=== dsp_mac_slice ===
--- src/rtl/dsp_mac_pkg.sv ---
// Shared OPMODE field positions, post-adder select encodings and the
// per-sample post-adder control word carried down the pipeline.
package dsp_mac_pkg;

  localparam int unsigned OP_POST_SUB = 7;
  localparam int unsigned OP_PRE_SUB  = 6;
  localparam int unsigned OP_CIN      = 5;
  localparam int unsigned OP_BSEL     = 4;
  localparam int unsigned OP_Z_LSB    = 2;
  localparam int unsigned OP_X_LSB    = 0;

  localparam logic [1:0] X_ZERO = 2'd0;
  localparam logic [1:0] X_M    = 2'd1;
  localparam logic [1:0] X_P    = 2'd2;
  localparam logic [1:0] X_DAB  = 2'd3;

  localparam logic [1:0] Z_ZERO = 2'd0;
  localparam logic [1:0] Z_PCIN = 2'd1;
  localparam logic [1:0] Z_P    = 2'd2;
  localparam logic [1:0] Z_C    = 2'd3;

  // Only the OPMODE fields still needed after the pre-adder stage
  typedef struct packed {
    logic       sub;
    logic       cin;
    logic [1:0] zsel;
    logic [1:0] xsel;
  } post_op_t;

  function automatic post_op_t post_op(input logic [7:0] op);
    post_op_t r;
    r.sub  = op[OP_POST_SUB];
    r.cin  = op[OP_CIN];
    r.zsel = op[OP_Z_LSB +: 2];
    r.xsel = op[OP_X_LSB +: 2];
    return r;
  endfunction

endpackage

--- src/rtl/dsp_post_adder.sv ---
// Combinational post-adder: Z +/- (X + CIN) with carry/borrow out and
// optional clamping to all-ones (carry) or zero (borrow).
module dsp_post_adder #(
  parameter int unsigned W      = 48,
  parameter bit          SAT_EN = 1'b0
) (
  input  logic [W-1:0] x,
  input  logic [W-1:0] z,
  input  logic         cin,
  input  logic         sub,
  output logic [W-1:0] res_c,
  output logic         carry_c,
  output logic         ovf_c
);

  logic [W:0] raw;

  // Compute at W+1 bits so the top bit is the carry or the borrow
  always_comb begin
    raw = '0;
    if (sub) raw = {1'b0, z} - ({1'b0, x} + (W+1)'(cin));
    else     raw = {1'b0, z} + {1'b0, x} + (W+1)'(cin);
    carry_c = raw[W];
    ovf_c   = SAT_EN && raw[W];
    res_c   = raw[W-1:0];
    if (ovf_c) res_c = sub ? '0 : '1;
  end

endmodule

--- src/rtl/dsp_mac_slice.sv ---
// Four-stage pre-add / multiply / post-add MAC slice with per-sample valid,
// pipelined OPMODE, frame-based accumulation and optional saturation.
module dsp_mac_slice
  import dsp_mac_pkg::*;
#(
  parameter int unsigned A_WIDTH = 18,
  parameter int unsigned B_WIDTH = 18,
  parameter int unsigned D_WIDTH = 18,
  parameter int unsigned P_WIDTH = 48,
  parameter int unsigned ACC_LEN = 0,
  parameter int unsigned SAT_EN  = 0
) (
  input  logic                       CLK,
  input  logic                       RST,
  input  logic                       CE,
  input  logic                       IN_VALID,
  input  logic [7:0]                 OPMODE,
  input  logic [A_WIDTH-1:0]         A,
  input  logic [B_WIDTH-1:0]         B,
  input  logic [D_WIDTH-1:0]         D,
  input  logic [P_WIDTH-1:0]         C,
  input  logic [P_WIDTH-1:0]         PCIN,
  output logic [B_WIDTH-1:0]         BCOUT,
  output logic [A_WIDTH+B_WIDTH-1:0] M,
  output logic [P_WIDTH-1:0]         P,
  output logic [P_WIDTH-1:0]         PCOUT,
  output logic                       CARRYOUT,
  output logic                       OUT_VALID,
  output logic                       OUT_LAST,
  output logic                       OVF
);

  localparam int unsigned M_WIDTH   = A_WIDTH + B_WIDTH;
  localparam int unsigned CNT_WIDTH = (ACC_LEN > 1) ? $clog2(ACC_LEN) : 1;

  logic                 v1, v2, v3;
  logic [7:0]           op1;
  post_op_t             op2, op3;
  logic [A_WIDTH-1:0]   a1, a2, a3;
  logic [B_WIDTH-1:0]   b1, b3;
  logic [D_WIDTH-1:0]   d1, d2, d3;
  logic [P_WIDTH-1:0]   c1, c2, c3, pcin1, pcin2, pcin3;
  logic [B_WIDTH-1:0]   pre_c;
  logic [P_WIDTH-1:0]   x_c, z_c, res_c;
  logic                 carry_c, ovf_c, frame_start_c, last_c;
  logic [CNT_WIDTH-1:0] cnt;

  // S1: capture operands and OPMODE of each valid sample
  always_ff @(posedge CLK) begin
    if (RST) begin
      v1 <= 1'b0; op1 <= '0; a1 <= '0; b1 <= '0; d1 <= '0; c1 <= '0; pcin1 <= '0;
    end else if (CE) begin
      v1 <= IN_VALID;
      if (IN_VALID) begin
        op1 <= OPMODE; a1 <= A; b1 <= B; d1 <= D; c1 <= C; pcin1 <= PCIN;
      end
    end
  end

  // Pre-adder wraps modulo 2^B_WIDTH
  always_comb begin
    pre_c = b1;
    if (op1[OP_BSEL]) begin
      if (op1[OP_PRE_SUB]) pre_c = B_WIDTH'(d1) - b1;
      else                 pre_c = B_WIDTH'(d1) + b1;
    end
  end

  // S2: register BCOUT and carry the sample's remaining fields
  always_ff @(posedge CLK) begin
    if (RST) begin
      v2 <= 1'b0; op2 <= '0; a2 <= '0; d2 <= '0; c2 <= '0; pcin2 <= '0; BCOUT <= '0;
    end else if (CE) begin
      v2 <= v1;
      if (v1) begin
        op2 <= post_op(op1); a2 <= a1; d2 <= d1; c2 <= c1; pcin2 <= pcin1; BCOUT <= pre_c;
      end
    end
  end

  // S3: unsigned multiply; keep A/BCOUT/D copies for the DAB concat
  always_ff @(posedge CLK) begin
    if (RST) begin
      v3 <= 1'b0; op3 <= '0; a3 <= '0; b3 <= '0; d3 <= '0; c3 <= '0; pcin3 <= '0; M <= '0;
    end else if (CE) begin
      v3 <= v2;
      if (v2) begin
        op3 <= op2; a3 <= a2; b3 <= BCOUT; d3 <= d2; c3 <= c2; pcin3 <= pcin2;
        M   <= M_WIDTH'(a2) * M_WIDTH'(BCOUT);
      end
    end
  end

  assign frame_start_c = (ACC_LEN != 0) && (cnt == '0);
  assign last_c        = (ACC_LEN != 0) && (cnt == CNT_WIDTH'(ACC_LEN - 1));

  // X/Z operand selection; Z=P starts a fresh frame from zero
  always_comb begin
    x_c = '0;
    z_c = '0;
    case (op3.xsel)
      X_M:     x_c = P_WIDTH'(M);
      X_P:     x_c = P;
      X_DAB:   x_c = P_WIDTH'({d3, a3, b3});
      default: x_c = '0;
    endcase
    case (op3.zsel)
      Z_PCIN:  z_c = pcin3;
      Z_P:     z_c = frame_start_c ? '0 : P;
      Z_C:     z_c = c3;
      default: z_c = '0;
    endcase
  end

  dsp_post_adder #(
    .W      (P_WIDTH),
    .SAT_EN (SAT_EN != 0)
  ) u_post_adder (
    .x       (x_c),
    .z       (z_c),
    .cin     (op3.cin),
    .sub     (op3.sub),
    .res_c   (res_c),
    .carry_c (carry_c),
    .ovf_c   (ovf_c)
  );

  // S4: result, flags and frame counter
  always_ff @(posedge CLK) begin
    if (RST) begin
      P <= '0; CARRYOUT <= 1'b0; OUT_VALID <= 1'b0; OUT_LAST <= 1'b0; OVF <= 1'b0; cnt <= '0;
    end else if (CE) begin
      OUT_VALID <= v3;
      OUT_LAST  <= v3 && last_c;
      if (v3) begin
        P        <= res_c;
        CARRYOUT <= carry_c;
        if (ovf_c) OVF <= 1'b1;
        if (ACC_LEN != 0) cnt <= last_c ? '0 : cnt + 1'b1;
      end
    end
  end

  assign PCOUT = P;

endmodule

--- config.mk ---
export PLATFORM = sky130hd
export DESIGN_NAME = dsp_mac_slice
export DESIGN_NICKNAME = d
export VERILOG_FILES = /design/src/rtl/dsp_mac_pkg.sv /design/src/rtl/dsp_post_adder.sv /design/src/rtl/dsp_mac_slice.sv
export SDC_FILE = /design/constraint.sdc
export NUM_CORES = 2
export LEC_CHECK = 0
export ABC_AREA = 1
export CAP_MARGIN = 20
export CORE_MARGIN = 5
export CORE_UTILIZATION = 25
export CTS_CLUSTER_DIAMETER = 60
export CTS_CLUSTER_SIZE = 24
export DETAILED_ROUTE_END_ITERATION = 7
export PLACE_DENSITY = 0.43
export SLEW_MARGIN = 5
export SYNTH_ARGS = -nofsm -noshare
export SYNTH_HDL_FRONTEND = slang
export SYNTH_HIERARCHICAL = 1
export SYNTH_SLANG_ARGS = --single-unit
--- constraint.sdc ---
create_clock -name CLK -period 17.1 [get_ports CLK]
set_clock_uncertainty 0.1 [all_clocks]
set_input_delay 1.71 -clock CLK [delete_from_list [all_inputs] [get_ports CLK]]
set_output_delay 1.71 -clock CLK [all_outputs]
set_load 0.01 [all_outputs]
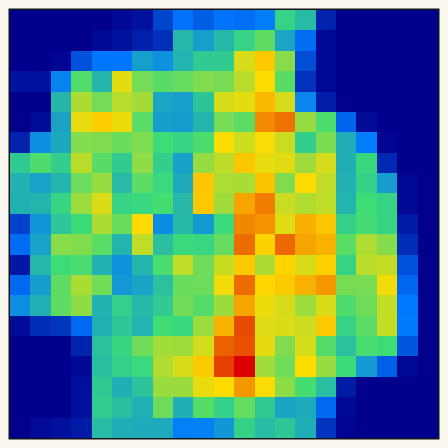
Fig. 1. Wire density map (dsp_mac_slice).
21 x 21 tiles, from dark blue (low) to red (high), scaled to the fullest tile. Values are wire area over tile area, all layers added.
fullest tile: 0.41
emptiest ninth of the die: top right
tiles over half the peak: 41%
nearly empty tiles: 21%
mean over tiles: 0.16

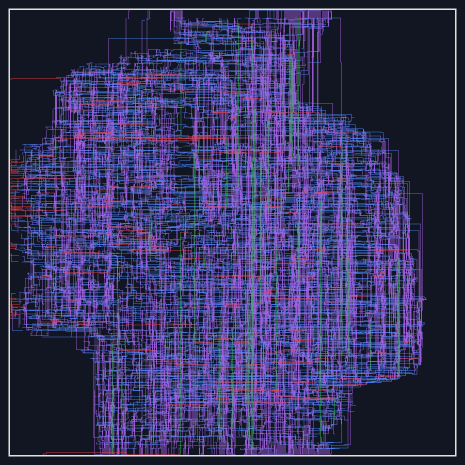
Fig. 2. Signal wires by layer (dsp_mac_slice).
[purple] metal 2 | wire length: 90.3 mm
[red] metal 3 | wire length: 6100 µm
[green] metal 4 | wire length: 5600 µm
[blue] metal 1 | wire length: 82.8 mm

==> notes.md <==
flow finished, numbers: synth warn=6, crit path from=BCOUT[17], Synth mux share=0, Final non-clock buffer share=0.0713, min-delay src=OVF, Comb power frac=0.126, total core area=169000 µm², Worst Path Arrival=6940 ps, cells on worst reg2reg path=20, crit start category=flip-flop, status=completed, Chip Area=178000 µm², post-placement cell area=47300 µm², Synth top cells by count=nand2_1, nor2_1, inv_1, Buf/Inv on CP=4, row count=151, final hold slack=360 ps, pre-CTS setup slack=10570 ps, Global Route Usage Sum=0.202, Worst R2R Setup Slack=10610 ps, Multi-Input Combinational=4471, library cells used by synthesis=49, number of flops mapped to enable cells by yosys=0, CP Max Fanout=21, Post-CTS Hold Buffers=0, GR Util met3=0.0176, most common cell in the synthesized netlist=nand2_1, Async SR Flop Fraction=0, Clock-cell share=0.0417, Worst Hold Class=reg2reg

=== mgr_upstream_router ===
## config.mk

```make
export PLATFORM = sky130hd
export DESIGN_NAME = mgr_upstream_router
export DESIGN_NICKNAME = d
export VERILOG_FILES = /design/src/rtl/mgr_upstream_router.sv
export SDC_FILE = /design/constraint.sdc
export NUM_CORES = 2
export LEC_CHECK = 0
export CAP_MARGIN = 20
export CELL_PAD_IN_SITES_DETAIL_PLACEMENT = 0
export CELL_PAD_IN_SITES_GLOBAL_PLACEMENT = 1
export CORE_AREA = 2 2 413 415
export CTS_CLUSTER_DIAMETER = 100
export DETAILED_ROUTE_END_ITERATION = 10
export DIE_AREA = 0 0 415 417
export HOLD_SLACK_MARGIN = 0.02
export MAX_ROUTING_LAYER = met4
export PLACE_DENSITY_LB_ADDON = 0.1
export SLEW_MARGIN = 20
export SYNTH_ARGS = -nofsm -noshare
export SYNTH_HDL_FRONTEND = slang
export SYNTH_SLANG_ARGS = --single-unit
```

## constraint.sdc

```tcl
create_clock -name clk -period 18 [get_ports clk]
set_input_delay 3.6 -clock clk [delete_from_list [all_inputs] [get_ports clk]]
set_output_delay 3.6 -clock clk [all_outputs]
set_load 0.05 [all_outputs]
```

## src/rtl/mgr_upstream_router.sv

```systemverilog
// mgr_upstream_router
//   Routes packets from one upstream stream to NUM_CH consumer channels.
//   The low CH_W bits of the tag at start-of-message pick the channel. Each
//   channel has its own FIFO, so a stalled consumer only blocks the input
//   while the current beat targets it. Packets to a disabled or out-of-range
//   channel are dropped and counted. Delineator misuse sets a sticky error.
//
// Ports
//   clk, reset_poweron         clock, synchronous active-high reset
//   stu__rtr__valid/cntl/tag/data, rtr__stu__ready   upstream beat handshake
//   rtr__cns__valid/cntl/tag/data, cns__rtr__ready   per-channel outputs (packed, ch0 in LSBs)
//   cfg__rtr__ch_enable        per-channel enable, sampled at each SOM
//   cfg__rtr__err_clear        clears rtr__sys__proto_err
//   rtr__sys__proto_err        sticky protocol error
//   rtr__sys__drop_count       saturating dropped-packet count
module mgr_upstream_router #(
    parameter int NUM_CH     = 4,
    parameter int DATA_W     = 64,
    parameter int TAG_W      = 8,
    parameter int FIFO_DEPTH = 8
) (
    input  logic                     clk,
    input  logic                     reset_poweron,
    input  logic                     stu__rtr__valid,
    input  logic [1:0]               stu__rtr__cntl,
    output logic                     rtr__stu__ready,
    input  logic [TAG_W-1:0]         stu__rtr__tag,
    input  logic [DATA_W-1:0]        stu__rtr__data,
    output logic [NUM_CH-1:0]        rtr__cns__valid,
    output logic [2*NUM_CH-1:0]      rtr__cns__cntl,
    input  logic [NUM_CH-1:0]        cns__rtr__ready,
    output logic [TAG_W*NUM_CH-1:0]  rtr__cns__tag,
    output logic [DATA_W*NUM_CH-1:0] rtr__cns__data,
    input  logic [NUM_CH-1:0]        cfg__rtr__ch_enable,
    input  logic                     cfg__rtr__err_clear,
    output logic                     rtr__sys__proto_err,
    output logic [15:0]              rtr__sys__drop_count
);

    localparam int CH_W  = (NUM_CH > 1) ? $clog2(NUM_CH) : 1;
    localparam int AW    = $clog2(FIFO_DEPTH);
    localparam int ENT_W = 2 + TAG_W + DATA_W;

    localparam logic [1:0] C_SOM_EOM = 2'b00;
    localparam logic [1:0] C_SOM     = 2'b01;
    localparam logic [1:0] C_MOM     = 2'b10;
    localparam logic [1:0] C_EOM     = 2'b11;

    typedef enum logic [1:0] {ST_IDLE, ST_ROUTE, ST_DROP} state_t;

    state_t            state, state_nxt;
    logic [CH_W-1:0]   lat_ch, lat_ch_nxt;
    logic [TAG_W-1:0]  lat_tag;
    logic              tag_latch;

    logic [CH_W-1:0]   tag_ch;
    logic              tag_en;
    logic              full_tag, full_lat;
    logic [NUM_CH-1:0] full, empty, push, pop;

    logic              accept;
    logic              push_any;
    logic [CH_W-1:0]   push_ch;
    logic [1:0]        push_cntl;
    logic [TAG_W-1:0]  push_tag;
    logic              err_set, drop_inc;

    logic              proto_err_q;
    logic [15:0]       drop_q;

    assign tag_ch = stu__rtr__tag[CH_W-1:0];

    // Channel codes >= NUM_CH match no index and therefore read as disabled.
    always_comb begin
        tag_en   = 1'b0;
        full_tag = 1'b0;
        full_lat = 1'b0;
        for (int i = 0; i < NUM_CH; i++) begin
            if (tag_ch == CH_W'(i)) begin
                tag_en   = cfg__rtr__ch_enable[i];
                full_tag = full[i];
            end
            if (lat_ch == CH_W'(i)) begin
                full_lat = full[i];
            end
        end
    end

    // Ready looks only at registered fullness, never at valid, so a pop in
    // the same cycle does not open room for a push.
    always_comb begin
        rtr__stu__ready = 1'b1;
        if (reset_poweron) begin
            rtr__stu__ready = 1'b0;
        end else begin
            case (state)
                ST_IDLE: begin
                    if ((stu__rtr__cntl == C_SOM_EOM || stu__rtr__cntl == C_SOM) && tag_en) begin
                        rtr__stu__ready = !full_tag;
                    end
                end
                ST_ROUTE: rtr__stu__ready = !full_lat;
                default:  rtr__stu__ready = 1'b1;
            endcase
        end
    end

    assign accept = stu__rtr__valid && rtr__stu__ready;

    always_comb begin
        state_nxt  = state;
        lat_ch_nxt = lat_ch;
        tag_latch  = 1'b0;
        push_any   = 1'b0;
        push_ch    = lat_ch;
        push_cntl  = stu__rtr__cntl;
        push_tag   = lat_tag;
        err_set    = 1'b0;
        drop_inc   = 1'b0;
        if (accept) begin
            case (state)
                ST_IDLE: begin
                    case (stu__rtr__cntl)
                        C_SOM_EOM: begin
                            if (tag_en) begin
                                push_any = 1'b1;
                                push_ch  = tag_ch;
                                push_tag = stu__rtr__tag;
                            end else begin
                                drop_inc = 1'b1;
                            end
                        end
                        C_SOM: begin
                            lat_ch_nxt = tag_ch;
                            tag_latch  = 1'b1;
                            if (tag_en) begin
                                state_nxt = ST_ROUTE;
                                push_any  = 1'b1;
                                push_ch   = tag_ch;
                                push_tag  = stu__rtr__tag;
                            end else begin
                                state_nxt = ST_DROP;
                                drop_inc  = 1'b1;
                            end
                        end
                        default: err_set = 1'b1;
                    endcase
                end
                default: begin
                    // Inside a packet a stray SOM continues it and a stray
                    // SOM_EOM closes it; both are flagged.
                    if (stu__rtr__cntl == C_SOM) begin
                        push_cntl = C_MOM;
                        err_set   = 1'b1;
                    end
                    if (stu__rtr__cntl == C_SOM_EOM) begin
                        push_cntl = C_EOM;
                        err_set   = 1'b1;
                    end
                    push_any = (state == ST_ROUTE);
                    if (stu__rtr__cntl == C_EOM || stu__rtr__cntl == C_SOM_EOM) begin
                        state_nxt = ST_IDLE;
                    end
                end
            endcase
        end
    end

    always_ff @(posedge clk) begin
        if (reset_poweron) begin
            state       <= ST_IDLE;
            lat_ch      <= '0;
            proto_err_q <= 1'b0;
            drop_q      <= '0;
        end else begin
            state  <= state_nxt;
            lat_ch <= lat_ch_nxt;
            if (err_set) begin
                proto_err_q <= 1'b1;
            end else if (cfg__rtr__err_clear) begin
                proto_err_q <= 1'b0;
            end
            if (drop_inc && drop_q != 16'hFFFF) begin
                drop_q <= drop_q + 16'd1;
            end
        end
    end

    always_ff @(posedge clk) begin
        if (tag_latch) begin
            lat_tag <= stu__rtr__tag;
        end
    end

    assign rtr__sys__proto_err  = proto_err_q;
    assign rtr__sys__drop_count = drop_q;

    for (genvar g = 0; g < NUM_CH; g++) begin : g_fifo
        logic [ENT_W-1:0] mem [FIFO_DEPTH];
        logic [AW:0]      wr_ptr, rd_ptr;
        logic [ENT_W-1:0] head;

        assign push[g]  = push_any && (push_ch == CH_W'(g));
        assign empty[g] = (wr_ptr == rd_ptr);
        assign full[g]  = (wr_ptr[AW] != rd_ptr[AW]) && (wr_ptr[AW-1:0] == rd_ptr[AW-1:0]);
        assign pop[g]   = rtr__cns__valid[g] && cns__rtr__ready[g];

        always_ff @(posedge clk) begin
            if (reset_poweron) begin
                wr_ptr <= '0;
                rd_ptr <= '0;
            end else begin
                if (push[g]) begin
                    wr_ptr <= wr_ptr + 1'b1;
                end
                if (pop[g]) begin
                    rd_ptr <= rd_ptr + 1'b1;
                end
            end
        end

        always_ff @(posedge clk) begin
            if (push[g]) begin
                mem[wr_ptr[AW-1:0]] <= {push_cntl, push_tag, stu__rtr__data};
            end
        end

        assign head                             = mem[rd_ptr[AW-1:0]];
        assign rtr__cns__valid[g]               = !empty[g] && !reset_poweron;
        assign rtr__cns__cntl[2*g +: 2]         = head[ENT_W-1 -: 2];
        assign rtr__cns__tag[TAG_W*g +: TAG_W]  = head[DATA_W +: TAG_W];
        assign rtr__cns__data[DATA_W*g +: DATA_W] = head[DATA_W-1:0];
    end

endmodule

```

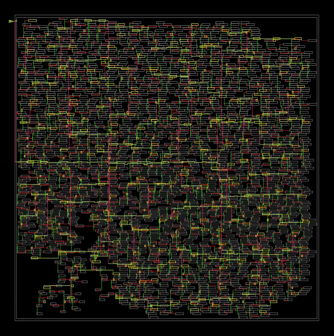
Fig. 3. Clock routing (mgr_upstream_router).
clock skew: 34.8 ps
seq_cells: 2441

==> notes.md <==
flow finished, numbers: status=completed, P_comb=246 µW, Fin Setup TNS=0 ps, total core area=169000 µm², Pre-Place Util=0.547, max_cap viols=0, fin crit share=0.575, library cells used by synthesis=56, Post-CTS Hold Buffers=0, Buf/Inv on CP=2, pre-CTS setup slack=7610 ps, row count=151, Clock-cell share=0.0723, #FFs+latches synth=2441, Top class by area=sequential cells

=== memshare_rqst_profiler ===
Fig. 4: memshare_rqst_profiler, register map, names as in the netlist
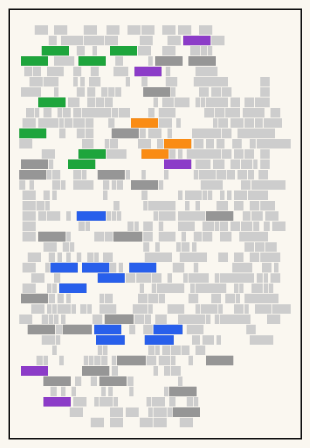
Fig. 5: memshare_rqst_profiler, signal wires by layer
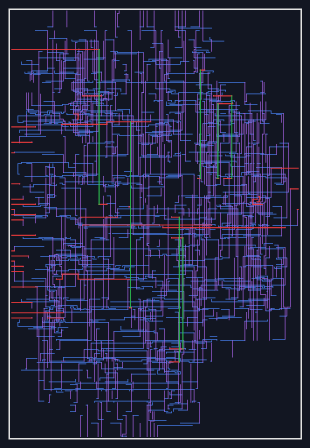
File: src/rtl/memShare_config_pkg.sv
// Shared memShare configuration: share-group geometry, DRC indexing and
// the helper types used by the profiling and allocation stages.
package memShare_config_pkg;

  localparam int SHARE_GROUP_SIZE     = 5;
  localparam int RQST_ADDR_BITWIDTH   = 2;
  localparam logic [SHARE_GROUP_SIZE-1:0] SHARE_COL_CONFIG = 5'b10101;
  localparam int ARR_RQST_TRACK_DEPTH = 4;
  localparam int MAX_ALLOC_SEQ_NUM    = 2;
  localparam int MEMSHARE_DRC_NUM     = 3;

  localparam int MEMSHARE_BANK_NUM  = 2 ** RQST_ADDR_BITWIDTH;
  localparam int DRC_FAIL_CNT_WIDTH = 8;

  typedef enum logic [1:0] {
    DRC_GP2_NONSHARED = 2'd0,
    DRC_BANK_OVERFLOW = 2'd1,
    DRC_SEQ_HISTORY   = 2'd2
  } memShare_drc_index;

  typedef logic [MEMSHARE_DRC_NUM-1:0] memshare_drc_vec_t;

endpackage

File: src/rtl/memshare_bank_hit_cnt.sv
// Per-bank count of active requestors and the largest such count; purely
// combinational so the downstream allocator can reuse it unchanged.
module memshare_bank_hit_cnt
  import memShare_config_pkg::*;
#(
  parameter int SHARE_GROUP_SIZE   = memShare_config_pkg::SHARE_GROUP_SIZE,
  parameter int RQST_ADDR_BITWIDTH = memShare_config_pkg::RQST_ADDR_BITWIDTH,
  localparam int BANK_NUM = 2 ** RQST_ADDR_BITWIDTH,
  localparam int CNT_W    = $clog2(SHARE_GROUP_SIZE + 1)
) (
  input  logic [SHARE_GROUP_SIZE-1:0]                    en,
  input  logic [SHARE_GROUP_SIZE*RQST_ADDR_BITWIDTH-1:0] addr,
  output logic [BANK_NUM*CNT_W-1:0]                      hit_cnt,
  output logic [CNT_W-1:0]                               max_hit
);

  logic [CNT_W-1:0] hit_s [BANK_NUM];

  // Count matching active requestors per bank.
  always_comb begin
    for (int b = 0; b < BANK_NUM; b++) begin
      hit_s[b] = '0;
      for (int r = 0; r < SHARE_GROUP_SIZE; r++) begin
        hit_s[b] = hit_s[b] + CNT_W'(en[r] &&
                   (addr[r*RQST_ADDR_BITWIDTH +: RQST_ADDR_BITWIDTH] == RQST_ADDR_BITWIDTH'(b)));
      end
    end
  end

  // Pack the counts and reduce to the maximum.
  always_comb begin
    hit_cnt = '0;
    max_hit = '0;
    for (int b = 0; b < BANK_NUM; b++) begin
      hit_cnt[b*CNT_W +: CNT_W] = hit_s[b];
      max_hit = (hit_s[b] > max_hit) ? hit_s[b] : max_hit;
    end
  end

endmodule

File: src/rtl/memshare_rqst_profiler.sv
// Two-register profiling stage: annotates each share-group request pattern
// with its allocation sequence count and memShare DRC flags.
module memshare_rqst_profiler
  import memShare_config_pkg::*;
#(
  parameter int SHARE_GROUP_SIZE     = memShare_config_pkg::SHARE_GROUP_SIZE,
  parameter int RQST_ADDR_BITWIDTH   = memShare_config_pkg::RQST_ADDR_BITWIDTH,
  parameter logic [SHARE_GROUP_SIZE-1:0] SHARE_COL_CONFIG = memShare_config_pkg::SHARE_COL_CONFIG,
  parameter int ARR_RQST_TRACK_DEPTH = memShare_config_pkg::ARR_RQST_TRACK_DEPTH,
  parameter int MAX_ALLOC_SEQ_NUM    = memShare_config_pkg::MAX_ALLOC_SEQ_NUM,
  parameter int MEMSHARE_DRC_NUM     = memShare_config_pkg::MEMSHARE_DRC_NUM,
  localparam int AW    = SHARE_GROUP_SIZE * RQST_ADDR_BITWIDTH,
  localparam int SEQ_W = $clog2(MAX_ALLOC_SEQ_NUM + 1)
) (
  input  logic                          sys_clk,
  input  logic                          rst,
  input  logic                          rqst_valid,
  output logic                          rqst_ready,
  input  logic [SHARE_GROUP_SIZE-1:0]   rqst_en,
  input  logic [AW-1:0]                 rqst_addr,
  input  logic                          hist_clr,
  output logic                          out_valid,
  input  logic                          out_ready,
  output logic [SHARE_GROUP_SIZE-1:0]   out_en,
  output logic [AW-1:0]                 out_addr,
  output logic [SEQ_W-1:0]              out_seq_num,
  output logic [MEMSHARE_DRC_NUM-1:0]   out_drc_fail,
  output logic [DRC_FAIL_CNT_WIDTH-1:0] drc_fail_cnt
);

  localparam int BANK_NUM = 2 ** RQST_ADDR_BITWIDTH;
  localparam int HIT_W    = $clog2(SHARE_GROUP_SIZE + 1);
  localparam int HIST_W   = ARR_RQST_TRACK_DEPTH - 1;

  logic                        s1_valid_r;
  logic [SHARE_GROUP_SIZE-1:0] s1_en_r;
  logic [AW-1:0]               s1_addr_r;
  logic [HIST_W-1:0]           hist_r;

  logic                        s1_adv_s;
  logic [BANK_NUM*HIT_W-1:0]   hit_cnt_s;
  logic [HIT_W-1:0]            max_hit_s;
  logic [SEQ_W-1:0]            seq_num_s;
  logic                        need2_s;
  memshare_drc_vec_t           drc_s;

  assign s1_adv_s   = s1_valid_r && (!out_valid || out_ready);
  assign rqst_ready = !s1_valid_r || s1_adv_s;

  memshare_bank_hit_cnt #(
    .SHARE_GROUP_SIZE   (SHARE_GROUP_SIZE),
    .RQST_ADDR_BITWIDTH (RQST_ADDR_BITWIDTH)
  ) u_bank_hit_cnt (
    .en      (s1_en_r),
    .addr    (s1_addr_r),
    .hit_cnt (hit_cnt_s),
    .max_hit (max_hit_s)
  );

  assign seq_num_s = (max_hit_s > HIT_W'(MAX_ALLOC_SEQ_NUM)) ? SEQ_W'(MAX_ALLOC_SEQ_NUM)
                                                             : SEQ_W'(max_hit_s);
  assign need2_s   = (seq_num_s == SEQ_W'(2));

  // DRC evaluation on S1; a same-cycle history clear masks the history check.
  always_comb begin
    drc_s = '0;
    for (int r = 0; r < SHARE_GROUP_SIZE; r++) begin
      drc_s[DRC_GP2_NONSHARED] = drc_s[DRC_GP2_NONSHARED] |
        (s1_en_r[r] & ~SHARE_COL_CONFIG[r] & s1_addr_r[r*RQST_ADDR_BITWIDTH]);
    end
    for (int b = 0; b < BANK_NUM; b++) begin
      drc_s[DRC_BANK_OVERFLOW] = drc_s[DRC_BANK_OVERFLOW] |
        (hit_cnt_s[b*HIT_W +: HIT_W] > HIT_W'(MAX_ALLOC_SEQ_NUM));
    end
    drc_s[DRC_SEQ_HISTORY] = need2_s && (&hist_r) && !hist_clr;
  end

  // Input register S1.
  always_ff @(posedge sys_clk) begin
    if (rst) begin
      s1_valid_r <= 1'b0;
      s1_en_r    <= '0;
      s1_addr_r  <= '0;
    end else if (rqst_valid && rqst_ready) begin
      s1_valid_r <= 1'b1;
      s1_en_r    <= rqst_en;
      s1_addr_r  <= rqst_addr;
    end else if (s1_adv_s) begin
      s1_valid_r <= 1'b0;
    end
  end

  // Output register S2; held while downstream stalls.
  always_ff @(posedge sys_clk) begin
    if (rst) begin
      out_valid    <= 1'b0;
      out_en       <= '0;
      out_addr     <= '0;
      out_seq_num  <= '0;
      out_drc_fail <= '0;
    end else if (s1_adv_s) begin
      out_valid    <= 1'b1;
      out_en       <= s1_en_r;
      out_addr     <= s1_addr_r;
      out_seq_num  <= seq_num_s;
      out_drc_fail <= drc_s;
    end else if (out_ready) begin
      out_valid    <= 1'b0;
    end
  end

  // Two-sequence history; a clear discards the flag of a same-cycle advance.
  always_ff @(posedge sys_clk) begin
    if (rst || hist_clr) begin
      hist_r <= '0;
    end else if (s1_adv_s) begin
      hist_r <= (hist_r << 1) | HIST_W'(need2_s);
    end
  end

  // Saturating count of forwarded patterns with any DRC failure.
  always_ff @(posedge sys_clk) begin
    if (rst) begin
      drc_fail_cnt <= '0;
    end else if (s1_adv_s && (|drc_s) && (drc_fail_cnt != {DRC_FAIL_CNT_WIDTH{1'b1}})) begin
      drc_fail_cnt <= drc_fail_cnt + DRC_FAIL_CNT_WIDTH'(1);
    end
  end

endmodule

File: config.mk
export PLATFORM = sky130hd
export DESIGN_NAME = memshare_rqst_profiler
export DESIGN_NICKNAME = d
export VERILOG_FILES = /design/src/rtl/memShare_config_pkg.sv /design/src/rtl/memshare_bank_hit_cnt.sv /design/src/rtl/memshare_rqst_profiler.sv
export SDC_FILE = /design/constraint.sdc
export NUM_CORES = 1
export LEC_CHECK = 0
export CAP_MARGIN = 20
export CELL_PAD_IN_SITES_DETAIL_PLACEMENT = 0
export CELL_PAD_IN_SITES_GLOBAL_PLACEMENT = 1
export CORE_ASPECT_RATIO = 1.5
export CORE_MARGIN = 2
export CORE_UTILIZATION = 37
export CTS_BUF_LIST = sky130_fd_sc_hd__clkbuf_2
export DETAILED_ROUTE_END_ITERATION = 8
export PLACE_DENSITY = 0.77
export RECOVER_POWER = 25
export SETUP_SLACK_MARGIN = 0.4
export SLEW_MARGIN = 10
export SYNTH_ARGS = -nofsm -noshare
export SYNTH_HDL_FRONTEND = slang
export SYNTH_SLANG_ARGS = --single-unit
File: constraint.sdc
create_clock -name sys_clk -period 5.5 [get_ports sys_clk]
set_input_delay 1.1 -clock sys_clk [delete_from_list [all_inputs] [get_ports sys_clk]]
set_output_delay 1.1 -clock sys_clk [all_outputs]
set_load 0.01 [all_outputs]
==> notes.md <==
flow finished, numbers: status=completed, met1 GRT Util=0.206, first-pass GRT wire length=12900 µm, synthesis area per yosys=2920 µm², leading area contributor after synthesis=dfxtp_1, Avg Cell Area, Syn=8.01 µm², Sw Pwr=398 µW, seq pwr=376 µW, largest net degree at the start of global routing=58, Final GP Congestion=0.789, total core area=7610 µm², Post-CTS Hold Buffers=0, initial antenna violation count=0, WHS Path Cells=2, most used logic cell in the final layout=nand2_1, Plain + repair buffers=93, postcts setup bufs=6, n_diodes=0, drt drc=0, max_cap viols=0, Stages on worst setup path=24, logic area=2090 µm², CTS tree=yes, VDD IR max=0.166 mV, Design Power=1.09 mW, Top Registers=out_addr x10, s1_addr_r x10, drc_fail_cnt x8, adder-cell area share of the yosys netlist=0.132, Gate Count Post-Synth=364
## Picture notes: Fig. 4
[orange] `hist_r` | sequential cells: 3
[purple] `out_en` | sequential cells: 5
[blue] `s1_addr_r` | sequential cells: 10
[green] `drc_fail_cnt` | sequential cells: 8 | where: top left
not coloured: 22

## Picture notes: Fig. 5
[blue] metal 1 | wire length: 3280 µm
[green] metal 4 | wire length: 227 µm
[red] metal 3 | wire length: 283 µm
[purple] metal 2 | wire length: 4110 µm


=== imem_arbiter ===
Fig. 6: imem_arbiter, wire density map
21 x 21 tiles, from dark blue (low) to red (high), scaled to the fullest tile. Values are wire area over tile area, all layers added.
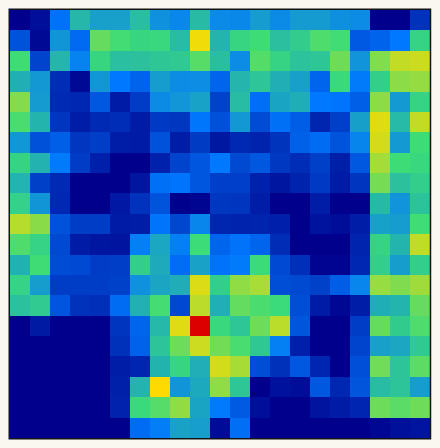
Fig. 7: imem_arbiter, clock routing
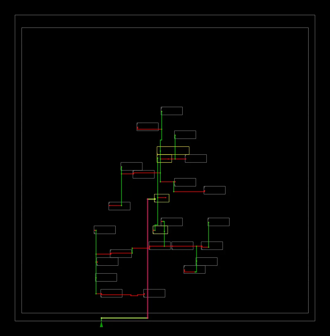
### config.mk
export PLATFORM = sky130hd
export DESIGN_NAME = imem_arbiter
export DESIGN_NICKNAME = d
export VERILOG_FILES = /design/src/rtl/imem_arbiter.sv
export SDC_FILE = /design/constraint.sdc
export NUM_CORES = 1
export LEC_CHECK = 0
export CORE_AREA = 2 2 101 103
export CTS_CLUSTER_SIZE = 12
export DETAILED_ROUTE_END_ITERATION = 10
export DIE_AREA = 0 0 103 105
export PLACE_DENSITY = 0.67
export SETUP_SLACK_MARGIN = 0.4
export SLEW_MARGIN = 20
export SYNTH_ARGS = -nofsm -noshare
export SYNTH_HDL_FRONTEND = slang
export SYNTH_SLANG_ARGS = --single-unit
### constraint.sdc
create_clock -name clk -period 3.2 [get_ports clk]
set_input_delay 0.64 -clock clk [delete_from_list [all_inputs] [get_ports clk]]
set_output_delay 0.64 -clock clk [all_outputs]
set_load 0.02 [all_outputs]
### src/rtl/imem_arbiter.sv
// imem_arbiter: fetch/loader arbiter for a single-port instruction memory; define IMEM_ARB_RR_EN for round-robin ties
module imem_arbiter #(
    parameter int ADDR_W = 6
) (
    input  logic              clk,
    input  logic              reset,
    input  logic              f_req,
    input  logic [31:0]       f_addr,
    input  logic              f_flush,
    output logic              f_gnt,
    output logic              f_rvalid,
    output logic              f_err,
    output logic [31:0]       f_rdata,
    input  logic              l_req,
    input  logic              l_we,
    input  logic              l_lock,
    input  logic [31:0]       l_addr,
    input  logic [31:0]       l_wdata,
    output logic              l_gnt,
    output logic              l_rvalid,
    output logic              l_err,
    output logic [31:0]       l_rdata,
    output logic              mem_en,
    output logic              mem_we,
    output logic [ADDR_W-1:0] mem_a,
    output logic [31:0]       mem_d,
    input  logic [31:0]       mem_rd,
    output logic [15:0]       stall_cnt
);
    localparam logic [0:0] ARB  = 1'b0;
    localparam logic [0:0] LOCK = 1'b1;

    logic [0:0]  state_q, state_d;
    logic        f_pend_q, f_pend_d, f_bad_q, f_bad_d;
    logic        l_pend_q, l_pend_d, l_bad_q, l_bad_d, l_wr_q, l_wr_d;
    logic [15:0] stall_q, stall_d;
    logic        f_cand, locked, tie, f_win, f_mis, l_mis;
    logic        unused_addr_bits;

    assign unused_addr_bits = ^{f_addr[31:ADDR_W+2], l_addr[31:ADDR_W+2]};

`ifdef IMEM_ARB_RR_EN
    logic rr_q, rr_d;

    // rr_q set means the loader wins the next tie; only real ARB ties move it
    always_comb begin
        rr_d = (tie && !locked) ? f_win : rr_q;
    end

    // round-robin pointer register
    always_ff @(posedge clk) begin
        if (reset) rr_q <= 1'b0;
        else       rr_q <= rr_d;
    end
`endif

    // grant selection and memory port drive; a flushed fetch does not compete
    always_comb begin
        f_cand = f_req && !f_flush;
        locked = (state_q == LOCK) && l_lock;
        tie    = f_cand && l_req;
`ifdef IMEM_ARB_RR_EN
        f_win  = tie ? !rr_q : f_cand;
`else
        f_win  = f_cand;
`endif
        f_gnt  = !reset && !locked && f_win;
        l_gnt  = !reset && l_req && !f_gnt;
        f_mis  = f_addr[1:0] != 2'b00;
        l_mis  = l_addr[1:0] != 2'b00;
        mem_en = (f_gnt && !f_mis) || (l_gnt && !l_mis);
        mem_we = l_gnt && !l_mis && l_we;
        mem_a  = l_gnt ? l_addr[ADDR_W+1:2] : f_addr[ADDR_W+1:2];
        mem_d  = l_gnt ? l_wdata : 32'd0;
    end

    // next state: lock persists while l_lock holds, responses follow grants by one cycle
    always_comb begin
        state_d  = (locked || (l_gnt && l_lock)) ? LOCK : ARB;
        f_pend_d = f_gnt;
        f_bad_d  = f_mis;
        l_pend_d = l_gnt;
        l_bad_d  = l_mis;
        l_wr_d   = l_we;
        stall_d  = (f_req && !f_gnt && stall_q != 16'hFFFF) ? stall_q + 16'd1 : stall_q;
    end

    // registered arbitration state, pending responses and stall counter
    always_ff @(posedge clk) begin
        if (reset) begin
            state_q  <= ARB;
            f_pend_q <= 1'b0;
            f_bad_q  <= 1'b0;
            l_pend_q <= 1'b0;
            l_bad_q  <= 1'b0;
            l_wr_q   <= 1'b0;
            stall_q  <= 16'd0;
        end else begin
            state_q  <= state_d;
            f_pend_q <= f_pend_d;
            f_bad_q  <= f_bad_d;
            l_pend_q <= l_pend_d;
            l_bad_q  <= l_bad_d;
            l_wr_q   <= l_wr_d;
            stall_q  <= stall_d;
        end
    end

    // responses: flush drops a due fetch reply, reset drops anything in flight
    always_comb begin
        f_rvalid  = !reset && f_pend_q && !f_flush;
        f_err     = f_rvalid && f_bad_q;
        f_rdata   = (f_rvalid && !f_bad_q) ? mem_rd : 32'd0;
        l_rvalid  = !reset && l_pend_q;
        l_err     = l_rvalid && l_bad_q;
        l_rdata   = (l_rvalid && !l_bad_q && !l_wr_q) ? mem_rd : 32'd0;
        stall_cnt = stall_q;
    end
endmodule

==> notes.md <==
flow finished, numbers: Clock Power Share=0.309, Worst-Margin Slew=753 ps, max FFs per register=16, dominant synthesized flop cell=dfxtp_1, Top Metal Used=met4, status=completed, Avg Cell Area, Syn=7.74 µm², RR Startpoint=stall_cnt[13], DRT iter0 DRCs=97, Final non-clock buffer share=0.475, Top cells excl fill/tap=and2_1, clkdlybuf4s50_1, clkbuf_2, Top cells by area=and2_1, dfxtp_1, mux2_2, Period minus WS final=2730 ps, Main power group=combinational logic, Sw Pwr=216 µW, largest net degree at the start of global routing=33, total core area=9640 µm², die width=103 µm, Max-Slew Margin vs Limit=0.495, Worst Hold Class=reg2reg, WL/cell=13.3 µm, Area Growth Syn to Fin=112%, metal2 WL=4090 µm, adder-cell area share of the yosys netlist=0.00660, Comb area share=0.353, RR Endpoint=stall_cnt[5], Hold Path End=stall_cnt[15], # setup viols final=0
Notes on Fig. 6 above:
tiles over half the peak: 14%
mean over tiles: 0.12
emptiest ninth of the die: bottom left

Notes on Fig. 7 above:
Clk power: 257 µW
CTS sink cnt: 22
Latency at later pin: 260 ps
clock skew: 4.67 ps
Num CTS Buffers: 3


=== spi_osc_regfile ===
Fig. 8: spi_osc_regfile, clock routing
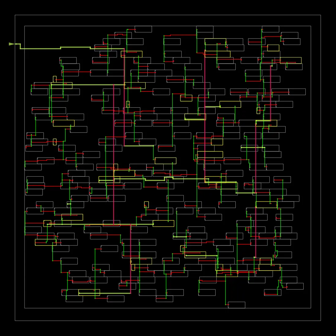
===== src/rtl/spi_osc_regfile.sv =====
// ============================================================================
//  Module   : spi_osc_regfile
//  Purpose  : SPI-slave command front end that decodes byte-framed commands
//             into per-channel wave/freq/phase/amp registers for NUM_OSC
//             oscillators. Optional macro SPI_TIMEOUT_EN aborts stalled payloads.
//  Revision : 1.0  initial multi-oscillator release
// ============================================================================
`default_nettype none

module spi_osc_regfile #(
    parameter int NUM_OSC     = 2,
    parameter int FREQ_W      = 24,
    parameter int PHASE_W     = 16,
    parameter int AMP_W       = 16,
    parameter int TIMEOUT_CYC = 2500000
) (
    input  logic                        i_clk50mhz,
    input  logic                        i_rst_n,
    input  logic                        i_spi_clk,
    input  logic                        i_spi_mosi,
    input  logic                        i_spi_ss,
    output logic                        o_spi_miso,
    output logic [NUM_OSC*8-1:0]        o_wave,
    output logic [NUM_OSC*FREQ_W-1:0]   o_freq,
    output logic [NUM_OSC*PHASE_W-1:0]  o_phase,
    output logic [NUM_OSC*AMP_W-1:0]    o_amp,
    output logic [NUM_OSC-1:0]          o_update,
    output logic                        o_busy
);

    localparam int c_FREQ_BYTES  = (FREQ_W + 7) / 8;
    localparam int c_PHASE_BYTES = (PHASE_W + 7) / 8;
    localparam int c_AMP_BYTES   = (AMP_W + 7) / 8;
    localparam int c_FP_BYTES    = (c_FREQ_BYTES > c_PHASE_BYTES) ? c_FREQ_BYTES : c_PHASE_BYTES;
    localparam int c_STAGE_BYTES = (c_FP_BYTES > c_AMP_BYTES) ? c_FP_BYTES : c_AMP_BYTES;
    localparam int c_STAGE_W     = 8 * c_STAGE_BYTES;

    localparam logic [4:0] c_NUM_OSC   = 5'(NUM_OSC);
    localparam logic [3:0] c_CODE_WAVE = 4'd1;
    localparam logic [3:0] c_CODE_FREQ = 4'd2;
    localparam logic [3:0] c_CODE_PHASE = 4'd3;
    localparam logic [3:0] c_CODE_AMP  = 4'd4;

    typedef enum logic [1:0] {
        S_IDLE    = 2'd0,
        S_PAYLOAD = 2'd1,
        S_COMMIT  = 2'd2
    } state_t;

    // Bit [2] of the SCLK/SS pipes is the previous synchronised value for edge detection
    logic [2:0] r_sclk_sync;
    logic [2:0] r_ss_sync;
    logic [1:0] r_mosi_sync;

    always_ff @(posedge i_clk50mhz) begin
        if (!i_rst_n) begin
            r_sclk_sync <= 3'b000;
            r_ss_sync   <= 3'b111;
            r_mosi_sync <= 2'b00;
        end else begin
            r_sclk_sync <= {r_sclk_sync[1:0], i_spi_clk};
            r_ss_sync   <= {r_ss_sync[1:0], i_spi_ss};
            r_mosi_sync <= {r_mosi_sync[0], i_spi_mosi};
        end
    end

    logic w_sclk_rise;
    logic w_sclk_fall;
    logic w_ss_low;
    logic w_ss_edge;
    logic w_mosi;

    assign w_sclk_rise = r_sclk_sync[1] & ~r_sclk_sync[2];
    assign w_sclk_fall = ~r_sclk_sync[1] & r_sclk_sync[2];
    assign w_ss_low    = ~r_ss_sync[1];
    assign w_ss_edge   = r_ss_sync[1] ^ r_ss_sync[2];
    assign w_mosi      = r_mosi_sync[1];

    logic [2:0] r_bit_cnt;
    logic [7:0] r_shift;
    logic [7:0] r_rx_byte;
    logic       r_rx_valid;

    always_ff @(posedge i_clk50mhz) begin
        if (!i_rst_n) begin
            r_bit_cnt  <= 3'd0;
            r_shift    <= 8'd0;
            r_rx_byte  <= 8'd0;
            r_rx_valid <= 1'b0;
        end else begin
            r_rx_valid <= 1'b0;
            if (w_ss_edge) begin
                r_bit_cnt <= 3'd0;
            end else if (w_sclk_rise && w_ss_low) begin
                r_shift <= {r_shift[6:0], w_mosi};
                if (r_bit_cnt == 3'd7) begin
                    r_bit_cnt  <= 3'd0;
                    r_rx_byte  <= {r_shift[6:0], w_mosi};
                    r_rx_valid <= 1'b1;
                end else begin
                    r_bit_cnt <= r_bit_cnt + 3'd1;
                end
            end
        end
    end

    // The first SCLK fall after a load ends the current byte, so it must not shift the echo
    logic [7:0] r_miso_shift;
    logic       r_miso_hold;
    logic       r_miso;

    always_ff @(posedge i_clk50mhz) begin
        if (!i_rst_n) begin
            r_miso_shift <= 8'd0;
            r_miso_hold  <= 1'b0;
            r_miso       <= 1'b0;
        end else begin
            if (r_rx_valid) begin
                r_miso_shift <= r_rx_byte;
                r_miso_hold  <= 1'b1;
            end else if (w_sclk_fall && w_ss_low) begin
                if (r_miso_hold) begin
                    r_miso_hold <= 1'b0;
                end else begin
                    r_miso_shift <= {r_miso_shift[6:0], 1'b0};
                end
            end
            r_miso <= w_ss_low ? r_miso_shift[7] : 1'b0;
        end
    end

    assign o_spi_miso = r_miso;

    state_t                 r_state;
    state_t                 w_state_next;
    logic [3:0]             r_index;
    logic [3:0]             r_code;
    logic [7:0]             r_byte_cnt;
    logic [7:0]             r_byte_idx;
    logic [c_STAGE_W-1:0]   r_stage;
    logic [c_STAGE_W-1:0]   w_stage_merged;
    logic [7:0]             w_cmd_bytes;
    logic                   w_cmd_valid;
    logic                   w_latch_cmd;
    logic                   w_take_byte;
    logic                   w_commit;
    logic                   w_abort;
    logic                   w_timeout;

    assign w_cmd_valid = (r_rx_byte[3:0] >= c_CODE_WAVE) && (r_rx_byte[3:0] <= c_CODE_AMP)
                       && ({1'b0, r_rx_byte[7:4]} < c_NUM_OSC);

    always_comb begin
        w_cmd_bytes = 8'd0;
        case (r_rx_byte[3:0])
            c_CODE_WAVE:  w_cmd_bytes = 8'd1;
            c_CODE_FREQ:  w_cmd_bytes = 8'(c_FREQ_BYTES);
            c_CODE_PHASE: w_cmd_bytes = 8'(c_PHASE_BYTES);
            c_CODE_AMP:   w_cmd_bytes = 8'(c_AMP_BYTES);
            default:      w_cmd_bytes = 8'd0;
        endcase
    end

    always_comb begin
        w_stage_merged = r_stage;
        for (int b = 0; b < c_STAGE_BYTES; b++) begin
            if (r_byte_idx == 8'(b)) begin
                w_stage_merged[8*b +: 8] = r_rx_byte;
            end
        end
    end

    always_ff @(posedge i_clk50mhz) begin
        if (!i_rst_n) begin
            r_state <= S_IDLE;
        end else begin
            r_state <= w_state_next;
        end
    end

    always_comb begin
        w_state_next = r_state;
        w_latch_cmd  = 1'b0;
        w_take_byte  = 1'b0;
        w_commit     = 1'b0;
        w_abort      = 1'b0;
        case (r_state)
            S_IDLE: begin
                if (r_rx_valid && w_cmd_valid) begin
                    w_latch_cmd  = 1'b1;
                    w_state_next = S_PAYLOAD;
                end
            end
            S_PAYLOAD: begin
                if (r_rx_valid) begin
                    w_take_byte = 1'b1;
                    if (r_byte_cnt == 8'd1) begin
                        w_commit     = 1'b1;
                        w_state_next = S_COMMIT;
                    end
                end else if (w_timeout) begin
                    w_abort      = 1'b1;
                    w_state_next = S_IDLE;
                end
            end
            S_COMMIT: begin
                w_state_next = S_IDLE;
            end
            default: begin
                w_state_next = S_IDLE;
            end
        endcase
    end

    always_ff @(posedge i_clk50mhz) begin
        if (!i_rst_n) begin
            r_index    <= 4'd0;
            r_code     <= 4'd0;
            r_byte_cnt <= 8'd0;
            r_byte_idx <= 8'd0;
            r_stage    <= '0;
        end else if (w_latch_cmd) begin
            r_index    <= r_rx_byte[7:4];
            r_code     <= r_rx_byte[3:0];
            r_byte_cnt <= w_cmd_bytes;
            r_byte_idx <= 8'd0;
            r_stage    <= '0;
        end else if (w_take_byte) begin
            r_stage    <= w_stage_merged;
            r_byte_cnt <= r_byte_cnt - 8'd1;
            r_byte_idx <= r_byte_idx + 8'd1;
        end else if (w_abort) begin
            r_stage <= '0;
        end
    end

`ifdef SPI_TIMEOUT_EN
    localparam int                c_TO_W     = $clog2(TIMEOUT_CYC + 1);
    localparam logic [c_TO_W-1:0] c_TO_LIMIT = c_TO_W'(TIMEOUT_CYC);

    logic [c_TO_W-1:0] r_timeout_cnt;

    always_ff @(posedge i_clk50mhz) begin
        if (!i_rst_n || (r_state != S_PAYLOAD) || r_rx_valid) begin
            r_timeout_cnt <= '0;
        end else if (!w_timeout) begin
            r_timeout_cnt <= r_timeout_cnt + c_TO_W'(1);
        end
    end

    assign w_timeout = (r_timeout_cnt == c_TO_LIMIT);
`else
    logic w_unused_timeout;
    assign w_unused_timeout = (TIMEOUT_CYC == 0);
    assign w_timeout        = 1'b0;
`endif

    // Fields load on the last payload byte so value and o_update appear in the COMMIT cycle
    for (genvar k = 0; k < NUM_OSC; k++) begin : g_ch
        logic               w_sel;
        logic [7:0]         r_wave_ch;
        logic [FREQ_W-1:0]  r_freq_ch;
        logic [PHASE_W-1:0] r_phase_ch;
        logic [AMP_W-1:0]   r_amp_ch;
        logic               r_upd_ch;

        assign w_sel = w_commit && (r_index == 4'(k));

        always_ff @(posedge i_clk50mhz) begin
            if (!i_rst_n) begin
                r_wave_ch  <= 8'd0;
                r_freq_ch  <= '0;
                r_phase_ch <= '0;
                r_amp_ch   <= '0;
                r_upd_ch   <= 1'b0;
            end else begin
                r_upd_ch <= w_sel;
                if (w_sel) begin
                    case (r_code)
                        c_CODE_WAVE:  r_wave_ch  <= w_stage_merged[7:0];
                        c_CODE_FREQ:  r_freq_ch  <= w_stage_merged[FREQ_W-1:0];
                        c_CODE_PHASE: r_phase_ch <= w_stage_merged[PHASE_W-1:0];
                        c_CODE_AMP:   r_amp_ch   <= w_stage_merged[AMP_W-1:0];
                        default:      ;
                    endcase
                end
            end
        end

        assign o_wave[8*k +: 8]             = r_wave_ch;
        assign o_freq[FREQ_W*k +: FREQ_W]   = r_freq_ch;
        assign o_phase[PHASE_W*k +: PHASE_W] = r_phase_ch;
        assign o_amp[AMP_W*k +: AMP_W]      = r_amp_ch;
        assign o_update[k]                  = r_upd_ch;
    end

    assign o_busy = (r_state != S_IDLE);

endmodule

`default_nettype wire

===== config.mk =====
export PLATFORM = sky130hd
export DESIGN_NAME = spi_osc_regfile
export DESIGN_NICKNAME = d
export VERILOG_FILES = /design/src/rtl/spi_osc_regfile.sv
export SDC_FILE = /design/constraint.sdc
export NUM_CORES = 1
export LEC_CHECK = 0
export CAP_MARGIN = 0
export CORE_MARGIN = 4
export CORE_UTILIZATION = 53
export DETAILED_ROUTE_END_ITERATION = 16
export GPL_TIMING_DRIVEN = 0
export PLACE_DENSITY_LB_ADDON = 0.12
export REMOVE_ABC_BUFFERS = 1
export SKIP_LAST_GASP = 1
export SYNTH_ARGS = -nofsm -noshare
export SYNTH_HDL_FRONTEND = slang
export SYNTH_SLANG_ARGS = --single-unit

===== constraint.sdc =====
create_clock -name i_clk50mhz -period 2.6 [get_ports i_clk50mhz]
set_input_delay 0.78 -clock i_clk50mhz [delete_from_list [all_inputs] [get_ports i_clk50mhz]]
set_output_delay 0.78 -clock i_clk50mhz [all_outputs]
set_load 0.1 [all_outputs]

==> notes.md <==
flow finished, numbers: status=completed, fin area=10400 µm², fill count=1185, Clock buffer cells=32, max_cap viols=0, synth warn=0, Post-synth seq share=0.528, Max clock buf depth=3, PnR worst setup slack=8.56 ps, largest net degree at the start of global routing=80, root buffer cell=clkbuf_16, Top class by area=sequential cells, switching part of the total power=0.203, Clock transition at path regs=60 ps, total grt overflow=0, met3 WL=1560 µm, Top non-seq family=AND-OR/OR-AND gates, synthesis area per yosys=8230 µm², total core area=15200 µm², non-filler cells, final=1160
## Picture notes: Fig. 8
Latency at later pin: 500 ps
Clk power: 3.22 mW


=== countdown_timer_flat ===
Fig. 9: countdown_timer_flat, pin map
Pins as bars across the die edge, other pins in grey.
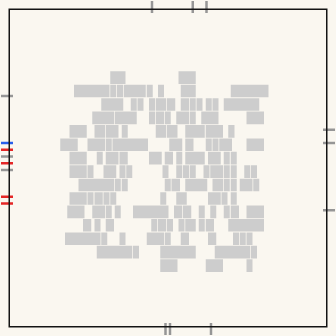
Fig. 10: countdown_timer_flat, signal wires by layer
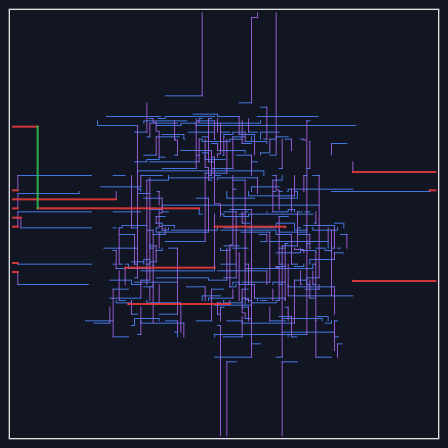
Fig. 11: countdown_timer_flat, gate families picked out
The bar under the picture is 20 µm long.
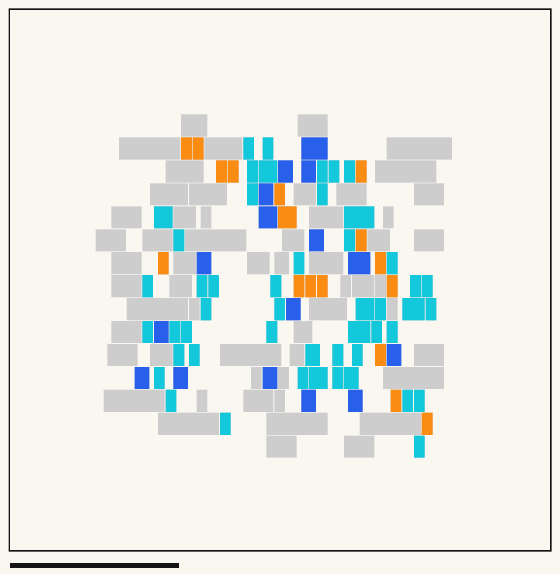
==> config.mk <==
export PLATFORM = sky130hd
export DESIGN_NAME = countdown_timer_flat
export DESIGN_NICKNAME = d
export VERILOG_FILES = /design/src/rtl/timer_pkg.sv /design/src/rtl/countdown_timer_if.sv /design/src/rtl/down_counter_core.sv /design/src/rtl/countdown_timer.sv /design/src/flat_wrapper.sv
export SDC_FILE = /design/constraint.sdc
export NUM_CORES = 1
export LEC_CHECK = 0
export ABC_AREA = 1
export CORE_MARGIN = 10
export CORE_UTILIZATION = 37
export CTS_CLUSTER_SIZE = 30
export DETAILED_ROUTE_END_ITERATION = 6
export SLEW_MARGIN = 10
export SYNTH_ARGS = -nofsm -noshare
export SYNTH_HDL_FRONTEND = slang
export SYNTH_HIERARCHICAL = 1
export SYNTH_SLANG_ARGS = --single-unit
==> constraint.sdc <==
create_clock -name clk -period 1.98 [get_ports clk]
set_input_delay 0.594 -clock clk [delete_from_list [all_inputs] [get_ports clk]]
set_output_delay 0.594 -clock clk [all_outputs]
set_load 0.01 [all_outputs]
==> src/rtl/timer_pkg.sv <==
// timer_pkg: shared FSM state encoding for countdown_timer
package timer_pkg;
    typedef enum logic [1:0] {IDLE = 2'd0, RUN = 2'd1, PAUSE = 2'd2, DONE = 2'd3} state_t;
endpackage

==> src/rtl/countdown_timer_if.sv <==
// countdown_timer_if: control/status bundle; master drives tick/load/load_val/start/pause/auto_reload, slave returns out/busy/tc
interface countdown_timer_if #(parameter int WIDTH = 4);
    logic             tick;
    logic             load;
    logic [WIDTH-1:0] load_val;
    logic             start;
    logic             pause;
    logic             auto_reload;
    logic [WIDTH-1:0] out;
    logic             busy;
    logic             tc;
    modport master (output tick, load, load_val, start, pause, auto_reload, input out, busy, tc);
    modport slave  (input tick, load, load_val, start, pause, auto_reload, output out, busy, tc);
endinterface

==> src/rtl/down_counter_core.sv <==
// down_counter_core: count register; ports clk, rst, ld/ld_val (load), dec (saturating decrement), cnt (registered count)
module down_counter_core #(parameter int WIDTH = 4) (
    input  logic             clk,
    input  logic             rst,
    input  logic             ld,
    input  logic [WIDTH-1:0] ld_val,
    input  logic             dec,
    output logic [WIDTH-1:0] cnt
);
    always_ff @(posedge clk)
        cnt <= rst ? '0 : ld ? ld_val : (dec && cnt != '0) ? cnt - WIDTH'(1) : cnt;
endmodule

==> src/rtl/countdown_timer.sv <==
// countdown_timer: loadable down-counter with pause/auto-reload FSM; ports clk, rst, bus (countdown_timer_if.slave)
module countdown_timer
    import timer_pkg::*;
#(parameter int WIDTH = 4) (
    input logic              clk,
    input logic              rst,
    countdown_timer_if.slave bus
);
    state_t           state;
    logic [WIDTH-1:0] reload_reg, ld_val, cnt;
    logic             ld, dec, term, tc;
    assign term = state == RUN && !bus.load && !bus.pause && bus.tick && cnt == WIDTH'(1);
    always_comb begin
        ld     = bus.load || (term && bus.auto_reload) ||
                 (state == DONE && !bus.pause && bus.start && reload_reg != '0);
        ld_val = bus.load ? bus.load_val : reload_reg;
        dec    = state == RUN && !bus.load && !bus.pause && bus.tick && !(term && bus.auto_reload);
    end
    always_ff @(posedge clk) begin
        if (rst) begin
            state      <= IDLE;
            reload_reg <= '0;
            tc         <= 1'b0;
        end else begin
            tc <= term;
            if (bus.load) begin
                reload_reg <= bus.load_val;
                state      <= IDLE;
            end else begin
                case (state)
                    IDLE:  state <= (!bus.pause && bus.start && cnt != '0) ? RUN : IDLE;
                    RUN:   state <= bus.pause ? PAUSE : (term && !bus.auto_reload) ? DONE : RUN;
                    PAUSE: state <= (!bus.pause && bus.start) ? RUN : PAUSE;
                    DONE:  state <= (!bus.pause && bus.start) ? (reload_reg != '0 ? RUN : IDLE) : DONE;
                endcase
            end
        end
    end
    down_counter_core #(.WIDTH(WIDTH)) core (
        .clk    (clk),
        .rst    (rst),
        .ld     (ld),
        .ld_val (ld_val),
        .dec    (dec),
        .cnt    (cnt)
    );
    assign bus.out  = cnt;
    assign bus.busy = state == RUN || state == PAUSE;
    assign bus.tc   = tc;
endmodule

==> src/flat_wrapper.sv <==
// flat-port wrapper written by rule: the top's interface ports become plain ports
module countdown_timer_flat import timer_pkg::*;
#(parameter int WIDTH = 4)
  (clk, rst, bus_tick, bus_load, bus_load_val, bus_start, bus_pause, bus_auto_reload, bus_out, bus_busy, bus_tc);
  countdown_timer_if #(.WIDTH(WIDTH)) bus_i ();
  input logic clk;
  input logic rst;
  input wire logic [$bits(bus_i.tick)-1:0] bus_tick;
  input wire logic [$bits(bus_i.load)-1:0] bus_load;
  input wire logic [$bits(bus_i.load_val)-1:0] bus_load_val;
  input wire logic [$bits(bus_i.start)-1:0] bus_start;
  input wire logic [$bits(bus_i.pause)-1:0] bus_pause;
  input wire logic [$bits(bus_i.auto_reload)-1:0] bus_auto_reload;
  output wire logic [$bits(bus_i.out)-1:0] bus_out;
  output wire logic [$bits(bus_i.busy)-1:0] bus_busy;
  output wire logic [$bits(bus_i.tc)-1:0] bus_tc;
  assign bus_i.tick = bus_tick;
  assign bus_i.load = bus_load;
  assign bus_i.load_val = bus_load_val;
  assign bus_i.start = bus_start;
  assign bus_i.pause = bus_pause;
  assign bus_i.auto_reload = bus_auto_reload;
  assign bus_out = bus_i.out;
  assign bus_busy = bus_i.busy;
  assign bus_tc = bus_i.tc;
  countdown_timer #(.WIDTH(WIDTH)) u_core (.clk(clk), .rst(rst), .bus(bus_i));
endmodule
==> notes.md <==
flow finished, numbers: Synth top cells by count=nand2_1, inv_1, dfxtp_1, Final non-clock buffer share=0.208, Chip Area=4100 µm², P_comb=124 µW, Sw Pwr=152 µW, status=completed, Design Power=523 µW, Post-synth seq share=0.307, synthesis area per yosys=717 µm², GR Util met3=0.0453, Internal=371 µW, Fin Setup TNS=0 ps, fmax=526 MHz, WL/cell=10.3 µm, Worst R2R Setup Slack=380 ps
## Picture notes: Fig. 9
[red] `bus_load_val` | pins: 4 | direction: input | edge: left
[blue] `bus_tick` | pins: 1 | direction: input | edge: left
all pins by edge: 8 left, 3 right, 3 top, 3 bottom

## Picture notes: Fig. 10
[purple] metal 2 | wire length: 706 µm
[green] metal 4 | wire length: 12.2 µm
[red] metal 3 | wire length: 112 µm
[blue] metal 1 | wire length: 851 µm

## Picture notes: Fig. 11
[cyan] nand cells | cells: 49
[orange] inv cells | cells: 17
[blue] aoi and oai cells | cells: 16 | where: middle


=== uart_receiver_flat ===
Fig. 12: uart_receiver_flat, pin map
Pins as bars across the die edge, other pins in grey.
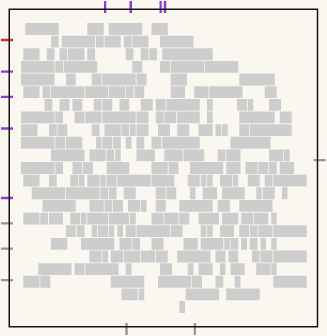
==> config.mk <==
export PLATFORM = sky130hd
export DESIGN_NAME = uart_receiver_flat
export DESIGN_NICKNAME = d
export VERILOG_FILES = /design/src/rtl/uart_receiver_if.sv /design/src/rtl/uart_receiver.sv /design/src/flat_wrapper.sv
export SDC_FILE = /design/constraint.sdc
export NUM_CORES = 1
export LEC_CHECK = 0
export CORE_AREA = 2 2 64 66
export CTS_CLUSTER_SIZE = 20
export DETAILED_ROUTE_END_ITERATION = 8
export DIE_AREA = 0 0 66 68
export PLACE_DENSITY_LB_ADDON = 0.25
export SYNTH_ARGS = -nofsm -noshare
export SYNTH_HDL_FRONTEND = slang
export SYNTH_SLANG_ARGS = --single-unit
==> constraint.sdc <==
create_clock -name clk -period 1.9 [get_ports clk]
set_clock_uncertainty 0.2 [all_clocks]
set_input_delay 0.38 -clock clk [delete_from_list [all_inputs] [get_ports clk]]
set_output_delay 0.38 -clock clk [all_outputs]
set_load 0.005 [all_outputs]
==> src/rtl/uart_receiver_if.sv <==
// Signal bundle between the serial line, the uart_receiver and the logic consuming its bytes.
// The master side is the receiver; the slave side drives the line and takes the received bytes.
interface uart_receiver_if;
    logic       serial;
    logic [7:0] oByte;
    logic       oValid;
    logic       oFrameErr;
    logic       oParityErr;
    logic       oActive;

    modport master (
        input  serial,
        output oByte, oValid, oFrameErr, oParityErr, oActive
    );

    modport slave (
        output serial,
        input  oByte, oValid, oFrameErr, oParityErr, oActive
    );
endinterface

==> src/rtl/uart_receiver.sv <==
// 8N1 UART receiver, oversampled at CLKS_PER_BIT system clocks per bit.
// Define UART_RX_PARITY_EN to expect an even-parity bit between the data bits and the stop bit.
module uart_receiver #(
    parameter int CLKS_PER_BIT = 5208
) (
    input  logic            clk,
    input  logic            rst,
    uart_receiver_if.master rx
);

    localparam int CNT_W = $clog2(CLKS_PER_BIT) + 1;
    localparam logic [CNT_W-1:0] HALF_CNT = CNT_W'((CLKS_PER_BIT - 1) / 2);
    localparam logic [CNT_W-1:0] FULL_CNT = CNT_W'(CLKS_PER_BIT - 1);

    localparam logic [2:0] IDLE   = 3'd0;
    localparam logic [2:0] START  = 3'd1;
    localparam logic [2:0] DATA   = 3'd2;
    localparam logic [2:0] STOP   = 3'd3;
`ifdef UART_RX_PARITY_EN
    localparam logic [2:0] PARITY = 3'd4;
`endif

    logic             serial_meta;
    logic             line;
    logic [2:0]       state;
    logic [CNT_W-1:0] cnt;
    logic [2:0]       bit_idx;
    logic [7:0]       data_q;
    logic [7:0]       byte_q;
    logic             valid_q;
    logic             frame_err_q;
    logic             active_q;
`ifdef UART_RX_PARITY_EN
    logic             par_q;
    logic             parity_err_q;
`endif

    // Idle-high reset value keeps a reset release from looking like a start edge.
    always_ff @(posedge clk) begin
        if (rst) begin
            serial_meta <= 1'b1;
            line        <= 1'b1;
        end else begin
            // NOTE: non-blocking here is what makes these two separate flops; blocking would collapse the chain.
            serial_meta <= rx.serial;
            line        <= serial_meta;
        end
    end

    always_ff @(posedge clk) begin
        if (rst) begin
            state        <= IDLE;
            cnt          <= '0;
            bit_idx      <= '0;
            data_q       <= '0;
            byte_q       <= '0;
            valid_q      <= 1'b0;
            frame_err_q  <= 1'b0;
            active_q     <= 1'b0;
`ifdef UART_RX_PARITY_EN
            par_q        <= 1'b0;
            parity_err_q <= 1'b0;
`endif
        end else begin
            // Strobes default low so each one lasts exactly one clock.
            valid_q     <= 1'b0;
            frame_err_q <= 1'b0;
`ifdef UART_RX_PARITY_EN
            parity_err_q <= 1'b0;
`endif
            case (state)
                IDLE: begin
                    cnt     <= '0;
                    bit_idx <= '0;
                    if (!line) begin
                        state    <= START;
                        active_q <= 1'b1;
                    end
                end

                START: begin
                    if (cnt == HALF_CNT) begin
                        cnt <= '0;
                        if (!line) begin
                            state <= DATA;
                        end else begin
                            state    <= IDLE;
                            active_q <= 1'b0;
                        end
                    end else begin
                        cnt <= cnt + 1'b1;
                    end
                end

                DATA: begin
                    if (cnt == FULL_CNT) begin
                        cnt             <= '0;
                        data_q[bit_idx] <= line;
                        if (bit_idx == 3'd7) begin
                            bit_idx <= '0;
`ifdef UART_RX_PARITY_EN
                            state   <= PARITY;
`else
                            state   <= STOP;
`endif
                        end else begin
                            bit_idx <= bit_idx + 1'b1;
                        end
                    end else begin
                        cnt <= cnt + 1'b1;
                    end
                end

`ifdef UART_RX_PARITY_EN
                PARITY: begin
                    if (cnt == FULL_CNT) begin
                        cnt   <= '0;
                        par_q <= line;
                        state <= STOP;
                    end else begin
                        cnt <= cnt + 1'b1;
                    end
                end
`endif

                // Leaving at mid-stop-bit leaves half a bit to catch an immediately following start edge.
                STOP: begin
                    if (cnt == FULL_CNT) begin
                        cnt      <= '0;
                        state    <= IDLE;
                        active_q <= 1'b0;
                        if (!line) begin
                            frame_err_q <= 1'b1;
`ifdef UART_RX_PARITY_EN
                        end else if (^{data_q, par_q}) begin
                            parity_err_q <= 1'b1;
`endif
                        end else begin
                            byte_q  <= data_q;
                            valid_q <= 1'b1;
                        end
                    end else begin
                        cnt <= cnt + 1'b1;
                    end
                end

                default: begin
                    state    <= IDLE;
                    active_q <= 1'b0;
                end
            endcase
        end
    end

    assign rx.oByte     = byte_q;
    assign rx.oValid    = valid_q;
    assign rx.oFrameErr = frame_err_q;
    assign rx.oActive   = active_q;
`ifdef UART_RX_PARITY_EN
    assign rx.oParityErr = parity_err_q;
`else
    assign rx.oParityErr = 1'b0;
`endif

endmodule

==> src/flat_wrapper.sv <==
// flat-port wrapper written by rule: the top's interface ports become plain ports
module uart_receiver_flat 
#(
    parameter int CLKS_PER_BIT = 5208
)
  (clk, rst, rx_serial, rx_oByte, rx_oValid, rx_oFrameErr, rx_oParityErr, rx_oActive);
  uart_receiver_if rx_i ();
  input  logic clk;
  input  logic rst;
  input wire logic [$bits(rx_i.serial)-1:0] rx_serial;
  output wire logic [$bits(rx_i.oByte)-1:0] rx_oByte;
  output wire logic [$bits(rx_i.oValid)-1:0] rx_oValid;
  output wire logic [$bits(rx_i.oFrameErr)-1:0] rx_oFrameErr;
  output wire logic [$bits(rx_i.oParityErr)-1:0] rx_oParityErr;
  output wire logic [$bits(rx_i.oActive)-1:0] rx_oActive;
  assign rx_i.serial = rx_serial;
  assign rx_oByte = rx_i.oByte;
  assign rx_oValid = rx_i.oValid;
  assign rx_oFrameErr = rx_i.oFrameErr;
  assign rx_oParityErr = rx_i.oParityErr;
  assign rx_oActive = rx_i.oActive;
  uart_receiver #(.CLKS_PER_BIT(CLKS_PER_BIT)) u_core (.clk(clk), .rst(rst), .rx(rx_i));
endmodule
==> notes.md <==
flow finished, numbers: via count=1551, Num CTS Buffers=5, Via density=5.33, Sw Pwr=319 µW, FF+latch area=803 µm², logic area=988 µm², Top cells by area=dfxtp_1, xnor2_1, nor2_1, Mapped Area=1870 µm², Clock Power Share=0.431, Plain + repair buffers=37, Final Hold Vio Count=0, Clock-cell share=0.0468, max_cap viols=0, leading area contributor after synthesis=dfxtp_1, fill count=340, Area leader share=0.428, status=completed, CP Cell Sequence=ha_4 -> nor4b_4 -> buf_4 -> nand4_2 -> or3b_1 -> mux2i_1, pre-CTS setup slack=88.6 ps, Async SR Flop Fraction=0, Stages on worst setup path=6, OpenROAD warnings=27, Slowest cell on crit path=or3b_1, Placed Cells=282, Internal=1.26 mW, Flop pwr share=0.537
About Fig. 12:
[purple] `rx_oByte` | pins: 8 | direction: output | edge: 4 left, 4 top
[red] `clk` | pins: 1 | direction: input | edge: left
die width: 66 µm
Die Height: 68 µm
Port-buffer cells: 13


=== fifo_rd_stream ===
===== src/rtl/fifo_rd_stream.sv =====
// Read-side adapter for spram_fifo. It issues FIFO reads against a credit
// budget, captures the returned words in a small prefetch ring, and presents
// them as a valid/ready stream at up to one beat per cycle.
module fifo_rd_stream #(
  parameter int DATA_WIDTH = 8,
  parameter int BUF_DEPTH  = 2,
  parameter int CNT_WIDTH  = $clog2(BUF_DEPTH) + 1
) (
  input  logic                  clk,
  input  logic                  rst,
  output logic                  fifo_ren,
  input  logic                  fifo_empty,
  input  logic                  fifo_rvalid,
  input  logic [DATA_WIDTH-1:0] fifo_rdata,
  output logic                  m_valid,
  input  logic                  m_ready,
  output logic [DATA_WIDTH-1:0] m_data,
  output logic [CNT_WIDTH-1:0]  buf_count,
  output logic                  err
);

  localparam int PTR_W = $clog2(BUF_DEPTH);
  localparam logic [CNT_WIDTH-1:0] FULL_CNT  = CNT_WIDTH'(BUF_DEPTH);
  localparam logic [CNT_WIDTH:0]   DEPTH_EXT = (CNT_WIDTH + 1)'(BUF_DEPTH);

  logic [DATA_WIDTH-1:0] buf_mem [BUF_DEPTH];
  logic [PTR_W-1:0]      head;
  logic [PTR_W-1:0]      tail;
  logic [CNT_WIDTH-1:0]  count;
  logic [CNT_WIDTH-1:0]  inflight;
  logic [CNT_WIDTH:0]    credit;
  logic                  pop;
  logic                  accept;
  logic                  drop;
  logic                  capture;
  logic                  retire;

  // Stream side: the head entry is visible whenever the ring holds a word.
  assign m_valid   = (count != '0);
  assign m_data    = m_valid ? buf_mem[head] : '0;
  assign buf_count = count;
  assign pop       = m_valid && m_ready;

  // Credit check counts the slot freed by this cycle's pop, so a draining
  // consumer keeps one read issued per cycle. One extra bit keeps the sum
  // from wrapping even if a stray word has overfilled the accounting.
  assign credit   = {1'b0, count} + {1'b0, inflight} - {{CNT_WIDTH{1'b0}}, pop};
  assign fifo_ren = !rst && !fifo_empty && (credit < DEPTH_EXT);
  assign accept   = fifo_ren && !fifo_empty;

  // A returning word with no free slot and no pop this cycle cannot be stored.
  assign drop    = fifo_rvalid && (count == FULL_CNT) && !pop;
  assign capture = fifo_rvalid && !drop;
  // Only credited words retire an in-flight slot; strays must not underflow it.
  assign retire  = fifo_rvalid && (inflight != '0);

  // Prefetch ring storage: written at the tail on each captured word.
  always_ff @(posedge clk) begin
    if (capture && !rst) begin
      buf_mem[tail] <= fifo_rdata;
    end
  end

  // Pointers, occupancy, outstanding-read count and the sticky error flag.
  always_ff @(posedge clk) begin
    if (rst) begin
      head     <= '0;
      tail     <= '0;
      count    <= '0;
      inflight <= '0;
      err      <= 1'b0;
    end else begin
      head <= head + PTR_W'(pop);
      tail <= tail + PTR_W'(capture);
      case ({capture, pop})
        2'b10:   count <= count + 1'b1;
        2'b01:   count <= count - 1'b1;
        default: count <= count;
      endcase
      case ({accept, retire})
        2'b10:   inflight <= inflight + 1'b1;
        2'b01:   inflight <= inflight - 1'b1;
        default: inflight <= inflight;
      endcase
      if (fifo_rvalid && ((inflight == '0) || drop)) begin
        err <= 1'b1;
      end
    end
  end

endmodule


===== config.mk =====
export PLATFORM = sky130hd
export DESIGN_NAME = fifo_rd_stream
export DESIGN_NICKNAME = d
export VERILOG_FILES = /design/src/rtl/fifo_rd_stream.sv
export SDC_FILE = /design/constraint.sdc
export NUM_CORES = 1
export LEC_CHECK = 0
export CAP_MARGIN = 30
export CORE_UTILIZATION = 47
export DETAILED_ROUTE_END_ITERATION = 8
export GPL_TIMING_DRIVEN = 0
export PLACE_DENSITY = 0.79
export SYNTH_ARGS = -nofsm -noshare
export SYNTH_HDL_FRONTEND = slang
export SYNTH_SLANG_ARGS = --single-unit

===== constraint.sdc =====
create_clock -name clk -period 3.5 [get_ports clk]
set_clock_uncertainty 0.2 [all_clocks]
set_input_delay 0.7 -clock clk [delete_from_list [all_inputs] [get_ports clk]]
set_output_delay 0.7 -clock clk [all_outputs]
set_load 0.03 [all_outputs]

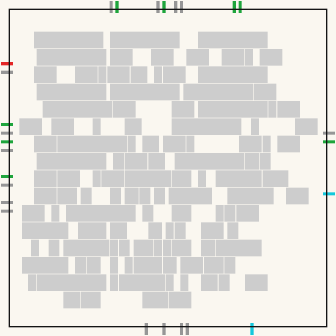
Fig. 13. Pin map (fifo_rd_stream).
Pins as bars across the die edge, other pins in grey.
[green] `m_data` | pins: 8 | direction: output | edge: 4 top, 3 left, 1 right
[red] `clk` | pins: 1 | direction: input | edge: left
[cyan] `buf_count` | pins: 2 | direction: output | edge: 1 bottom, 1 right

==> notes.md <==
flow finished, numbers: status=completed, Non-CTS inverters=6, DRT Wirelength=1830 µm, dominant synthesized flop cell=edfxtp_1, Synth mux share=0.0941, Clock buffer cells=3, Chip Area=2460 µm², Sw Pwr=195 µW, Critical Path Max Stage Delay=380 ps, Stages on worst setup path=7, PnR worst setup slack=261 ps, Final non-clock buffer share=0.207, die width=49.6 µm, Post-DRT Antenna Nets=0, RR Startpoint=buf_count[1], Top cells excl fill/tap=clkdlybuf4s50_1, edfxtp_1, nor2_1, row count=16, Main power group=registers, Period minus WS final=3240 ps, sequential fraction of total cell area=0.450, worst setup path endpoint=fifo_ren, Setup CP Type=in2out, Top non-seq family=simple AND/OR/NAND/NOR gates, unrepaired setup endpoints after global routing=false, Global Route Usage Sum=0.171, synth warn=0, first drt pass iteration count=4, Max H-tree Level=1, XOR Share, Synth=0.0494, DRT iter0 DRCs=10

=== pipeline_hazard_ctrl ===
===== src/rtl/pipeline_hazard_ctrl.sv =====
// Pipeline register sequencer: boot hold, load-use stall, redirect flush, halt drain/freeze.
// Optional performance counters are enabled by defining HAZ_PERF_CNT_EN.
module pipeline_hazard_ctrl #(
  parameter int BOOT_CYCLES  = 4,
  parameter int DRAIN_CYCLES = 3,
  parameter int CNT_W        = 32
) (
  input  logic             clk,
  input  logic             reset_n,
  input  logic [4:0]       id_rs1,
  input  logic [4:0]       id_rs2,
  input  logic [4:0]       ex_rd,
  input  logic             ex_memr,
  input  logic             ex_pc_src,
  input  logic             halt_req,
  output logic             halt_ack,
  output logic             pc_write,
  output logic             if_id_write,
  output logic             if_id_flush,
  output logic             id_ex_write,
  output logic             id_ex_flush
`ifdef HAZ_PERF_CNT_EN
  ,
  output logic [CNT_W-1:0] stall_cnt,
  output logic [CNT_W-1:0] flush_cnt
`endif
);

  localparam int BOOT_W  = $clog2(BOOT_CYCLES) + 1;
  localparam int DRAIN_W = $clog2(DRAIN_CYCLES) + 1;
  localparam logic [BOOT_W-1:0]  BOOT_LAST  = BOOT_W'(BOOT_CYCLES - 1);
  localparam logic [DRAIN_W-1:0] DRAIN_LAST = DRAIN_W'(DRAIN_CYCLES - 1);

  if (BOOT_CYCLES < 1 || DRAIN_CYCLES < 1 || CNT_W < 1) begin : g_bad_param
    $error("pipeline_hazard_ctrl: BOOT_CYCLES, DRAIN_CYCLES and CNT_W must be >= 1");
  end

  typedef enum logic [1:0] {
    ST_BOOT,
    ST_RUN,
    ST_DRAIN,
    ST_HALTED
  } state_e;

  state_e               state_q, state_d;
  logic [BOOT_W-1:0]    boot_cnt_q, boot_cnt_d;
  logic [DRAIN_W-1:0]   drain_cnt_q, drain_cnt_d;
  logic                 halt_ack_q, halt_ack_d;
  logic                 load_use;

  // A load writing x0 never creates a real dependency.
  assign load_use = ex_memr && (ex_rd != 5'd0) &&
                    ((ex_rd == id_rs1) || (ex_rd == id_rs2));

  always_comb begin
    // NOTE: every signal gets a default before the case so no path leaves one unassigned (no latch).
    state_d     = state_q;
    boot_cnt_d  = boot_cnt_q;
    drain_cnt_d = drain_cnt_q;
    halt_ack_d  = halt_ack_q;
    pc_write    = 1'b0;
    if_id_write = 1'b0;
    if_id_flush = 1'b0;
    id_ex_write = 1'b0;
    id_ex_flush = 1'b0;

    unique case (state_q)
      ST_BOOT: begin
        if (boot_cnt_q == BOOT_LAST) begin
          state_d    = ST_RUN;
          boot_cnt_d = '0;
        end else begin
          boot_cnt_d = boot_cnt_q + 1'b1;
        end
      end

      ST_RUN: begin
        if (ex_pc_src) begin
          pc_write    = 1'b1;
          if_id_write = 1'b1;
          if_id_flush = 1'b1;
          id_ex_write = 1'b1;
          id_ex_flush = 1'b1;
        end else if (load_use) begin
          id_ex_write = 1'b1;
          id_ex_flush = 1'b1;
        end else begin
          pc_write    = 1'b1;
          if_id_write = 1'b1;
          id_ex_write = 1'b1;
        end
        if (halt_req) begin
          state_d     = ST_DRAIN;
          drain_cnt_d = '0;
        end
      end

      ST_DRAIN: begin
        id_ex_write = 1'b1;
        id_ex_flush = 1'b1;
        // A redirect resolving during drain still latches its target and kills the wrong path.
        if (ex_pc_src) begin
          pc_write    = 1'b1;
          if_id_write = 1'b1;
          if_id_flush = 1'b1;
        end
        if (!halt_req) begin
          state_d     = ST_RUN;
          drain_cnt_d = '0;
        end else if (drain_cnt_q == DRAIN_LAST) begin
          state_d     = ST_HALTED;
          drain_cnt_d = '0;
          halt_ack_d  = 1'b1;
        end else begin
          drain_cnt_d = drain_cnt_q + 1'b1;
        end
      end

      ST_HALTED: begin
        if (!halt_req) begin
          state_d    = ST_RUN;
          halt_ack_d = 1'b0;
        end
      end

      default: begin
        state_d     = ST_BOOT;
        boot_cnt_d  = '0;
        drain_cnt_d = '0;
        halt_ack_d  = 1'b0;
      end
    endcase
  end

  // NOTE: sequential state uses non-blocking assignments so all flops update together.
  always_ff @(posedge clk or negedge reset_n) begin
    if (!reset_n) begin
      state_q     <= ST_BOOT;
      boot_cnt_q  <= '0;
      drain_cnt_q <= '0;
      halt_ack_q  <= 1'b0;
    end else begin
      state_q     <= state_d;
      boot_cnt_q  <= boot_cnt_d;
      drain_cnt_q <= drain_cnt_d;
      halt_ack_q  <= halt_ack_d;
    end
  end

  assign halt_ack = halt_ack_q;

`ifdef HAZ_PERF_CNT_EN
  logic [CNT_W-1:0] stall_cnt_q, stall_cnt_d;
  logic [CNT_W-1:0] flush_cnt_q, flush_cnt_d;
  logic             stall_inc, flush_inc;

  assign stall_inc = (state_q == ST_RUN) && load_use && !ex_pc_src;
  assign flush_inc = ((state_q == ST_RUN) || (state_q == ST_DRAIN)) && ex_pc_src;

  // Both counters stick at all-ones rather than wrapping.
  always_comb begin
    stall_cnt_d = stall_cnt_q;
    flush_cnt_d = flush_cnt_q;
    if (stall_inc && (stall_cnt_q != '1)) stall_cnt_d = stall_cnt_q + 1'b1;
    if (flush_inc && (flush_cnt_q != '1)) flush_cnt_d = flush_cnt_q + 1'b1;
  end

  always_ff @(posedge clk or negedge reset_n) begin
    if (!reset_n) begin
      stall_cnt_q <= '0;
      flush_cnt_q <= '0;
    end else begin
      stall_cnt_q <= stall_cnt_d;
      flush_cnt_q <= flush_cnt_d;
    end
  end

  assign stall_cnt = stall_cnt_q;
  assign flush_cnt = flush_cnt_q;
`endif

endmodule


===== config.mk =====
export PLATFORM = sky130hd
export DESIGN_NAME = pipeline_hazard_ctrl
export DESIGN_NICKNAME = d
export VERILOG_FILES = /design/src/rtl/pipeline_hazard_ctrl.sv
export SDC_FILE = /design/constraint.sdc
export NUM_CORES = 1
export LEC_CHECK = 0
export ABC_AREA = 1
export CAP_MARGIN = 20
export CELL_PAD_IN_SITES_DETAIL_PLACEMENT = 0
export CELL_PAD_IN_SITES_GLOBAL_PLACEMENT = 1
export CORE_MARGIN = 2
export CORE_UTILIZATION = 32
export DETAILED_ROUTE_END_ITERATION = 7
export PLACE_DENSITY = 0.88
export SLEW_MARGIN = 20
export SYNTH_ARGS = -nofsm -noshare
export SYNTH_HDL_FRONTEND = slang
export SYNTH_SLANG_ARGS = --single-unit

===== constraint.sdc =====
create_clock -name clk -period 2.2 [get_ports clk]
set_input_delay 0.44 -clock clk [delete_from_list [all_inputs] [get_ports clk]]
set_output_delay 0.44 -clock clk [all_outputs]
set_load 0.02 [all_outputs]

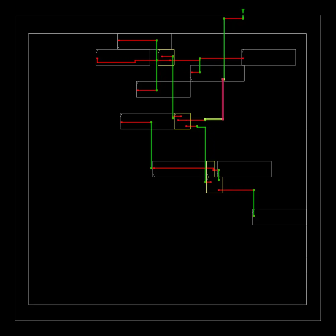
Fig. 14. Clock routing (pipeline_hazard_ctrl).
clock skew: 2.81 ps
CTS sink cnt: 9
Clk power: 126 µW

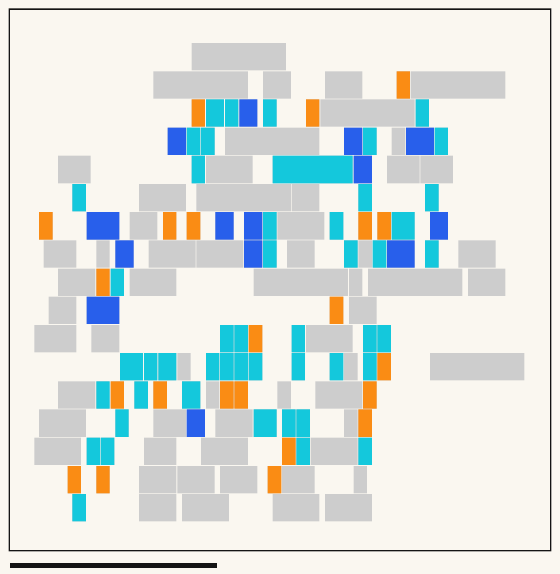
Fig. 15. Gate families picked out (pipeline_hazard_ctrl).
The bar under the picture is 20 µm long.
[cyan] nand cells | cells: 48
[blue] aoi and oai cells | cells: 14
[orange] inv cells | cells: 22

==> notes.md <==
flow finished, numbers: status=completed, I/O Pins=26, critical path's top delay family=buffers and inverters, max_cap viols=0, CTS tree=yes, Post-Synth Simple-Gate Area=0.336, Via density=4.42, Post-CTS Hold Buffers=0, Pre-Place Util=0.338, Area Growth Syn to Fin=46.5%, Setup crit end kind=primary output, fmax=472 MHz, fin area=1080 µm², total core area=2190 µm², Synth top cells by count=nand2_1, inv_1, dfrtp_1, nor2_1, o21ai_0, FF+latch area=225 µm², yosys stat cell total=113, Stages on worst setup path=8, Top cells by area=dfrtp_1, nand2_1, inv_1, non-filler cells, final=171, DRT iter0 DRCs=10, GR Util met3=0.0172, Worst Path Arrival=1680 ps
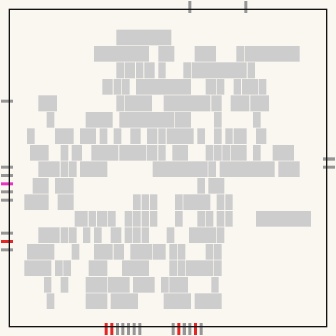
Fig. 16. Pin map (pipeline_hazard_ctrl).
Pins as bars across the die edge, other pins in grey.
[magenta] `if_id_write` | pins: 1 | direction: output | edge: left
[red] `ex_rd` | pins: 5 | direction: input | edge: 4 bottom, 1 left
all pins by edge: 13 bottom, 9 left, 2 top, 2 right


=== hazard_unit ===
Fig. 17: hazard_unit, clock routing
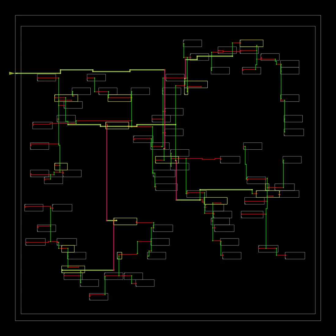
===== config.mk =====
export PLATFORM = sky130hd
export DESIGN_NAME = hazard_unit
export DESIGN_NICKNAME = d
export VERILOG_FILES = /design/src/rtl/hazard_unit.sv
export SDC_FILE = /design/constraint.sdc
export NUM_CORES = 1
export LEC_CHECK = 0
export ABC_AREA = 1
export CAP_MARGIN = 10
export CORE_MARGIN = 2
export CORE_UTILIZATION = 32
export DETAILED_ROUTE_END_ITERATION = 7
export PLACE_DENSITY = 0.66
export SLEW_MARGIN = 20
export SYNTH_ARGS = -nofsm -noshare
export SYNTH_HDL_FRONTEND = slang
export SYNTH_SLANG_ARGS = --single-unit

===== constraint.sdc =====
create_clock -name CLK -period 1.8 [get_ports CLK]
set_clock_uncertainty 0.1 [all_clocks]
set_input_delay 0.36 -clock CLK [delete_from_list [all_inputs] [get_ports CLK]]
set_output_delay 0.36 -clock CLK [all_outputs]
set_load 0.01 [all_outputs]

===== src/rtl/hazard_unit.sv =====
// ============================================================================
// hazard_unit : stall/flush controller for the 5-stage pipeline
// Revision    : 1.0
// ============================================================================
`default_nettype none
`timescale 1ns/1ps

module hazard_unit #(
  parameter int CNT_W = 32
) (
  input  logic             CLK,
  input  logic             RST,
  input  logic [4:0]       id_rsel1,
  input  logic [4:0]       id_rsel2,
  input  logic             id_uses_rs2,
  input  logic [4:0]       ex_wsel,
  input  logic             ex_wen,
  input  logic             ex_memToReg,
  input  logic             mem_dreq,
  input  logic             dhit,
  input  logic             ihit,
  input  logic             mem_br_taken,
  output logic             pc_en,
  output logic             ifid_en,
  output logic             idex_en,
  output logic             exmem_en,
  output logic             memwb_en,
  output logic             ifid_flush,
  output logic             idex_flush,
  output logic             exmem_flush,
  output logic             memwb_flush,
  output logic [1:0]       hz_state,
  output logic [CNT_W-1:0] stall_cnt,
  output logic [CNT_W-1:0] flush_cnt
);

  typedef enum logic [1:0] {
    RUN   = 2'd0,
    LU    = 2'd1,
    DWAIT = 2'd2,
    FLUSH = 2'd3
  } state_e;

  localparam logic [CNT_W-1:0] CNT_MAX = {CNT_W{1'b1}};

  state_e           state_q, state_d;
  logic             pend_q, pend_d;
  logic [CNT_W-1:0] stall_cnt_q, flush_cnt_q;
  logic             flush_evt;
  logic             lu_hz;
  logic             dw_hz;

  assign lu_hz = ex_memToReg && ex_wen && (ex_wsel != 5'd0) &&
                 ((ex_wsel == id_rsel1) || (id_uses_rs2 && (ex_wsel == id_rsel2)));
  assign dw_hz = mem_dreq && !dhit;

  always_comb begin
    pc_en       = 1'b1;
    ifid_en     = 1'b1;
    idex_en     = 1'b1;
    exmem_en    = 1'b1;
    memwb_en    = 1'b1;
    ifid_flush  = 1'b0;
    idex_flush  = 1'b0;
    exmem_flush = 1'b0;
    memwb_flush = 1'b0;
    state_d     = RUN;
    pend_d      = pend_q;
    flush_evt   = 1'b0;

    if (RST) begin
      pc_en       = 1'b0;
      ifid_en     = 1'b0;
      idex_en     = 1'b0;
      exmem_en    = 1'b0;
      memwb_en    = 1'b0;
      ifid_flush  = 1'b1;
      idex_flush  = 1'b1;
      exmem_flush = 1'b1;
      memwb_flush = 1'b1;
      pend_d      = 1'b0;
    end else if (dw_hz) begin
      // A branch resolving during the wait is remembered and flushed once MEM completes.
      pc_en       = 1'b0;
      ifid_en     = 1'b0;
      idex_en     = 1'b0;
      exmem_en    = 1'b0;
      memwb_en    = 1'b0;
      memwb_flush = 1'b1;
      state_d     = DWAIT;
      pend_d      = pend_q | mem_br_taken;
    end else if (mem_br_taken || pend_q) begin
      ifid_flush  = 1'b1;
      idex_flush  = 1'b1;
      exmem_flush = 1'b1;
      state_d     = FLUSH;
      pend_d      = 1'b0;
      flush_evt   = 1'b1;
    end else if (lu_hz && (state_q != LU)) begin
      pc_en       = 1'b0;
      ifid_en     = 1'b0;
      idex_flush  = 1'b1;
      state_d     = LU;
    end else if (!ihit) begin
      pc_en       = 1'b0;
      ifid_flush  = 1'b1;
    end
  end

  always_ff @(posedge CLK) begin
    if (RST) begin
      state_q     <= RUN;
      pend_q      <= 1'b0;
      stall_cnt_q <= '0;
      flush_cnt_q <= '0;
    end else begin
      state_q <= state_d;
      pend_q  <= pend_d;
      if (!pc_en && (stall_cnt_q != CNT_MAX))
        stall_cnt_q <= stall_cnt_q + CNT_W'(1);
      if (flush_evt && (flush_cnt_q != CNT_MAX))
        flush_cnt_q <= flush_cnt_q + CNT_W'(1);
    end
  end

  assign hz_state  = state_q;
  assign stall_cnt = stall_cnt_q;
  assign flush_cnt = flush_cnt_q;

endmodule

`default_nettype wire


==> notes.md <==
flow finished, numbers: status=finished with violations, failing checks=setup timing, # setup viols final=15, worst setup path endpoint=pc_en, Well Taps=176, Worst R2R Setup Slack=-30 ps, Internal=2.82 mW, fin crit share=1.02, WL/cell=13.9 µm, PnR worst setup slack=-44.9 ps, OpenROAD warnings=29, seq_cells=67, drt drc=0, cells on worst reg2reg path=12, Max-Slew Margin vs Limit=0.671, max_cap viols=0, Area Growth Syn to Fin=69.6%, seq pwr=1.51 mW, synthesis area per yosys=4400 µm², sequential fraction of total cell area=0.184, Post-synth seq share=0.305, first-pass GRT wire length=23500 µm, Top cells by area=dfxtp_1, nand2_1, nor2_1, final hold slack=380 ps, most common cell in the synthesized netlist=nand2_1
## Picture notes: Fig. 17
CTS sink cnt: 67
Clk power: 1.75 mW
Latency at later pin: 350 ps
Clock buffer cells: 14


=== sort_mem_responder ===
Fig. 18: sort_mem_responder, register map, names as in the netlist
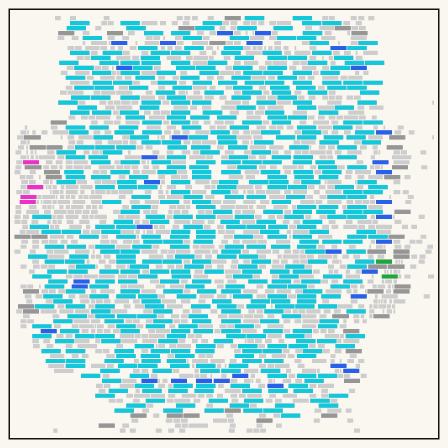
Fig. 19: sort_mem_responder, clock routing
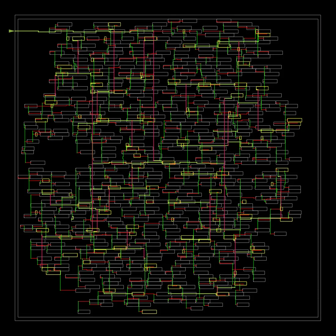
==> config.mk <==
export PLATFORM = sky130hd
export DESIGN_NAME = sort_mem_responder
export DESIGN_NICKNAME = d
export VERILOG_FILES = /design/src/rtl/sort_mem_responder.sv
export SDC_FILE = /design/constraint.sdc
export NUM_CORES = 1
export LEC_CHECK = 0
export CORE_MARGIN = 2
export CORE_UTILIZATION = 55
export CTS_CLUSTER_DIAMETER = 150
export DETAILED_ROUTE_END_ITERATION = 16
export PLACE_DENSITY = 0.83
export SETUP_SLACK_MARGIN = 0.15
export SYNTH_ARGS = -nofsm -noshare
export SYNTH_HDL_FRONTEND = slang
export SYNTH_SLANG_ARGS = --single-unit
==> constraint.sdc <==
create_clock -name clk -period 5.3 [get_ports clk]
set_input_delay 1.325 -clock clk [delete_from_list [all_inputs] [get_ports clk]]
set_output_delay 1.325 -clock clk [all_outputs]
set_load 0.01 [all_outputs]
==> src/rtl/sort_mem_responder.sv <==
// Memory-side responder for the sort engine: AXI-lite-style AR/R and AW/W/B
// channels over a small word array, with a handshake-free preload port.
module sort_mem_responder #(
  parameter int ADDR_WDTH = 4,
  parameter int DATA_WDTH = 32,
  parameter int RESP_WDTH = 1,
  parameter int MEM_SIZE  = 16,
  parameter int READ_WAIT = 1
) (
  input  logic                 clk,
  input  logic                 rst_n,
  input  logic                 ar_valid,
  output logic                 ar_ready,
  input  logic [ADDR_WDTH-1:0] ar_addr,
  output logic                 r_valid,
  input  logic                 r_ready,
  output logic [DATA_WDTH-1:0] r_data,
  output logic [RESP_WDTH-1:0] r_resp,
  input  logic                 aw_valid,
  output logic                 aw_ready,
  input  logic [ADDR_WDTH-1:0] aw_addr,
  input  logic                 w_valid,
  output logic                 w_ready,
  input  logic [DATA_WDTH-1:0] w_data,
  output logic                 b_valid,
  input  logic                 b_ready,
  output logic [RESP_WDTH-1:0] b_resp,
  input  logic                 init_we,
  input  logic [ADDR_WDTH-1:0] init_addr,
  input  logic [DATA_WDTH-1:0] init_data
);

  typedef enum logic [1:0] {
    R_IDLE,
    R_WAIT,
    R_RESP
  } r_state_t;

  r_state_t r_state, r_state_nxt;
  logic [3:0] wait_cnt, wait_cnt_nxt;
  logic r_load;

  logic [ADDR_WDTH-1:0] r_addr;
  logic [ADDR_WDTH-1:0] aw_addr_q;
  logic [DATA_WDTH-1:0] w_data_q;
  logic [DATA_WDTH-1:0] mem [MEM_SIZE];

  logic ar_fire, r_fire, aw_fire, w_fire, b_fire, commit;
  logic r_in_range, w_in_range, i_in_range;

  assign ar_fire = ar_valid && ar_ready;
  assign r_fire  = r_valid && r_ready;
  assign aw_fire = aw_valid && aw_ready;
  assign w_fire  = w_valid && w_ready;
  assign b_fire  = b_valid && b_ready;
  assign commit  = !aw_ready && !w_ready && !b_valid;

  assign r_in_range = 32'(r_addr) < 32'(MEM_SIZE);
  assign w_in_range = 32'(aw_addr_q) < 32'(MEM_SIZE);
  assign i_in_range = 32'(init_addr) < 32'(MEM_SIZE);

  // Every read passes through R_WAIT, so r_valid lands READ_WAIT+1 edges after AR.
  always_comb begin
    r_state_nxt  = r_state;
    wait_cnt_nxt = wait_cnt;
    r_load       = 1'b0;
    case (r_state)
      R_IDLE: begin
        if (ar_fire) begin
          r_state_nxt  = R_WAIT;
          wait_cnt_nxt = 4'(READ_WAIT);
        end
      end
      R_WAIT: begin
        if (wait_cnt == 4'd0) begin
          r_state_nxt = R_RESP;
          r_load      = 1'b1;
        end else begin
          wait_cnt_nxt = wait_cnt - 4'd1;
        end
      end
      R_RESP: begin
        if (r_fire) r_state_nxt = R_IDLE;
      end
      default: r_state_nxt = R_IDLE;
    endcase
  end

  always_ff @(posedge clk or negedge rst_n) begin
    if (!rst_n) begin
      r_state  <= R_IDLE;
      wait_cnt <= '0;
      r_addr   <= '0;
      ar_ready <= 1'b1;
      r_valid  <= 1'b0;
      r_data   <= '0;
      r_resp   <= '0;
    end else begin
      r_state  <= r_state_nxt;
      wait_cnt <= wait_cnt_nxt;
      ar_ready <= (r_state_nxt == R_IDLE);
      if (ar_fire) r_addr <= ar_addr;
      if (r_load) begin
        r_valid <= 1'b1;
        r_data  <= r_in_range ? mem[r_addr] : '0;
        r_resp  <= r_in_range ? '0 : RESP_WDTH'(1);
      end else if (r_fire) begin
        r_valid <= 1'b0;
      end
    end
  end

  // aw_ready/w_ready low doubles as "captured and held" for each channel.
  always_ff @(posedge clk or negedge rst_n) begin
    if (!rst_n) begin
      aw_ready  <= 1'b1;
      w_ready   <= 1'b1;
      b_valid   <= 1'b0;
      b_resp    <= '0;
      aw_addr_q <= '0;
      w_data_q  <= '0;
    end else begin
      if (aw_fire) begin
        aw_addr_q <= aw_addr;
        aw_ready  <= 1'b0;
      end
      if (w_fire) begin
        w_data_q <= w_data;
        w_ready  <= 1'b0;
      end
      if (commit) begin
        b_valid <= 1'b1;
        b_resp  <= w_in_range ? '0 : RESP_WDTH'(1);
      end
      if (b_fire) begin
        b_valid  <= 1'b0;
        aw_ready <= 1'b1;
        w_ready  <= 1'b1;
      end
    end
  end

  // Preload is assigned last so it overrides a same-address commit.
  always_ff @(posedge clk) begin
    if (commit && w_in_range) mem[aw_addr_q] <= w_data_q;
    if (init_we && i_in_range) mem[init_addr] <= init_data;
  end

endmodule

==> notes.md <==
flow finished, numbers: Area leader share=0.527, total core area=52600 µm², Final GP Congestion=0.793, sequential fraction of total cell area=0.528, met2 usage=0.425, Well Taps=688, Top non-seq family=multiplexers, Final non-clock buffer share=0.0498, Synth mux share=0.331, n_diodes=0, root buffer cell=clkbuf_16, Final Hold Vio Count=0, status=completed, via count=16300, Critical Path Max Stage Delay=670 ps, worst setup path endpoint=mem[1][5], leading area contributor after synthesis=edfxtp_1, Clock buffer cells=84, Top Metal Used=met5, clock skew=12.3 ps, I/O Pins=123, postcts setup bufs=0, final hold slack=514 ps, DRT Wirelength=74300 µm, number of flops mapped to enable cells by yosys=512, min-delay src=r_data[8], Global Route Usage Sum=0.277, CTS tree=yes, required time of the critical path=5680 ps, Async SR Flop Fraction=0.139
About Fig. 18:
[blue] `r_data` | sequential cells: 32 | where: all over the die
[cyan] `mem` | sequential cells: 512
[magenta] `aw_addr_q` | sequential cells: 4 | where: left middle
[green] `r_state` | sequential cells: 2
seq pwr: 7.47 mW
final core utilization: 0.630

About Fig. 19:
Num CTS Buffers: 60
seq_cells: 595
CTS sink cnt: 595


=== serial_tl_host_bridge ===
Fig. 20: serial_tl_host_bridge, clock routing
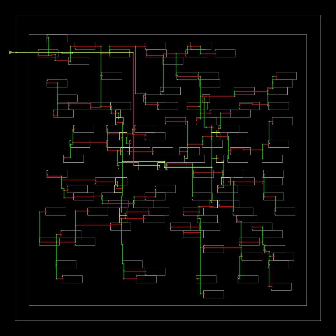
Fig. 21: serial_tl_host_bridge, gate families picked out
The bar under the picture is 20 µm long.
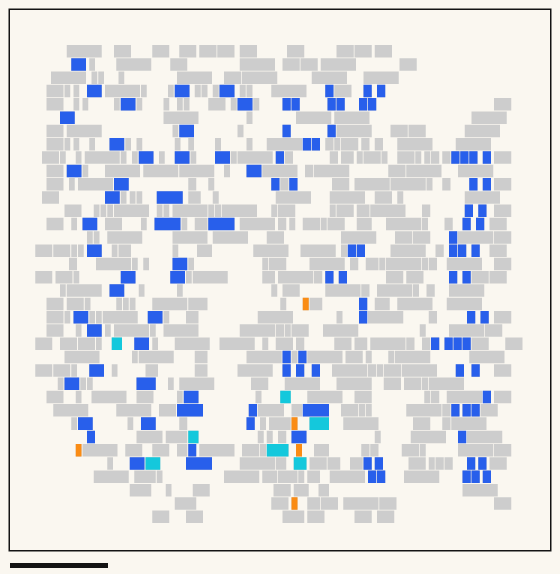
Fig. 22: serial_tl_host_bridge, pin map
Pins as bars across the die edge, other pins in grey.
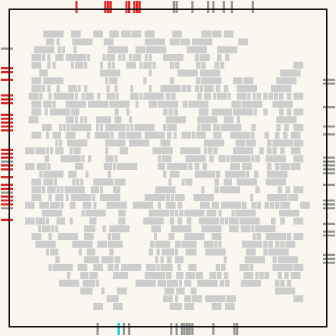
File: src/rtl/serial_tl_pkg.sv
// Shared definitions for the host-side serial TileLink bridge.
// Holds the default word width and the TX state encoding.
package serial_tl_pkg;

    localparam int SERIAL_TL_WORD_W = 32;

    typedef enum logic {
        TX_IDLE,
        TX_SHIFT
    } tx_state_e;

endpackage

File: src/rtl/serial_tl_deser.sv
// RX deserializer: collects LSB-first bits into words and parks each finished
// word in a one-entry holding register in front of the host.
module serial_tl_deser
    import serial_tl_pkg::*;
#(
    parameter int WORD_W = SERIAL_TL_WORD_W,
    parameter int CNT_W  = $clog2(WORD_W)
) (
    input  logic              clock,
    input  logic              reset,
    input  logic              in_valid,
    input  logic              in_bit,
    output logic              in_ready,
    output logic              out_valid,
    input  logic              out_ready,
    output logic [WORD_W-1:0] out_data,
    output logic              stall
);

    logic [WORD_W-1:1] rx_sr;
    logic [CNT_W-1:0]  rx_cnt;
    logic              hold_valid;
    logic [WORD_W-1:0] hold_data;
    logic [WORD_W-1:0] word;
    logic              cnt_last;
    logic              fire;

    // Only the final bit of a word can be refused, and only while the previous word is still unread.
    assign cnt_last  = (rx_cnt == CNT_W'(WORD_W - 1));
    assign in_ready  = !(cnt_last && hold_valid && !out_ready);
    assign stall     = !in_ready;
    assign fire      = in_valid && in_ready;
    assign word      = {in_bit, rx_sr};
    assign out_valid = hold_valid;
    assign out_data  = hold_data;

    always_ff @(posedge clock) begin
        if (reset) begin
            rx_sr      <= '0;
            rx_cnt     <= '0;
            hold_valid <= 1'b0;
            hold_data  <= '0;
        end else begin
            if (fire) begin
                rx_sr  <= word[WORD_W-1:1];
                rx_cnt <= cnt_last ? '0 : rx_cnt + 1'b1;
            end
            // A completing word wins over a pop, so valid stays high when both happen together.
            if (fire && cnt_last) begin
                hold_valid <= 1'b1;
                hold_data  <= word;
            end else if (out_ready) begin
                hold_valid <= 1'b0;
            end
        end
    end

endmodule

File: src/rtl/serial_tl_host_bridge.sv
// Host-side endpoint of the 1-bit serial TileLink link: serializes host words
// toward the chip (LSB-first) and deserializes the chip's bit stream back.
module serial_tl_host_bridge
    import serial_tl_pkg::*;
#(
    parameter int WORD_W = SERIAL_TL_WORD_W,
    parameter int CNT_W  = $clog2(WORD_W)
) (
    input  logic              clock,
    input  logic              reset,
    input  logic              host_tx_valid,
    output logic              host_tx_ready,
    input  logic [WORD_W-1:0] host_tx_data,
    output logic              host_rx_valid,
    input  logic              host_rx_ready,
    output logic [WORD_W-1:0] host_rx_data,
    output logic              serial_tl_bits_in_valid,
    output logic              serial_tl_bits_in_bits,
    input  logic              serial_tl_bits_in_ready,
    input  logic              serial_tl_bits_out_valid,
    input  logic              serial_tl_bits_out_bits,
    output logic              serial_tl_bits_out_ready,
    output logic              tx_busy,
    output logic              rx_overrun_stall
);

    tx_state_e         state, state_d;
    logic [WORD_W-1:0] tx_sr, tx_sr_d;
    logic [CNT_W-1:0]  tx_cnt, tx_cnt_d;

    always_ff @(posedge clock) begin
        if (reset) begin
            state  <= TX_IDLE;
            tx_sr  <= '0;
            tx_cnt <= '0;
        end else begin
            state  <= state_d;
            tx_sr  <= tx_sr_d;
            tx_cnt <= tx_cnt_d;
        end
    end

    // On the last accepted bit the host may hand over the next word in the same cycle, giving no gap.
    always_comb begin
        state_d                 = state;
        tx_sr_d                 = tx_sr;
        tx_cnt_d                = tx_cnt;
        host_tx_ready           = 1'b0;
        serial_tl_bits_in_valid = 1'b0;
        serial_tl_bits_in_bits  = 1'b0;
        case (state)
            TX_IDLE: begin
                host_tx_ready = 1'b1;
                if (host_tx_valid) begin
                    tx_sr_d  = host_tx_data;
                    tx_cnt_d = '0;
                    state_d  = TX_SHIFT;
                end
            end
            TX_SHIFT: begin
                serial_tl_bits_in_valid = 1'b1;
                serial_tl_bits_in_bits  = tx_sr[0];
                if (serial_tl_bits_in_ready) begin
                    if (tx_cnt == CNT_W'(WORD_W - 1)) begin
                        host_tx_ready = 1'b1;
                        tx_cnt_d      = '0;
                        if (host_tx_valid) begin
                            tx_sr_d = host_tx_data;
                        end else begin
                            tx_sr_d = tx_sr >> 1;
                            state_d = TX_IDLE;
                        end
                    end else begin
                        tx_sr_d  = tx_sr >> 1;
                        tx_cnt_d = tx_cnt + 1'b1;
                    end
                end
            end
            default: state_d = TX_IDLE;
        endcase
    end

    assign tx_busy = (state == TX_SHIFT);

    serial_tl_deser #(
        .WORD_W (WORD_W),
        .CNT_W  (CNT_W)
    ) u_deser (
        .clock     (clock),
        .reset     (reset),
        .in_valid  (serial_tl_bits_out_valid),
        .in_bit    (serial_tl_bits_out_bits),
        .in_ready  (serial_tl_bits_out_ready),
        .out_valid (host_rx_valid),
        .out_ready (host_rx_ready),
        .out_data  (host_rx_data),
        .stall     (rx_overrun_stall)
    );

endmodule

File: config.mk
export PLATFORM = sky130hd
export DESIGN_NAME = serial_tl_host_bridge
export DESIGN_NICKNAME = d
export VERILOG_FILES = /design/src/rtl/serial_tl_pkg.sv /design/src/rtl/serial_tl_deser.sv /design/src/rtl/serial_tl_host_bridge.sv
export SDC_FILE = /design/constraint.sdc
export NUM_CORES = 1
export LEC_CHECK = 0
export CAP_MARGIN = 40
export CORE_MARGIN = 5
export CORE_UTILIZATION = 44
export CTS_BUF_LIST = sky130_fd_sc_hd__clkbuf_4
export CTS_CLUSTER_DIAMETER = 150
export DETAILED_ROUTE_END_ITERATION = 12
export PLACE_DENSITY = 0.66
export SYNTH_ARGS = -nofsm -noshare
export SYNTH_HDL_FRONTEND = slang
export SYNTH_HIERARCHICAL = 1
export SYNTH_SLANG_ARGS = --single-unit
File: constraint.sdc
create_clock -name clock -period 3.02 [get_ports clock]
set_clock_uncertainty 0.1 [all_clocks]
set_input_delay 0.604 -clock clock [delete_from_list [all_inputs] [get_ports clock]]
set_output_delay 0.604 -clock clock [all_outputs]
set_load 0.02 [all_outputs]
==> notes.md <==
flow finished, numbers: Slowest cell on crit path=dfxtp_1, Area Growth Syn to Fin=18.6%, Met1 Wirelength=4100 µm, crit start category=flip-flop, fill count=1007, Post-synth seq share=0.483, status=completed, synthesis area per yosys=4440 µm², Top Metal Used=met4, met1 GRT Util=0.184, critical path's top delay family=adder cells, Async SR Flop Fraction=0, library cells used by synthesis=37, total core area=9820 µm², Design Power=2.36 mW, Setup CP Type=reg2out, Worst Path Arrival=2050 ps, Via density=5.31, Placed Cells=669, Final HPWL DP=6260 µm, most common cell in the synthesized netlist=dfxtp_1, Comb power frac=0.102, Post-Synth Simple-Gate Area=0.181, Buf/Inv on CP=2, #FFs+latches synth=107
Notes on Fig. 20 above:
CTS sink cnt: 107
Num CTS Buffers: 9
Clock buffer cells: 9
Clk power: 638 µW
seq_cells: 107

Notes on Fig. 21 above:
[orange] inv cells | cells: 5 | where: bottom middle
[blue] aoi and oai cells | cells: 109 | where: all over the die
[cyan] and/or cells | cells: 7 | where: bottom middle

Notes on Fig. 22 above:
[cyan] `host_tx_ready` | pins: 1 | direction: output | edge: bottom
[red] `host_tx_data` | pins: 32 | direction: input | edge: 23 left, 9 top


=== host_mat_responder ===
`src/rtl/host_mat_responder.sv`:
```
// Host-side matrix-load responder: 4-phase ready/valid handshake with an asynchronous
// host, storing each byte into weight memory. Define HOST_PARITY_EN for odd-parity checking.
module host_mat_responder #(
    parameter int DATA_W    = 8,
    parameter int NUM_ELEMS = 8,
    parameter int ADDR_W    = 3
) (
    input  logic              clk,
    input  logic              rst_n,
    input  logic              host_req_mat,
    input  logic [DATA_W-1:0] host_data,
    input  logic              host_valid,
`ifdef HOST_PARITY_EN
    input  logic              host_parity,
    output logic              parity_err,
`endif
    output logic              host_ready,
    output logic              wm_we,
    output logic [ADDR_W-1:0] wm_addr,
    output logic [DATA_W-1:0] wm_wdata,
    output logic              busy,
    output logic              load_done
);

    // state        | meaning
    // IDLE         | no request; counter and address held at 0
    // WAIT_VALID   | host_ready high, waiting for synchronised valid
    // WAIT_RELEASE | element captured (or rejected), waiting for valid to fall
    // DONE         | all elements stored, waiting for the request to drop
    typedef enum logic [1:0] {
        IDLE         = 2'd0,
        WAIT_VALID   = 2'd1,
        WAIT_RELEASE = 2'd2,
        DONE         = 2'd3
    } state_t;

    localparam logic [ADDR_W-1:0] LAST = ADDR_W'(NUM_ELEMS - 1);

    if ((2 ** ADDR_W) < NUM_ELEMS) begin : g_addr_check
        $error("ADDR_W too narrow for NUM_ELEMS");
    end

    state_t            state;
    logic [ADDR_W-1:0] count;
    logic              v_meta;
    logic              vs;
    logic              retry;
    logic              par_ok;

    always_ff @(posedge clk or negedge rst_n) begin
        if (!rst_n) begin
            v_meta <= 1'b0;
            vs     <= 1'b0;
        end else begin
            v_meta <= host_valid;
            vs     <= v_meta;
        end
    end

`ifdef HOST_PARITY_EN
    assign par_ok = ^{host_data, host_parity};
`else
    assign par_ok = 1'b1;
`endif

    // All outputs are registered; each transition sets them for the state being entered.
    always_ff @(posedge clk or negedge rst_n) begin
        if (!rst_n) begin
            state      <= IDLE;
            count      <= '0;
            retry      <= 1'b0;
            host_ready <= 1'b0;
            wm_we      <= 1'b0;
            wm_addr    <= '0;
            wm_wdata   <= '0;
            busy       <= 1'b0;
            load_done  <= 1'b0;
`ifdef HOST_PARITY_EN
            parity_err <= 1'b0;
`endif
        end else begin
            wm_we     <= 1'b0;
            load_done <= 1'b0;
            case (state)
                IDLE: begin
                    host_ready <= 1'b0;
                    busy       <= 1'b0;
                    count      <= '0;
                    wm_addr    <= '0;
                    retry      <= 1'b0;
                    if (host_req_mat) begin
                        state      <= WAIT_VALID;
                        host_ready <= 1'b1;
                        busy       <= 1'b1;
                    end
                end

                WAIT_VALID: begin
                    if (!host_req_mat) begin
                        state      <= IDLE;
                        host_ready <= 1'b0;
                        busy       <= 1'b0;
                        count      <= '0;
`ifdef HOST_PARITY_EN
                        parity_err <= 1'b0;
`endif
                    end else if (vs) begin
                        state      <= WAIT_RELEASE;
                        host_ready <= 1'b0;
                        retry      <= !par_ok;
                        if (par_ok) begin
                            wm_we    <= 1'b1;
                            wm_wdata <= host_data;
                            wm_addr  <= count;
                        end
`ifdef HOST_PARITY_EN
                        else begin
                            parity_err <= 1'b1;
                        end
`endif
                    end
                end

                WAIT_RELEASE: begin
                    if (!host_req_mat) begin
                        state      <= IDLE;
                        host_ready <= 1'b0;
                        busy       <= 1'b0;
                        count      <= '0;
`ifdef HOST_PARITY_EN
                        parity_err <= 1'b0;
`endif
                    end else if (!vs) begin
                        // A rejected element returns to the same address for retransmission.
                        if (!retry && count == LAST) begin
                            state     <= DONE;
                            load_done <= 1'b1;
                        end else begin
                            state      <= WAIT_VALID;
                            host_ready <= 1'b1;
                            if (!retry) begin
                                count <= count + 1'b1;
                            end
                        end
                    end
                end

                DONE: begin
                    host_ready <= 1'b0;
                    if (!host_req_mat) begin
                        state <= IDLE;
                        busy  <= 1'b0;
                        count <= '0;
`ifdef HOST_PARITY_EN
                        parity_err <= 1'b0;
`endif
                    end
                end

                default: begin
                    state      <= IDLE;
                    host_ready <= 1'b0;
                    busy       <= 1'b0;
                end
            endcase
        end
    end

endmodule

```
`config.mk`:
```
export PLATFORM = sky130hd
export DESIGN_NAME = host_mat_responder
export DESIGN_NICKNAME = d
export VERILOG_FILES = /design/src/rtl/host_mat_responder.sv
export SDC_FILE = /design/constraint.sdc
export NUM_CORES = 1
export LEC_CHECK = 0
export CAP_MARGIN = 20
export CORE_MARGIN = 2
export CORE_UTILIZATION = 49
export DETAILED_ROUTE_END_ITERATION = 7
export PLACE_DENSITY = 0.82
export SKIP_CTS_REPAIR_TIMING = 1
export SLEW_MARGIN = 40
export SYNTH_ARGS = -nofsm -noshare
export SYNTH_HDL_FRONTEND = slang
export SYNTH_SLANG_ARGS = --single-unit
export TNS_END_PERCENT = 10
```
`constraint.sdc`:
```
create_clock -name clk -period 4.14 [get_ports clk]
set_clock_uncertainty 0.15 [all_clocks]
set_input_delay 0.414 -clock clk [delete_from_list [all_inputs] [get_ports clk]]
set_output_delay 0.414 -clock clk [all_outputs]
set_load 0.1 [all_outputs]
```
==> notes.md <==
flow finished, numbers: dominant synthesized flop cell=dfrtp_1, Via density=4.87, Gate Count Post-Synth=66, #FFs+latches synth=22, RR Startpoint=count[0], fin area=1180 µm², synth warn=0, nets@finish=109, P_comb=255 µW, busiest layer in global routing=met2, crit start category=flip-flop, Clock-cell share=0.0308, Multi-Input Combinational=39, Avg Cell Area, Syn=14.3 µm², unrepaired setup endpoints after global routing=false, VDD IR max=0.297 mV, PD cells=530 nW/µm², Top non-seq family=AND-OR/OR-AND gates, cells on worst reg2reg path=5, Clock buffer cells=4, Fin Setup TNS=0 ps, Biggest register=wm_wdata, status=completed, Syn Nets=80, non-filler cells, final=119, Internal=351 µW, Post-DRT Antenna Nets=0
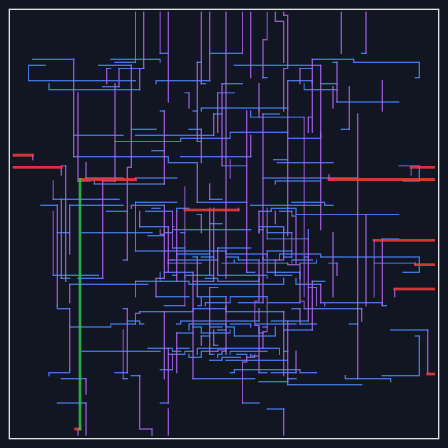
Fig. 23. Signal wires by layer (host_mat_responder).
[red] metal 3 | wire length: 47.8 µm
[blue] metal 1 | wire length: 761 µm
[purple] metal 2 | wire length: 752 µm
[green] metal 4 | wire length: 27.9 µm
Global Route Usage Sum: 0.151
via count: 580
WL/cell: 13.3 µm
DRT Wirelength: 1590 µm


=== wptr_full ===
**config.mk**
```make
export PLATFORM = sky130hd
export DESIGN_NAME = wptr_full
export DESIGN_NICKNAME = d
export VERILOG_FILES = /design/src/rtl/fifo_pkg.sv /design/src/rtl/gray2bin.sv /design/src/rtl/wptr_full.sv
export SDC_FILE = /design/constraint.sdc
export NUM_CORES = 1
export LEC_CHECK = 0
export CAP_MARGIN = 20
export CORE_UTILIZATION = 49
export DETAILED_ROUTE_END_ITERATION = 7
export GPL_TIMING_DRIVEN = 1
export HOLD_SLACK_MARGIN = 0.06
export PLACE_DENSITY = 0.81
export RECOVER_POWER = 50
export SETUP_SLACK_MARGIN = 0.02
export SKIP_CTS_REPAIR_TIMING = 1
export SLEW_MARGIN = 20
export SYNTH_ARGS = -nofsm -noshare
export SYNTH_HDL_FRONTEND = slang
export SYNTH_HIERARCHICAL = 1
export SYNTH_SLANG_ARGS = --single-unit
```
**constraint.sdc**
```tcl
create_clock -name wclk -period 4.1 [get_ports wclk]
set_input_delay 0.615 -clock wclk [delete_from_list [all_inputs] [get_ports wclk]]
set_output_delay 0.615 -clock wclk [all_outputs]
set_load 0.01 [all_outputs]
```
**src/rtl/fifo_pkg.sv**
```systemverilog
// ----------------------------------------------------------------------------
// fifo_pkg
// Shared helpers for the dual-clock FIFO pointer blocks (write and read side).
//   ptr_width   : pointer width for a given RAM address width (one extra wrap bit)
//   gray_encode : binary to reflected Gray code
//   full_target : the Gray value the write pointer must equal for the FIFO to be
//                 full, given the synchronized read pointer (top two bits inverted)
// The functions work on 32-bit containers so that blocks of any pointer width
// can share them; callers zero-extend on the way in and size-cast on the way out.
// ----------------------------------------------------------------------------
package fifo_pkg;

    function automatic int ptr_width(input int asize);
        return asize + 1;
    endfunction

    function automatic logic [31:0] gray_encode(input logic [31:0] bin);
        return bin ^ (bin >> 1);
    endfunction

    // In Gray code, a pointer exactly one full lap ahead of another differs in
    // its two most significant bits and matches in all the others.
    function automatic logic [31:0] full_target(input logic [31:0] gray, input int w);
        return gray ^ (32'h3 << (w - 2));
    endfunction

endpackage

```
**src/rtl/gray2bin.sv**
```systemverilog
// ----------------------------------------------------------------------------
// gray2bin
// Combinational Gray to binary converter (prefix XOR from the MSB downwards).
// Ports:
//   gray_i  [W-1:0]  Gray-coded input
//   bin_o   [W-1:0]  binary equivalent
// ----------------------------------------------------------------------------
module gray2bin #(
    parameter int W = 5
) (
    input  logic [W-1:0] gray_i,
    output logic [W-1:0] bin_o
);

    // Each binary bit is the XOR of its Gray bit and every Gray bit above it.
    for (genvar i = 0; i < W; i++) begin : g_bit
        assign bin_o[i] = ^gray_i[W-1:i];
    end

endmodule

```
**src/rtl/wptr_full.sv**
```systemverilog
// ----------------------------------------------------------------------------
// wptr_full
// Write-side pointer and full-flag generator for the dual-clock FIFO. Keeps the
// binary write count, publishes a Gray write pointer to the read domain, brings
// the read domain's Gray pointer across with a two-flop synchronizer and derives
// registered full, sticky overflow and (optionally) almost-full flags.
//
// Optional feature: define WPTR_FULL_AFULL_EN to build the almost-full logic.
// Without it walmost_full is tied low; the port list is the same either way.
//
// Ports:
//   wclk          in   write clock, all state updates on its rising edge
//   wrst          in   synchronous active-high reset
//   winc          in   write request for this cycle
//   rptr          in   [ASIZE:0] Gray read pointer, asynchronous to wclk
//   waddr         out  [ASIZE-1:0] RAM write address
//   wptr          out  [ASIZE:0] registered Gray write pointer
//   wfull         out  registered full flag
//   wovf          out  sticky overflow (write attempted while full)
//   walmost_full  out  almost-full flag
// ----------------------------------------------------------------------------
module wptr_full
    import fifo_pkg::*;
#(
    parameter int ASIZE        = 4,
    parameter int AFULL_MARGIN = 2
) (
    input  logic             wclk,
    input  logic             wrst,
    input  logic             winc,
    input  logic [ASIZE:0]   rptr,
    output logic [ASIZE-1:0] waddr,
    output logic [ASIZE:0]   wptr,
    output logic             wfull,
    output logic             wovf,
    output logic             walmost_full
);

    localparam int PW = ptr_width(ASIZE);

    logic [PW-1:0] wbin_q,     wbin_d;
    logic [PW-1:0] wptr_q,     wptr_d;
    logic [PW-1:0] wq1Rptr_q;
    logic [PW-1:0] wq2Rptr_q;
    logic          wfull_q,    wfull_d;
    logic          wovf_q,     wovf_d;

    // Next pointer values and flags. A write only advances the count when the
    // FIFO is not already full; a refused write sets the sticky overflow flag.
    // Full is judged on the pointer we are about to register, so the flag rises
    // on the same edge that accepts the write into the last free entry.
    always_comb begin
        wbin_d  = wbin_q + PW'(winc & ~wfull_q);
        wptr_d  = PW'(gray_encode(32'(wbin_d)));
        wfull_d = (32'(wptr_d) == full_target(32'(wq2Rptr_q), PW));
        wovf_d  = wovf_q | (winc & wfull_q);
    end

    // Pointer, flag and synchronizer registers. rptr is only ever sampled by
    // wq1Rptr_q; everything else works from the second stage.
    always_ff @(posedge wclk) begin
        if (wrst) begin
            wbin_q    <= '0;
            wptr_q    <= '0;
            wq1Rptr_q <= '0;
            wq2Rptr_q <= '0;
            wfull_q   <= 1'b0;
            wovf_q    <= 1'b0;
        end else begin
            wbin_q    <= wbin_d;
            wptr_q    <= wptr_d;
            wq1Rptr_q <= rptr;
            wq2Rptr_q <= wq1Rptr_q;
            wfull_q   <= wfull_d;
            wovf_q    <= wovf_d;
        end
    end

`ifdef WPTR_FULL_AFULL_EN
    localparam logic [PW-1:0] AFULL_THRESH = PW'((1 << ASIZE) - AFULL_MARGIN);

    logic [PW-1:0] rbinS;
    logic [PW-1:0] wlevel;
    logic          wafull_q, wafull_d;

    gray2bin #(
        .W (PW)
    ) u_gray2bin (
        .gray_i (wq2Rptr_q),
        .bin_o  (rbinS)
    );

    // Occupancy as seen from the write side. The read pointer is stale by the
    // synchronizer latency, so the level only ever over-estimates; a full FIFO
    // reads as 2**ASIZE and therefore keeps the flag high.
    always_comb begin
        wlevel   = wbin_d - rbinS;
        wafull_d = (wlevel >= AFULL_THRESH);
    end

    // Registered almost-full flag.
    always_ff @(posedge wclk) begin
        if (wrst) begin
            wafull_q <= 1'b0;
        end else begin
            wafull_q <= wafull_d;
        end
    end

    assign walmost_full = wafull_q;
`else
    assign walmost_full = 1'b0;
`endif

    assign waddr = wbin_q[ASIZE-1:0];
    assign wptr  = wptr_q;
    assign wfull = wfull_q;
    assign wovf  = wovf_q;

endmodule
```
==> notes.md <==
flow finished, numbers: max_cap viols=0, PnR worst setup slack=1620 ps, Worst Path Arrival=2690 ps, XOR Share, Synth=0.145, synth warn=6, FF+latch area=420 µm², Stages on worst setup path=8, cells on worst reg2reg path=7, I/O Pins=20, status=completed, Slew Viols, Final=0, min-delay src=wq1Rptr_q[4], Final GP Congestion=0.706, crit path from=winc, Plain + repair buffers=18, leading area contributor after synthesis=dfxtp_1, first-pass GRT wire length=1700 µm, #FFs+latches synth=21, number of flops mapped to enable cells by yosys=0, row count=13, Final Hold Vio Count=0, Worst R2R Setup Slack=2190 ps, Post-synth seq share=0.554, Clock transition at path regs=110 ps, DRT Wirelength=1100 µm, Hold Path End=wq2Rptr_q[4], most used logic cell in the final layout=dfxtp_1, CTS sink cnt=21
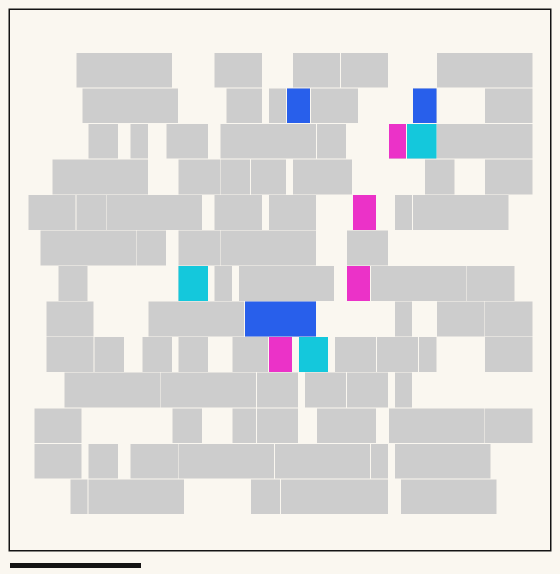
Fig. 24. Gate families picked out (wptr_full).
The bar under the picture is 10 µm long.
[blue] aoi and oai cells | cells: 3
[cyan] and/or cells | cells: 3
[magenta] nand cells | cells: 4


=== prefix_sum_stage_flat ===
File: config.mk
export PLATFORM = sky130hd
export DESIGN_NAME = prefix_sum_stage_flat
export DESIGN_NICKNAME = d
export VERILOG_FILES = /design/src/rtl/prefix_sum_stage_if.sv /design/src/rtl/prefix_sum_stage.sv /design/src/flat_wrapper.sv
export SDC_FILE = /design/constraint.sdc
export NUM_CORES = 1
export LEC_CHECK = 0
export CAP_MARGIN = 30
export CORE_UTILIZATION = 51
export DETAILED_ROUTE_END_ITERATION = 10
export GPL_TIMING_DRIVEN = 0
export MAX_ROUTING_LAYER = met4
export PLACE_DENSITY = 0.8
export SETUP_SLACK_MARGIN = 0.1
export SLEW_MARGIN = 15
export SYNTH_ARGS = -nofsm -noshare
export SYNTH_HDL_FRONTEND = slang
export SYNTH_SLANG_ARGS = --single-unit
File: constraint.sdc
create_clock -name clk -period 4.6 [get_ports clk]
set_input_delay 0.69 -clock clk [delete_from_list [all_inputs] [get_ports clk]]
set_output_delay 0.69 -clock clk [all_outputs]
set_load 0.01 [all_outputs]
File: src/rtl/prefix_sum_stage_if.sv
// Handshake bundle for the final-sum stage: operand/tree inputs, result outputs,
// and the sticky tree-checker flag.
interface prefix_sum_stage_if #(
  parameter int BLK  = 4,
  parameter int NGRP = 4
) ();
  localparam int WIDTH = BLK * NGRP;

  logic             in_valid;
  logic             in_ready;
  logic [WIDTH-1:0] in_a;
  logic [WIDTH-1:0] in_b;
  logic             in_cin;
  logic [NGRP-1:0]  grp_g;
  logic [NGRP-1:0]  grp_p;
  logic             out_valid;
  logic             out_ready;
  logic [WIDTH-1:0] out_sum;
  logic             out_cout;
  logic             gp_err;

  modport master (
    output in_valid, in_a, in_b, in_cin, grp_g, grp_p, out_ready,
    input  in_ready, out_valid, out_sum, out_cout, gp_err
  );

  modport slave (
    input  in_valid, in_a, in_b, in_cin, grp_g, grp_p, out_ready,
    output in_ready, out_valid, out_sum, out_cout, gp_err
  );
endinterface

File: src/rtl/prefix_sum_stage.sv
// Two-stage final adder behind the prefix tree: S1 resolves block carries from the
// supplied group G/P and cross-checks them; S2 forms the block sums.
module prefix_sum_stage #(
  parameter int BLK  = 4,
  parameter int NGRP = 4
) (
  input  logic              clk,
  input  logic              rst_n,
  prefix_sum_stage_if.slave bus
);
  localparam int WIDTH = BLK * NGRP;

  // Reference group {g,p} of one block with zero carry-in.
  function automatic logic [1:0] ref_gp(input logic [BLK-1:0] a, input logic [BLK-1:0] b);
    logic c;
    c = 1'b0;
    for (int i = 0; i < BLK; i++) begin
      c = (a[i] & b[i]) | ((a[i] ^ b[i]) & c);
    end
    return {c, &(a ^ b)};
  endfunction

  logic [WIDTH-1:0] a_r;
  logic [WIDTH-1:0] b_r;
  logic [NGRP-1:0]  carry_r;
  logic             cout_r;
  logic             mm_r;
  logic             s1_valid_r;
  logic [WIDTH-1:0] out_sum_r;
  logic             out_cout_r;
  logic             out_valid_r;
  logic             gp_err_r;

  logic [NGRP:0]    carry_s;
  logic             mm_s;
  logic [WIDTH-1:0] sum_s;
  logic             s1_adv_s;
  logic             accept_s;

  assign s1_adv_s      = s1_valid_r & (~out_valid_r | bus.out_ready);
  assign bus.in_ready  = ~s1_valid_r | ~out_valid_r | bus.out_ready;
  assign accept_s      = bus.in_valid & bus.in_ready;
  assign bus.out_valid = out_valid_r;
  assign bus.out_sum   = out_sum_r;
  assign bus.out_cout  = out_cout_r;
  assign bus.gp_err    = gp_err_r;

  // Carry ripple over groups using the supplied G/P, plus the tree cross-check.
  always_comb begin
    carry_s    = '0;
    mm_s       = 1'b0;
    carry_s[0] = bus.in_cin;
    for (int k = 0; k < NGRP; k++) begin
      carry_s[k+1] = bus.grp_g[k] | (bus.grp_p[k] & carry_s[k]);
      if (ref_gp(bus.in_a[k*BLK +: BLK], bus.in_b[k*BLK +: BLK]) != {bus.grp_g[k], bus.grp_p[k]}) begin
        mm_s = 1'b1;
      end else begin
        mm_s = mm_s;
      end
    end
  end

  // Per-block sums with the registered block carry-ins.
  always_comb begin
    sum_s = '0;
    for (int k = 0; k < NGRP; k++) begin
      sum_s[k*BLK +: BLK] = a_r[k*BLK +: BLK] + b_r[k*BLK +: BLK]
                          + {{(BLK-1){1'b0}}, carry_r[k]};
    end
  end

  // S1 capture register.
  always_ff @(posedge clk or negedge rst_n) begin
    if (!rst_n) begin
      a_r        <= '0;
      b_r        <= '0;
      carry_r    <= '0;
      cout_r     <= 1'b0;
      mm_r       <= 1'b0;
      s1_valid_r <= 1'b0;
    end else if (accept_s) begin
      a_r        <= bus.in_a;
      b_r        <= bus.in_b;
      carry_r    <= carry_s[NGRP-1:0];
      cout_r     <= carry_s[NGRP];
      mm_r       <= mm_s;
      s1_valid_r <= 1'b1;
    end else if (s1_adv_s) begin
      s1_valid_r <= 1'b0;
    end
  end

  // Output register; gp_err is sticky until reset.
  always_ff @(posedge clk or negedge rst_n) begin
    if (!rst_n) begin
      out_sum_r   <= '0;
      out_cout_r  <= 1'b0;
      out_valid_r <= 1'b0;
      gp_err_r    <= 1'b0;
    end else if (s1_adv_s) begin
      out_sum_r   <= sum_s;
      out_cout_r  <= cout_r;
      out_valid_r <= 1'b1;
      gp_err_r    <= gp_err_r | mm_r;
    end else if (bus.out_ready) begin
      out_valid_r <= 1'b0;
    end
  end
endmodule

File: src/flat_wrapper.sv
// flat-port wrapper written by rule: the top's interface ports become plain ports
module prefix_sum_stage_flat 
#(
  parameter int BLK  = 4,
  parameter int NGRP = 4
)
  (clk, rst_n, bus_in_valid, bus_in_a, bus_in_b, bus_in_cin, bus_grp_g, bus_grp_p, bus_out_ready, bus_in_ready, bus_out_valid, bus_out_sum, bus_out_cout, bus_gp_err);
  prefix_sum_stage_if #(.BLK(BLK), .NGRP(NGRP)) bus_i ();
  input  logic clk;
  input  logic rst_n;
  input wire logic [$bits(bus_i.in_valid)-1:0] bus_in_valid;
  input wire logic [$bits(bus_i.in_a)-1:0] bus_in_a;
  input wire logic [$bits(bus_i.in_b)-1:0] bus_in_b;
  input wire logic [$bits(bus_i.in_cin)-1:0] bus_in_cin;
  input wire logic [$bits(bus_i.grp_g)-1:0] bus_grp_g;
  input wire logic [$bits(bus_i.grp_p)-1:0] bus_grp_p;
  input wire logic [$bits(bus_i.out_ready)-1:0] bus_out_ready;
  output wire logic [$bits(bus_i.in_ready)-1:0] bus_in_ready;
  output wire logic [$bits(bus_i.out_valid)-1:0] bus_out_valid;
  output wire logic [$bits(bus_i.out_sum)-1:0] bus_out_sum;
  output wire logic [$bits(bus_i.out_cout)-1:0] bus_out_cout;
  output wire logic [$bits(bus_i.gp_err)-1:0] bus_gp_err;
  assign bus_i.in_valid = bus_in_valid;
  assign bus_i.in_a = bus_in_a;
  assign bus_i.in_b = bus_in_b;
  assign bus_i.in_cin = bus_in_cin;
  assign bus_i.grp_g = bus_grp_g;
  assign bus_i.grp_p = bus_grp_p;
  assign bus_i.out_ready = bus_out_ready;
  assign bus_in_ready = bus_i.in_ready;
  assign bus_out_valid = bus_i.out_valid;
  assign bus_out_sum = bus_i.out_sum;
  assign bus_out_cout = bus_i.out_cout;
  assign bus_gp_err = bus_i.gp_err;
  prefix_sum_stage #(.BLK(BLK), .NGRP(NGRP)) u_core (.clk(clk), .rst_n(rst_n), .bus(bus_i));
endmodule
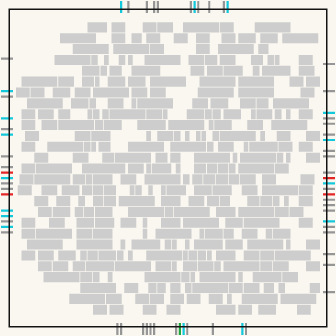
Fig. 25. Pin map (prefix_sum_stage_flat).
Pins as bars across the die edge, other pins in grey.
[green] `bus_out_valid` | pins: 1 | direction: output | edge: bottom
[cyan] `bus_in_a` | pins: 16 | direction: input | edge: 7 left, 4 right, 3 top, 2 bottom
[red] `bus_grp_p` | pins: 4 | direction: input | edge: 2 right, 2 left
all pins by edge: 23 right, 18 left, 13 bottom, 11 top

==> notes.md <==
flow finished, numbers: status=completed, Post-CTS Resized=0, Stages on worst setup path=3, Worst Path Arrival=1880 ps, Setup CP Type=in2out, P_comb=536 µW, seq pwr=691 µW, final core utilization=0.708, non-filler cells, final=396, Pre-Place Util=0.541, Top class by area=combinational gates, row count=27, die width=79.1 µm, number of flops mapped to enable cells by yosys=0, sequential fraction of total cell area=0.366

=== mul8_rr_share ===
--- src/rtl/mul8_rr_share.sv ---
// mul8_rr_share
//   Round-robin front end that time-shares one external combinational 8x8
//   multiplier among NREQ requesters. A granted operand pair is registered
//   onto mul_a/mul_b, the product on mul_o is captured one cycle later, and
//   it is returned with the owning requester ID over a valid/ready port.
//
// Ports
//   clk        : clock, rising edge
//   rst        : synchronous active-high reset
//   req_valid  : per-requester operand-pair valid
//   req_ready  : per-requester grant (combinational, at most one bit high)
//   req_a      : packed operand A, requester i at [8i+7:8i]
//   req_b      : packed operand B, same packing as req_a
//   mul_a      : registered operand A to the shared multiplier
//   mul_b      : registered operand B to the shared multiplier
//   mul_o      : combinational product returned by the multiplier
//   rsp_valid  : response holds a captured product
//   rsp_ready  : downstream accepts the response
//   rsp_data   : captured product
//   rsp_id     : requester index that owns rsp_data
module mul8_rr_share #(
  parameter int unsigned NREQ = 4,
  parameter int unsigned IDW  = $clog2(NREQ)
) (
  input  logic              clk,
  input  logic              rst,
  input  logic [NREQ-1:0]   req_valid,
  output logic [NREQ-1:0]   req_ready,
  input  logic [8*NREQ-1:0] req_a,
  input  logic [8*NREQ-1:0] req_b,
  output logic [7:0]        mul_a,
  output logic [7:0]        mul_b,
  input  logic [15:0]       mul_o,
  output logic              rsp_valid,
  input  logic              rsp_ready,
  output logic [15:0]       rsp_data,
  output logic [IDW-1:0]    rsp_id
);

  localparam int unsigned OPW = 8;
  localparam int unsigned PW  = 16;

  typedef enum logic [1:0] {
    S_IDLE = 2'd0,
    S_OP   = 2'd1,
    S_RSP  = 2'd2
  } state_e;

  state_e         state_q, state_d;
  logic [IDW-1:0] ptr_q, ptr_d;
  logic [IDW-1:0] id_q, id_d;
  logic [OPW-1:0] mul_a_q, mul_a_d;
  logic [OPW-1:0] mul_b_q, mul_b_d;
  logic [PW-1:0]  rsp_data_q, rsp_data_d;
  logic [IDW-1:0] rsp_id_q, rsp_id_d;
  logic           rsp_valid_q, rsp_valid_d;

  logic           grant_ok_c;
  logic           gnt_found_c;
  logic [IDW-1:0] gnt_idx_c;
  logic [IDW-1:0] scan_idx_c;
  logic           hs_c;
  logic [OPW-1:0] sel_a_c;
  logic [OPW-1:0] sel_b_c;

  // A grant may only be issued when the multiplier path is free: either
  // nothing is in flight, or the held result is being consumed this cycle.
  always_comb begin
    grant_ok_c = (state_q == S_IDLE) || ((state_q == S_RSP) && rsp_ready);
  end

  // Round-robin search starting one past the last granted requester.
  always_comb begin
    gnt_found_c = 1'b0;
    gnt_idx_c   = '0;
    scan_idx_c  = '0;
    for (int unsigned k = 1; k <= NREQ; k++) begin
      scan_idx_c = IDW'((32'(ptr_q) + k) % NREQ);
      if (!gnt_found_c && req_valid[scan_idx_c]) begin
        gnt_found_c = 1'b1;
        gnt_idx_c   = scan_idx_c;
      end
    end
  end

  // Handshake happens exactly when a requester is selected and grant is allowed.
  always_comb begin
    hs_c = grant_ok_c && gnt_found_c;
  end

  // One-hot grant vector; all-zero when no grant is possible.
  always_comb begin
    req_ready = '0;
    for (int unsigned i = 0; i < NREQ; i++) begin
      req_ready[i] = hs_c && (gnt_idx_c == IDW'(i));
    end
  end

  // Operand mux for the selected requester.
  always_comb begin
    sel_a_c = '0;
    sel_b_c = '0;
    for (int unsigned i = 0; i < NREQ; i++) begin
      if (gnt_idx_c == IDW'(i)) begin
        sel_a_c = req_a[OPW*i +: OPW];
        sel_b_c = req_b[OPW*i +: OPW];
      end
    end
  end

  // Next-state and register-update logic.
  always_comb begin
    state_d    = state_q;
    ptr_d      = ptr_q;
    id_d       = id_q;
    mul_a_d    = mul_a_q;
    mul_b_d    = mul_b_q;
    rsp_data_d = rsp_data_q;
    rsp_id_d   = rsp_id_q;

    // Operands only move on a handshake so the multiplier input is quiet
    // while a result is held.
    if (hs_c) begin
      mul_a_d = sel_a_c;
      mul_b_d = sel_b_c;
      id_d    = gnt_idx_c;
      ptr_d   = gnt_idx_c;
    end

    case (state_q)
      S_IDLE: begin
        if (hs_c) begin
          state_d = S_OP;
        end
      end
      S_OP: begin
        // Multiplier has had a full cycle to settle on the registered operands.
        rsp_data_d = mul_o;
        rsp_id_d   = id_q;
        state_d    = S_RSP;
      end
      S_RSP: begin
        if (rsp_ready) begin
          state_d = hs_c ? S_OP : S_IDLE;
        end
      end
      default: begin
        state_d = S_IDLE;
      end
    endcase

    rsp_valid_d = (state_d == S_RSP);
  end

  // State and datapath registers.
  always_ff @(posedge clk) begin
    if (rst) begin
      state_q     <= S_IDLE;
      ptr_q       <= IDW'(NREQ - 1);
      id_q        <= '0;
      mul_a_q     <= '0;
      mul_b_q     <= '0;
      rsp_data_q  <= '0;
      rsp_id_q    <= '0;
      rsp_valid_q <= 1'b0;
    end else begin
      state_q     <= state_d;
      ptr_q       <= ptr_d;
      id_q        <= id_d;
      mul_a_q     <= mul_a_d;
      mul_b_q     <= mul_b_d;
      rsp_data_q  <= rsp_data_d;
      rsp_id_q    <= rsp_id_d;
      rsp_valid_q <= rsp_valid_d;
    end
  end

  assign mul_a     = mul_a_q;
  assign mul_b     = mul_b_q;
  assign rsp_data  = rsp_data_q;
  assign rsp_id    = rsp_id_q;
  assign rsp_valid = rsp_valid_q;

endmodule

--- config.mk ---
export PLATFORM = sky130hd
export DESIGN_NAME = mul8_rr_share
export DESIGN_NICKNAME = d
export VERILOG_FILES = /design/src/rtl/mul8_rr_share.sv
export SDC_FILE = /design/constraint.sdc
export NUM_CORES = 1
export LEC_CHECK = 0
export CAP_MARGIN = 10
export CORE_ASPECT_RATIO = 1.5
export CORE_UTILIZATION = 37
export CTS_CLUSTER_SIZE = 8
export DETAILED_ROUTE_END_ITERATION = 8
export GPL_TIMING_DRIVEN = 1
export PLACE_DENSITY = 0.85
export SLEW_MARGIN = 20
export SYNTH_ARGS = -nofsm -noshare
export SYNTH_HDL_FRONTEND = slang
export SYNTH_SLANG_ARGS = --single-unit
--- constraint.sdc ---
create_clock -name clk -period 2.5 [get_ports clk]
set_clock_uncertainty 0.05 [all_clocks]
set_input_delay 0.5 -clock clk [delete_from_list [all_inputs] [get_ports clk]]
set_output_delay 0.5 -clock clk [all_outputs]
set_load 0.005 [all_outputs]
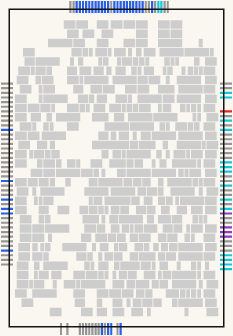
Fig. 26. Pin map (mul8_rr_share).
Pins as bars across the die edge, other pins in grey.
[purple] `req_valid` | pins: 4 | direction: input | edge: right
[red] `clk` | pins: 1 | direction: input | edge: right
[cyan] `mul_o` | pins: 16 | direction: input | edge: 14 right, 2 top
[blue] `req_b` | pins: 32 | direction: input | edge: 22 top, 6 left, 4 bottom
Die Height: 92.6 µm
die width: 62.4 µm
Port-buffer cells: 125

==> notes.md <==
flow finished, numbers: status=completed, synthesis area per yosys=2030 µm², Period minus WS final=2460 ps, logic area=1140 µm², worst setup path endpoint=ptr_q[1], DRT iter0 DRCs=105, Global Route Usage Sum=0.274, Post-Synth Simple-Gate Area=0.203, Post-DRT Antenna Nets=0, Clk power=543 µW, sequential fraction of total cell area=0.218, library cells used by synthesis=38, max_cap viols=0, fin area=3770 µm², Hold Path End=rsp_id[1], Well Taps=68, most common cell in the synthesized netlist=nand2_1, Post-CTS Resized=23

=== axi_lite_regbank_flat ===
$ cat src/rtl/axi_lite_regbank_if.sv
// axi_lite_regbank_if: five-channel AXI-lite subset without strobes, prot or IDs.
// The master modport drives requests; the slave modport drives readies and responses.
interface axi_lite_regbank_if;
  logic        s_arvalid_i;
  logic        s_aready_o;
  logic [31:0] s_araddr_i;
  logic        s_rvalid_o;
  logic        s_rready_i;
  logic [31:0] s_rdata_o;
  logic [1:0]  s_rresp_o;
  logic        s_awvalid_i;
  logic        s_awready_o;
  logic [31:0] s_awaddr_i;
  logic        s_wvalid_i;
  logic        s_wready_o;
  logic [31:0] s_wdata_i;
  logic        s_bvalid_o;
  logic        s_bready_i;
  logic [1:0]  s_bresp_o;

  modport master (
    output s_arvalid_i, s_araddr_i, s_rready_i,
    output s_awvalid_i, s_awaddr_i,
    output s_wvalid_i, s_wdata_i, s_bready_i,
    input  s_aready_o, s_rvalid_o, s_rdata_o, s_rresp_o,
    input  s_awready_o, s_wready_o,
    input  s_bvalid_o, s_bresp_o
  );

  modport slave (
    input  s_arvalid_i, s_araddr_i, s_rready_i,
    input  s_awvalid_i, s_awaddr_i,
    input  s_wvalid_i, s_wdata_i, s_bready_i,
    output s_aready_o, s_rvalid_o, s_rdata_o, s_rresp_o,
    output s_awready_o, s_wready_o,
    output s_bvalid_o, s_bresp_o
  );
endinterface

$ cat src/rtl/axi_lite_regbank.sv
// axi_lite_regbank: AXI-lite responder with NUM_REGS 32-bit R/W registers.
// Define AXI_LITE_REGBANK_HW_IF_EN to export hw_regs_o and hw_wr_pulse_o.
module axi_lite_regbank #(
  parameter int unsigned NUM_REGS  = 8,
  parameter logic [31:0] BASE_ADDR = 32'h0000_0000
) (
  input  logic clk_i,
  input  logic rst_i,
`ifdef AXI_LITE_REGBANK_HW_IF_EN
  output logic [32*NUM_REGS-1:0] hw_regs_o,
  output logic [NUM_REGS-1:0]    hw_wr_pulse_o,
`endif
  axi_lite_regbank_if.slave s
);
  localparam int unsigned IW =
    (NUM_REGS > 1) ? $clog2(NUM_REGS) : 1;
  localparam logic [1:0] RESP_OKAY   = 2'b00;
  localparam logic [1:0] RESP_SLVERR = 2'b10;

  typedef enum logic {
    R_IDLE,
    R_VALID
  } rstate_e;

  typedef enum logic [2:0] {
    W_IDLE,
    W_WAIT_DATA,
    W_WAIT_ADDR,
    W_COMMIT,
    W_RESP
  } wstate_e;

  rstate_e     rstate_q, rstate_d;
  wstate_e     wstate_q, wstate_d;
  logic        init_q, init_d;
  logic [31:0] regs_q [NUM_REGS];
  logic [31:0] regs_d [NUM_REGS];
  logic [31:0] rdata_q, rdata_d;
  logic [1:0]  rresp_q, rresp_d;
  logic [31:0] awaddr_q, awaddr_d;
  logic [31:0] wdata_q, wdata_d;
  logic [1:0]  bresp_q, bresp_d;

  logic [31:0]   ar_off;
  logic [31:0]   aw_off;
  logic          ar_hit;
  logic          aw_hit;
  logic [IW-1:0] ar_idx;
  logic [IW-1:0] aw_idx;
  logic          wr_en;
  logic          unused_lsb;

  // Byte lanes inside a word are ignored; only word index matters.
  assign ar_off = s.s_araddr_i - BASE_ADDR;
  assign aw_off = awaddr_q - BASE_ADDR;
  assign ar_idx = ar_off[IW+1:2];
  assign aw_idx = aw_off[IW+1:2];
  assign unused_lsb = ^{ar_off[1:0], aw_off[1:0]};

  assign ar_hit = (s.s_araddr_i >= BASE_ADDR) &&
                  ({2'b00, ar_off[31:2]} < 32'(NUM_REGS));
  assign aw_hit = (awaddr_q >= BASE_ADDR) &&
                  ({2'b00, aw_off[31:2]} < 32'(NUM_REGS));

  assign init_d = 1'b0;

  assign s.s_rdata_o = rdata_q;
  assign s.s_rresp_o = rresp_q;
  assign s.s_bresp_o = bresp_q;

  always_comb begin
    rstate_d     = rstate_q;
    rdata_d      = rdata_q;
    rresp_d      = rresp_q;
    s.s_aready_o = 1'b0;
    s.s_rvalid_o = 1'b0;
    unique case (rstate_q)
      R_IDLE: begin
        s.s_aready_o = !init_q;
        if (!init_q && s.s_arvalid_i) begin
          rstate_d = R_VALID;
          rdata_d  = ar_hit ? regs_q[ar_idx] : 32'h0;
          rresp_d  = ar_hit ? RESP_OKAY : RESP_SLVERR;
        end
      end
      R_VALID: begin
        s.s_rvalid_o = 1'b1;
        if (s.s_rready_i) begin
          rstate_d = R_IDLE;
        end
      end
      default: rstate_d = R_IDLE;
    endcase
  end

  always_comb begin
    wstate_d      = wstate_q;
    awaddr_d      = awaddr_q;
    wdata_d       = wdata_q;
    bresp_d       = bresp_q;
    wr_en         = 1'b0;
    s.s_awready_o = 1'b0;
    s.s_wready_o  = 1'b0;
    s.s_bvalid_o  = 1'b0;
    unique case (wstate_q)
      W_IDLE: begin
        s.s_awready_o = !init_q;
        s.s_wready_o  = !init_q;
        if (!init_q) begin
          if (s.s_awvalid_i) begin
            awaddr_d = s.s_awaddr_i;
          end
          if (s.s_wvalid_i) begin
            wdata_d = s.s_wdata_i;
          end
          unique case (1'b1)
            s.s_awvalid_i && s.s_wvalid_i:
              wstate_d = W_COMMIT;
            s.s_awvalid_i && !s.s_wvalid_i:
              wstate_d = W_WAIT_DATA;
            !s.s_awvalid_i && s.s_wvalid_i:
              wstate_d = W_WAIT_ADDR;
            default: wstate_d = W_IDLE;
          endcase
        end
      end
      W_WAIT_DATA: begin
        s.s_wready_o = 1'b1;
        if (s.s_wvalid_i) begin
          wdata_d  = s.s_wdata_i;
          wstate_d = W_COMMIT;
        end
      end
      W_WAIT_ADDR: begin
        s.s_awready_o = 1'b1;
        if (s.s_awvalid_i) begin
          awaddr_d = s.s_awaddr_i;
          wstate_d = W_COMMIT;
        end
      end
      W_COMMIT: begin
        wr_en    = aw_hit;
        bresp_d  = aw_hit ? RESP_OKAY : RESP_SLVERR;
        wstate_d = W_RESP;
      end
      W_RESP: begin
        s.s_bvalid_o = 1'b1;
        if (s.s_bready_i) begin
          wstate_d = W_IDLE;
        end
      end
      default: wstate_d = W_IDLE;
    endcase
  end

  // A read sampling on the commit edge sees the old value.
  always_comb begin
    regs_d = regs_q;
    if (wr_en) begin
      regs_d[aw_idx] = wdata_q;
    end
  end

`ifdef AXI_LITE_REGBANK_HW_IF_EN
  always_comb begin
    hw_regs_o     = '0;
    hw_wr_pulse_o = '0;
    for (int unsigned i = 0; i < NUM_REGS; i++) begin
      hw_regs_o[32*i +: 32] = regs_q[i];
    end
    if (wr_en) begin
      hw_wr_pulse_o[aw_idx] = 1'b1;
    end
  end
`endif

  always_ff @(posedge clk_i or negedge rst_i) begin
    if (!rst_i) begin
      init_q   <= 1'b1;
      rstate_q <= R_IDLE;
      wstate_q <= W_IDLE;
      regs_q   <= '{default: '0};
      rdata_q  <= '0;
      rresp_q  <= '0;
      awaddr_q <= '0;
      wdata_q  <= '0;
      bresp_q  <= '0;
    end else begin
      init_q   <= init_d;
      rstate_q <= rstate_d;
      wstate_q <= wstate_d;
      regs_q   <= regs_d;
      rdata_q  <= rdata_d;
      rresp_q  <= rresp_d;
      awaddr_q <= awaddr_d;
      wdata_q  <= wdata_d;
      bresp_q  <= bresp_d;
    end
  end
endmodule

$ cat src/flat_wrapper.sv
// flat-port wrapper written by rule: the top's interface ports become plain ports
module axi_lite_regbank_flat 
#(
  parameter int unsigned NUM_REGS  = 8,
  parameter logic [31:0] BASE_ADDR = 32'h0000_0000
)
  (clk_i, rst_i, s_s_arvalid_i, s_s_araddr_i, s_s_rready_i, s_s_awvalid_i, s_s_awaddr_i, s_s_wvalid_i, s_s_wdata_i, s_s_bready_i, s_s_aready_o, s_s_rvalid_o, s_s_rdata_o, s_s_rresp_o, s_s_awready_o, s_s_wready_o, s_s_bvalid_o, s_s_bresp_o);
  axi_lite_regbank_if s_i ();
  input  logic clk_i;
  input  logic rst_i;
  input wire logic [$bits(s_i.s_arvalid_i)-1:0] s_s_arvalid_i;
  input wire logic [$bits(s_i.s_araddr_i)-1:0] s_s_araddr_i;
  input wire logic [$bits(s_i.s_rready_i)-1:0] s_s_rready_i;
  input wire logic [$bits(s_i.s_awvalid_i)-1:0] s_s_awvalid_i;
  input wire logic [$bits(s_i.s_awaddr_i)-1:0] s_s_awaddr_i;
  input wire logic [$bits(s_i.s_wvalid_i)-1:0] s_s_wvalid_i;
  input wire logic [$bits(s_i.s_wdata_i)-1:0] s_s_wdata_i;
  input wire logic [$bits(s_i.s_bready_i)-1:0] s_s_bready_i;
  output wire logic [$bits(s_i.s_aready_o)-1:0] s_s_aready_o;
  output wire logic [$bits(s_i.s_rvalid_o)-1:0] s_s_rvalid_o;
  output wire logic [$bits(s_i.s_rdata_o)-1:0] s_s_rdata_o;
  output wire logic [$bits(s_i.s_rresp_o)-1:0] s_s_rresp_o;
  output wire logic [$bits(s_i.s_awready_o)-1:0] s_s_awready_o;
  output wire logic [$bits(s_i.s_wready_o)-1:0] s_s_wready_o;
  output wire logic [$bits(s_i.s_bvalid_o)-1:0] s_s_bvalid_o;
  output wire logic [$bits(s_i.s_bresp_o)-1:0] s_s_bresp_o;
  assign s_i.s_arvalid_i = s_s_arvalid_i;
  assign s_i.s_araddr_i = s_s_araddr_i;
  assign s_i.s_rready_i = s_s_rready_i;
  assign s_i.s_awvalid_i = s_s_awvalid_i;
  assign s_i.s_awaddr_i = s_s_awaddr_i;
  assign s_i.s_wvalid_i = s_s_wvalid_i;
  assign s_i.s_wdata_i = s_s_wdata_i;
  assign s_i.s_bready_i = s_s_bready_i;
  assign s_s_aready_o = s_i.s_aready_o;
  assign s_s_rvalid_o = s_i.s_rvalid_o;
  assign s_s_rdata_o = s_i.s_rdata_o;
  assign s_s_rresp_o = s_i.s_rresp_o;
  assign s_s_awready_o = s_i.s_awready_o;
  assign s_s_wready_o = s_i.s_wready_o;
  assign s_s_bvalid_o = s_i.s_bvalid_o;
  assign s_s_bresp_o = s_i.s_bresp_o;
  axi_lite_regbank #(.NUM_REGS(NUM_REGS), .BASE_ADDR(BASE_ADDR)) u_core (.clk_i(clk_i), .rst_i(rst_i), .s(s_i));
endmodule
$ cat config.mk
export PLATFORM = sky130hd
export DESIGN_NAME = axi_lite_regbank_flat
export DESIGN_NICKNAME = d
export VERILOG_FILES = /design/src/rtl/axi_lite_regbank_if.sv /design/src/rtl/axi_lite_regbank.sv /design/src/flat_wrapper.sv
export SDC_FILE = /design/constraint.sdc
export NUM_CORES = 1
export LEC_CHECK = 0
export CORE_AREA = 2 2 189 191
export CTS_BUF_LIST = sky130_fd_sc_hd__clkbuf_4 sky130_fd_sc_hd__clkbuf_8
export CTS_CLUSTER_DIAMETER = 200
export DETAILED_ROUTE_END_ITERATION = 6
export DIE_AREA = 0 0 191 193
export PLACE_DENSITY = 0.68
export SETUP_SLACK_MARGIN = 0.4
export SYNTH_ARGS = -nofsm -noshare
export SYNTH_HDL_FRONTEND = slang
export SYNTH_SLANG_ARGS = --single-unit
$ cat constraint.sdc
create_clock -name clk_i -period 3.85 [get_ports clk_i]
set_input_delay 0.77 -clock clk_i [delete_from_list [all_inputs] [get_ports clk_i]]
set_output_delay 0.77 -clock clk_i [all_outputs]
set_load 0.05 [all_outputs]
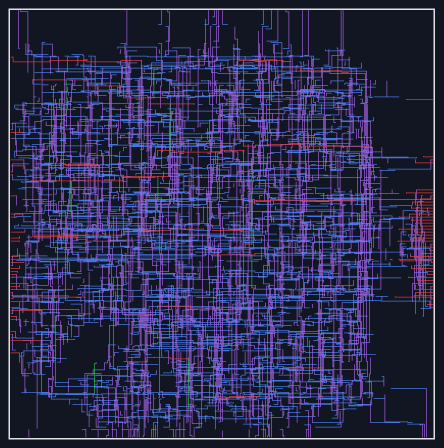
Fig. 27. Signal wires by layer (axi_lite_regbank_flat).
[blue] metal 1 | wire length: 15200 µm
[purple] metal 2 | wire length: 15500 µm
[green] metal 4 | wire length: 479 µm
[red] metal 3 | wire length: 1450 µm

==> notes.md <==
flow finished, numbers: Final GP Congestion=0.706, final hold slack=91.7 ps, n_diodes=1, Die Height=193 µm, largest net degree at the start of global routing=80, status=completed, Clock buffer cells=102, Stages on worst setup path=3, Flop pwr share=0.504, Final HPWL DP=19500 µm, nets@finish=1224, pre-CTS setup slack=1090 ps, total core area=35000 µm², Design Power=9.31 mW, Buf/Inv on CP=1, Async SR Flop Fraction=1.00

=== fault_inject_layer_bus_flat ===
Fig. 28: fault_inject_layer_bus_flat, pin map
Pins as bars across the die edge, other pins in grey.
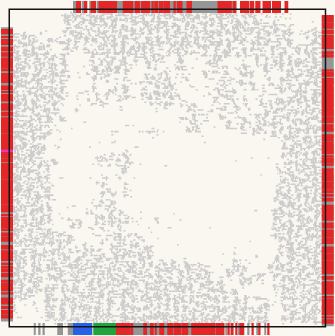
Fig. 29: fault_inject_layer_bus_flat, signal wires by layer
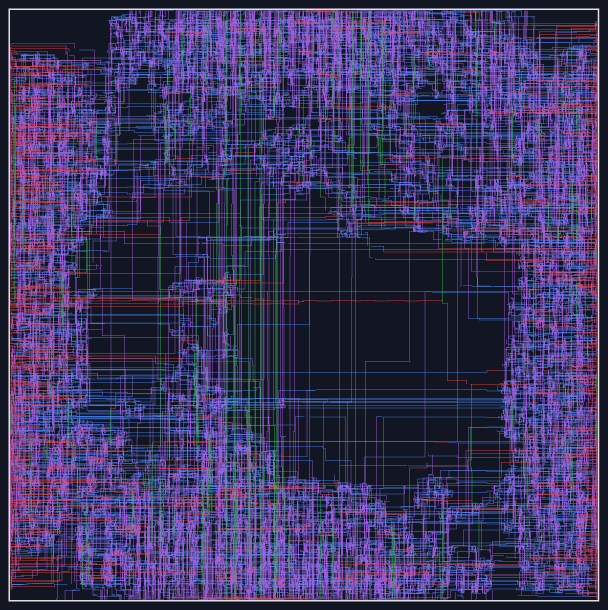
Fig. 30: fault_inject_layer_bus_flat, register map, names as in the netlist
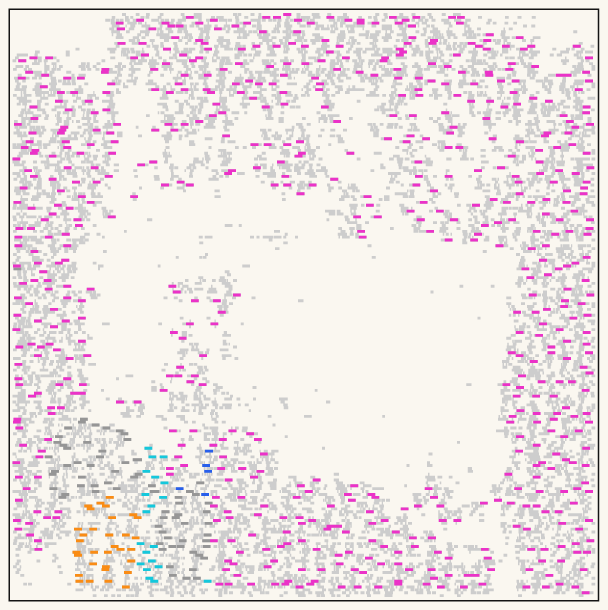
<file path="src/rtl/fault_inject_layer_bus_if.sv">
// Layer-output bus between two NN layers: beat qualifier, flattened lane data
// and the injector's corruption flag on the downstream side.
interface fault_inject_layer_bus_if #(
    parameter int LANES  = 32,
    parameter int LANE_W = 20
);
    logic                    valid_in;
    logic [LANES*LANE_W-1:0] data_in;
    logic                    valid_out;
    logic [LANES*LANE_W-1:0] data_out;
    logic                    corrupt_out;

    modport master (
        output valid_in, data_in,
        input  valid_out, data_out, corrupt_out
    );

    modport slave (
        input  valid_in, data_in,
        output valid_out, data_out, corrupt_out
    );
endinterface

</file>
<file path="src/rtl/fault_inject_layer_bus.sv">
// Transaction-aware fault injector on a flattened NN layer bus: stuck-at / flip on
// one lane, gated by beat-counted trigger delay and duration, one-cycle latency.
module fault_inject_layer_bus #(
    parameter int LANES  = 32,
    parameter int LANE_W = 20,
    parameter int CNT_W  = 32,
    localparam int LW    = (LANES > 1) ? $clog2(LANES) : 1
) (
    input  logic                 clk,
    input  logic                 rst,
    input  logic                 clk_enable,
    input  logic                 arm,
    input  logic                 abort,
    input  logic [1:0]           cfg_mode,
    input  logic [LW-1:0]        cfg_lane,
    input  logic [LANE_W-1:0]    cfg_mask,
    input  logic [CNT_W-1:0]     cfg_delay,
    input  logic [CNT_W-1:0]     cfg_duration,
    fault_inject_layer_bus_if.slave bus,
    output logic                 fault_active,
    output logic                 fault_done,
    output logic [CNT_W-1:0]     inject_count
);
    typedef enum logic [1:0] {S_IDLE, S_ARMED, S_ACTIVE, S_DONE} state_t;

    localparam logic [CNT_W-1:0] ONE = CNT_W'(1);

    state_t                  r_state;
    logic [1:0]              r_mode;
    logic [LW-1:0]           r_lane;
    logic [LANE_W-1:0]       r_mask;
    logic [CNT_W-1:0]        r_dcnt;
    logic [CNT_W-1:0]        r_rcnt;
    logic [CNT_W-1:0]        r_inj;
    logic                    r_valid;
    logic                    r_corrupt;
    logic [LANES*LANE_W-1:0] r_data;

    logic                    w_beat;
    logic                    w_elig;
    logic                    w_lane_ok;
    logic                    w_arm_ok;
    logic [LANES-1:0]        w_hit;
    logic [LANES*LANE_W-1:0] w_data_mod;

    function automatic logic [LANE_W-1:0] f_corrupt(input logic [1:0] m,
                                                   input logic [LANE_W-1:0] d,
                                                   input logic [LANE_W-1:0] mk);
        case (m)
            2'd1:    f_corrupt = d & ~mk;
            2'd2:    f_corrupt = d | mk;
            2'd3:    f_corrupt = d ^ mk;
            default: f_corrupt = d;
        endcase
    endfunction

    // Out-of-range lanes only exist when LANES is not a power of two.
    generate
        if ((1 << LW) > LANES) begin : g_lchk
            assign w_lane_ok = (int'(cfg_lane) < LANES);
        end else begin : g_lall
            assign w_lane_ok = 1'b1;
        end
    endgenerate

    assign w_beat   = bus.valid_in;
    assign w_arm_ok = arm && (cfg_mode != 2'd0) && w_lane_ok;
    assign w_elig   = w_beat && clk_enable &&
                      (((r_state == S_ARMED) && (r_dcnt == '0)) || (r_state == S_ACTIVE));

    generate
        for (genvar k = 0; k < LANES; k++) begin : g_lane
            assign w_hit[k] = w_elig && (r_lane == LW'(k));
            assign w_data_mod[k*LANE_W +: LANE_W] = w_hit[k]
                ? f_corrupt(r_mode, bus.data_in[k*LANE_W +: LANE_W], r_mask)
                : bus.data_in[k*LANE_W +: LANE_W];
        end
    endgenerate

    always_ff @(posedge clk) begin
        if (rst) begin
            r_state <= S_IDLE;
            r_mode  <= 2'd0;
            r_lane  <= '0;
            r_mask  <= '0;
            r_dcnt  <= '0;
            r_rcnt  <= '0;
        end else if (abort) begin
            r_state <= S_IDLE;
        end else begin
            case (r_state)
                S_IDLE, S_DONE: begin
                    if (w_arm_ok) begin
                        r_state <= S_ARMED;
                        r_mode  <= cfg_mode;
                        r_lane  <= cfg_lane;
                        r_mask  <= cfg_mask;
                        r_dcnt  <= cfg_delay;
                        r_rcnt  <= cfg_duration;
                    end else if (arm) begin
                        r_state <= S_IDLE;
                    end
                end
                S_ARMED: begin
                    if (w_beat && clk_enable) begin
                        if (r_dcnt != '0) begin
                            r_dcnt <= r_dcnt - ONE;
                        end else if (r_rcnt == ONE) begin
                            r_state <= S_DONE;
                        end else begin
                            r_state <= S_ACTIVE;
                            if (r_rcnt != '0) r_rcnt <= r_rcnt - ONE;
                        end
                    end
                end
                S_ACTIVE: begin
                    // rcnt==0 is the permanent mode and never counts down.
                    if (w_beat && clk_enable) begin
                        if (r_rcnt == ONE)     r_state <= S_DONE;
                        else if (r_rcnt != '0) r_rcnt  <= r_rcnt - ONE;
                    end
                end
                default: r_state <= S_IDLE;
            endcase
        end
    end

    always_ff @(posedge clk) begin
        if (rst) begin
            r_valid   <= 1'b0;
            r_corrupt <= 1'b0;
            r_data    <= '0;
            r_inj     <= '0;
        end else begin
            r_valid   <= w_beat;
            r_corrupt <= w_elig;
            if (w_beat) r_data <= w_data_mod;
            if (w_elig && !(&r_inj)) r_inj <= r_inj + ONE;
        end
    end

    assign bus.valid_out   = r_valid;
    assign bus.data_out    = r_data;
    assign bus.corrupt_out = r_corrupt;
    assign inject_count    = r_inj;
    assign fault_active    = (r_state == S_ARMED) || (r_state == S_ACTIVE);
    assign fault_done      = (r_state == S_DONE);
endmodule

</file>
<file path="src/flat_wrapper.sv">
// flat-port wrapper written by rule: the top's interface ports become plain ports
module fault_inject_layer_bus_flat 
#(
    parameter int LANES  = 32,
    parameter int LANE_W = 20,
    parameter int CNT_W  = 32,
    localparam int LW    = (LANES > 1) ? $clog2(LANES) : 1
)
  (clk, rst, clk_enable, arm, abort, cfg_mode, cfg_lane, cfg_mask, cfg_delay, cfg_duration, fault_active, fault_done, inject_count, bus_valid_in, bus_data_in, bus_valid_out, bus_data_out, bus_corrupt_out);
  fault_inject_layer_bus_if #(.LANES(LANES), .LANE_W(LANE_W)) bus_i ();
  input  logic clk;
  input  logic rst;
  input  logic clk_enable;
  input  logic arm;
  input  logic abort;
  input  logic [1:0] cfg_mode;
  input  logic [LW-1:0] cfg_lane;
  input  logic [LANE_W-1:0] cfg_mask;
  input  logic [CNT_W-1:0] cfg_delay;
  input  logic [CNT_W-1:0] cfg_duration;
  output logic fault_active;
  output logic fault_done;
  output logic [CNT_W-1:0] inject_count;
  input wire logic [$bits(bus_i.valid_in)-1:0] bus_valid_in;
  input wire logic [$bits(bus_i.data_in)-1:0] bus_data_in;
  output wire logic [$bits(bus_i.valid_out)-1:0] bus_valid_out;
  output wire logic [$bits(bus_i.data_out)-1:0] bus_data_out;
  output wire logic [$bits(bus_i.corrupt_out)-1:0] bus_corrupt_out;
  assign bus_i.valid_in = bus_valid_in;
  assign bus_i.data_in = bus_data_in;
  assign bus_valid_out = bus_i.valid_out;
  assign bus_data_out = bus_i.data_out;
  assign bus_corrupt_out = bus_i.corrupt_out;
  fault_inject_layer_bus #(.LANES(LANES), .LANE_W(LANE_W), .CNT_W(CNT_W)) u_core (.clk(clk), .rst(rst), .clk_enable(clk_enable), .arm(arm), .abort(abort), .cfg_mode(cfg_mode), .cfg_lane(cfg_lane), .cfg_mask(cfg_mask), .cfg_delay(cfg_delay), .cfg_duration(cfg_duration), .bus(bus_i), .fault_active(fault_active), .fault_done(fault_done), .inject_count(inject_count));
endmodule
</file>
<file path="config.mk">
export PLATFORM = sky130hd
export DESIGN_NAME = fault_inject_layer_bus_flat
export DESIGN_NICKNAME = d
export VERILOG_FILES = /design/src/rtl/fault_inject_layer_bus_if.sv /design/src/rtl/fault_inject_layer_bus.sv /design/src/flat_wrapper.sv
export SDC_FILE = /design/constraint.sdc
export NUM_CORES = 2
export LEC_CHECK = 0
export ABC_AREA = 0
export CORE_AREA = 2 2 551 553
export CTS_BUF_LIST = sky130_fd_sc_hd__clkbuf_4 sky130_fd_sc_hd__clkbuf_8
export CTS_CLUSTER_SIZE = 28
export DETAILED_ROUTE_END_ITERATION = 6
export DIE_AREA = 0 0 553 555
export MAX_ROUTING_LAYER = met4
export PLACE_DENSITY = 0.47
export SYNTH_ARGS = -nofsm -noshare
export SYNTH_HDL_FRONTEND = slang
export SYNTH_SLANG_ARGS = --single-unit
</file>
<file path="constraint.sdc">
create_clock -name clk -period 5.7 [get_ports clk]
set_input_delay 1.14 -clock clk [delete_from_list [all_inputs] [get_ports clk]]
set_output_delay 1.14 -clock clk [all_outputs]
set_load 0.02 [all_outputs]
</file>
==> notes.md <==
flow finished, numbers: status=completed, clock skew=112 ps, Clock Power Share=0.414, Period minus WS final=4360 ps, unrepaired setup endpoints after global routing=false, Top cells excl fill/tap=clkdlybuf4s50_1, ha_1, inv_1, Multi-Input Combinational=5101, synthesis area per yosys=65400 µm², Via density=4.79, #FFs+latches synth=767, most used cell, CP=inv_1, CTS sink cnt=767, number of flops mapped to enable cells by yosys=0, Non-CTS inverters=1175, met3 WL=29100 µm, Hold Path End=u_core.bus.data_out[551], min-delay src=u_core.bus.data_out[551], Comb area share=0.496, PD cells=205 nW/µm², yosys stat cell total=7575, met2 usage=0.363, Plain + repair buffers=1550, Mapped Area=65400 µm², fin crit share=0.765, root buffer cell=clkbuf_8, Leakage Power=36.3 nW, max_cap viols=0
## Picture notes: Fig. 28
[red] `bus_data_out` | pins: 640 | direction: output | edge: 201 right, 194 left, 141 top, 104 bottom
[green] `inject_count` | pins: 32 | direction: output | edge: bottom
[blue] `cfg_mask` | pins: 20 | direction: input | edge: bottom
[magenta] `bus_valid_out` | pins: 1 | direction: output | edge: left
all pins by edge: 400 right, 378 left, 322 top, 313 bottom

## Picture notes: Fig. 29
[blue] metal 1 | wire length: 145 mm
[green] metal 4 | wire length: 16100 µm
[purple] metal 2 | wire length: 162 mm
[red] metal 3 | wire length: 29.1 mm
DRT Wirelength: 352000 µm
WL/cell: 27.2 µm
via count: 62100
Global Route Usage Sum: 0.226

## Picture notes: Fig. 30
[orange] `u_core.r_dcnt` | sequential cells: 32 | where: bottom left
[cyan] `u_core.r_mask` | sequential cells: 20 | where: bottom left
[magenta] `u_core.bus.data_out` | sequential cells: 640 | where: all over the die
[blue] `u_core.r_lane` | sequential cells: 5
not coloured: 70
FF+latch area: 15400 µm²
seq pwr: 5.90 mW
sequential fraction of total cell area: 0.174


=== req_vec_serializer ===
Fig. 31: req_vec_serializer, pin map
Pins as bars across the die edge, other pins in grey.
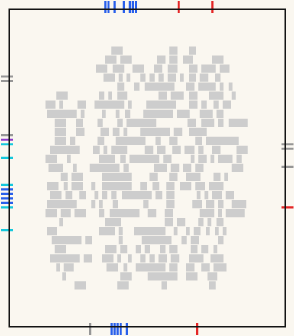
Fig. 32: req_vec_serializer, gate families picked out
The bar under the picture is 20 µm long.
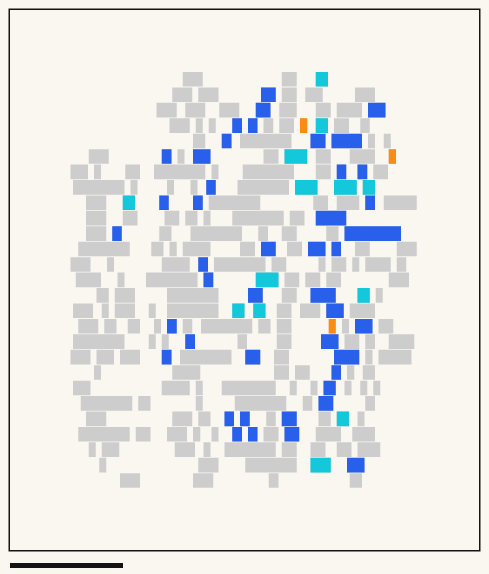
===== config.mk =====
export PLATFORM = sky130hd
export DESIGN_NAME = req_vec_serializer
export DESIGN_NICKNAME = d
export VERILOG_FILES = /design/src/rtl/req_vec_serializer.sv
export SDC_FILE = /design/constraint.sdc
export NUM_CORES = 1
export LEC_CHECK = 0
export ABC_AREA = 0
export CAP_MARGIN = 20
export CELL_PAD_IN_SITES_DETAIL_PLACEMENT = 1
export CELL_PAD_IN_SITES_GLOBAL_PLACEMENT = 1
export CORE_ASPECT_RATIO = 1.2
export CORE_MARGIN = 10
export CORE_UTILIZATION = 30
export DETAILED_ROUTE_END_ITERATION = 8
export PLACE_DENSITY_LB_ADDON = 0.1
export SLEW_MARGIN = 10
export SYNTH_ARGS = -nofsm -noshare
export SYNTH_HDL_FRONTEND = slang
export SYNTH_SLANG_ARGS = --single-unit

===== constraint.sdc =====
create_clock -name clk -period 2.32 [get_ports clk]
set_input_delay 0.232 -clock clk [delete_from_list [all_inputs] [get_ports clk]]
set_output_delay 0.232 -clock clk [all_outputs]
set_load 0.005 [all_outputs]

===== src/rtl/req_vec_serializer.sv =====
// req_vec_serializer: captures a multi-hot request vector and emits the index
// of each set bit, lowest first, one beat per out_valid/out_ready handshake.
//
// Parameters:
//   W          width of the request vector (>= 2)
// Ports:
//   clk        rising-edge clock
//   rst_n      asynchronous active-low reset
//   flush      synchronous abort of the vector being drained
//   in_valid   in_vec offered
//   in_ready   block can capture in_vec this cycle
//   in_vec     request vector (zero or more bits set)
//   out_valid  out_idx holds a valid index
//   out_ready  downstream accepts the current index
//   out_idx    index of the lowest pending set bit
//   out_last   current index is the final pending bit
//   out_seq    zero-based beat number within the vector
//
// Build option: define REQ_SER_BYPASS_EN to allow capture of the next vector
// in the last-beat cycle (zero bubbles between vectors). Without it, one IDLE
// cycle separates consecutive vectors.
module req_vec_serializer #(
  parameter int unsigned W = 16
) (
  input  logic                   clk,
  input  logic                   rst_n,
  input  logic                   flush,
  input  logic                   in_valid,
  output logic                   in_ready,
  input  logic [W-1:0]           in_vec,
  output logic                   out_valid,
  input  logic                   out_ready,
  output logic [$clog2(W)-1:0]   out_idx,
  output logic                   out_last,
  output logic [$clog2(W):0]     out_seq
);

  localparam int unsigned IW = $clog2(W);

  typedef enum logic {
    IDLE  = 1'b0,
    DRAIN = 1'b1
  } state_t;

  state_t         state, state_nxt;
  logic [W-1:0]   pending, pending_nxt;
  logic [IW:0]    seq_nxt;
  logic           single_bit;

  // Lowest set bit of pending wins.
  always_comb begin
    out_idx = '0;
    for (int i = W - 1; i >= 0; i--) begin
      if (pending[i]) out_idx = IW'(i);
    end
  end

  // pending & (pending - 1) drops the lowest set bit; zero result means one-hot.
  assign single_bit = (pending != '0) && ((pending & (pending - W'(1))) == '0);

  assign out_valid = (state == DRAIN);
  assign out_last  = out_valid && single_bit;

  // Capture window; rst_n gating keeps in_ready low while reset is held.
`ifdef REQ_SER_BYPASS_EN
  assign in_ready = rst_n && !flush && ((state == IDLE) || (out_ready && out_last));
`else
  assign in_ready = rst_n && !flush && (state == IDLE);
`endif

  // Next-state and datapath update; capture overrides a same-cycle last beat.
  always_comb begin
    state_nxt   = state;
    pending_nxt = pending;
    seq_nxt     = out_seq;
    if (flush) begin
      state_nxt   = IDLE;
      pending_nxt = '0;
      seq_nxt     = '0;
    end else begin
      if (out_valid && out_ready) begin
        pending_nxt = pending & (pending - W'(1));
        seq_nxt     = out_seq + (IW+1)'(1);
        if (out_last) state_nxt = IDLE;
      end
      if (in_valid && in_ready) begin
        pending_nxt = in_vec;
        seq_nxt     = '0;
        state_nxt   = (in_vec != '0) ? DRAIN : IDLE;
      end
    end
  end

  // State and datapath registers.
  always_ff @(posedge clk or negedge rst_n) begin
    if (!rst_n) begin
      state   <= IDLE;
      pending <= '0;
      out_seq <= '0;
    end else begin
      state   <= state_nxt;
      pending <= pending_nxt;
      out_seq <= seq_nxt;
    end
  end

endmodule


==> notes.md <==
flow finished, numbers: status=finished with violations, failing checks=setup timing, metal2 WL=2740 µm, I/O Pins=33, GR Util met3=0.0235, Top non-seq family=simple AND/OR/NAND/NOR gates, Design Power=1.00 mW, Worst Path Arrival=2660 ps, PnR worst setup slack=-183 ps, Num CTS Buffers=3, Top Metal Used=met4, Plain + repair buffers=66, root buffer cell=clkbuf_8, crit path from=pending[7], row count=27, most common cell in the synthesized netlist=nand2_1, Post-Synth Simple-Gate Area=0.300, number of flops mapped to enable cells by yosys=0, vias in the first global route=1772, FF+latch area=552 µm², critical path's top delay family=simple AND/OR/NAND/NOR gates, Final GP Congestion=0.825, Final non-clock buffer share=0.264, Clock Power Share=0.273, # setup viols final=2, Buf/Inv on CP=2, first-pass GRT wire length=8830 µm, Met1 Wirelength=2310 µm, logic area=920 µm², switching part of the total power=0.291
Notes on Fig. 31 above:
[cyan] `out_seq` | pins: 5 | direction: output | edge: left
[blue] `in_vec` | pins: 16 | direction: input | edge: 7 top, 5 bottom, 4 left
[red] `out_idx` | pins: 4 | direction: output | edge: 2 top, 1 right, 1 bottom
[purple] `in_ready` | pins: 1 | direction: output | edge: left
all pins by edge: 13 left, 9 top, 7 bottom, 4 right

Notes on Fig. 32 above:
[orange] inv cells | cells: 3
[blue] aoi and oai cells | cells: 44
[cyan] and/or cells | cells: 13
non-filler cells, final: 292
Comb area share: 0.420
most used logic cell in the final layout: buf_4


=== ram_crc_ctrl ===
## src/rtl/ram_crc_pkg.sv

```systemverilog
// Shared types and CRC-4 constants for the CRC-protected register RAM.
// Polynomial x^4+x+1, zero seed, no final XOR.
package ram_crc_pkg;

  typedef enum logic {
    ST_INIT,
    ST_IDLE
  } state_t;

  localparam int         CRC_W    = 4;
  localparam logic [3:0] CRC_POLY = 4'h3;
  localparam logic [3:0] CRC_INIT = 4'h0;

endpackage

```

## src/rtl/ram_crc_ctrl_crc4_gen.sv

```systemverilog
// crc4_gen: combinational CRC-4 over a DATA_W word, MSB first.
// Latency: none (pure combinational). Backpressure: n/a.
module crc4_gen
  import ram_crc_pkg::*;
#(
  parameter int DATA_W = 4
) (
  input  logic [DATA_W-1:0] data,
  output logic [CRC_W-1:0]  crc
);

  always_comb begin
    logic [CRC_W-1:0] c;
    logic             fb;
    c  = CRC_INIT;
    fb = 1'b0;
    for (int i = DATA_W - 1; i >= 0; i--) begin
      fb = c[CRC_W-1] ^ data[i];
      c  = {c[CRC_W-2:0], 1'b0} ^ (fb ? CRC_POLY : '0);
    end
    crc = c;
  end

endmodule

```

## src/rtl/ram_crc_ctrl.sv

```systemverilog
// ram_crc_ctrl: single-port register RAM with valid/ready access, init sweep, optional per-word CRC-4 (RAM_CRC_CHECK_EN).
// Latency: writes 0 cycles to visibility, reads 1 cycle to rsp_valid; init sweep takes DEPTH+1 edges.
// Backpressure: req_ready drops while a response is held by rsp_ready = 0, and throughout the init sweep.
module ram_crc_ctrl
  import ram_crc_pkg::*;
#(
  parameter int DATA_W   = 4,
  parameter int ADDR_W   = 3,
  parameter int ERRCNT_W = 8
) (
  input  logic                clk,
  input  logic                reset,
  input  logic                req_valid,
  output logic                req_ready,
  input  logic                req_write,
  input  logic [ADDR_W-1:0]   req_addr,
  input  logic [DATA_W-1:0]   req_wdata,
  input  logic                err_inject,
  output logic                rsp_valid,
  input  logic                rsp_ready,
  output logic [DATA_W-1:0]   rsp_rdata,
  output logic [CRC_W-1:0]    rsp_crc,
  output logic                rsp_crc_err,
  output logic                init_done,
  output logic [ERRCNT_W-1:0] err_cnt
);

  localparam int DEPTH = 1 << ADDR_W;

  state_t            state;
  logic [ADDR_W:0]   init_ptr;

  logic [DATA_W-1:0] mem_dat [DEPTH];

  logic              req_acc;
  logic              rd_acc;
  logic              wr_en;
  logic [ADDR_W-1:0] wr_addr;
  logic [DATA_W-1:0] wr_dat;
  logic [DATA_W-1:0] rd_dat;
  logic [CRC_W-1:0]  wr_crc_calc;
  logic [CRC_W-1:0]  rd_crc_calc;
  logic [CRC_W-1:0]  rd_crc;
  logic              rd_err;

  assign req_ready = init_done & (~rsp_valid | rsp_ready);
  assign req_acc   = req_valid & req_ready;
  assign rd_acc    = req_acc & ~req_write;

  // The sweep borrows the write port; the pointer MSB marks "all words cleared".
  assign wr_en   = ((state == ST_INIT) && !init_ptr[ADDR_W]) || (req_acc && req_write);
  assign wr_addr = (state == ST_INIT) ? init_ptr[ADDR_W-1:0] : req_addr;
  assign wr_dat  = (state == ST_INIT) ? '0 : req_wdata;
  assign rd_dat  = mem_dat[req_addr];

  crc4_gen #(.DATA_W(DATA_W)) u_wr_crc (.data(wr_dat), .crc(wr_crc_calc));
  crc4_gen #(.DATA_W(DATA_W)) u_rd_crc (.data(rd_dat), .crc(rd_crc_calc));

`ifdef RAM_CRC_CHECK_EN
  logic [CRC_W-1:0] mem_crc [DEPTH];
  logic [CRC_W-1:0] wr_crc;

  assign wr_crc = wr_crc_calc ^ {{(CRC_W-1){1'b0}}, err_inject & (state == ST_IDLE)};
  assign rd_crc = mem_crc[req_addr];
  assign rd_err = (rd_crc_calc != rd_crc);

  always_ff @(posedge clk) begin
    if (wr_en) mem_crc[wr_addr] <= wr_crc;
  end
`else
  logic unused_crc;
  assign unused_crc = ^{err_inject, wr_crc_calc, rd_crc_calc};
  assign rd_crc     = '0;
  assign rd_err     = 1'b0;
`endif

  always_ff @(posedge clk) begin
    if (wr_en) mem_dat[wr_addr] <= wr_dat;
  end

  always_ff @(posedge clk or negedge reset) begin
    if (!reset) begin
      state     <= ST_INIT;
      init_ptr  <= '0;
      init_done <= 1'b0;
    end else begin
      case (state)
        ST_INIT: begin
          if (init_ptr[ADDR_W]) begin
            state     <= ST_IDLE;
            init_done <= 1'b1;
          end else begin
            init_ptr <= init_ptr + 1'b1;
          end
        end
        ST_IDLE: state <= ST_IDLE;
        default: state <= ST_INIT;
      endcase
    end
  end

  always_ff @(posedge clk or negedge reset) begin
    if (!reset) begin
      rsp_valid   <= 1'b0;
      rsp_rdata   <= '0;
      rsp_crc     <= '0;
      rsp_crc_err <= 1'b0;
      err_cnt     <= '0;
    end else begin
      if (rd_acc) begin
        rsp_valid   <= 1'b1;
        rsp_rdata   <= rd_dat;
        rsp_crc     <= rd_crc;
        rsp_crc_err <= rd_err;
      end else if (rsp_ready) begin
        rsp_valid <= 1'b0;
      end
      if (rd_acc && rd_err && !(&err_cnt)) err_cnt <= err_cnt + 1'b1;
    end
  end

endmodule

```

## config.mk

```make
export PLATFORM = sky130hd
export DESIGN_NAME = ram_crc_ctrl
export DESIGN_NICKNAME = d
export VERILOG_FILES = /design/src/rtl/ram_crc_pkg.sv /design/src/rtl/ram_crc_ctrl_crc4_gen.sv /design/src/rtl/ram_crc_ctrl.sv
export SDC_FILE = /design/constraint.sdc
export NUM_CORES = 1
export LEC_CHECK = 0
export CAP_MARGIN = 20
export CORE_ASPECT_RATIO = 0.75
export CORE_MARGIN = 2
export CORE_UTILIZATION = 56
export DETAILED_ROUTE_END_ITERATION = 10
export PLACE_DENSITY = 0.95
export SLEW_MARGIN = 20
export SYNTH_ARGS = -nofsm -noshare
export SYNTH_HDL_FRONTEND = slang
export SYNTH_SLANG_ARGS = --single-unit
```

## constraint.sdc

```tcl
create_clock -name clk -period 3.6 [get_ports clk]
set_clock_uncertainty 0.2 [all_clocks]
set_input_delay 0.36 -clock clk [delete_from_list [all_inputs] [get_ports clk]]
set_output_delay 0.36 -clock clk [all_outputs]
set_load 0.01 [all_outputs]
```

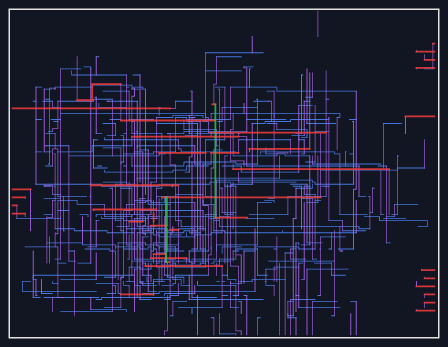
Fig. 33. Signal wires by layer (ram_crc_ctrl).
[green] metal 4 | wire length: 29.9 µm
[purple] metal 2 | wire length: 1770 µm
[blue] metal 1 | wire length: 1420 µm
[red] metal 3 | wire length: 264 µm
DRT Wirelength: 3490 µm
Global Route Usage Sum: 0.204
WL/cell: 18.2 µm

==> notes.md <==
flow finished, numbers: vias in the first global route=1139, Slew Viols, Final=0, Mapped Area=1940 µm², status=completed, Top cells excl fill/tap=edfxtp_1, mux2i_1, clkdlybuf4s50_1, Top class by area=sequential cells, initial antenna violation count=0, most common cell in the synthesized netlist=edfxtp_1, Clk power=288 µW, Post-Synth Simple-Gate Area=0.0671, Post-DRT Antenna Nets=0, CP Max Fanout=16, number of flops mapped to enable cells by yosys=32, Final non-clock buffer share=0.0866, required time of the critical path=3330 ps, GR Util met3=0.0598, PnR worst setup slack=1140 ps, Clock-cell share=0.0387, Chip Area=3950 µm², Gate Count Post-Synth=130, total grt overflow=0, max_cap viols=0, seq_cells=43, dominant synthesized flop cell=edfxtp_1, Clock buffer cells=5, Final HPWL DP=2610 µm
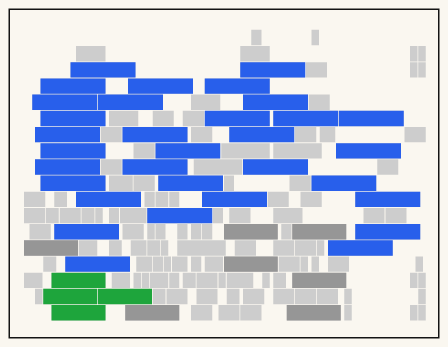
Fig. 34. Register map, names as in the netlist (ram_crc_ctrl).
[green] `init_ptr` | sequential cells: 4 | where: bottom left
[blue] `mem_dat` | sequential cells: 32
sequential fraction of total cell area: 0.570
FF+latch area: 1240 µm²
seq pwr: 554 µW
final core utilization: 0.655


=== serial_adder ===
Fig. 35: serial_adder, gate families picked out
The bar under the picture is 20 µm long.
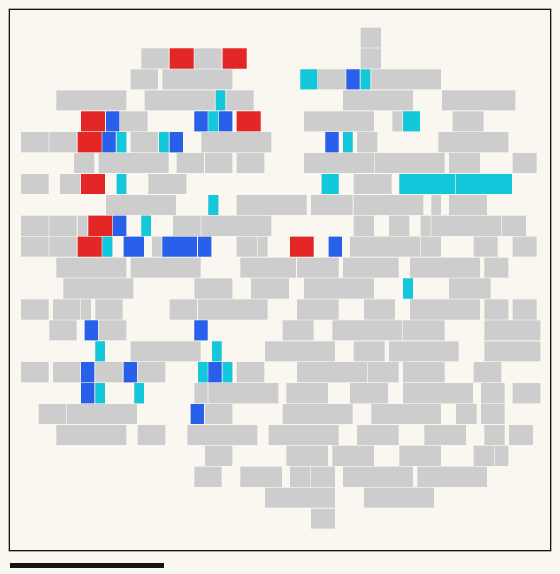
Fig. 36: serial_adder, register map, names as in the netlist
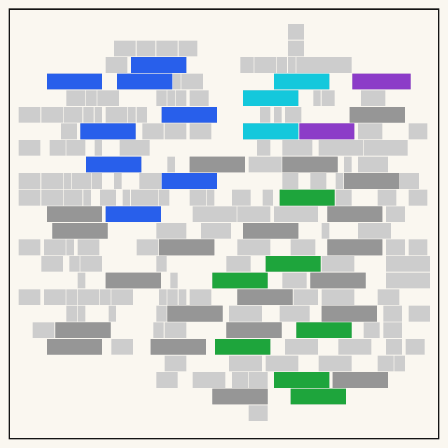
<file path="config.mk">
export PLATFORM = sky130hd
export DESIGN_NAME = serial_adder
export DESIGN_NICKNAME = d
export VERILOG_FILES = /design/src/rtl/serial_adder.sv
export SDC_FILE = /design/constraint.sdc
export NUM_CORES = 1
export LEC_CHECK = 0
export CAP_MARGIN = 0
export CORE_UTILIZATION = 40
export DETAILED_ROUTE_END_ITERATION = 8
export HOLD_SLACK_MARGIN = 0.06
export MAX_ROUTING_LAYER = met4
export PLACE_DENSITY = 0.66
export REMOVE_ABC_BUFFERS = 1
export SLEW_MARGIN = 20
export SYNTH_ARGS = -nofsm -noshare
export SYNTH_HDL_FRONTEND = slang
export SYNTH_SLANG_ARGS = --single-unit
</file>
<file path="constraint.sdc">
create_clock -name clk -period 1.35 [get_ports clk]
set_input_delay 0.3375 -clock clk [delete_from_list [all_inputs] [get_ports clk]]
set_output_delay 0.3375 -clock clk [all_outputs]
set_load 0.005 [all_outputs]
</file>
<file path="src/rtl/serial_adder.sv">
// serial_adder: bit-serial add/subtract unit. One full-adder cell and a
// registered carry process one bit per clock, LSB first, with a
// start/busy/done handshake. Results are reported through registered outputs.
module serial_adder #(
  parameter int WIDTH = 8
) (
  input  logic             clk,
  input  logic             rst_n,
  input  logic             start,
  input  logic             sub,
  input  logic [WIDTH-1:0] a,
  input  logic [WIDTH-1:0] b,
  input  logic             cin,
  output logic             busy,
  output logic             done,
  output logic [WIDTH-1:0] s,
  output logic             cout,
  output logic             ovf
);

  localparam int CW = (WIDTH > 1) ? $clog2(WIDTH) : 1;
  localparam logic [CW-1:0] LAST_BIT = CW'(WIDTH - 1);

  typedef enum logic [1:0] {
    IDLE = 2'b00,
    RUN  = 2'b01,
    DONE = 2'b10
  } state_t;

  // Majority of three inputs: the carry out of one full-adder cell.
  function automatic logic maj3(input logic x, input logic y, input logic z);
    return (x & y) | (x & z) | (y & z);
  endfunction

  state_t           state_r;
  state_t           state_s;
  logic [WIDTH-1:0] op_a_r;
  logic [WIDTH-1:0] op_b_r;
  logic [WIDTH-1:0] res_r;
  logic             carry_r;
  logic [CW-1:0]    count_r;
  logic [WIDTH-1:0] s_r;
  logic             cout_r;
  logic             ovf_r;
  logic             busy_r;
  logic             done_r;

  logic             sum_bit_s;
  logic             carry_next_s;
  logic [WIDTH:0]   res_ext_s;
  logic [WIDTH-1:0] res_next_s;
  logic             last_s;
  logic             accept_s;

  // Full-adder cell on the current LSBs plus the next result image.
  always_comb begin
    sum_bit_s    = op_a_r[0] ^ op_b_r[0] ^ carry_r;
    carry_next_s = maj3(op_a_r[0], op_b_r[0], carry_r);
    res_ext_s    = {sum_bit_s, res_r};
    res_next_s   = res_ext_s[WIDTH:1];
    last_s       = (state_r == RUN) && (count_r == LAST_BIT);
    accept_s     = start && (state_r != RUN);
  end

  // Next-state logic: a start is honoured in IDLE and in the DONE cycle.
  always_comb begin
    state_s = state_r;
    case (state_r)
      IDLE: begin
        if (start) state_s = RUN;
        else       state_s = IDLE;
      end
      RUN: begin
        if (count_r == LAST_BIT) state_s = DONE;
        else                     state_s = RUN;
      end
      DONE: begin
        if (start) state_s = RUN;
        else       state_s = IDLE;
      end
      default: state_s = IDLE;
    endcase
  end

  // State register.
  always_ff @(posedge clk or negedge rst_n) begin
    if (!rst_n) state_r <= IDLE;
    else        state_r <= state_s;
  end

  // Operand shift registers, carry, bit counter and partial result.
  always_ff @(posedge clk or negedge rst_n) begin
    if (!rst_n) begin
      op_a_r  <= {WIDTH{1'b0}};
      op_b_r  <= {WIDTH{1'b0}};
      res_r   <= {WIDTH{1'b0}};
      carry_r <= 1'b0;
      count_r <= {CW{1'b0}};
    end else if (accept_s) begin
      // Subtraction is a + ~b + 1, so the inverted operand and a forced
      // carry-in are loaded up front.
      op_a_r  <= a;
      op_b_r  <= sub ? ~b : b;
      carry_r <= sub ? 1'b1 : cin;
      count_r <= {CW{1'b0}};
    end else if (state_r == RUN) begin
      op_a_r  <= op_a_r >> 1;
      op_b_r  <= op_b_r >> 1;
      res_r   <= res_next_s;
      carry_r <= carry_next_s;
      count_r <= count_r + CW'(1'b1);
    end
  end

  // Registered handshake flags and result capture on the final bit.
  always_ff @(posedge clk or negedge rst_n) begin
    if (!rst_n) begin
      busy_r <= 1'b0;
      done_r <= 1'b0;
      s_r    <= {WIDTH{1'b0}};
      cout_r <= 1'b0;
      ovf_r  <= 1'b0;
    end else begin
      busy_r <= (state_s == RUN);
      done_r <= (state_s == DONE);
      if (last_s) begin
        s_r    <= res_next_s;
        cout_r <= carry_next_s;
        // carry_r is the carry into the MSB during the last step.
        ovf_r  <= carry_r ^ carry_next_s;
      end
    end
  end

  assign busy = busy_r;
  assign done = done_r;
  assign s    = s_r;
  assign cout = cout_r;
  assign ovf  = ovf_r;

endmodule

</file>
==> notes.md <==
flow finished, numbers: Area leader share=0.551, # setup viols final=6, failing checks=setup timing, leading area contributor after synthesis=dfrtp_1, Max clock buf depth=2, Top cells excl fill/tap=dfrtp_1, clkdlybuf4s50_1, nand2_1, o21ai_0, mux2i_1, Top Metal Used=met4, PnR worst setup slack=-17.5 ps, status=finished with violations, Clk power=716 µW, n_diodes=0, Pre-Place Util=0.422, met1 GRT Util=0.183, met3 WL=143 µm, Synth mux share=0.201, Well Taps=52
About Fig. 35:
[cyan] nand cells | cells: 22
[red] xor and xnor cells | cells: 9
[blue] aoi and oai cells | cells: 19
most used logic cell in the final layout: dfrtp_1
non-filler cells, final: 243

About Fig. 36:
[cyan] `count_r` | sequential cells: 3
[blue] `op_b_r` | sequential cells: 8
[green] `res_r` | sequential cells: 7
[purple] `state_r` | sequential cells: 2
not coloured: 21
sequential fraction of total cell area: 0.420
final core utilization: 0.555


=== bcd2bin ===
<file path="src/rtl/bcd2bin.sv">
// Sequential BCD-to-binary converter: one multiply-by-10 accumulate per digit per clock,
// most significant digit first; invalid digits force bin=0 with err=1.
module bcd2bin #(
  parameter int NDIG = 8,
  parameter int W    = 32
) (
  input  logic            clk,
  input  logic            rst_n,
  input  logic            start,
  input  logic [4*NDIG-1:0] bcd,
  output logic            busy,
  output logic            done,
  output logic            err,
  output logic [W-1:0]    bin
);

  localparam int CW = (NDIG > 1) ? $clog2(NDIG) : 1;

  typedef enum logic [1:0] {IDLE, CONV, DONE} state_t;

  state_t              state, state_next;
  logic [4*NDIG-1:0]   shreg;
  logic [W-1:0]        acc, acc_next;
  logic                err_flag, err_next;
  logic [CW-1:0]       cnt;
  logic [3:0]          digit;
  logic                load, last;

  // acc*10 built from two shifts so no wide multiplier is needed
  assign digit    = shreg[4*NDIG-1 -: 4];
  assign acc_next = (acc << 3) + (acc << 1) + W'(digit);
  assign err_next = err_flag | (digit > 4'd9);

  always_ff @(posedge clk or negedge rst_n) begin
    if (!rst_n) state <= IDLE;
    else        state <= state_next;
  end

  always_comb begin
    state_next = state;
    load       = 1'b0;
    last       = 1'b0;
    case (state)
      IDLE: begin
        if (start) begin
          load       = 1'b1;
          state_next = CONV;
        end
      end
      CONV: begin
        if (cnt == '0) begin
          last       = 1'b1;
          state_next = DONE;
        end
      end
      DONE: begin
        if (start) begin
          load       = 1'b1;
          state_next = CONV;
        end else begin
          state_next = IDLE;
        end
      end
      default: state_next = IDLE;
    endcase
  end

  always_ff @(posedge clk or negedge rst_n) begin
    if (!rst_n) begin
      shreg    <= '0;
      acc      <= '0;
      err_flag <= 1'b0;
      cnt      <= '0;
      busy     <= 1'b0;
      done     <= 1'b0;
      err      <= 1'b0;
      bin      <= '0;
    end else if (load) begin
      shreg    <= bcd;
      acc      <= '0;
      err_flag <= 1'b0;
      cnt      <= CW'(NDIG - 1);
      busy     <= 1'b1;
      done     <= 1'b0;
    end else if (state == CONV) begin
      acc      <= acc_next;
      shreg    <= shreg << 4;
      err_flag <= err_next;
      cnt      <= cnt - 1'b1;
      // A bad digit must never leak a partial value onto bin
      if (last) begin
        bin  <= err_next ? '0 : acc_next;
        err  <= err_next;
        done <= 1'b1;
        busy <= 1'b0;
      end
    end else begin
      done <= 1'b0;
    end
  end

endmodule
</file>
<file path="config.mk">
export PLATFORM = sky130hd
export DESIGN_NAME = bcd2bin
export DESIGN_NICKNAME = d
export VERILOG_FILES = /design/src/rtl/bcd2bin.sv
export SDC_FILE = /design/constraint.sdc
export NUM_CORES = 1
export LEC_CHECK = 0
export CORE_AREA = 3 3 113 115
export CTS_CLUSTER_SIZE = 14
export DETAILED_ROUTE_END_ITERATION = 8
export DIE_AREA = 0 0 116 118
export PLACE_DENSITY_LB_ADDON = 0.08
export SLEW_MARGIN = 20
export SYNTH_ARGS = -nofsm -noshare
export SYNTH_HDL_FRONTEND = slang
export SYNTH_SLANG_ARGS = --single-unit
</file>
<file path="constraint.sdc">
create_clock -name clk -period 2.64 [get_ports clk]
set_input_delay 0.396 -clock clk [delete_from_list [all_inputs] [get_ports clk]]
set_output_delay 0.396 -clock clk [all_outputs]
set_load 0.02 [all_outputs]
</file>
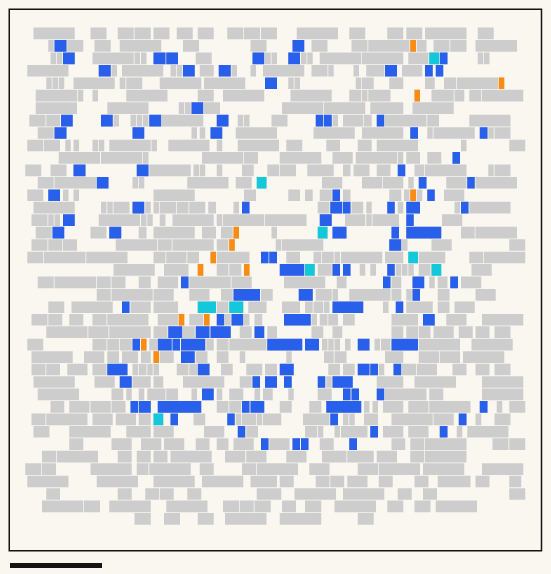
Fig. 37. Gate families picked out (bcd2bin).
The bar under the picture is 20 µm long.
[blue] aoi and oai cells | cells: 121
[orange] inv cells | cells: 13
[cyan] and/or cells | cells: 9
non-filler cells, final: 849
Comb area share: 0.447

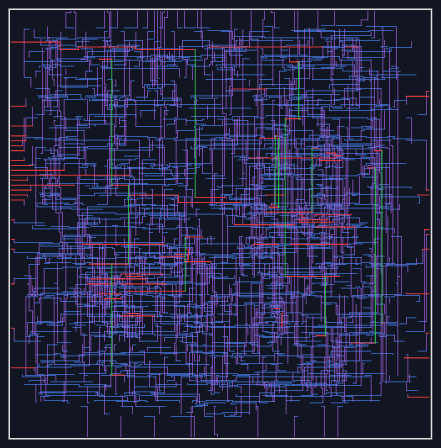
Fig. 38. Signal wires by layer (bcd2bin).
[blue] metal 1 | wire length: 7210 µm
[purple] metal 2 | wire length: 7070 µm
[green] metal 4 | wire length: 370 µm
[red] metal 3 | wire length: 641 µm

==> notes.md <==
flow finished, numbers: status=finished with violations, failing checks=setup timing, Worst Hold Class=in2async, initial antenna violation count=0, row count=40, Post-CTS Resized=23, number of flops mapped to enable cells by yosys=0, PnR worst setup slack=-111 ps, required time of the critical path=2890 ps, RR Endpoint=bin[17], drt drc=0, total grt overflow=0, GR Util met3=0.0339, # setup viols final=20, total core area=11900 µm², Top non-seq family=AND-OR/OR-AND gates, Area Growth Syn to Fin=29.6%, Final non-clock buffer share=0.144, synthesis area per yosys=5900 µm², Chip Area=13700 µm², n_diodes=0, Clock-cell share=0.0378, Die Height=118 µm

=== lookupflow_cmd ===
Fig. 39: lookupflow_cmd, clock routing
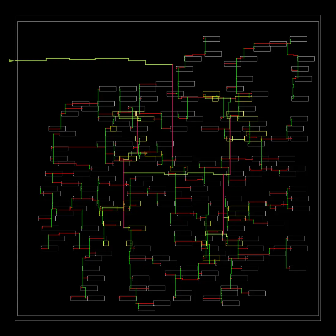
Fig. 40: lookupflow_cmd, gate families picked out
The bar under the picture is 50 µm long.
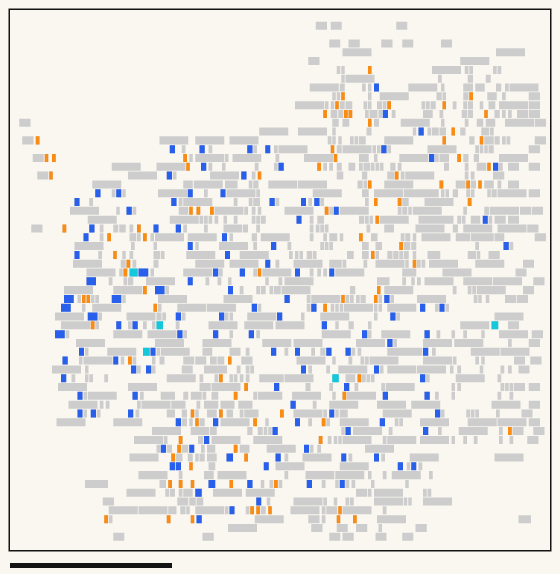
File: src/rtl/lookupflow_cmd.sv
// Flow-lookup front end: parses Ethernet/IPv4/UDP command frames from an RX FIFO
// and atomically commits the per-port forwarding table they carry.
module lookupflow_cmd #(
    parameter int unsigned NPORT        = 4,
    parameter int unsigned PORT_NUM     = 0,
    parameter logic [15:0] CMD_UDP_PORT = 16'd3776,
    parameter logic [31:0] MAGIC_CODE   = 32'hC0C0C0CC,
    parameter bit          FILTER_EN    = 1'b1,
    parameter logic [3:0]  DEFAULT_PORT = 4'h0
) (
    input  logic                 sys_clk,
    input  logic                 sys_rst_n,
    input  logic [8:0]           rx_dout,
    input  logic                 rx_empty,
    output logic                 rx_rd_en,
    input  logic                 of_lookup_req,
    output logic                 of_lookup_ack,
    output logic                 of_lookup_err,
    output logic [3:0]           of_lookup_fwd_port,
    output logic [4*NPORT-1:0]   of_table,
    output logic                 of_table_valid,
    output logic [15:0]          cmd_cnt,
    output logic [15:0]          drop_cnt
);
    localparam logic [10:0] PAYLOAD_OFF = 11'h02e;
    localparam logic [10:0] MIN_LEN     = 11'(46 + NPORT);

    typedef enum logic [1:0] {ST_IDLE, ST_PARSE, ST_EVAL} state_t;

    state_t               state_r, state_s;
    logic                 rd_vld_r;
    logic [10:0]          off_r, len_r;
    logic [15:0]          eth_r, udp_r;
    logic [7:0]           ver_r, proto_r;
    logic [31:0]          magic_r;
    logic [4*NPORT-1:0]   shadow_r, table_r;
    logic                 tv_r, ack_r, err_r;
    logic [3:0]           fwd_r;
    logic [15:0]          cmd_r, drop_r;
    logic                 in_byte_s, end_s, match_s, commit_s, drop_s;

    assign rx_rd_en  = sys_rst_n & ~rx_empty;
    assign in_byte_s = rd_vld_r &  rx_dout[8];
    assign end_s     = rd_vld_r & ~rx_dout[8];
    assign match_s   = (eth_r == 16'h0800) && (ver_r == 8'h45) && (proto_r == 8'h11) &&
                       (udp_r == CMD_UDP_PORT) && (magic_r == MAGIC_CODE);

    // FIFO read latency tracking, byte offset and frame length capture
    always_ff @(posedge sys_clk or negedge sys_rst_n) begin
        if (!sys_rst_n) begin
            rd_vld_r <= 1'b0;
            off_r    <= 11'd0;
            len_r    <= 11'd0;
        end else begin
            rd_vld_r <= rx_rd_en;
            if (in_byte_s) begin
                if (off_r != 11'h7ff) begin
                    off_r <= off_r + 11'd1;
                end
            end else if (end_s) begin
                off_r <= 11'd0;
                len_r <= off_r;
            end
        end
    end

    // Header field and shadow table capture at fixed byte offsets
    always_ff @(posedge sys_clk or negedge sys_rst_n) begin
        if (!sys_rst_n) begin
            eth_r    <= 16'h0000;
            ver_r    <= 8'h00;
            proto_r  <= 8'h00;
            udp_r    <= 16'h0000;
            magic_r  <= 32'h0000_0000;
            shadow_r <= '0;
        end else if (in_byte_s) begin
            case (off_r)
                11'h00c: eth_r[15:8]    <= rx_dout[7:0];
                11'h00d: eth_r[7:0]     <= rx_dout[7:0];
                11'h00e: ver_r          <= rx_dout[7:0];
                11'h017: proto_r        <= rx_dout[7:0];
                11'h024: udp_r[15:8]    <= rx_dout[7:0];
                11'h025: udp_r[7:0]     <= rx_dout[7:0];
                11'h02a: magic_r[31:24] <= rx_dout[7:0];
                11'h02b: magic_r[23:16] <= rx_dout[7:0];
                11'h02c: magic_r[15:8]  <= rx_dout[7:0];
                11'h02d: magic_r[7:0]   <= rx_dout[7:0];
                default: ;
            endcase
            for (int i = 0; i < int'(NPORT); i++) begin
                if (off_r == PAYLOAD_OFF + 11'(i)) begin
                    shadow_r[i*4 +: 4] <= rx_dout[3:0];
                end
            end
        end
    end

    // Frame state register
    always_ff @(posedge sys_clk or negedge sys_rst_n) begin
        if (!sys_rst_n) begin
            state_r <= ST_IDLE;
        end else begin
            state_r <= state_s;
        end
    end

    // Next state and commit decision; a byte arriving during EVAL opens the next frame
    always_comb begin
        state_s  = state_r;
        commit_s = 1'b0;
        drop_s   = 1'b0;
        case (state_r)
            ST_IDLE: begin
                if (in_byte_s) state_s = ST_PARSE;
                else           state_s = ST_IDLE;
            end
            ST_PARSE: begin
                if (end_s) state_s = ST_EVAL;
                else       state_s = ST_PARSE;
            end
            ST_EVAL: begin
                if ((len_r >= MIN_LEN) && (!FILTER_EN || match_s)) commit_s = 1'b1;
                else                                               drop_s   = 1'b1;
                if (in_byte_s) state_s = ST_PARSE;
                else           state_s = ST_IDLE;
            end
            default: state_s = ST_IDLE;
        endcase
    end

    // Live table and frame counters; table is replaced whole from the shadow
    always_ff @(posedge sys_clk or negedge sys_rst_n) begin
        if (!sys_rst_n) begin
            table_r <= {NPORT{DEFAULT_PORT}};
            tv_r    <= 1'b0;
            cmd_r   <= 16'h0000;
            drop_r  <= 16'h0000;
        end else if (commit_s) begin
            table_r <= shadow_r;
            tv_r    <= 1'b1;
            cmd_r   <= cmd_r + 16'h0001;
        end else if (drop_s) begin
            drop_r  <= drop_r + 16'h0001;
        end
    end

    // Lookup handshake; a request sees the table as it stood before this edge
    always_ff @(posedge sys_clk or negedge sys_rst_n) begin
        if (!sys_rst_n) begin
            ack_r <= 1'b0;
            err_r <= 1'b0;
            fwd_r <= 4'h0;
        end else begin
            ack_r <= of_lookup_req;
            err_r <= of_lookup_req & ~tv_r;
            if (of_lookup_req) begin
                fwd_r <= table_r[PORT_NUM*4 +: 4];
            end
        end
    end

    assign of_table           = table_r;
    assign of_table_valid     = tv_r;
    assign cmd_cnt            = cmd_r;
    assign drop_cnt           = drop_r;
    assign of_lookup_ack      = ack_r;
    assign of_lookup_err      = err_r;
    assign of_lookup_fwd_port = fwd_r;
endmodule
File: config.mk
export PLATFORM = sky130hd
export DESIGN_NAME = lookupflow_cmd
export DESIGN_NICKNAME = d
export VERILOG_FILES = /design/src/rtl/lookupflow_cmd.sv
export SDC_FILE = /design/constraint.sdc
export NUM_CORES = 1
export LEC_CHECK = 0
export ABC_AREA = 1
export CORE_UTILIZATION = 30
export DETAILED_ROUTE_END_ITERATION = 10
export PLACE_DENSITY = 0.52
export SETUP_SLACK_MARGIN = 0.05
export SYNTH_ARGS = -nofsm -noshare
export SYNTH_HDL_FRONTEND = slang
export SYNTH_SLANG_ARGS = --single-unit
File: constraint.sdc
create_clock -name sys_clk -period 4.56 [get_ports sys_clk]
set_clock_uncertainty 0.1 [all_clocks]
set_input_delay 0.912 -clock sys_clk [delete_from_list [all_inputs] [get_ports sys_clk]]
set_output_delay 0.912 -clock sys_clk [all_outputs]
set_load 0.01 [all_outputs]
==> notes.md <==
flow finished, numbers: nets@finish=1053, status=completed, Clk power=1.54 mW, post-placement cell area=9110 µm², Flop pwr share=0.482, critical path's top delay family=buffers and inverters, Synth top cells by count=nand2_1, dfrtp_1, inv_1, PnR worst setup slack=1480 ps, Post-Synth Simple-Gate Area=0.290, met2 usage=0.225, aoi share=0.0825, met3 WL=521 µm, Clock buffer cells=17, number of flops mapped to enable cells by yosys=0, Met1 Wirelength=9720 µm, postcts setup bufs=0, Top cells excl fill/tap=nand2_1, dfrtp_1, inv_1, Main power group=registers, via count=6326, Max-Slew Margin vs Limit=0.396, Via density=4.58, Top cells by area=dfrtp_1, nand2_1, o21ai_0, dominant synthesized flop cell=dfrtp_1, total grt overflow=0
About Fig. 39:
Latency at later pin: 420 ps
Num CTS Buffers: 17
CTS sink cnt: 175

About Fig. 40:
[orange] inv cells | cells: 95 | where: all over the die
[cyan] and/or cells | cells: 5
[blue] aoi and oai cells | cells: 126


=== instruction_fetch_queue ===
Fig. 41: instruction_fetch_queue, signal wires by layer
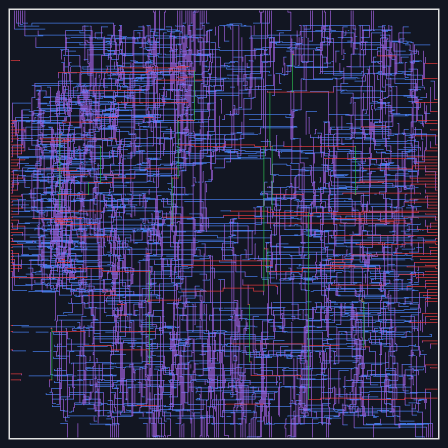
Fig. 42: instruction_fetch_queue, register map, names as in the netlist
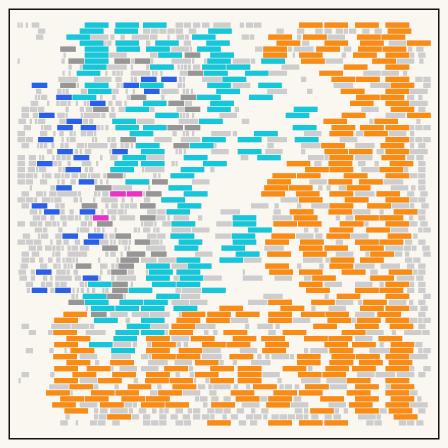
File: src/rtl/instruction_fetch_queue.sv
// Instruction fetch queue: issues paired (8-byte) fetches, buffers returned pairs
// in a small FIFO and presents the head pair to decode, with branch redirect/flush.
module instruction_fetch_queue #(
  parameter int unsigned DEPTH    = 4,
  parameter logic [31:0] RESET_PC = 32'h0000_0000
) (
  input  logic        clk,
  input  logic        reset,
  input  logic        stall,
  input  logic        branchTaken,
  input  logic [31:0] branchTarget,
  output logic        imemReq,
  output logic [31:0] imemAddr,
  input  logic [63:0] imemData,
  output logic        valid_ID,
  output logic [31:0] instr1_ID,
  output logic [31:0] instr2_ID,
  output logic [31:0] pc_ID
);

  localparam int unsigned PW  = $clog2(DEPTH);
  localparam int unsigned CW  = PW + 1;
  localparam logic [31:0] NOP = 32'h4020_0000;

  logic [31:0] pc_q, pc_d;
  logic        infl_q, infl_d;
  logic [31:0] infl_pc_q, infl_pc_d;
  logic        infl_nop_q, infl_nop_d;
  logic        nop_pend_q, nop_pend_d;
  logic [PW-1:0] wr_q, wr_d, rd_q, rd_d;
  logic [CW-1:0] cnt_q, cnt_d;

  logic [63:0] pair_q [DEPTH];
  logic [31:0] pcs_q  [DEPTH];

  logic [CW:0]  used;
  logic         push, pop;
  logic [63:0]  push_pair;
  logic         unused_tgt;

  assign unused_tgt = ^branchTarget[1:0];

  // Space is reserved at request time, so the in-flight pair always has a slot.
  assign used     = {1'b0, cnt_q} + {{CW{1'b0}}, infl_q};
  assign imemReq  = !reset && !branchTaken && (used < (CW+1)'(DEPTH));
  assign imemAddr = pc_q;

  assign valid_ID  = !reset && (cnt_q != '0);
  assign push      = infl_q && !branchTaken && !reset;
  assign pop       = valid_ID && !stall && !branchTaken;
  assign push_pair = infl_nop_q ? {NOP, imemData[31:0]} : imemData;

  assign instr1_ID = valid_ID ? pair_q[rd_q][63:32] : '0;
  assign instr2_ID = valid_ID ? pair_q[rd_q][31:0]  : '0;
  assign pc_ID     = valid_ID ? pcs_q[rd_q]         : '0;

  always_comb begin
    pc_d       = pc_q;
    infl_d     = 1'b0;
    infl_pc_d  = infl_pc_q;
    infl_nop_d = infl_nop_q;
    nop_pend_d = nop_pend_q;
    wr_d       = wr_q;
    rd_d       = rd_q;
    cnt_d      = cnt_q;
    if (branchTaken) begin
      // Flush wins over any push/pop this cycle; a mid-pair target fetches the
      // whole pair and later replaces its even slot with a nop.
      pc_d       = {branchTarget[31:3], 3'b000};
      nop_pend_d = branchTarget[2];
      wr_d       = '0;
      rd_d       = '0;
      cnt_d      = '0;
    end else begin
      if (imemReq) begin
        pc_d       = pc_q + 32'd8;
        infl_d     = 1'b1;
        infl_pc_d  = pc_q;
        infl_nop_d = nop_pend_q;
        nop_pend_d = 1'b0;
      end
      if (push) wr_d = wr_q + 1'b1;
      if (pop)  rd_d = rd_q + 1'b1;
      if (push && !pop)      cnt_d = cnt_q + 1'b1;
      else if (pop && !push) cnt_d = cnt_q - 1'b1;
    end
  end

  always_ff @(posedge clk) begin
    if (reset) begin
      pc_q       <= RESET_PC;
      infl_q     <= 1'b0;
      infl_pc_q  <= '0;
      infl_nop_q <= 1'b0;
      nop_pend_q <= 1'b0;
      wr_q       <= '0;
      rd_q       <= '0;
      cnt_q      <= '0;
    end else begin
      pc_q       <= pc_d;
      infl_q     <= infl_d;
      infl_pc_q  <= infl_pc_d;
      infl_nop_q <= infl_nop_d;
      nop_pend_q <= nop_pend_d;
      wr_q       <= wr_d;
      rd_q       <= rd_d;
      cnt_q      <= cnt_d;
    end
  end

  always_ff @(posedge clk) begin
    if (push) begin
      pair_q[wr_q] <= push_pair;
      pcs_q[wr_q]  <= infl_pc_q;
    end
  end

endmodule

File: config.mk
export PLATFORM = sky130hd
export DESIGN_NAME = instruction_fetch_queue
export DESIGN_NICKNAME = d
export VERILOG_FILES = /design/src/rtl/instruction_fetch_queue.sv
export SDC_FILE = /design/constraint.sdc
export NUM_CORES = 1
export LEC_CHECK = 0
export ABC_CLOCK_PERIOD_IN_PS = 4700
export CAP_MARGIN = 20
export CORE_MARGIN = 3
export CORE_UTILIZATION = 50
export CTS_CLUSTER_SIZE = 10
export DETAILED_ROUTE_END_ITERATION = 12
export HOLD_SLACK_MARGIN = 0.08
export MAX_ROUTING_LAYER = met4
export PLACE_DENSITY = 0.73
export SLEW_MARGIN = 20
export SYNTH_ARGS = -nofsm -noshare
export SYNTH_HDL_FRONTEND = slang
export SYNTH_SLANG_ARGS = --single-unit
File: constraint.sdc
create_clock -name clk -period 4.7 [get_ports clk]
set_input_delay 0.705 -clock clk [delete_from_list [all_inputs] [get_ports clk]]
set_output_delay 0.705 -clock clk [all_outputs]
set_load 0.005 [all_outputs]
==> notes.md <==
flow finished, numbers: drt drc=0, met2 usage=0.319, CP Cell Sequence=buf_12 -> mux4_2 -> and2_1 -> clkdlybuf4s50_1, dominant synthesized flop cell=edfxtp_1, Final GP Congestion=0.773, Top class by area=sequential cells, metal2 WL=17600 µm, unrepaired setup endpoints after global routing=false, leading area contributor after synthesis=edfxtp_1, Global Route Usage Sum=0.205, Period minus WS final=3560 ps, final core utilization=0.635, Slowest cell on crit path=dfxtp_4, Final non-clock buffer share=0.112, adder-cell area share of the yosys netlist=0.00543, Synth top cells by count=edfxtp_1, and2_1, mux4_2, Flop pwr share=0.544, final hold slack=455 ps, vias in the first global route=9922, share of layout cells above drive strength 1=0.146, status=completed
Notes on Fig. 41 above:
[purple] metal 2 | wire length: 17600 µm
[green] metal 4 | wire length: 490 µm
[red] metal 3 | wire length: 2350 µm
[blue] metal 1 | wire length: 16200 µm

Notes on Fig. 42 above:
[cyan] `pcs_q` | sequential cells: 116
[orange] `pair_q` | sequential cells: 256 | where: all over the die
[blue] `imemAddr` | sequential cells: 29
[magenta] `cnt_q` | sequential cells: 3
not coloured: 38
FF+latch area: 12600 µm²
sequential fraction of total cell area: 0.582


=== timer_dev ===
Fig. 43: timer_dev, gate families picked out
The bar under the picture is 20 µm long.
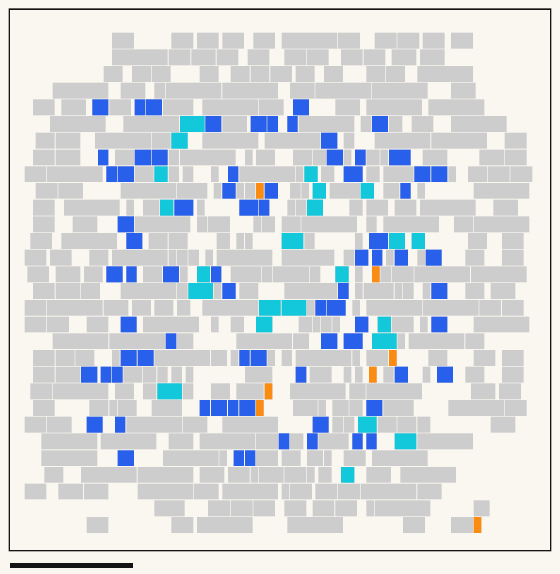
Fig. 44: timer_dev, signal wires by layer
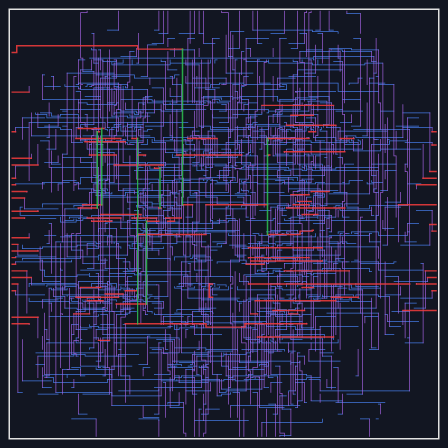
Fig. 45: timer_dev, clock routing
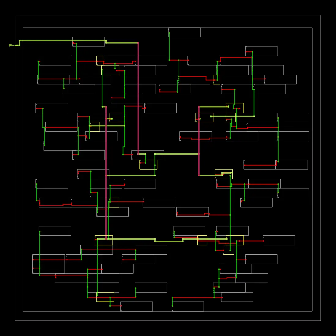
### src/rtl/timer_dev.sv
// Memory-mapped programmable down-counter timer with one-shot and periodic
// auto-reload modes; word registers CTRL, PRESET and COUNT, and a maskable interrupt.
module timer_dev #(
   parameter logic [31:0] PRESET_RST = 32'h0000_0000
) (
   input  logic        clk,
   input  logic        reset,
   input  logic [1:0]  addr,
   input  logic        we,
   input  logic [31:0] wd,
   output logic [31:0] rd,
   output logic        irq
);

   typedef enum logic [1:0] {IDLE, LOAD, CNT, INT} state_t;

   state_t      state;
   state_t      state_nxt;
   logic        ctrl_en;
   logic [1:0]  ctrl_mode;
   logic        ctrl_im;
   logic [31:0] preset;
   logic [31:0] count;
   logic        irq_flag;

   logic        wr_ctrl;
   logic        wr_preset;
   logic        periodic;
   logic        do_load;
   logic        do_dec;
   logic        do_expire;
   logic        hw_clr_en;
   logic        hw_clr_flag;

   // Bus side: a write takes effect at the rising edge where we=1; there is no
   // wait state and reads have no side effects.
   assign wr_ctrl   = we && (addr == 2'd0);
   assign wr_preset = we && (addr == 2'd1);
   assign periodic  = (ctrl_mode == 2'b01);

   always_ff @(posedge clk or posedge reset) begin
      if (reset) state <= IDLE;
      else       state <= state_nxt;
   end

   always_comb begin
      state_nxt   = state;
      do_load     = 1'b0;
      do_dec      = 1'b0;
      do_expire   = 1'b0;
      hw_clr_en   = 1'b0;
      hw_clr_flag = 1'b0;
      case (state)
         IDLE: begin
            if (ctrl_en) state_nxt = LOAD;
         end
         LOAD: begin
            if (!ctrl_en) begin
               state_nxt = IDLE;
            end else begin
               do_load   = 1'b1;
               state_nxt = CNT;
            end
         end
         CNT: begin
            if (!ctrl_en) begin
               state_nxt = IDLE;
            end else if (count > 32'd1) begin
               do_dec = 1'b1;
            end else begin
               // A count of 0 (PRESET=0) expires just like 1.
               do_expire = 1'b1;
               state_nxt = INT;
            end
         end
         INT: begin
            if (periodic) begin
               hw_clr_flag = 1'b1;
               state_nxt   = LOAD;
            end else begin
               hw_clr_en = 1'b1;
               state_nxt = IDLE;
            end
         end
         default: state_nxt = IDLE;
      endcase
   end

   always_ff @(posedge clk or posedge reset) begin
      if (reset) begin
         ctrl_en   <= 1'b0;
         ctrl_mode <= 2'b00;
         ctrl_im   <= 1'b0;
         preset    <= PRESET_RST;
         count     <= 32'd0;
         irq_flag  <= 1'b0;
      end else begin
         // A CPU write to CTRL outranks the one-shot hardware EN clear.
         if (wr_ctrl) begin
            ctrl_en   <= wd[0];
            ctrl_mode <= wd[2:1];
            ctrl_im   <= wd[3];
         end else if (hw_clr_en) begin
            ctrl_en <= 1'b0;
         end

         if (wr_preset) preset <= wd;

         if (do_load)        count <= preset;
         else if (do_dec)    count <= count - 32'd1;
         else if (do_expire) count <= 32'd0;

         // Expiry wins over a same-edge clear so an interrupt is never lost.
         if (do_expire)                                   irq_flag <= 1'b1;
         else if (wr_ctrl || wr_preset || hw_clr_flag)    irq_flag <= 1'b0;
      end
   end

   always_comb begin
      rd = 32'd0;
      case (addr)
         2'd0:    rd = {28'd0, ctrl_im, ctrl_mode, ctrl_en};
         2'd1:    rd = preset;
         2'd2:    rd = count;
         default: rd = 32'd0;
      endcase
   end

   assign irq = ctrl_im & irq_flag;

endmodule

### config.mk
export PLATFORM = sky130hd
export DESIGN_NAME = timer_dev
export DESIGN_NICKNAME = d
export VERILOG_FILES = /design/src/rtl/timer_dev.sv
export SDC_FILE = /design/constraint.sdc
export NUM_CORES = 1
export LEC_CHECK = 0
export CAP_MARGIN = 0
export CORE_MARGIN = 2
export CORE_UTILIZATION = 58
export CTS_CLUSTER_SIZE = 20
export DETAILED_ROUTE_END_ITERATION = 10
export PLACE_DENSITY = 0.86
export SKIP_CTS_REPAIR_TIMING = 1
export SLEW_MARGIN = 20
export SYNTH_ARGS = -nofsm -noshare
export SYNTH_HDL_FRONTEND = slang
export SYNTH_SLANG_ARGS = --single-unit
### constraint.sdc
create_clock -name clk -period 7.15 [get_ports clk]
set_input_delay 0.715 -clock clk [delete_from_list [all_inputs] [get_ports clk]]
set_output_delay 0.715 -clock clk [all_outputs]
set_load 0.005 [all_outputs]
==> notes.md <==
flow finished, numbers: status=completed, FF+latch area=1780 µm², Setup crit end kind=primary output, Worst Path Arrival=2820 ps, total grt overflow=0, met1 GRT Util=0.361, RR Endpoint=count[23], Placed Cells=534, Pre-Place Util=0.601, I/O Pins=70, Num CTS Buffers=9, Final GP Congestion=0.811, number of flops mapped to enable cells by yosys=0, Top class by area=combinational gates, adder-cell area share of the yosys netlist=0.00612, Top cells by area=dfrtp_1, mux2_2, a22o_1, max_cap viols=0, n_diodes=0, Top Metal Used=met4, logic area=2100 µm², Max clock buf depth=2, CTS tree=yes, CTS sink cnt=71
About Fig. 43:
[orange] inv cells | cells: 7
[cyan] and/or cells | cells: 23
[blue] aoi and oai cells | cells: 75

About Fig. 44:
[green] metal 4 | wire length: 146 µm
[blue] metal 1 | wire length: 4180 µm
[purple] metal 2 | wire length: 4770 µm
[red] metal 3 | wire length: 571 µm
Global Route Usage Sum: 0.269
via count: 3477
WL/cell: 17.6 µm

About Fig. 45:
Latency at later pin: 360 ps
Clock buffer cells: 9
seq_cells: 71


=== seq_combo_lock ===
Fig. 46: seq_combo_lock, clock routing
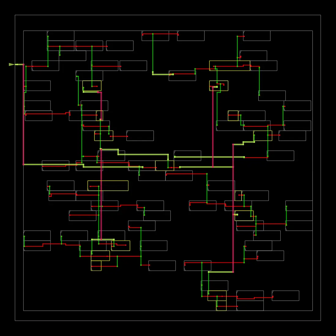
Fig. 47: seq_combo_lock, register map, names as in the netlist
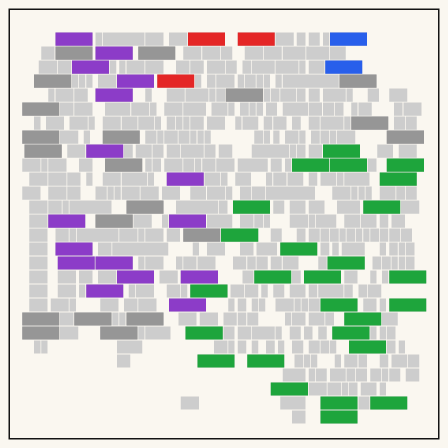
Fig. 48: seq_combo_lock, signal wires by layer
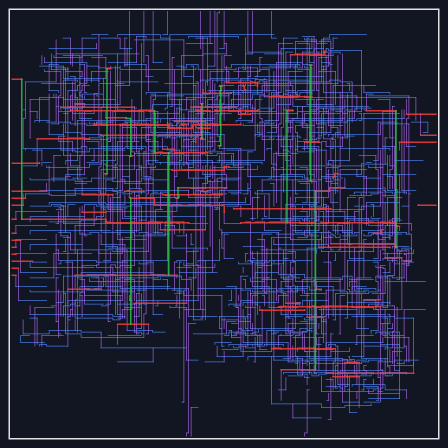
[src/rtl/seq_combo_lock.sv]
// Multi-digit sequential combination lock with attempt counting, timed lockout
// and in-place reprogramming. Define COMBO_AUTORELOCK_EN for the open timeout.
module seq_combo_lock #(
   parameter int DIGIT_W        = 4,
   parameter int SEQ_LEN        = 4,
   parameter int MAX_TRIES      = 3,
   parameter int LOCKOUT_CYCLES = 50_000_000,
   parameter int OPEN_CYCLES    = 500_000_000
) (
   input  logic                           clk,
   input  logic                           rst_n,
   input  logic [DIGIT_W-1:0]             digit_in,
   input  logic                           enter,
   input  logic                           clear,
   input  logic                           prog,
   output logic                           unlocked,
   output logic                           lockout,
   output logic [$clog2(SEQ_LEN+1)-1:0]   progress,
   output logic [$clog2(MAX_TRIES+1)-1:0] fail_count,
   output logic [DIGIT_W*SEQ_LEN-1:0]     code_out
);

   localparam int IW = $clog2(SEQ_LEN+1);
   localparam int FW = $clog2(MAX_TRIES+1);
   localparam int TW = $clog2(LOCKOUT_CYCLES+1);
   localparam int CW = DIGIT_W*SEQ_LEN;

   typedef enum logic [1:0] {
      S_LOCKED,
      S_OPEN,
      S_PROGRAM,
      S_LOCKOUT
   } state_t;

   state_t          state;
   logic [CW-1:0]   code;
   logic [CW-1:0]   shadow;
   logic [IW-1:0]   idx;
   logic            mismatch;
   logic [FW-1:0]   fails;
   logic [TW-1:0]   timer;
   logic            enter_q;

   logic            er;
   logic            last;
   logic            miss;
   logic [CW-1:0]   merged;
   logic [FW-1:0]   fail_inc;

`ifdef COMBO_AUTORELOCK_EN
   localparam int OW = $clog2(OPEN_CYCLES+1);
   logic [OW-1:0]   open_timer;
`else
   logic [31:0]     unused_open;
   assign unused_open = 32'(OPEN_CYCLES);
`endif

   always_comb begin
      er       = enter & ~enter_q;
      last     = (idx == IW'(SEQ_LEN-1));
      miss     = mismatch | (digit_in != code[idx*DIGIT_W +: DIGIT_W]);
      merged   = shadow;
      merged[idx*DIGIT_W +: DIGIT_W] = digit_in;
      fail_inc = fails + FW'(1);
   end

   always_ff @(posedge clk) begin
      if (!rst_n) begin
         state    <= S_LOCKED;
         code     <= '0;
         shadow   <= '0;
         idx      <= '0;
         mismatch <= 1'b0;
         fails    <= '0;
         timer    <= '0;
         enter_q  <= 1'b0;
`ifdef COMBO_AUTORELOCK_EN
         open_timer <= '0;
`endif
      end else begin
         enter_q <= enter;
         unique case (state)
            S_LOCKED: begin
               if (clear) begin
                  idx      <= '0;
                  mismatch <= 1'b0;
               end else if (er) begin
                  if (last) begin
                     idx      <= '0;
                     mismatch <= 1'b0;
                     if (!miss) begin
                        state <= S_OPEN;
                        fails <= '0;
`ifdef COMBO_AUTORELOCK_EN
                        open_timer <= OW'(OPEN_CYCLES-1);
`endif
                     end else if (fails < FW'(MAX_TRIES)) begin
                        fails <= fail_inc;
                        if (fail_inc == FW'(MAX_TRIES)) begin
                           state <= S_LOCKOUT;
                           timer <= TW'(LOCKOUT_CYCLES-1);
                        end
                     end
                  end else begin
                     idx      <= idx + IW'(1);
                     mismatch <= miss;
                  end
               end
            end
            S_OPEN: begin
               // a keypress always beats the relock timeout
               if (er) begin
                  state <= prog ? S_PROGRAM : S_LOCKED;
                  idx   <= '0;
               end
`ifdef COMBO_AUTORELOCK_EN
               else if (open_timer == '0) begin
                  state <= S_LOCKED;
               end else begin
                  open_timer <= open_timer - OW'(1);
               end
`endif
            end
            S_PROGRAM: begin
               if (clear) begin
                  state <= S_OPEN;
                  idx   <= '0;
`ifdef COMBO_AUTORELOCK_EN
                  open_timer <= OW'(OPEN_CYCLES-1);
`endif
               end else if (er) begin
                  shadow <= merged;
                  if (last) begin
                     code  <= merged;
                     state <= S_OPEN;
                     idx   <= '0;
`ifdef COMBO_AUTORELOCK_EN
                     open_timer <= OW'(OPEN_CYCLES-1);
`endif
                  end else begin
                     idx <= idx + IW'(1);
                  end
               end
            end
            S_LOCKOUT: begin
               if (timer == '0) begin
                  state <= S_LOCKED;
                  fails <= '0;
               end else begin
                  timer <= timer - TW'(1);
               end
            end
            default: state <= S_LOCKED;
         endcase
      end
   end

   assign unlocked   = (state == S_OPEN) || (state == S_PROGRAM);
   assign lockout    = (state == S_LOCKOUT);
   assign progress   = idx;
   assign fail_count = fails;
   assign code_out   = code;

endmodule

[config.mk]
export PLATFORM = sky130hd
export DESIGN_NAME = seq_combo_lock
export DESIGN_NICKNAME = d
export VERILOG_FILES = /design/src/rtl/seq_combo_lock.sv
export SDC_FILE = /design/constraint.sdc
export NUM_CORES = 1
export LEC_CHECK = 0
export CORE_MARGIN = 2
export CORE_UTILIZATION = 58
export CTS_CLUSTER_DIAMETER = 60
export CTS_CLUSTER_SIZE = 25
export DETAILED_ROUTE_END_ITERATION = 16
export HOLD_SLACK_MARGIN = 0.02
export PLACE_DENSITY = 0.91
export SYNTH_ARGS = -nofsm -noshare
export SYNTH_HDL_FRONTEND = slang
export SYNTH_SLANG_ARGS = --single-unit
[constraint.sdc]
create_clock -name clk -period 3.5 [get_ports clk]
set_clock_uncertainty 0.05 [all_clocks]
set_input_delay 0.35 -clock clk [delete_from_list [all_inputs] [get_ports clk]]
set_output_delay 0.35 -clock clk [all_outputs]
set_load 0.005 [all_outputs]
==> notes.md <==
flow finished, numbers: status=completed, critical path's top delay family=AND-OR/OR-AND gates, synthesis area per yosys=3630 µm², unrepaired setup endpoints after global routing=false, I/O Pins=32, initial antenna violation count=0, aoi share=0.192, Worst Hold Class=reg2reg, Top class by area=combinational gates, first-pass GRT wire length=14900 µm, Area Growth Syn to Fin=15.7%, max FFs per register=26, Synth mux share=0.127, Stages on worst setup path=7, share of layout cells above drive strength 1=0.0933, Non-CTS inverters=12, Final HPWL DP=5740 µm, Design Power=1.56 mW, n_diodes=0, final hold slack=413 ps, post-placement cell area=3990 µm², #FFs+latches synth=67, vias in the first global route=3166, non-filler cells, final=525, logic area=2140 µm², CP Cell Sequence=mux4_2 -> nor3_1 -> o31ai_1 -> a32oi_2 -> a2bb2oi_4 -> nor2_1 -> a31o_2
About Fig. 46:
Latency at later pin: 360 ps
seq_cells: 67
CTS sink cnt: 67
Clock buffer cells: 9
Clk power: 708 µW

About Fig. 47:
[red] `progress` | sequential cells: 3
[green] `timer` | sequential cells: 26
[purple] `code_out` | sequential cells: 16
[blue] `state` | sequential cells: 2
final core utilization: 0.702
seq pwr: 770 µW
sequential fraction of total cell area: 0.319
FF+latch area: 1340 µm²

About Fig. 48:
[blue] metal 1 | wire length: 3820 µm
[red] metal 3 | wire length: 559 µm
[purple] metal 2 | wire length: 4220 µm
[green] metal 4 | wire length: 238 µm
WL/cell: 16.8 µm
Global Route Usage Sum: 0.264
via count: 3319
DRT Wirelength: 8840 µm


=== regwr_arbiter ===
$ cat config.mk
export PLATFORM = sky130hd
export DESIGN_NAME = regwr_arbiter
export DESIGN_NICKNAME = d
export VERILOG_FILES = /design/src/rtl/cpu32_regs_pkg.sv /design/src/rtl/regwr_arbiter_rr_pick.sv /design/src/rtl/regwr_arbiter.sv
export SDC_FILE = /design/constraint.sdc
export NUM_CORES = 1
export LEC_CHECK = 0
export ABC_AREA = 0
export ABC_CLOCK_PERIOD_IN_PS = 3800
export CORE_UTILIZATION = 41
export CTS_BUF_LIST = sky130_fd_sc_hd__clkbuf_8
export DETAILED_ROUTE_END_ITERATION = 6
export HOLD_SLACK_MARGIN = 0.08
export PLACE_DENSITY = 0.8
export SLEW_MARGIN = 20
export SYNTH_ARGS = -nofsm -noshare
export SYNTH_HDL_FRONTEND = slang
export SYNTH_SLANG_ARGS = --single-unit
$ cat constraint.sdc
create_clock -name clk -period 3.8 [get_ports clk]
set_input_delay 0.57 -clock clk [delete_from_list [all_inputs] [get_ports clk]]
set_output_delay 0.57 -clock clk [all_outputs]
set_load 0.005 [all_outputs]
$ cat src/rtl/cpu32_regs_pkg.sv
// rtl/cpu32_regs_pkg.sv - register-file address constants shared by the register file and its write arbiter
package cpu32_regs_pkg;

  localparam int ADDRSIZE = 5;
  localparam int ST_ADDR  = 28;
  localparam int LR_ADDR  = 29;
  localparam int SP_ADDR  = 30;
  localparam int PC_ADDR  = 31;

  typedef logic [ADDRSIZE-1:0] reg_addr_t;

endpackage

$ cat src/rtl/regwr_arbiter_rr_pick.sv
// rtl/regwr_arbiter_rr_pick.sv - round-robin first-set finder: scans mask from start, wrapping modulo NREQ
module rr_pick #(
  parameter int NREQ = 4,
  parameter int PW   = 2
) (
  input  logic [NREQ-1:0] mask,
  input  logic [PW-1:0]   start,
  output logic            found,
  output logic [PW-1:0]   idx
);

  logic [PW-1:0] pos;

  always_comb begin
    found = 1'b0;
    idx   = '0;
    pos   = '0;
    for (int k = 0; k < NREQ; k++) begin
      pos = PW'((int'(start) + k) % NREQ);
      if (!found && mask[pos]) begin
        found = 1'b1;
        idx   = pos;
      end
    end
  end

endmodule

$ cat src/rtl/regwr_arbiter.sv
// rtl/regwr_arbiter.sv - grants up to two register-file write ports per cycle to NREQ requesters, round-robin
// Port 1 never receives port 0's address, so the register file never resolves same-address writes.
module regwr_arbiter #(
  parameter int NREQ     = 4,
  parameter int ADDRSIZE = cpu32_regs_pkg::ADDRSIZE,
  parameter int ST_ADDR  = cpu32_regs_pkg::ST_ADDR
) (
  input  logic                     clk,
  input  logic                     rst,
  input  logic [NREQ-1:0]          req,
  input  logic [NREQ*ADDRSIZE-1:0] req_wa,
  input  logic [NREQ*32-1:0]       req_wd,
  input  logic                     st_lock,
  output logic [NREQ-1:0]          ack,
  output logic [1:0]               write,
  output logic [ADDRSIZE-1:0]      wa0,
  output logic [ADDRSIZE-1:0]      wa1,
  output logic [31:0]              wd0,
  output logic [31:0]              wd1
);

  localparam int PW = (NREQ > 1) ? $clog2(NREQ) : 1;

  logic [ADDRSIZE-1:0] wa_arr [NREQ];
  logic [31:0]         wd_arr [NREQ];

  for (genvar g = 0; g < NREQ; g++) begin : g_unpack
    assign wa_arr[g] = req_wa[g*ADDRSIZE +: ADDRSIZE];
    assign wd_arr[g] = req_wd[g*32 +: 32];
  end

  logic [PW-1:0]       ptr_q, ptr_d;
  logic [NREQ-1:0]     ack_q, ack_d;
  logic [1:0]          write_q, write_d;
  logic [ADDRSIZE-1:0] wa0_q, wa0_d, wa1_q, wa1_d;
  logic [31:0]         wd0_q, wd0_d, wd1_q, wd1_d;

  logic [NREQ-1:0] elig, mask1;
  logic            f0, f1;
  logic [PW-1:0]   i0, i1, start1;

  // A requester acked last cycle has not yet withdrawn its request, so it is held out for one cycle.
  always_comb begin
    elig = '0;
    for (int i = 0; i < NREQ; i++) begin
      elig[i] = req[i] && !ack_q[i] && !(st_lock && (wa_arr[i] == ADDRSIZE'(ST_ADDR)));
    end
  end

  rr_pick #(.NREQ(NREQ), .PW(PW)) u_pick0 (
    .mask  (elig),
    .start (ptr_q),
    .found (f0),
    .idx   (i0)
  );

  always_comb begin
    mask1  = '0;
    start1 = PW'((int'(i0) + 1) % NREQ);
    for (int i = 0; i < NREQ; i++) begin
      mask1[i] = elig[i] && (PW'(i) != i0) && (wa_arr[i] != wa_arr[i0]);
    end
  end

  rr_pick #(.NREQ(NREQ), .PW(PW)) u_pick1 (
    .mask  (mask1),
    .start (start1),
    .found (f1),
    .idx   (i1)
  );

  always_comb begin
    ptr_d   = ptr_q;
    ack_d   = '0;
    write_d = '0;
    wa0_d   = '0;
    wa1_d   = '0;
    wd0_d   = '0;
    wd1_d   = '0;
    if (f0) begin
      ack_d[i0]  = 1'b1;
      write_d[0] = 1'b1;
      wa0_d      = wa_arr[i0];
      wd0_d      = wd_arr[i0];
      ptr_d      = PW'((int'(i0) + 1) % NREQ);
      if (f1) begin
        ack_d[i1]  = 1'b1;
        write_d[1] = 1'b1;
        wa1_d      = wa_arr[i1];
        wd1_d      = wd_arr[i1];
        ptr_d      = PW'((int'(i1) + 1) % NREQ);
      end
    end
  end

  always_ff @(posedge clk) begin
    if (rst) begin
      ptr_q   <= '0;
      ack_q   <= '0;
      write_q <= '0;
      wa0_q   <= '0;
      wa1_q   <= '0;
      wd0_q   <= '0;
      wd1_q   <= '0;
    end else begin
      ptr_q   <= ptr_d;
      ack_q   <= ack_d;
      write_q <= write_d;
      wa0_q   <= wa0_d;
      wa1_q   <= wa1_d;
      wd0_q   <= wd0_d;
      wd1_q   <= wd1_d;
    end
  end

  assign ack   = ack_q;
  assign write = write_q;
  assign wa0   = wa0_q;
  assign wa1   = wa1_q;
  assign wd0   = wd0_q;
  assign wd1   = wd1_q;

endmodule

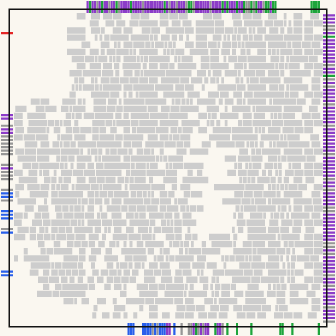
Fig. 49. Pin map (regwr_arbiter).
Pins as bars across the die edge, other pins in grey.
[red] `clk` | pins: 1 | direction: input | edge: left
[purple] `req_wd` | pins: 128 | direction: input | edge: 66 right, 49 top, 8 bottom, 5 left
[green] `wd1` | pins: 32 | direction: output | edge: 21 top, 9 bottom, 2 right
[blue] `req_wa` | pins: 20 | direction: input | edge: 12 bottom, 8 left
all pins by edge: 87 right, 83 top, 37 bottom, 28 left
die width: 121 µm
Port-buffer cells: 234
Die Height: 121 µm

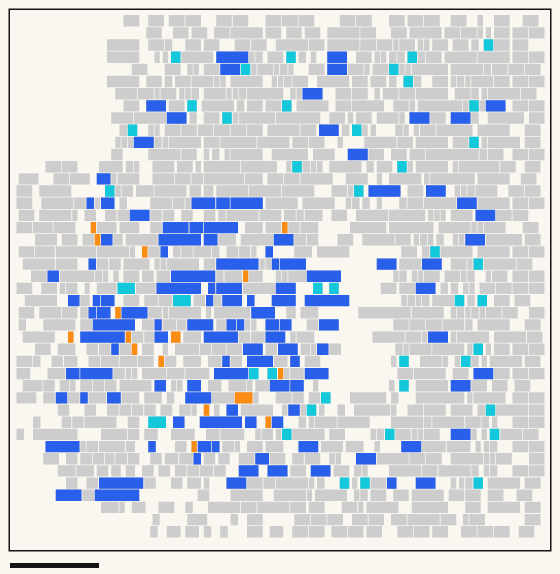
Fig. 50. Gate families picked out (regwr_arbiter).
The bar under the picture is 20 µm long.
[blue] aoi and oai cells | cells: 119
[orange] inv cells | cells: 16
[cyan] and/or cells | cells: 42
non-filler cells, final: 1206
Comb area share: 0.435
most used logic cell in the final layout: clkdlybuf4s50_1

==> notes.md <==
flow finished, numbers: Final HPWL DP=17100 µm, PnR worst setup slack=-31.6 ps, switching part of the total power=0.419, first-pass GRT wire length=36400 µm, Chip Area=14600 µm², total core area=13800 µm², Worst R2R Setup Slack=110 ps, status=finished with violations, #FFs+latches synth=82, failing checks=setup timing, Flop pwr share=0.149, worst setup path endpoint=wd1[9], seq pwr=1.30 mW, # setup viols final=17, Placed Cells=1161, unrepaired setup endpoints after global routing=true, seq_cells=82
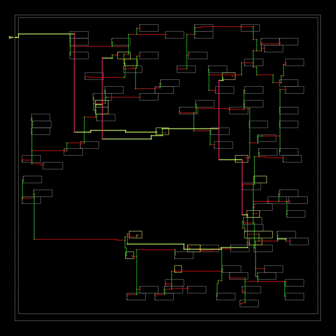
Fig. 51. Clock routing (regwr_arbiter).
clock skew: 14.1 ps
Latency at later pin: 380 ps
Clock buffer cells: 12
CTS sink cnt: 82
Num CTS Buffers: 9


=== uart_tx_fsm_flat ===
`src/rtl/uart_tx_fsm_if.sv`:
```
// Signal bundle between the UART TX frame controller, its request source and the
// external 8-bit serializer.
interface uart_tx_fsm_if;
    logic [7:0] P_DATA;
    logic       Data_Valid;
    logic       PAR_EN;
    logic       PAR_TYP;
    logic       ser_done;
    logic       ser_data;
    logic       ser_en;
    logic       busy;
    logic       TX_OUT;
    logic       frame_done;

    modport master (
        output P_DATA, Data_Valid, PAR_EN, PAR_TYP, ser_done, ser_data,
        input  ser_en, busy, TX_OUT, frame_done
    );

    modport slave (
        input  P_DATA, Data_Valid, PAR_EN, PAR_TYP, ser_done, ser_data,
        output ser_en, busy, TX_OUT, frame_done
    );
endinterface

```
`src/rtl/uart_tx_fsm.sv`:
```
// UART transmit frame controller: start bit, 8 serialized data bits, optional parity,
// then STOP_BITS stop cycles on TX_OUT.
module uart_tx_fsm #(
    parameter int unsigned STOP_BITS = 1
) (
    input logic          CLK,
    input logic          RST,
    uart_tx_fsm_if.slave bus
);

    typedef enum logic [2:0] {StIdle, StStart, StData, StParity, StStop} state_e;

    localparam logic [1:0] StopLast = 2'(STOP_BITS - 1);

    state_e     state_q, state_d;
    logic [1:0] stop_cnt_q, stop_cnt_d;
    logic       par_bit_q, par_bit_d;
    logic       par_en_q, par_en_d;

    always_ff @(posedge CLK) begin
        if (RST) begin
            state_q    <= StIdle;
            stop_cnt_q <= '0;
            par_bit_q  <= 1'b0;
            par_en_q   <= 1'b0;
        end else begin
            state_q    <= state_d;
            stop_cnt_q <= stop_cnt_d;
            par_bit_q  <= par_bit_d;
            par_en_q   <= par_en_d;
        end
    end

    always_comb begin
        state_d    = state_q;
        stop_cnt_d = stop_cnt_q;
        par_bit_d  = par_bit_q;
        par_en_d   = par_en_q;
        unique case (state_q)
            StIdle: begin
                // Parity and enable are frozen here so later input changes can't leak in.
                if (bus.Data_Valid) begin
                    par_bit_d = bus.PAR_TYP ? ~^bus.P_DATA : ^bus.P_DATA;
                    par_en_d  = bus.PAR_EN;
                    state_d   = StStart;
                end
            end
            StStart: state_d = StData;
            StData: begin
                if (bus.ser_done) begin
                    state_d = par_en_q ? StParity : StStop;
                end
            end
            StParity: state_d = StStop;
            StStop: begin
                if (stop_cnt_q == StopLast) begin
                    stop_cnt_d = '0;
                    state_d    = StIdle;
                end else begin
                    stop_cnt_d = stop_cnt_q + 2'd1;
                end
            end
            default: state_d = StIdle;
        endcase
    end

    always_comb begin
        bus.TX_OUT     = 1'b1;
        bus.busy       = 1'b1;
        bus.ser_en     = 1'b0;
        bus.frame_done = 1'b0;
        unique case (state_q)
            StIdle:   bus.busy = 1'b0;
            StStart:  bus.TX_OUT = 1'b0;
            StData: begin
                bus.TX_OUT = bus.ser_data;
                bus.ser_en = 1'b1;
            end
            StParity: bus.TX_OUT = par_bit_q;
            StStop:   bus.frame_done = (stop_cnt_q == StopLast);
            default:  bus.busy = 1'b0;
        endcase
    end

endmodule

```
`src/flat_wrapper.sv`:
```
// flat-port wrapper written by rule: the top's interface ports become plain ports
module uart_tx_fsm_flat 
#(
    parameter int unsigned STOP_BITS = 1
)
  (CLK, RST, bus_P_DATA, bus_Data_Valid, bus_PAR_EN, bus_PAR_TYP, bus_ser_done, bus_ser_data, bus_ser_en, bus_busy, bus_TX_OUT, bus_frame_done);
  uart_tx_fsm_if bus_i ();
  input logic CLK;
  input logic RST;
  input wire logic [$bits(bus_i.P_DATA)-1:0] bus_P_DATA;
  input wire logic [$bits(bus_i.Data_Valid)-1:0] bus_Data_Valid;
  input wire logic [$bits(bus_i.PAR_EN)-1:0] bus_PAR_EN;
  input wire logic [$bits(bus_i.PAR_TYP)-1:0] bus_PAR_TYP;
  input wire logic [$bits(bus_i.ser_done)-1:0] bus_ser_done;
  input wire logic [$bits(bus_i.ser_data)-1:0] bus_ser_data;
  output wire logic [$bits(bus_i.ser_en)-1:0] bus_ser_en;
  output wire logic [$bits(bus_i.busy)-1:0] bus_busy;
  output wire logic [$bits(bus_i.TX_OUT)-1:0] bus_TX_OUT;
  output wire logic [$bits(bus_i.frame_done)-1:0] bus_frame_done;
  assign bus_i.P_DATA = bus_P_DATA;
  assign bus_i.Data_Valid = bus_Data_Valid;
  assign bus_i.PAR_EN = bus_PAR_EN;
  assign bus_i.PAR_TYP = bus_PAR_TYP;
  assign bus_i.ser_done = bus_ser_done;
  assign bus_i.ser_data = bus_ser_data;
  assign bus_ser_en = bus_i.ser_en;
  assign bus_busy = bus_i.busy;
  assign bus_TX_OUT = bus_i.TX_OUT;
  assign bus_frame_done = bus_i.frame_done;
  uart_tx_fsm #(.STOP_BITS(STOP_BITS)) u_core (.CLK(CLK), .RST(RST), .bus(bus_i));
endmodule
```
`config.mk`:
```
export PLATFORM = sky130hd
export DESIGN_NAME = uart_tx_fsm_flat
export DESIGN_NICKNAME = d
export VERILOG_FILES = /design/src/rtl/uart_tx_fsm_if.sv /design/src/rtl/uart_tx_fsm.sv /design/src/flat_wrapper.sv
export SDC_FILE = /design/constraint.sdc
export NUM_CORES = 1
export LEC_CHECK = 0
export CORE_UTILIZATION = 37
export CTS_CLUSTER_SIZE = 14
export DETAILED_ROUTE_END_ITERATION = 12
export GPL_TIMING_DRIVEN = 0
export HOLD_SLACK_MARGIN = 0.15
export PLACE_DENSITY_LB_ADDON = 0.3
export SLEW_MARGIN = 40
export SYNTH_ARGS = -nofsm -noshare
export SYNTH_HDL_FRONTEND = slang
export SYNTH_SLANG_ARGS = --single-unit
```
`constraint.sdc`:
```
create_clock -name CLK -period 1.5 [get_ports CLK]
set_clock_uncertainty 0.15 [all_clocks]
set_input_delay 0.225 -clock CLK [delete_from_list [all_inputs] [get_ports CLK]]
set_output_delay 0.225 -clock CLK [all_outputs]
set_load 0.02 [all_outputs]
```
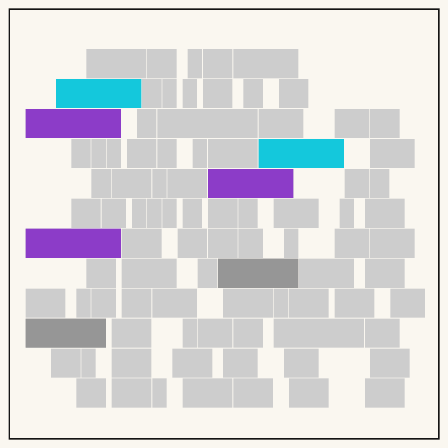
Fig. 52. Register map, names as in the netlist (uart_tx_fsm_flat).
[cyan] `u_core.stop_cnt_q` | sequential cells: 2
[purple] `u_core.state_q` | sequential cells: 3

==> notes.md <==
flow finished, numbers: status=finished with violations, failing checks=setup timing, Hold Path End=u_core.state_q[2], RR Endpoint=u_core.par_bit_q, crit start category=flip-flop, Max clock buf depth=2, library cells used by synthesis=25, Die Height=38.9 µm, Worst-Margin Slew=446 ps, synthesis area per yosys=503 µm², Biggest register=u_core.state_q, post-placement cell area=696 µm², met3 WL=70 µm, XOR Share, Synth=0.149, PnR worst setup slack=-54.1 ps, Clock Power Share=0.224, postcts setup bufs=3, # setup viols final=3
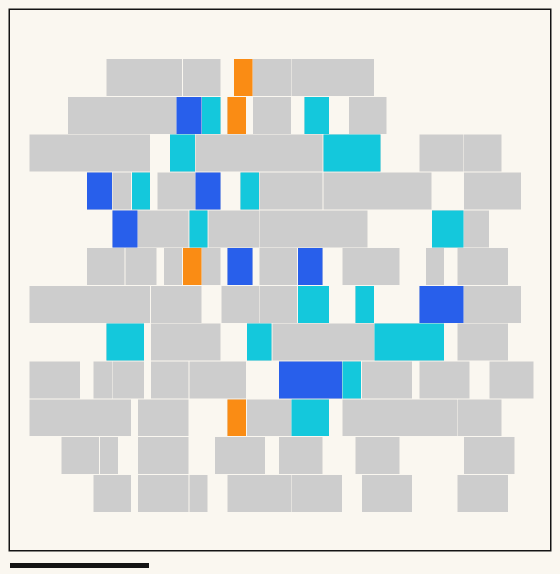
Fig. 53. Gate families picked out (uart_tx_fsm_flat).
The bar under the picture is 10 µm long.
[orange] inv cells | cells: 4
[cyan] nand cells | cells: 15
[blue] aoi and oai cells | cells: 8
most used logic cell in the final layout: clkdlybuf4s50_1
Comb area share: 0.470
non-filler cells, final: 104


=== puf_resp_reader ===
Fig. 54: puf_resp_reader, pin map
Pins as bars across the die edge, other pins in grey.
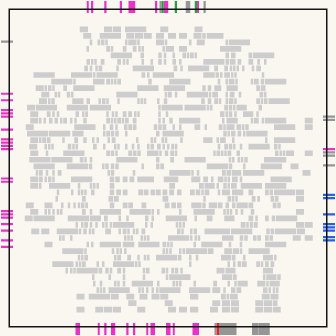
Fig. 55: puf_resp_reader, register map, names as in the netlist
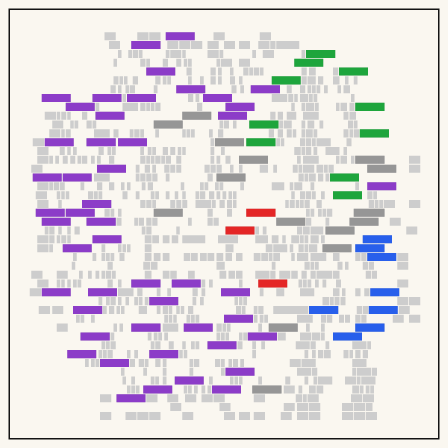
Fig. 56: puf_resp_reader, signal wires by layer
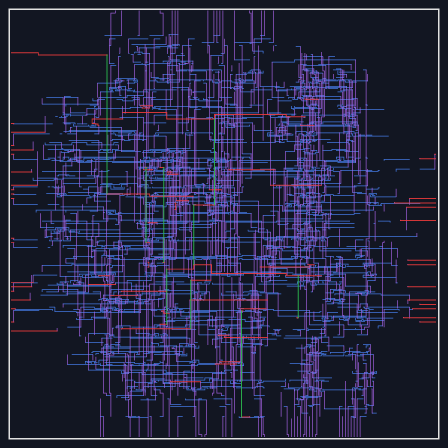
===== src/rtl/puf_resp_reader.sv =====
// Sequencer and reader for the RO-PUF datapath: one (sel1, sel2) challenge pair per
// response bit, each run through clear, settle, timed RO window, hold and sample.
//
// state   | meaning
// --------+---------------------------------------------------------------
// IDLE    | waiting for start; counters held in clear, sels keep last pair
// CLEAR   | 2 cycles: drive pair i onto the muxes, counters held in clear
// SETTLE  | SETTLE cycles: counters released, mux outputs settling
// MEASURE | WINDOW cycles: ROs and counters enabled
// HOLD    | SETTLE cycles: ROs stopped, counts settling
// SAMPLE  | 1 cycle: compare counts into response[i], update sticky flags
// DONE    | 1 cycle: done pulse, counters back in clear
module puf_resp_reader #(
    parameter int N_BITS = 8,
    parameter int WINDOW = 1000,
    parameter int SETTLE = 4,
    parameter int CNT_W  = 8
) (
    input  logic                clk,
    input  logic                reset,
    input  logic                start,
    input  logic [6*N_BITS-1:0] challenge,
    input  logic [CNT_W-1:0]    count_1,
    input  logic [CNT_W-1:0]    count_2,
    output logic [2:0]          sel1,
    output logic [2:0]          sel2,
    output logic                ro_enable,
    output logic                cnt_reset,
    output logic                busy,
    output logic                done,
    output logic [N_BITS-1:0]   response,
    output logic                tie_flag,
    output logic                sat_flag
);

    localparam int IDX_W = (N_BITS > 1) ? $clog2(N_BITS) : 1;
    localparam int T_MAX = (WINDOW > SETTLE) ? ((WINDOW > 2) ? WINDOW : 2)
                                             : ((SETTLE > 2) ? SETTLE : 2);
    localparam int TMR_W = $clog2(T_MAX + 1);

    localparam logic [TMR_W-1:0] T_ONE    = TMR_W'(1);
    localparam logic [TMR_W-1:0] T_CLEAR  = TMR_W'(1);
    localparam logic [TMR_W-1:0] T_SETTLE = TMR_W'(SETTLE - 1);
    localparam logic [TMR_W-1:0] T_WINDOW = TMR_W'(WINDOW - 1);
    localparam logic [IDX_W-1:0] IDX_ONE  = IDX_W'(1);
    localparam logic [IDX_W-1:0] IDX_LAST = IDX_W'(N_BITS - 1);
    localparam logic [CNT_W-1:0] CNT_MAX  = {CNT_W{1'b1}};

    typedef enum logic [2:0] {
        S_IDLE,
        S_CLEAR,
        S_SETTLE,
        S_MEASURE,
        S_HOLD,
        S_SAMPLE,
        S_DONE
    } state_t;

    state_t              state, state_nxt;
    logic [TMR_W-1:0]    tmr, tmr_nxt;
    logic [IDX_W-1:0]    bit_idx, idx_nxt;
    logic [6*N_BITS-1:0] shadow;
    logic [6*N_BITS-1:0] chal_src;
    logic [5:0]          pairs [N_BITS];
    logic [5:0]          pair_nxt;
    logic                tmr_zero;
    logic                accept;
    logic                load_pair;
    logic                cmp_gt;
    logic                cmp_eq;
    logic                cmp_sat;
    logic                ro_nxt;
    logic                clr_nxt;
    logic                busy_nxt;
    logic                done_nxt;

    assign tmr_zero = (tmr == '0);
    assign accept   = (state == S_IDLE) && start;
    assign cmp_gt   = (count_1 > count_2);
    assign cmp_eq   = (count_1 == count_2);
    assign cmp_sat  = (count_1 == CNT_MAX) || (count_2 == CNT_MAX);

    always_ff @(posedge clk or posedge reset) begin
        if (reset) begin
            state   <= S_IDLE;
            tmr     <= '0;
            bit_idx <= '0;
        end else begin
            state   <= state_nxt;
            tmr     <= tmr_nxt;
            bit_idx <= idx_nxt;
        end
    end

    always_comb begin
        state_nxt = state;
        tmr_nxt   = tmr;
        idx_nxt   = bit_idx;
        case (state)
            S_IDLE: begin
                if (start) begin
                    state_nxt = S_CLEAR;
                    tmr_nxt   = T_CLEAR;
                    idx_nxt   = '0;
                end
            end
            S_CLEAR: begin
                if (tmr_zero) begin
                    state_nxt = S_SETTLE;
                    tmr_nxt   = T_SETTLE;
                end else begin
                    tmr_nxt = tmr - T_ONE;
                end
            end
            S_SETTLE: begin
                if (tmr_zero) begin
                    state_nxt = S_MEASURE;
                    tmr_nxt   = T_WINDOW;
                end else begin
                    tmr_nxt = tmr - T_ONE;
                end
            end
            S_MEASURE: begin
                if (tmr_zero) begin
                    state_nxt = S_HOLD;
                    tmr_nxt   = T_SETTLE;
                end else begin
                    tmr_nxt = tmr - T_ONE;
                end
            end
            S_HOLD: begin
                if (tmr_zero) begin
                    state_nxt = S_SAMPLE;
                    tmr_nxt   = '0;
                end else begin
                    tmr_nxt = tmr - T_ONE;
                end
            end
            S_SAMPLE: begin
                if (bit_idx == IDX_LAST) begin
                    state_nxt = S_DONE;
                    tmr_nxt   = '0;
                end else begin
                    state_nxt = S_CLEAR;
                    tmr_nxt   = T_CLEAR;
                    idx_nxt   = bit_idx + IDX_ONE;
                end
            end
            S_DONE: begin
                state_nxt = S_IDLE;
                tmr_nxt   = '0;
            end
            default: begin
                state_nxt = S_IDLE;
                tmr_nxt   = '0;
                idx_nxt   = '0;
            end
        endcase
    end

    // Outputs are registered from the next state so they line up with the state they belong to.
    always_comb begin
        ro_nxt   = (state_nxt == S_MEASURE);
        clr_nxt  = (state_nxt == S_IDLE) || (state_nxt == S_CLEAR) || (state_nxt == S_DONE);
        busy_nxt = (state_nxt == S_CLEAR) || (state_nxt == S_SETTLE) ||
                   (state_nxt == S_MEASURE) || (state_nxt == S_HOLD) ||
                   (state_nxt == S_SAMPLE);
        done_nxt = (state_nxt == S_DONE);
        load_pair = (state_nxt == S_CLEAR) && (state != S_CLEAR);
    end

    // On the accepting edge the shadow is not loaded yet, so pair 0 comes straight from the port.
    always_comb begin
        chal_src = (state == S_IDLE) ? challenge : shadow;
        for (int i = 0; i < N_BITS; i++) begin
            pairs[i] = chal_src[6*i +: 6];
        end
    end

    assign pair_nxt = pairs[idx_nxt];

    always_ff @(posedge clk or posedge reset) begin
        if (reset) begin
            sel1      <= 3'd0;
            sel2      <= 3'd0;
            ro_enable <= 1'b0;
            cnt_reset <= 1'b1;
            busy      <= 1'b0;
            done      <= 1'b0;
            response  <= '0;
            tie_flag  <= 1'b0;
            sat_flag  <= 1'b0;
            shadow    <= '0;
        end else begin
            ro_enable <= ro_nxt;
            cnt_reset <= clr_nxt;
            busy      <= busy_nxt;
            done      <= done_nxt;
            if (load_pair) begin
                sel1 <= pair_nxt[2:0];
                sel2 <= pair_nxt[5:3];
            end
            if (accept) begin
                shadow   <= challenge;
                response <= '0;
                tie_flag <= 1'b0;
                sat_flag <= 1'b0;
            end else if (state == S_SAMPLE) begin
                response[bit_idx] <= cmp_gt;
                if (cmp_eq) begin
                    tie_flag <= 1'b1;
                end
                if (cmp_sat) begin
                    sat_flag <= 1'b1;
                end
            end
        end
    end

endmodule


===== config.mk =====
export PLATFORM = sky130hd
export DESIGN_NAME = puf_resp_reader
export DESIGN_NICKNAME = d
export VERILOG_FILES = /design/src/rtl/puf_resp_reader.sv
export SDC_FILE = /design/constraint.sdc
export NUM_CORES = 1
export LEC_CHECK = 0
export ABC_AREA = 1
export CAP_MARGIN = 20
export CORE_MARGIN = 5
export CORE_UTILIZATION = 34
export CTS_BUF_LIST = sky130_fd_sc_hd__clkbuf_8
export DETAILED_ROUTE_END_ITERATION = 10
export PLACE_DENSITY_LB_ADDON = 0.12
export SLEW_MARGIN = 20
export SYNTH_ARGS = -nofsm -noshare
export SYNTH_HDL_FRONTEND = slang
export SYNTH_SLANG_ARGS = --single-unit

===== constraint.sdc =====
create_clock -name clk -period 2.9 [get_ports clk]
set_clock_uncertainty 0.05 [all_clocks]
set_input_delay 0.29 -clock clk [delete_from_list [all_inputs] [get_ports clk]]
set_output_delay 0.29 -clock clk [all_outputs]
set_load 0.03 [all_outputs]

==> notes.md <==
flow finished, numbers: RR Endpoint=sel1[0], Gate Count Post-Synth=710, met2 usage=0.269, Mapped Area=5050 µm², Final non-clock buffer share=0.154, Chip Area=17400 µm², Via density=5.00, status=completed, n_diodes=0, unrepaired setup endpoints after global routing=false, Setup crit end kind=flip-flop, CTS sink cnt=84, Final HPWL DP=10400 µm, first drt pass iteration count=5, aoi share=0.109, Comb power frac=0.075, Placed Cells=952, XOR Share, Synth=0.00174, PD cells=357 nW/µm², synth warn=0, P_comb=168 µW, fmax=411 MHz, Port-buffer cells=86, Area leader share=0.412, Stages on worst setup path=12, CP Max Fanout=27, Fin Setup TNS=0 ps
About Fig. 54:
[red] `sat_flag` | pins: 1 | direction: output | edge: bottom
[green] `sel1` | pins: 3 | direction: output | edge: top
[blue] `response` | pins: 8 | direction: output | edge: right
[magenta] `challenge` | pins: 48 | direction: input | edge: 19 left, 17 bottom, 11 top, 1 right

About Fig. 55:
[purple] `shadow` | sequential cells: 48
[green] `tmr` | sequential cells: 10 | where: top right
[blue] `response` | sequential cells: 8
[red] `bit_idx` | sequential cells: 3
not coloured: 15
seq pwr: 1.17 mW
sequential fraction of total cell area: 0.336
final core utilization: 0.430
FF+latch area: 2100 µm²

About Fig. 56:
[green] metal 4 | wire length: 218 µm
[purple] metal 2 | wire length: 6900 µm
[red] metal 3 | wire length: 593 µm
[blue] metal 1 | wire length: 6570 µm
via count: 4832
WL/cell: 14.8 µm



==> layout pictures side by side <==
Register map, names as in the netlist.
image #1
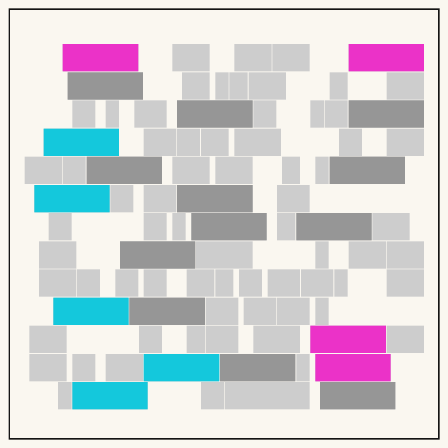
image #2
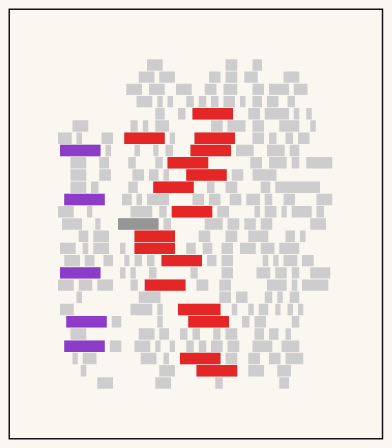
image #3
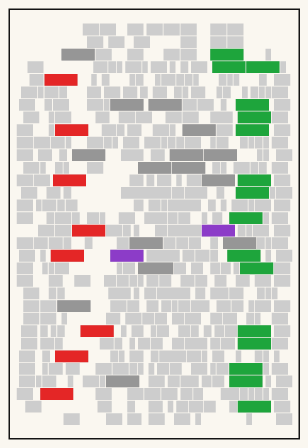
image #4
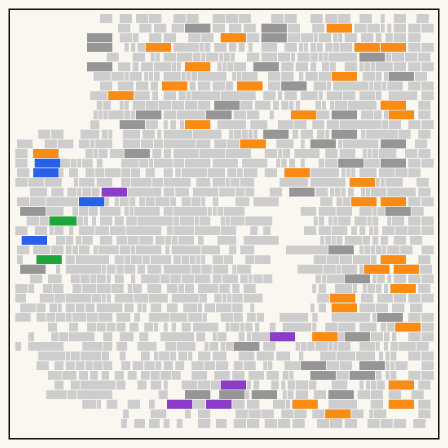
image #5
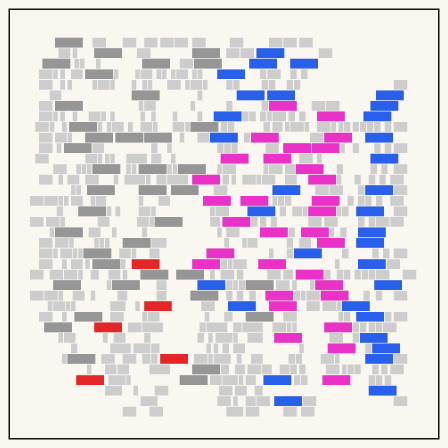
image #6
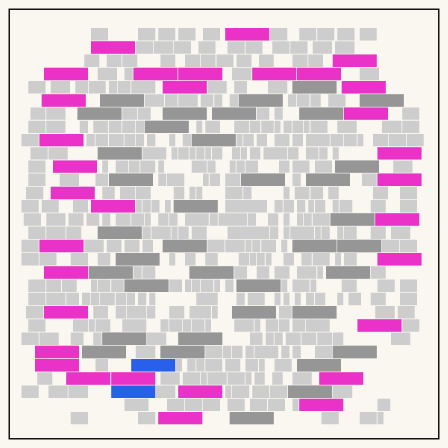
The one with the most sequential cells is image #5.
The one with the most cells is image #4.
Image #6 is timer_dev.
Image #3 is mul8_rr_share.
Image #4 is regwr_arbiter.
Image #1 is wptr_full.
Image #5 is serial_tl_host_bridge.
Image #2 is req_vec_serializer.


## Gallery

Gate families picked out.
panel A
The bar under the picture is 50 µm long.
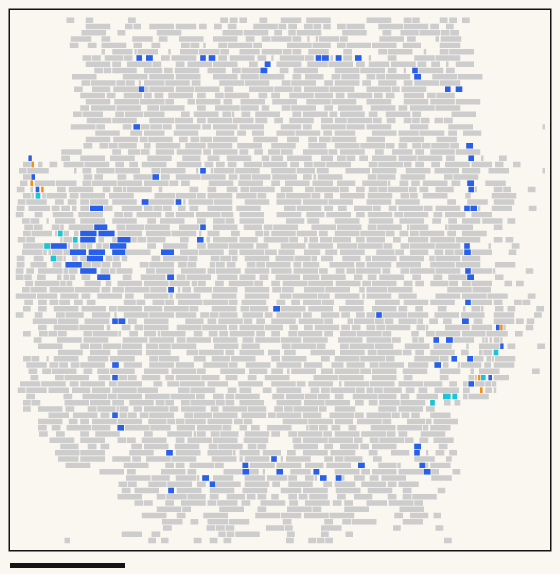
panel B
The bar under the picture is 50 µm long.
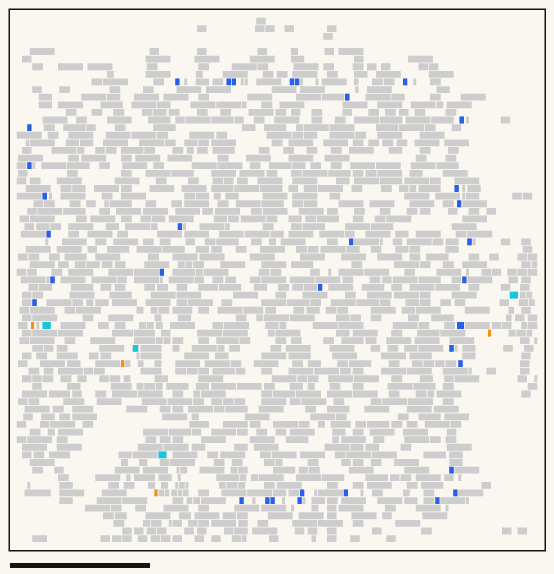
panel C
The bar under the picture is 10 µm long.
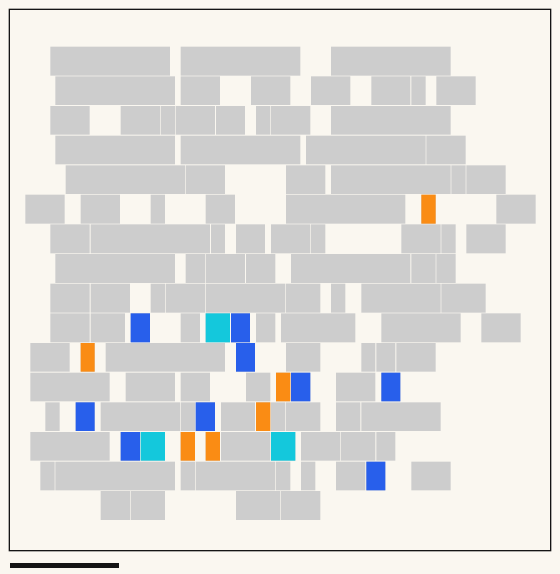
panel D
The bar under the picture is 20 µm long.
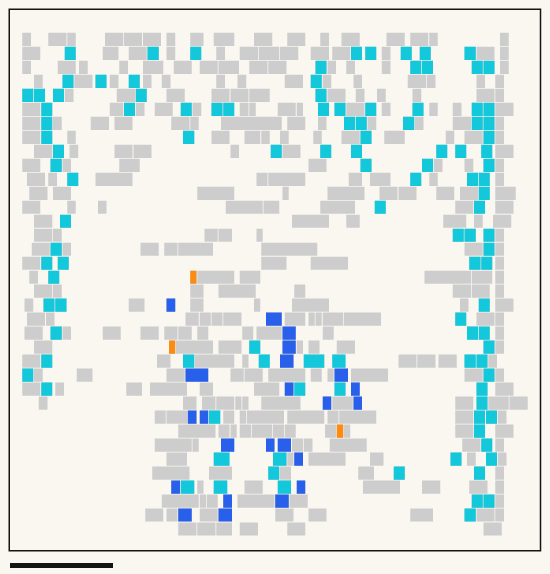
panel E
The bar under the picture is 10 µm long.
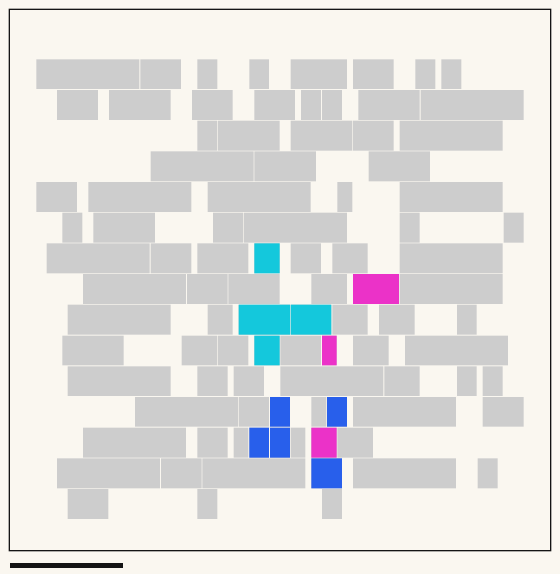
panel F
The bar under the picture is 20 µm long.
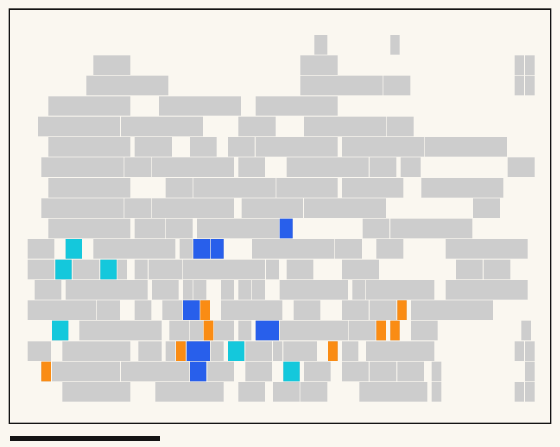
- largest die: panel A
- fewest cells: panel E
For host_mat_responder, see panel E.
For imem_arbiter, see panel D.
For fifo_rd_stream, see panel C.
For ram_crc_ctrl, see panel F.
For axi_lite_regbank_flat, see panel B.
For sort_mem_responder, see panel A.

Key to panel F:
[orange] inv cells | cells: 8
[blue] aoi and oai cells | cells: 7
[cyan] and/or cells | cells: 6

No activity file was given, so power comes from the tool's default toggle rates.
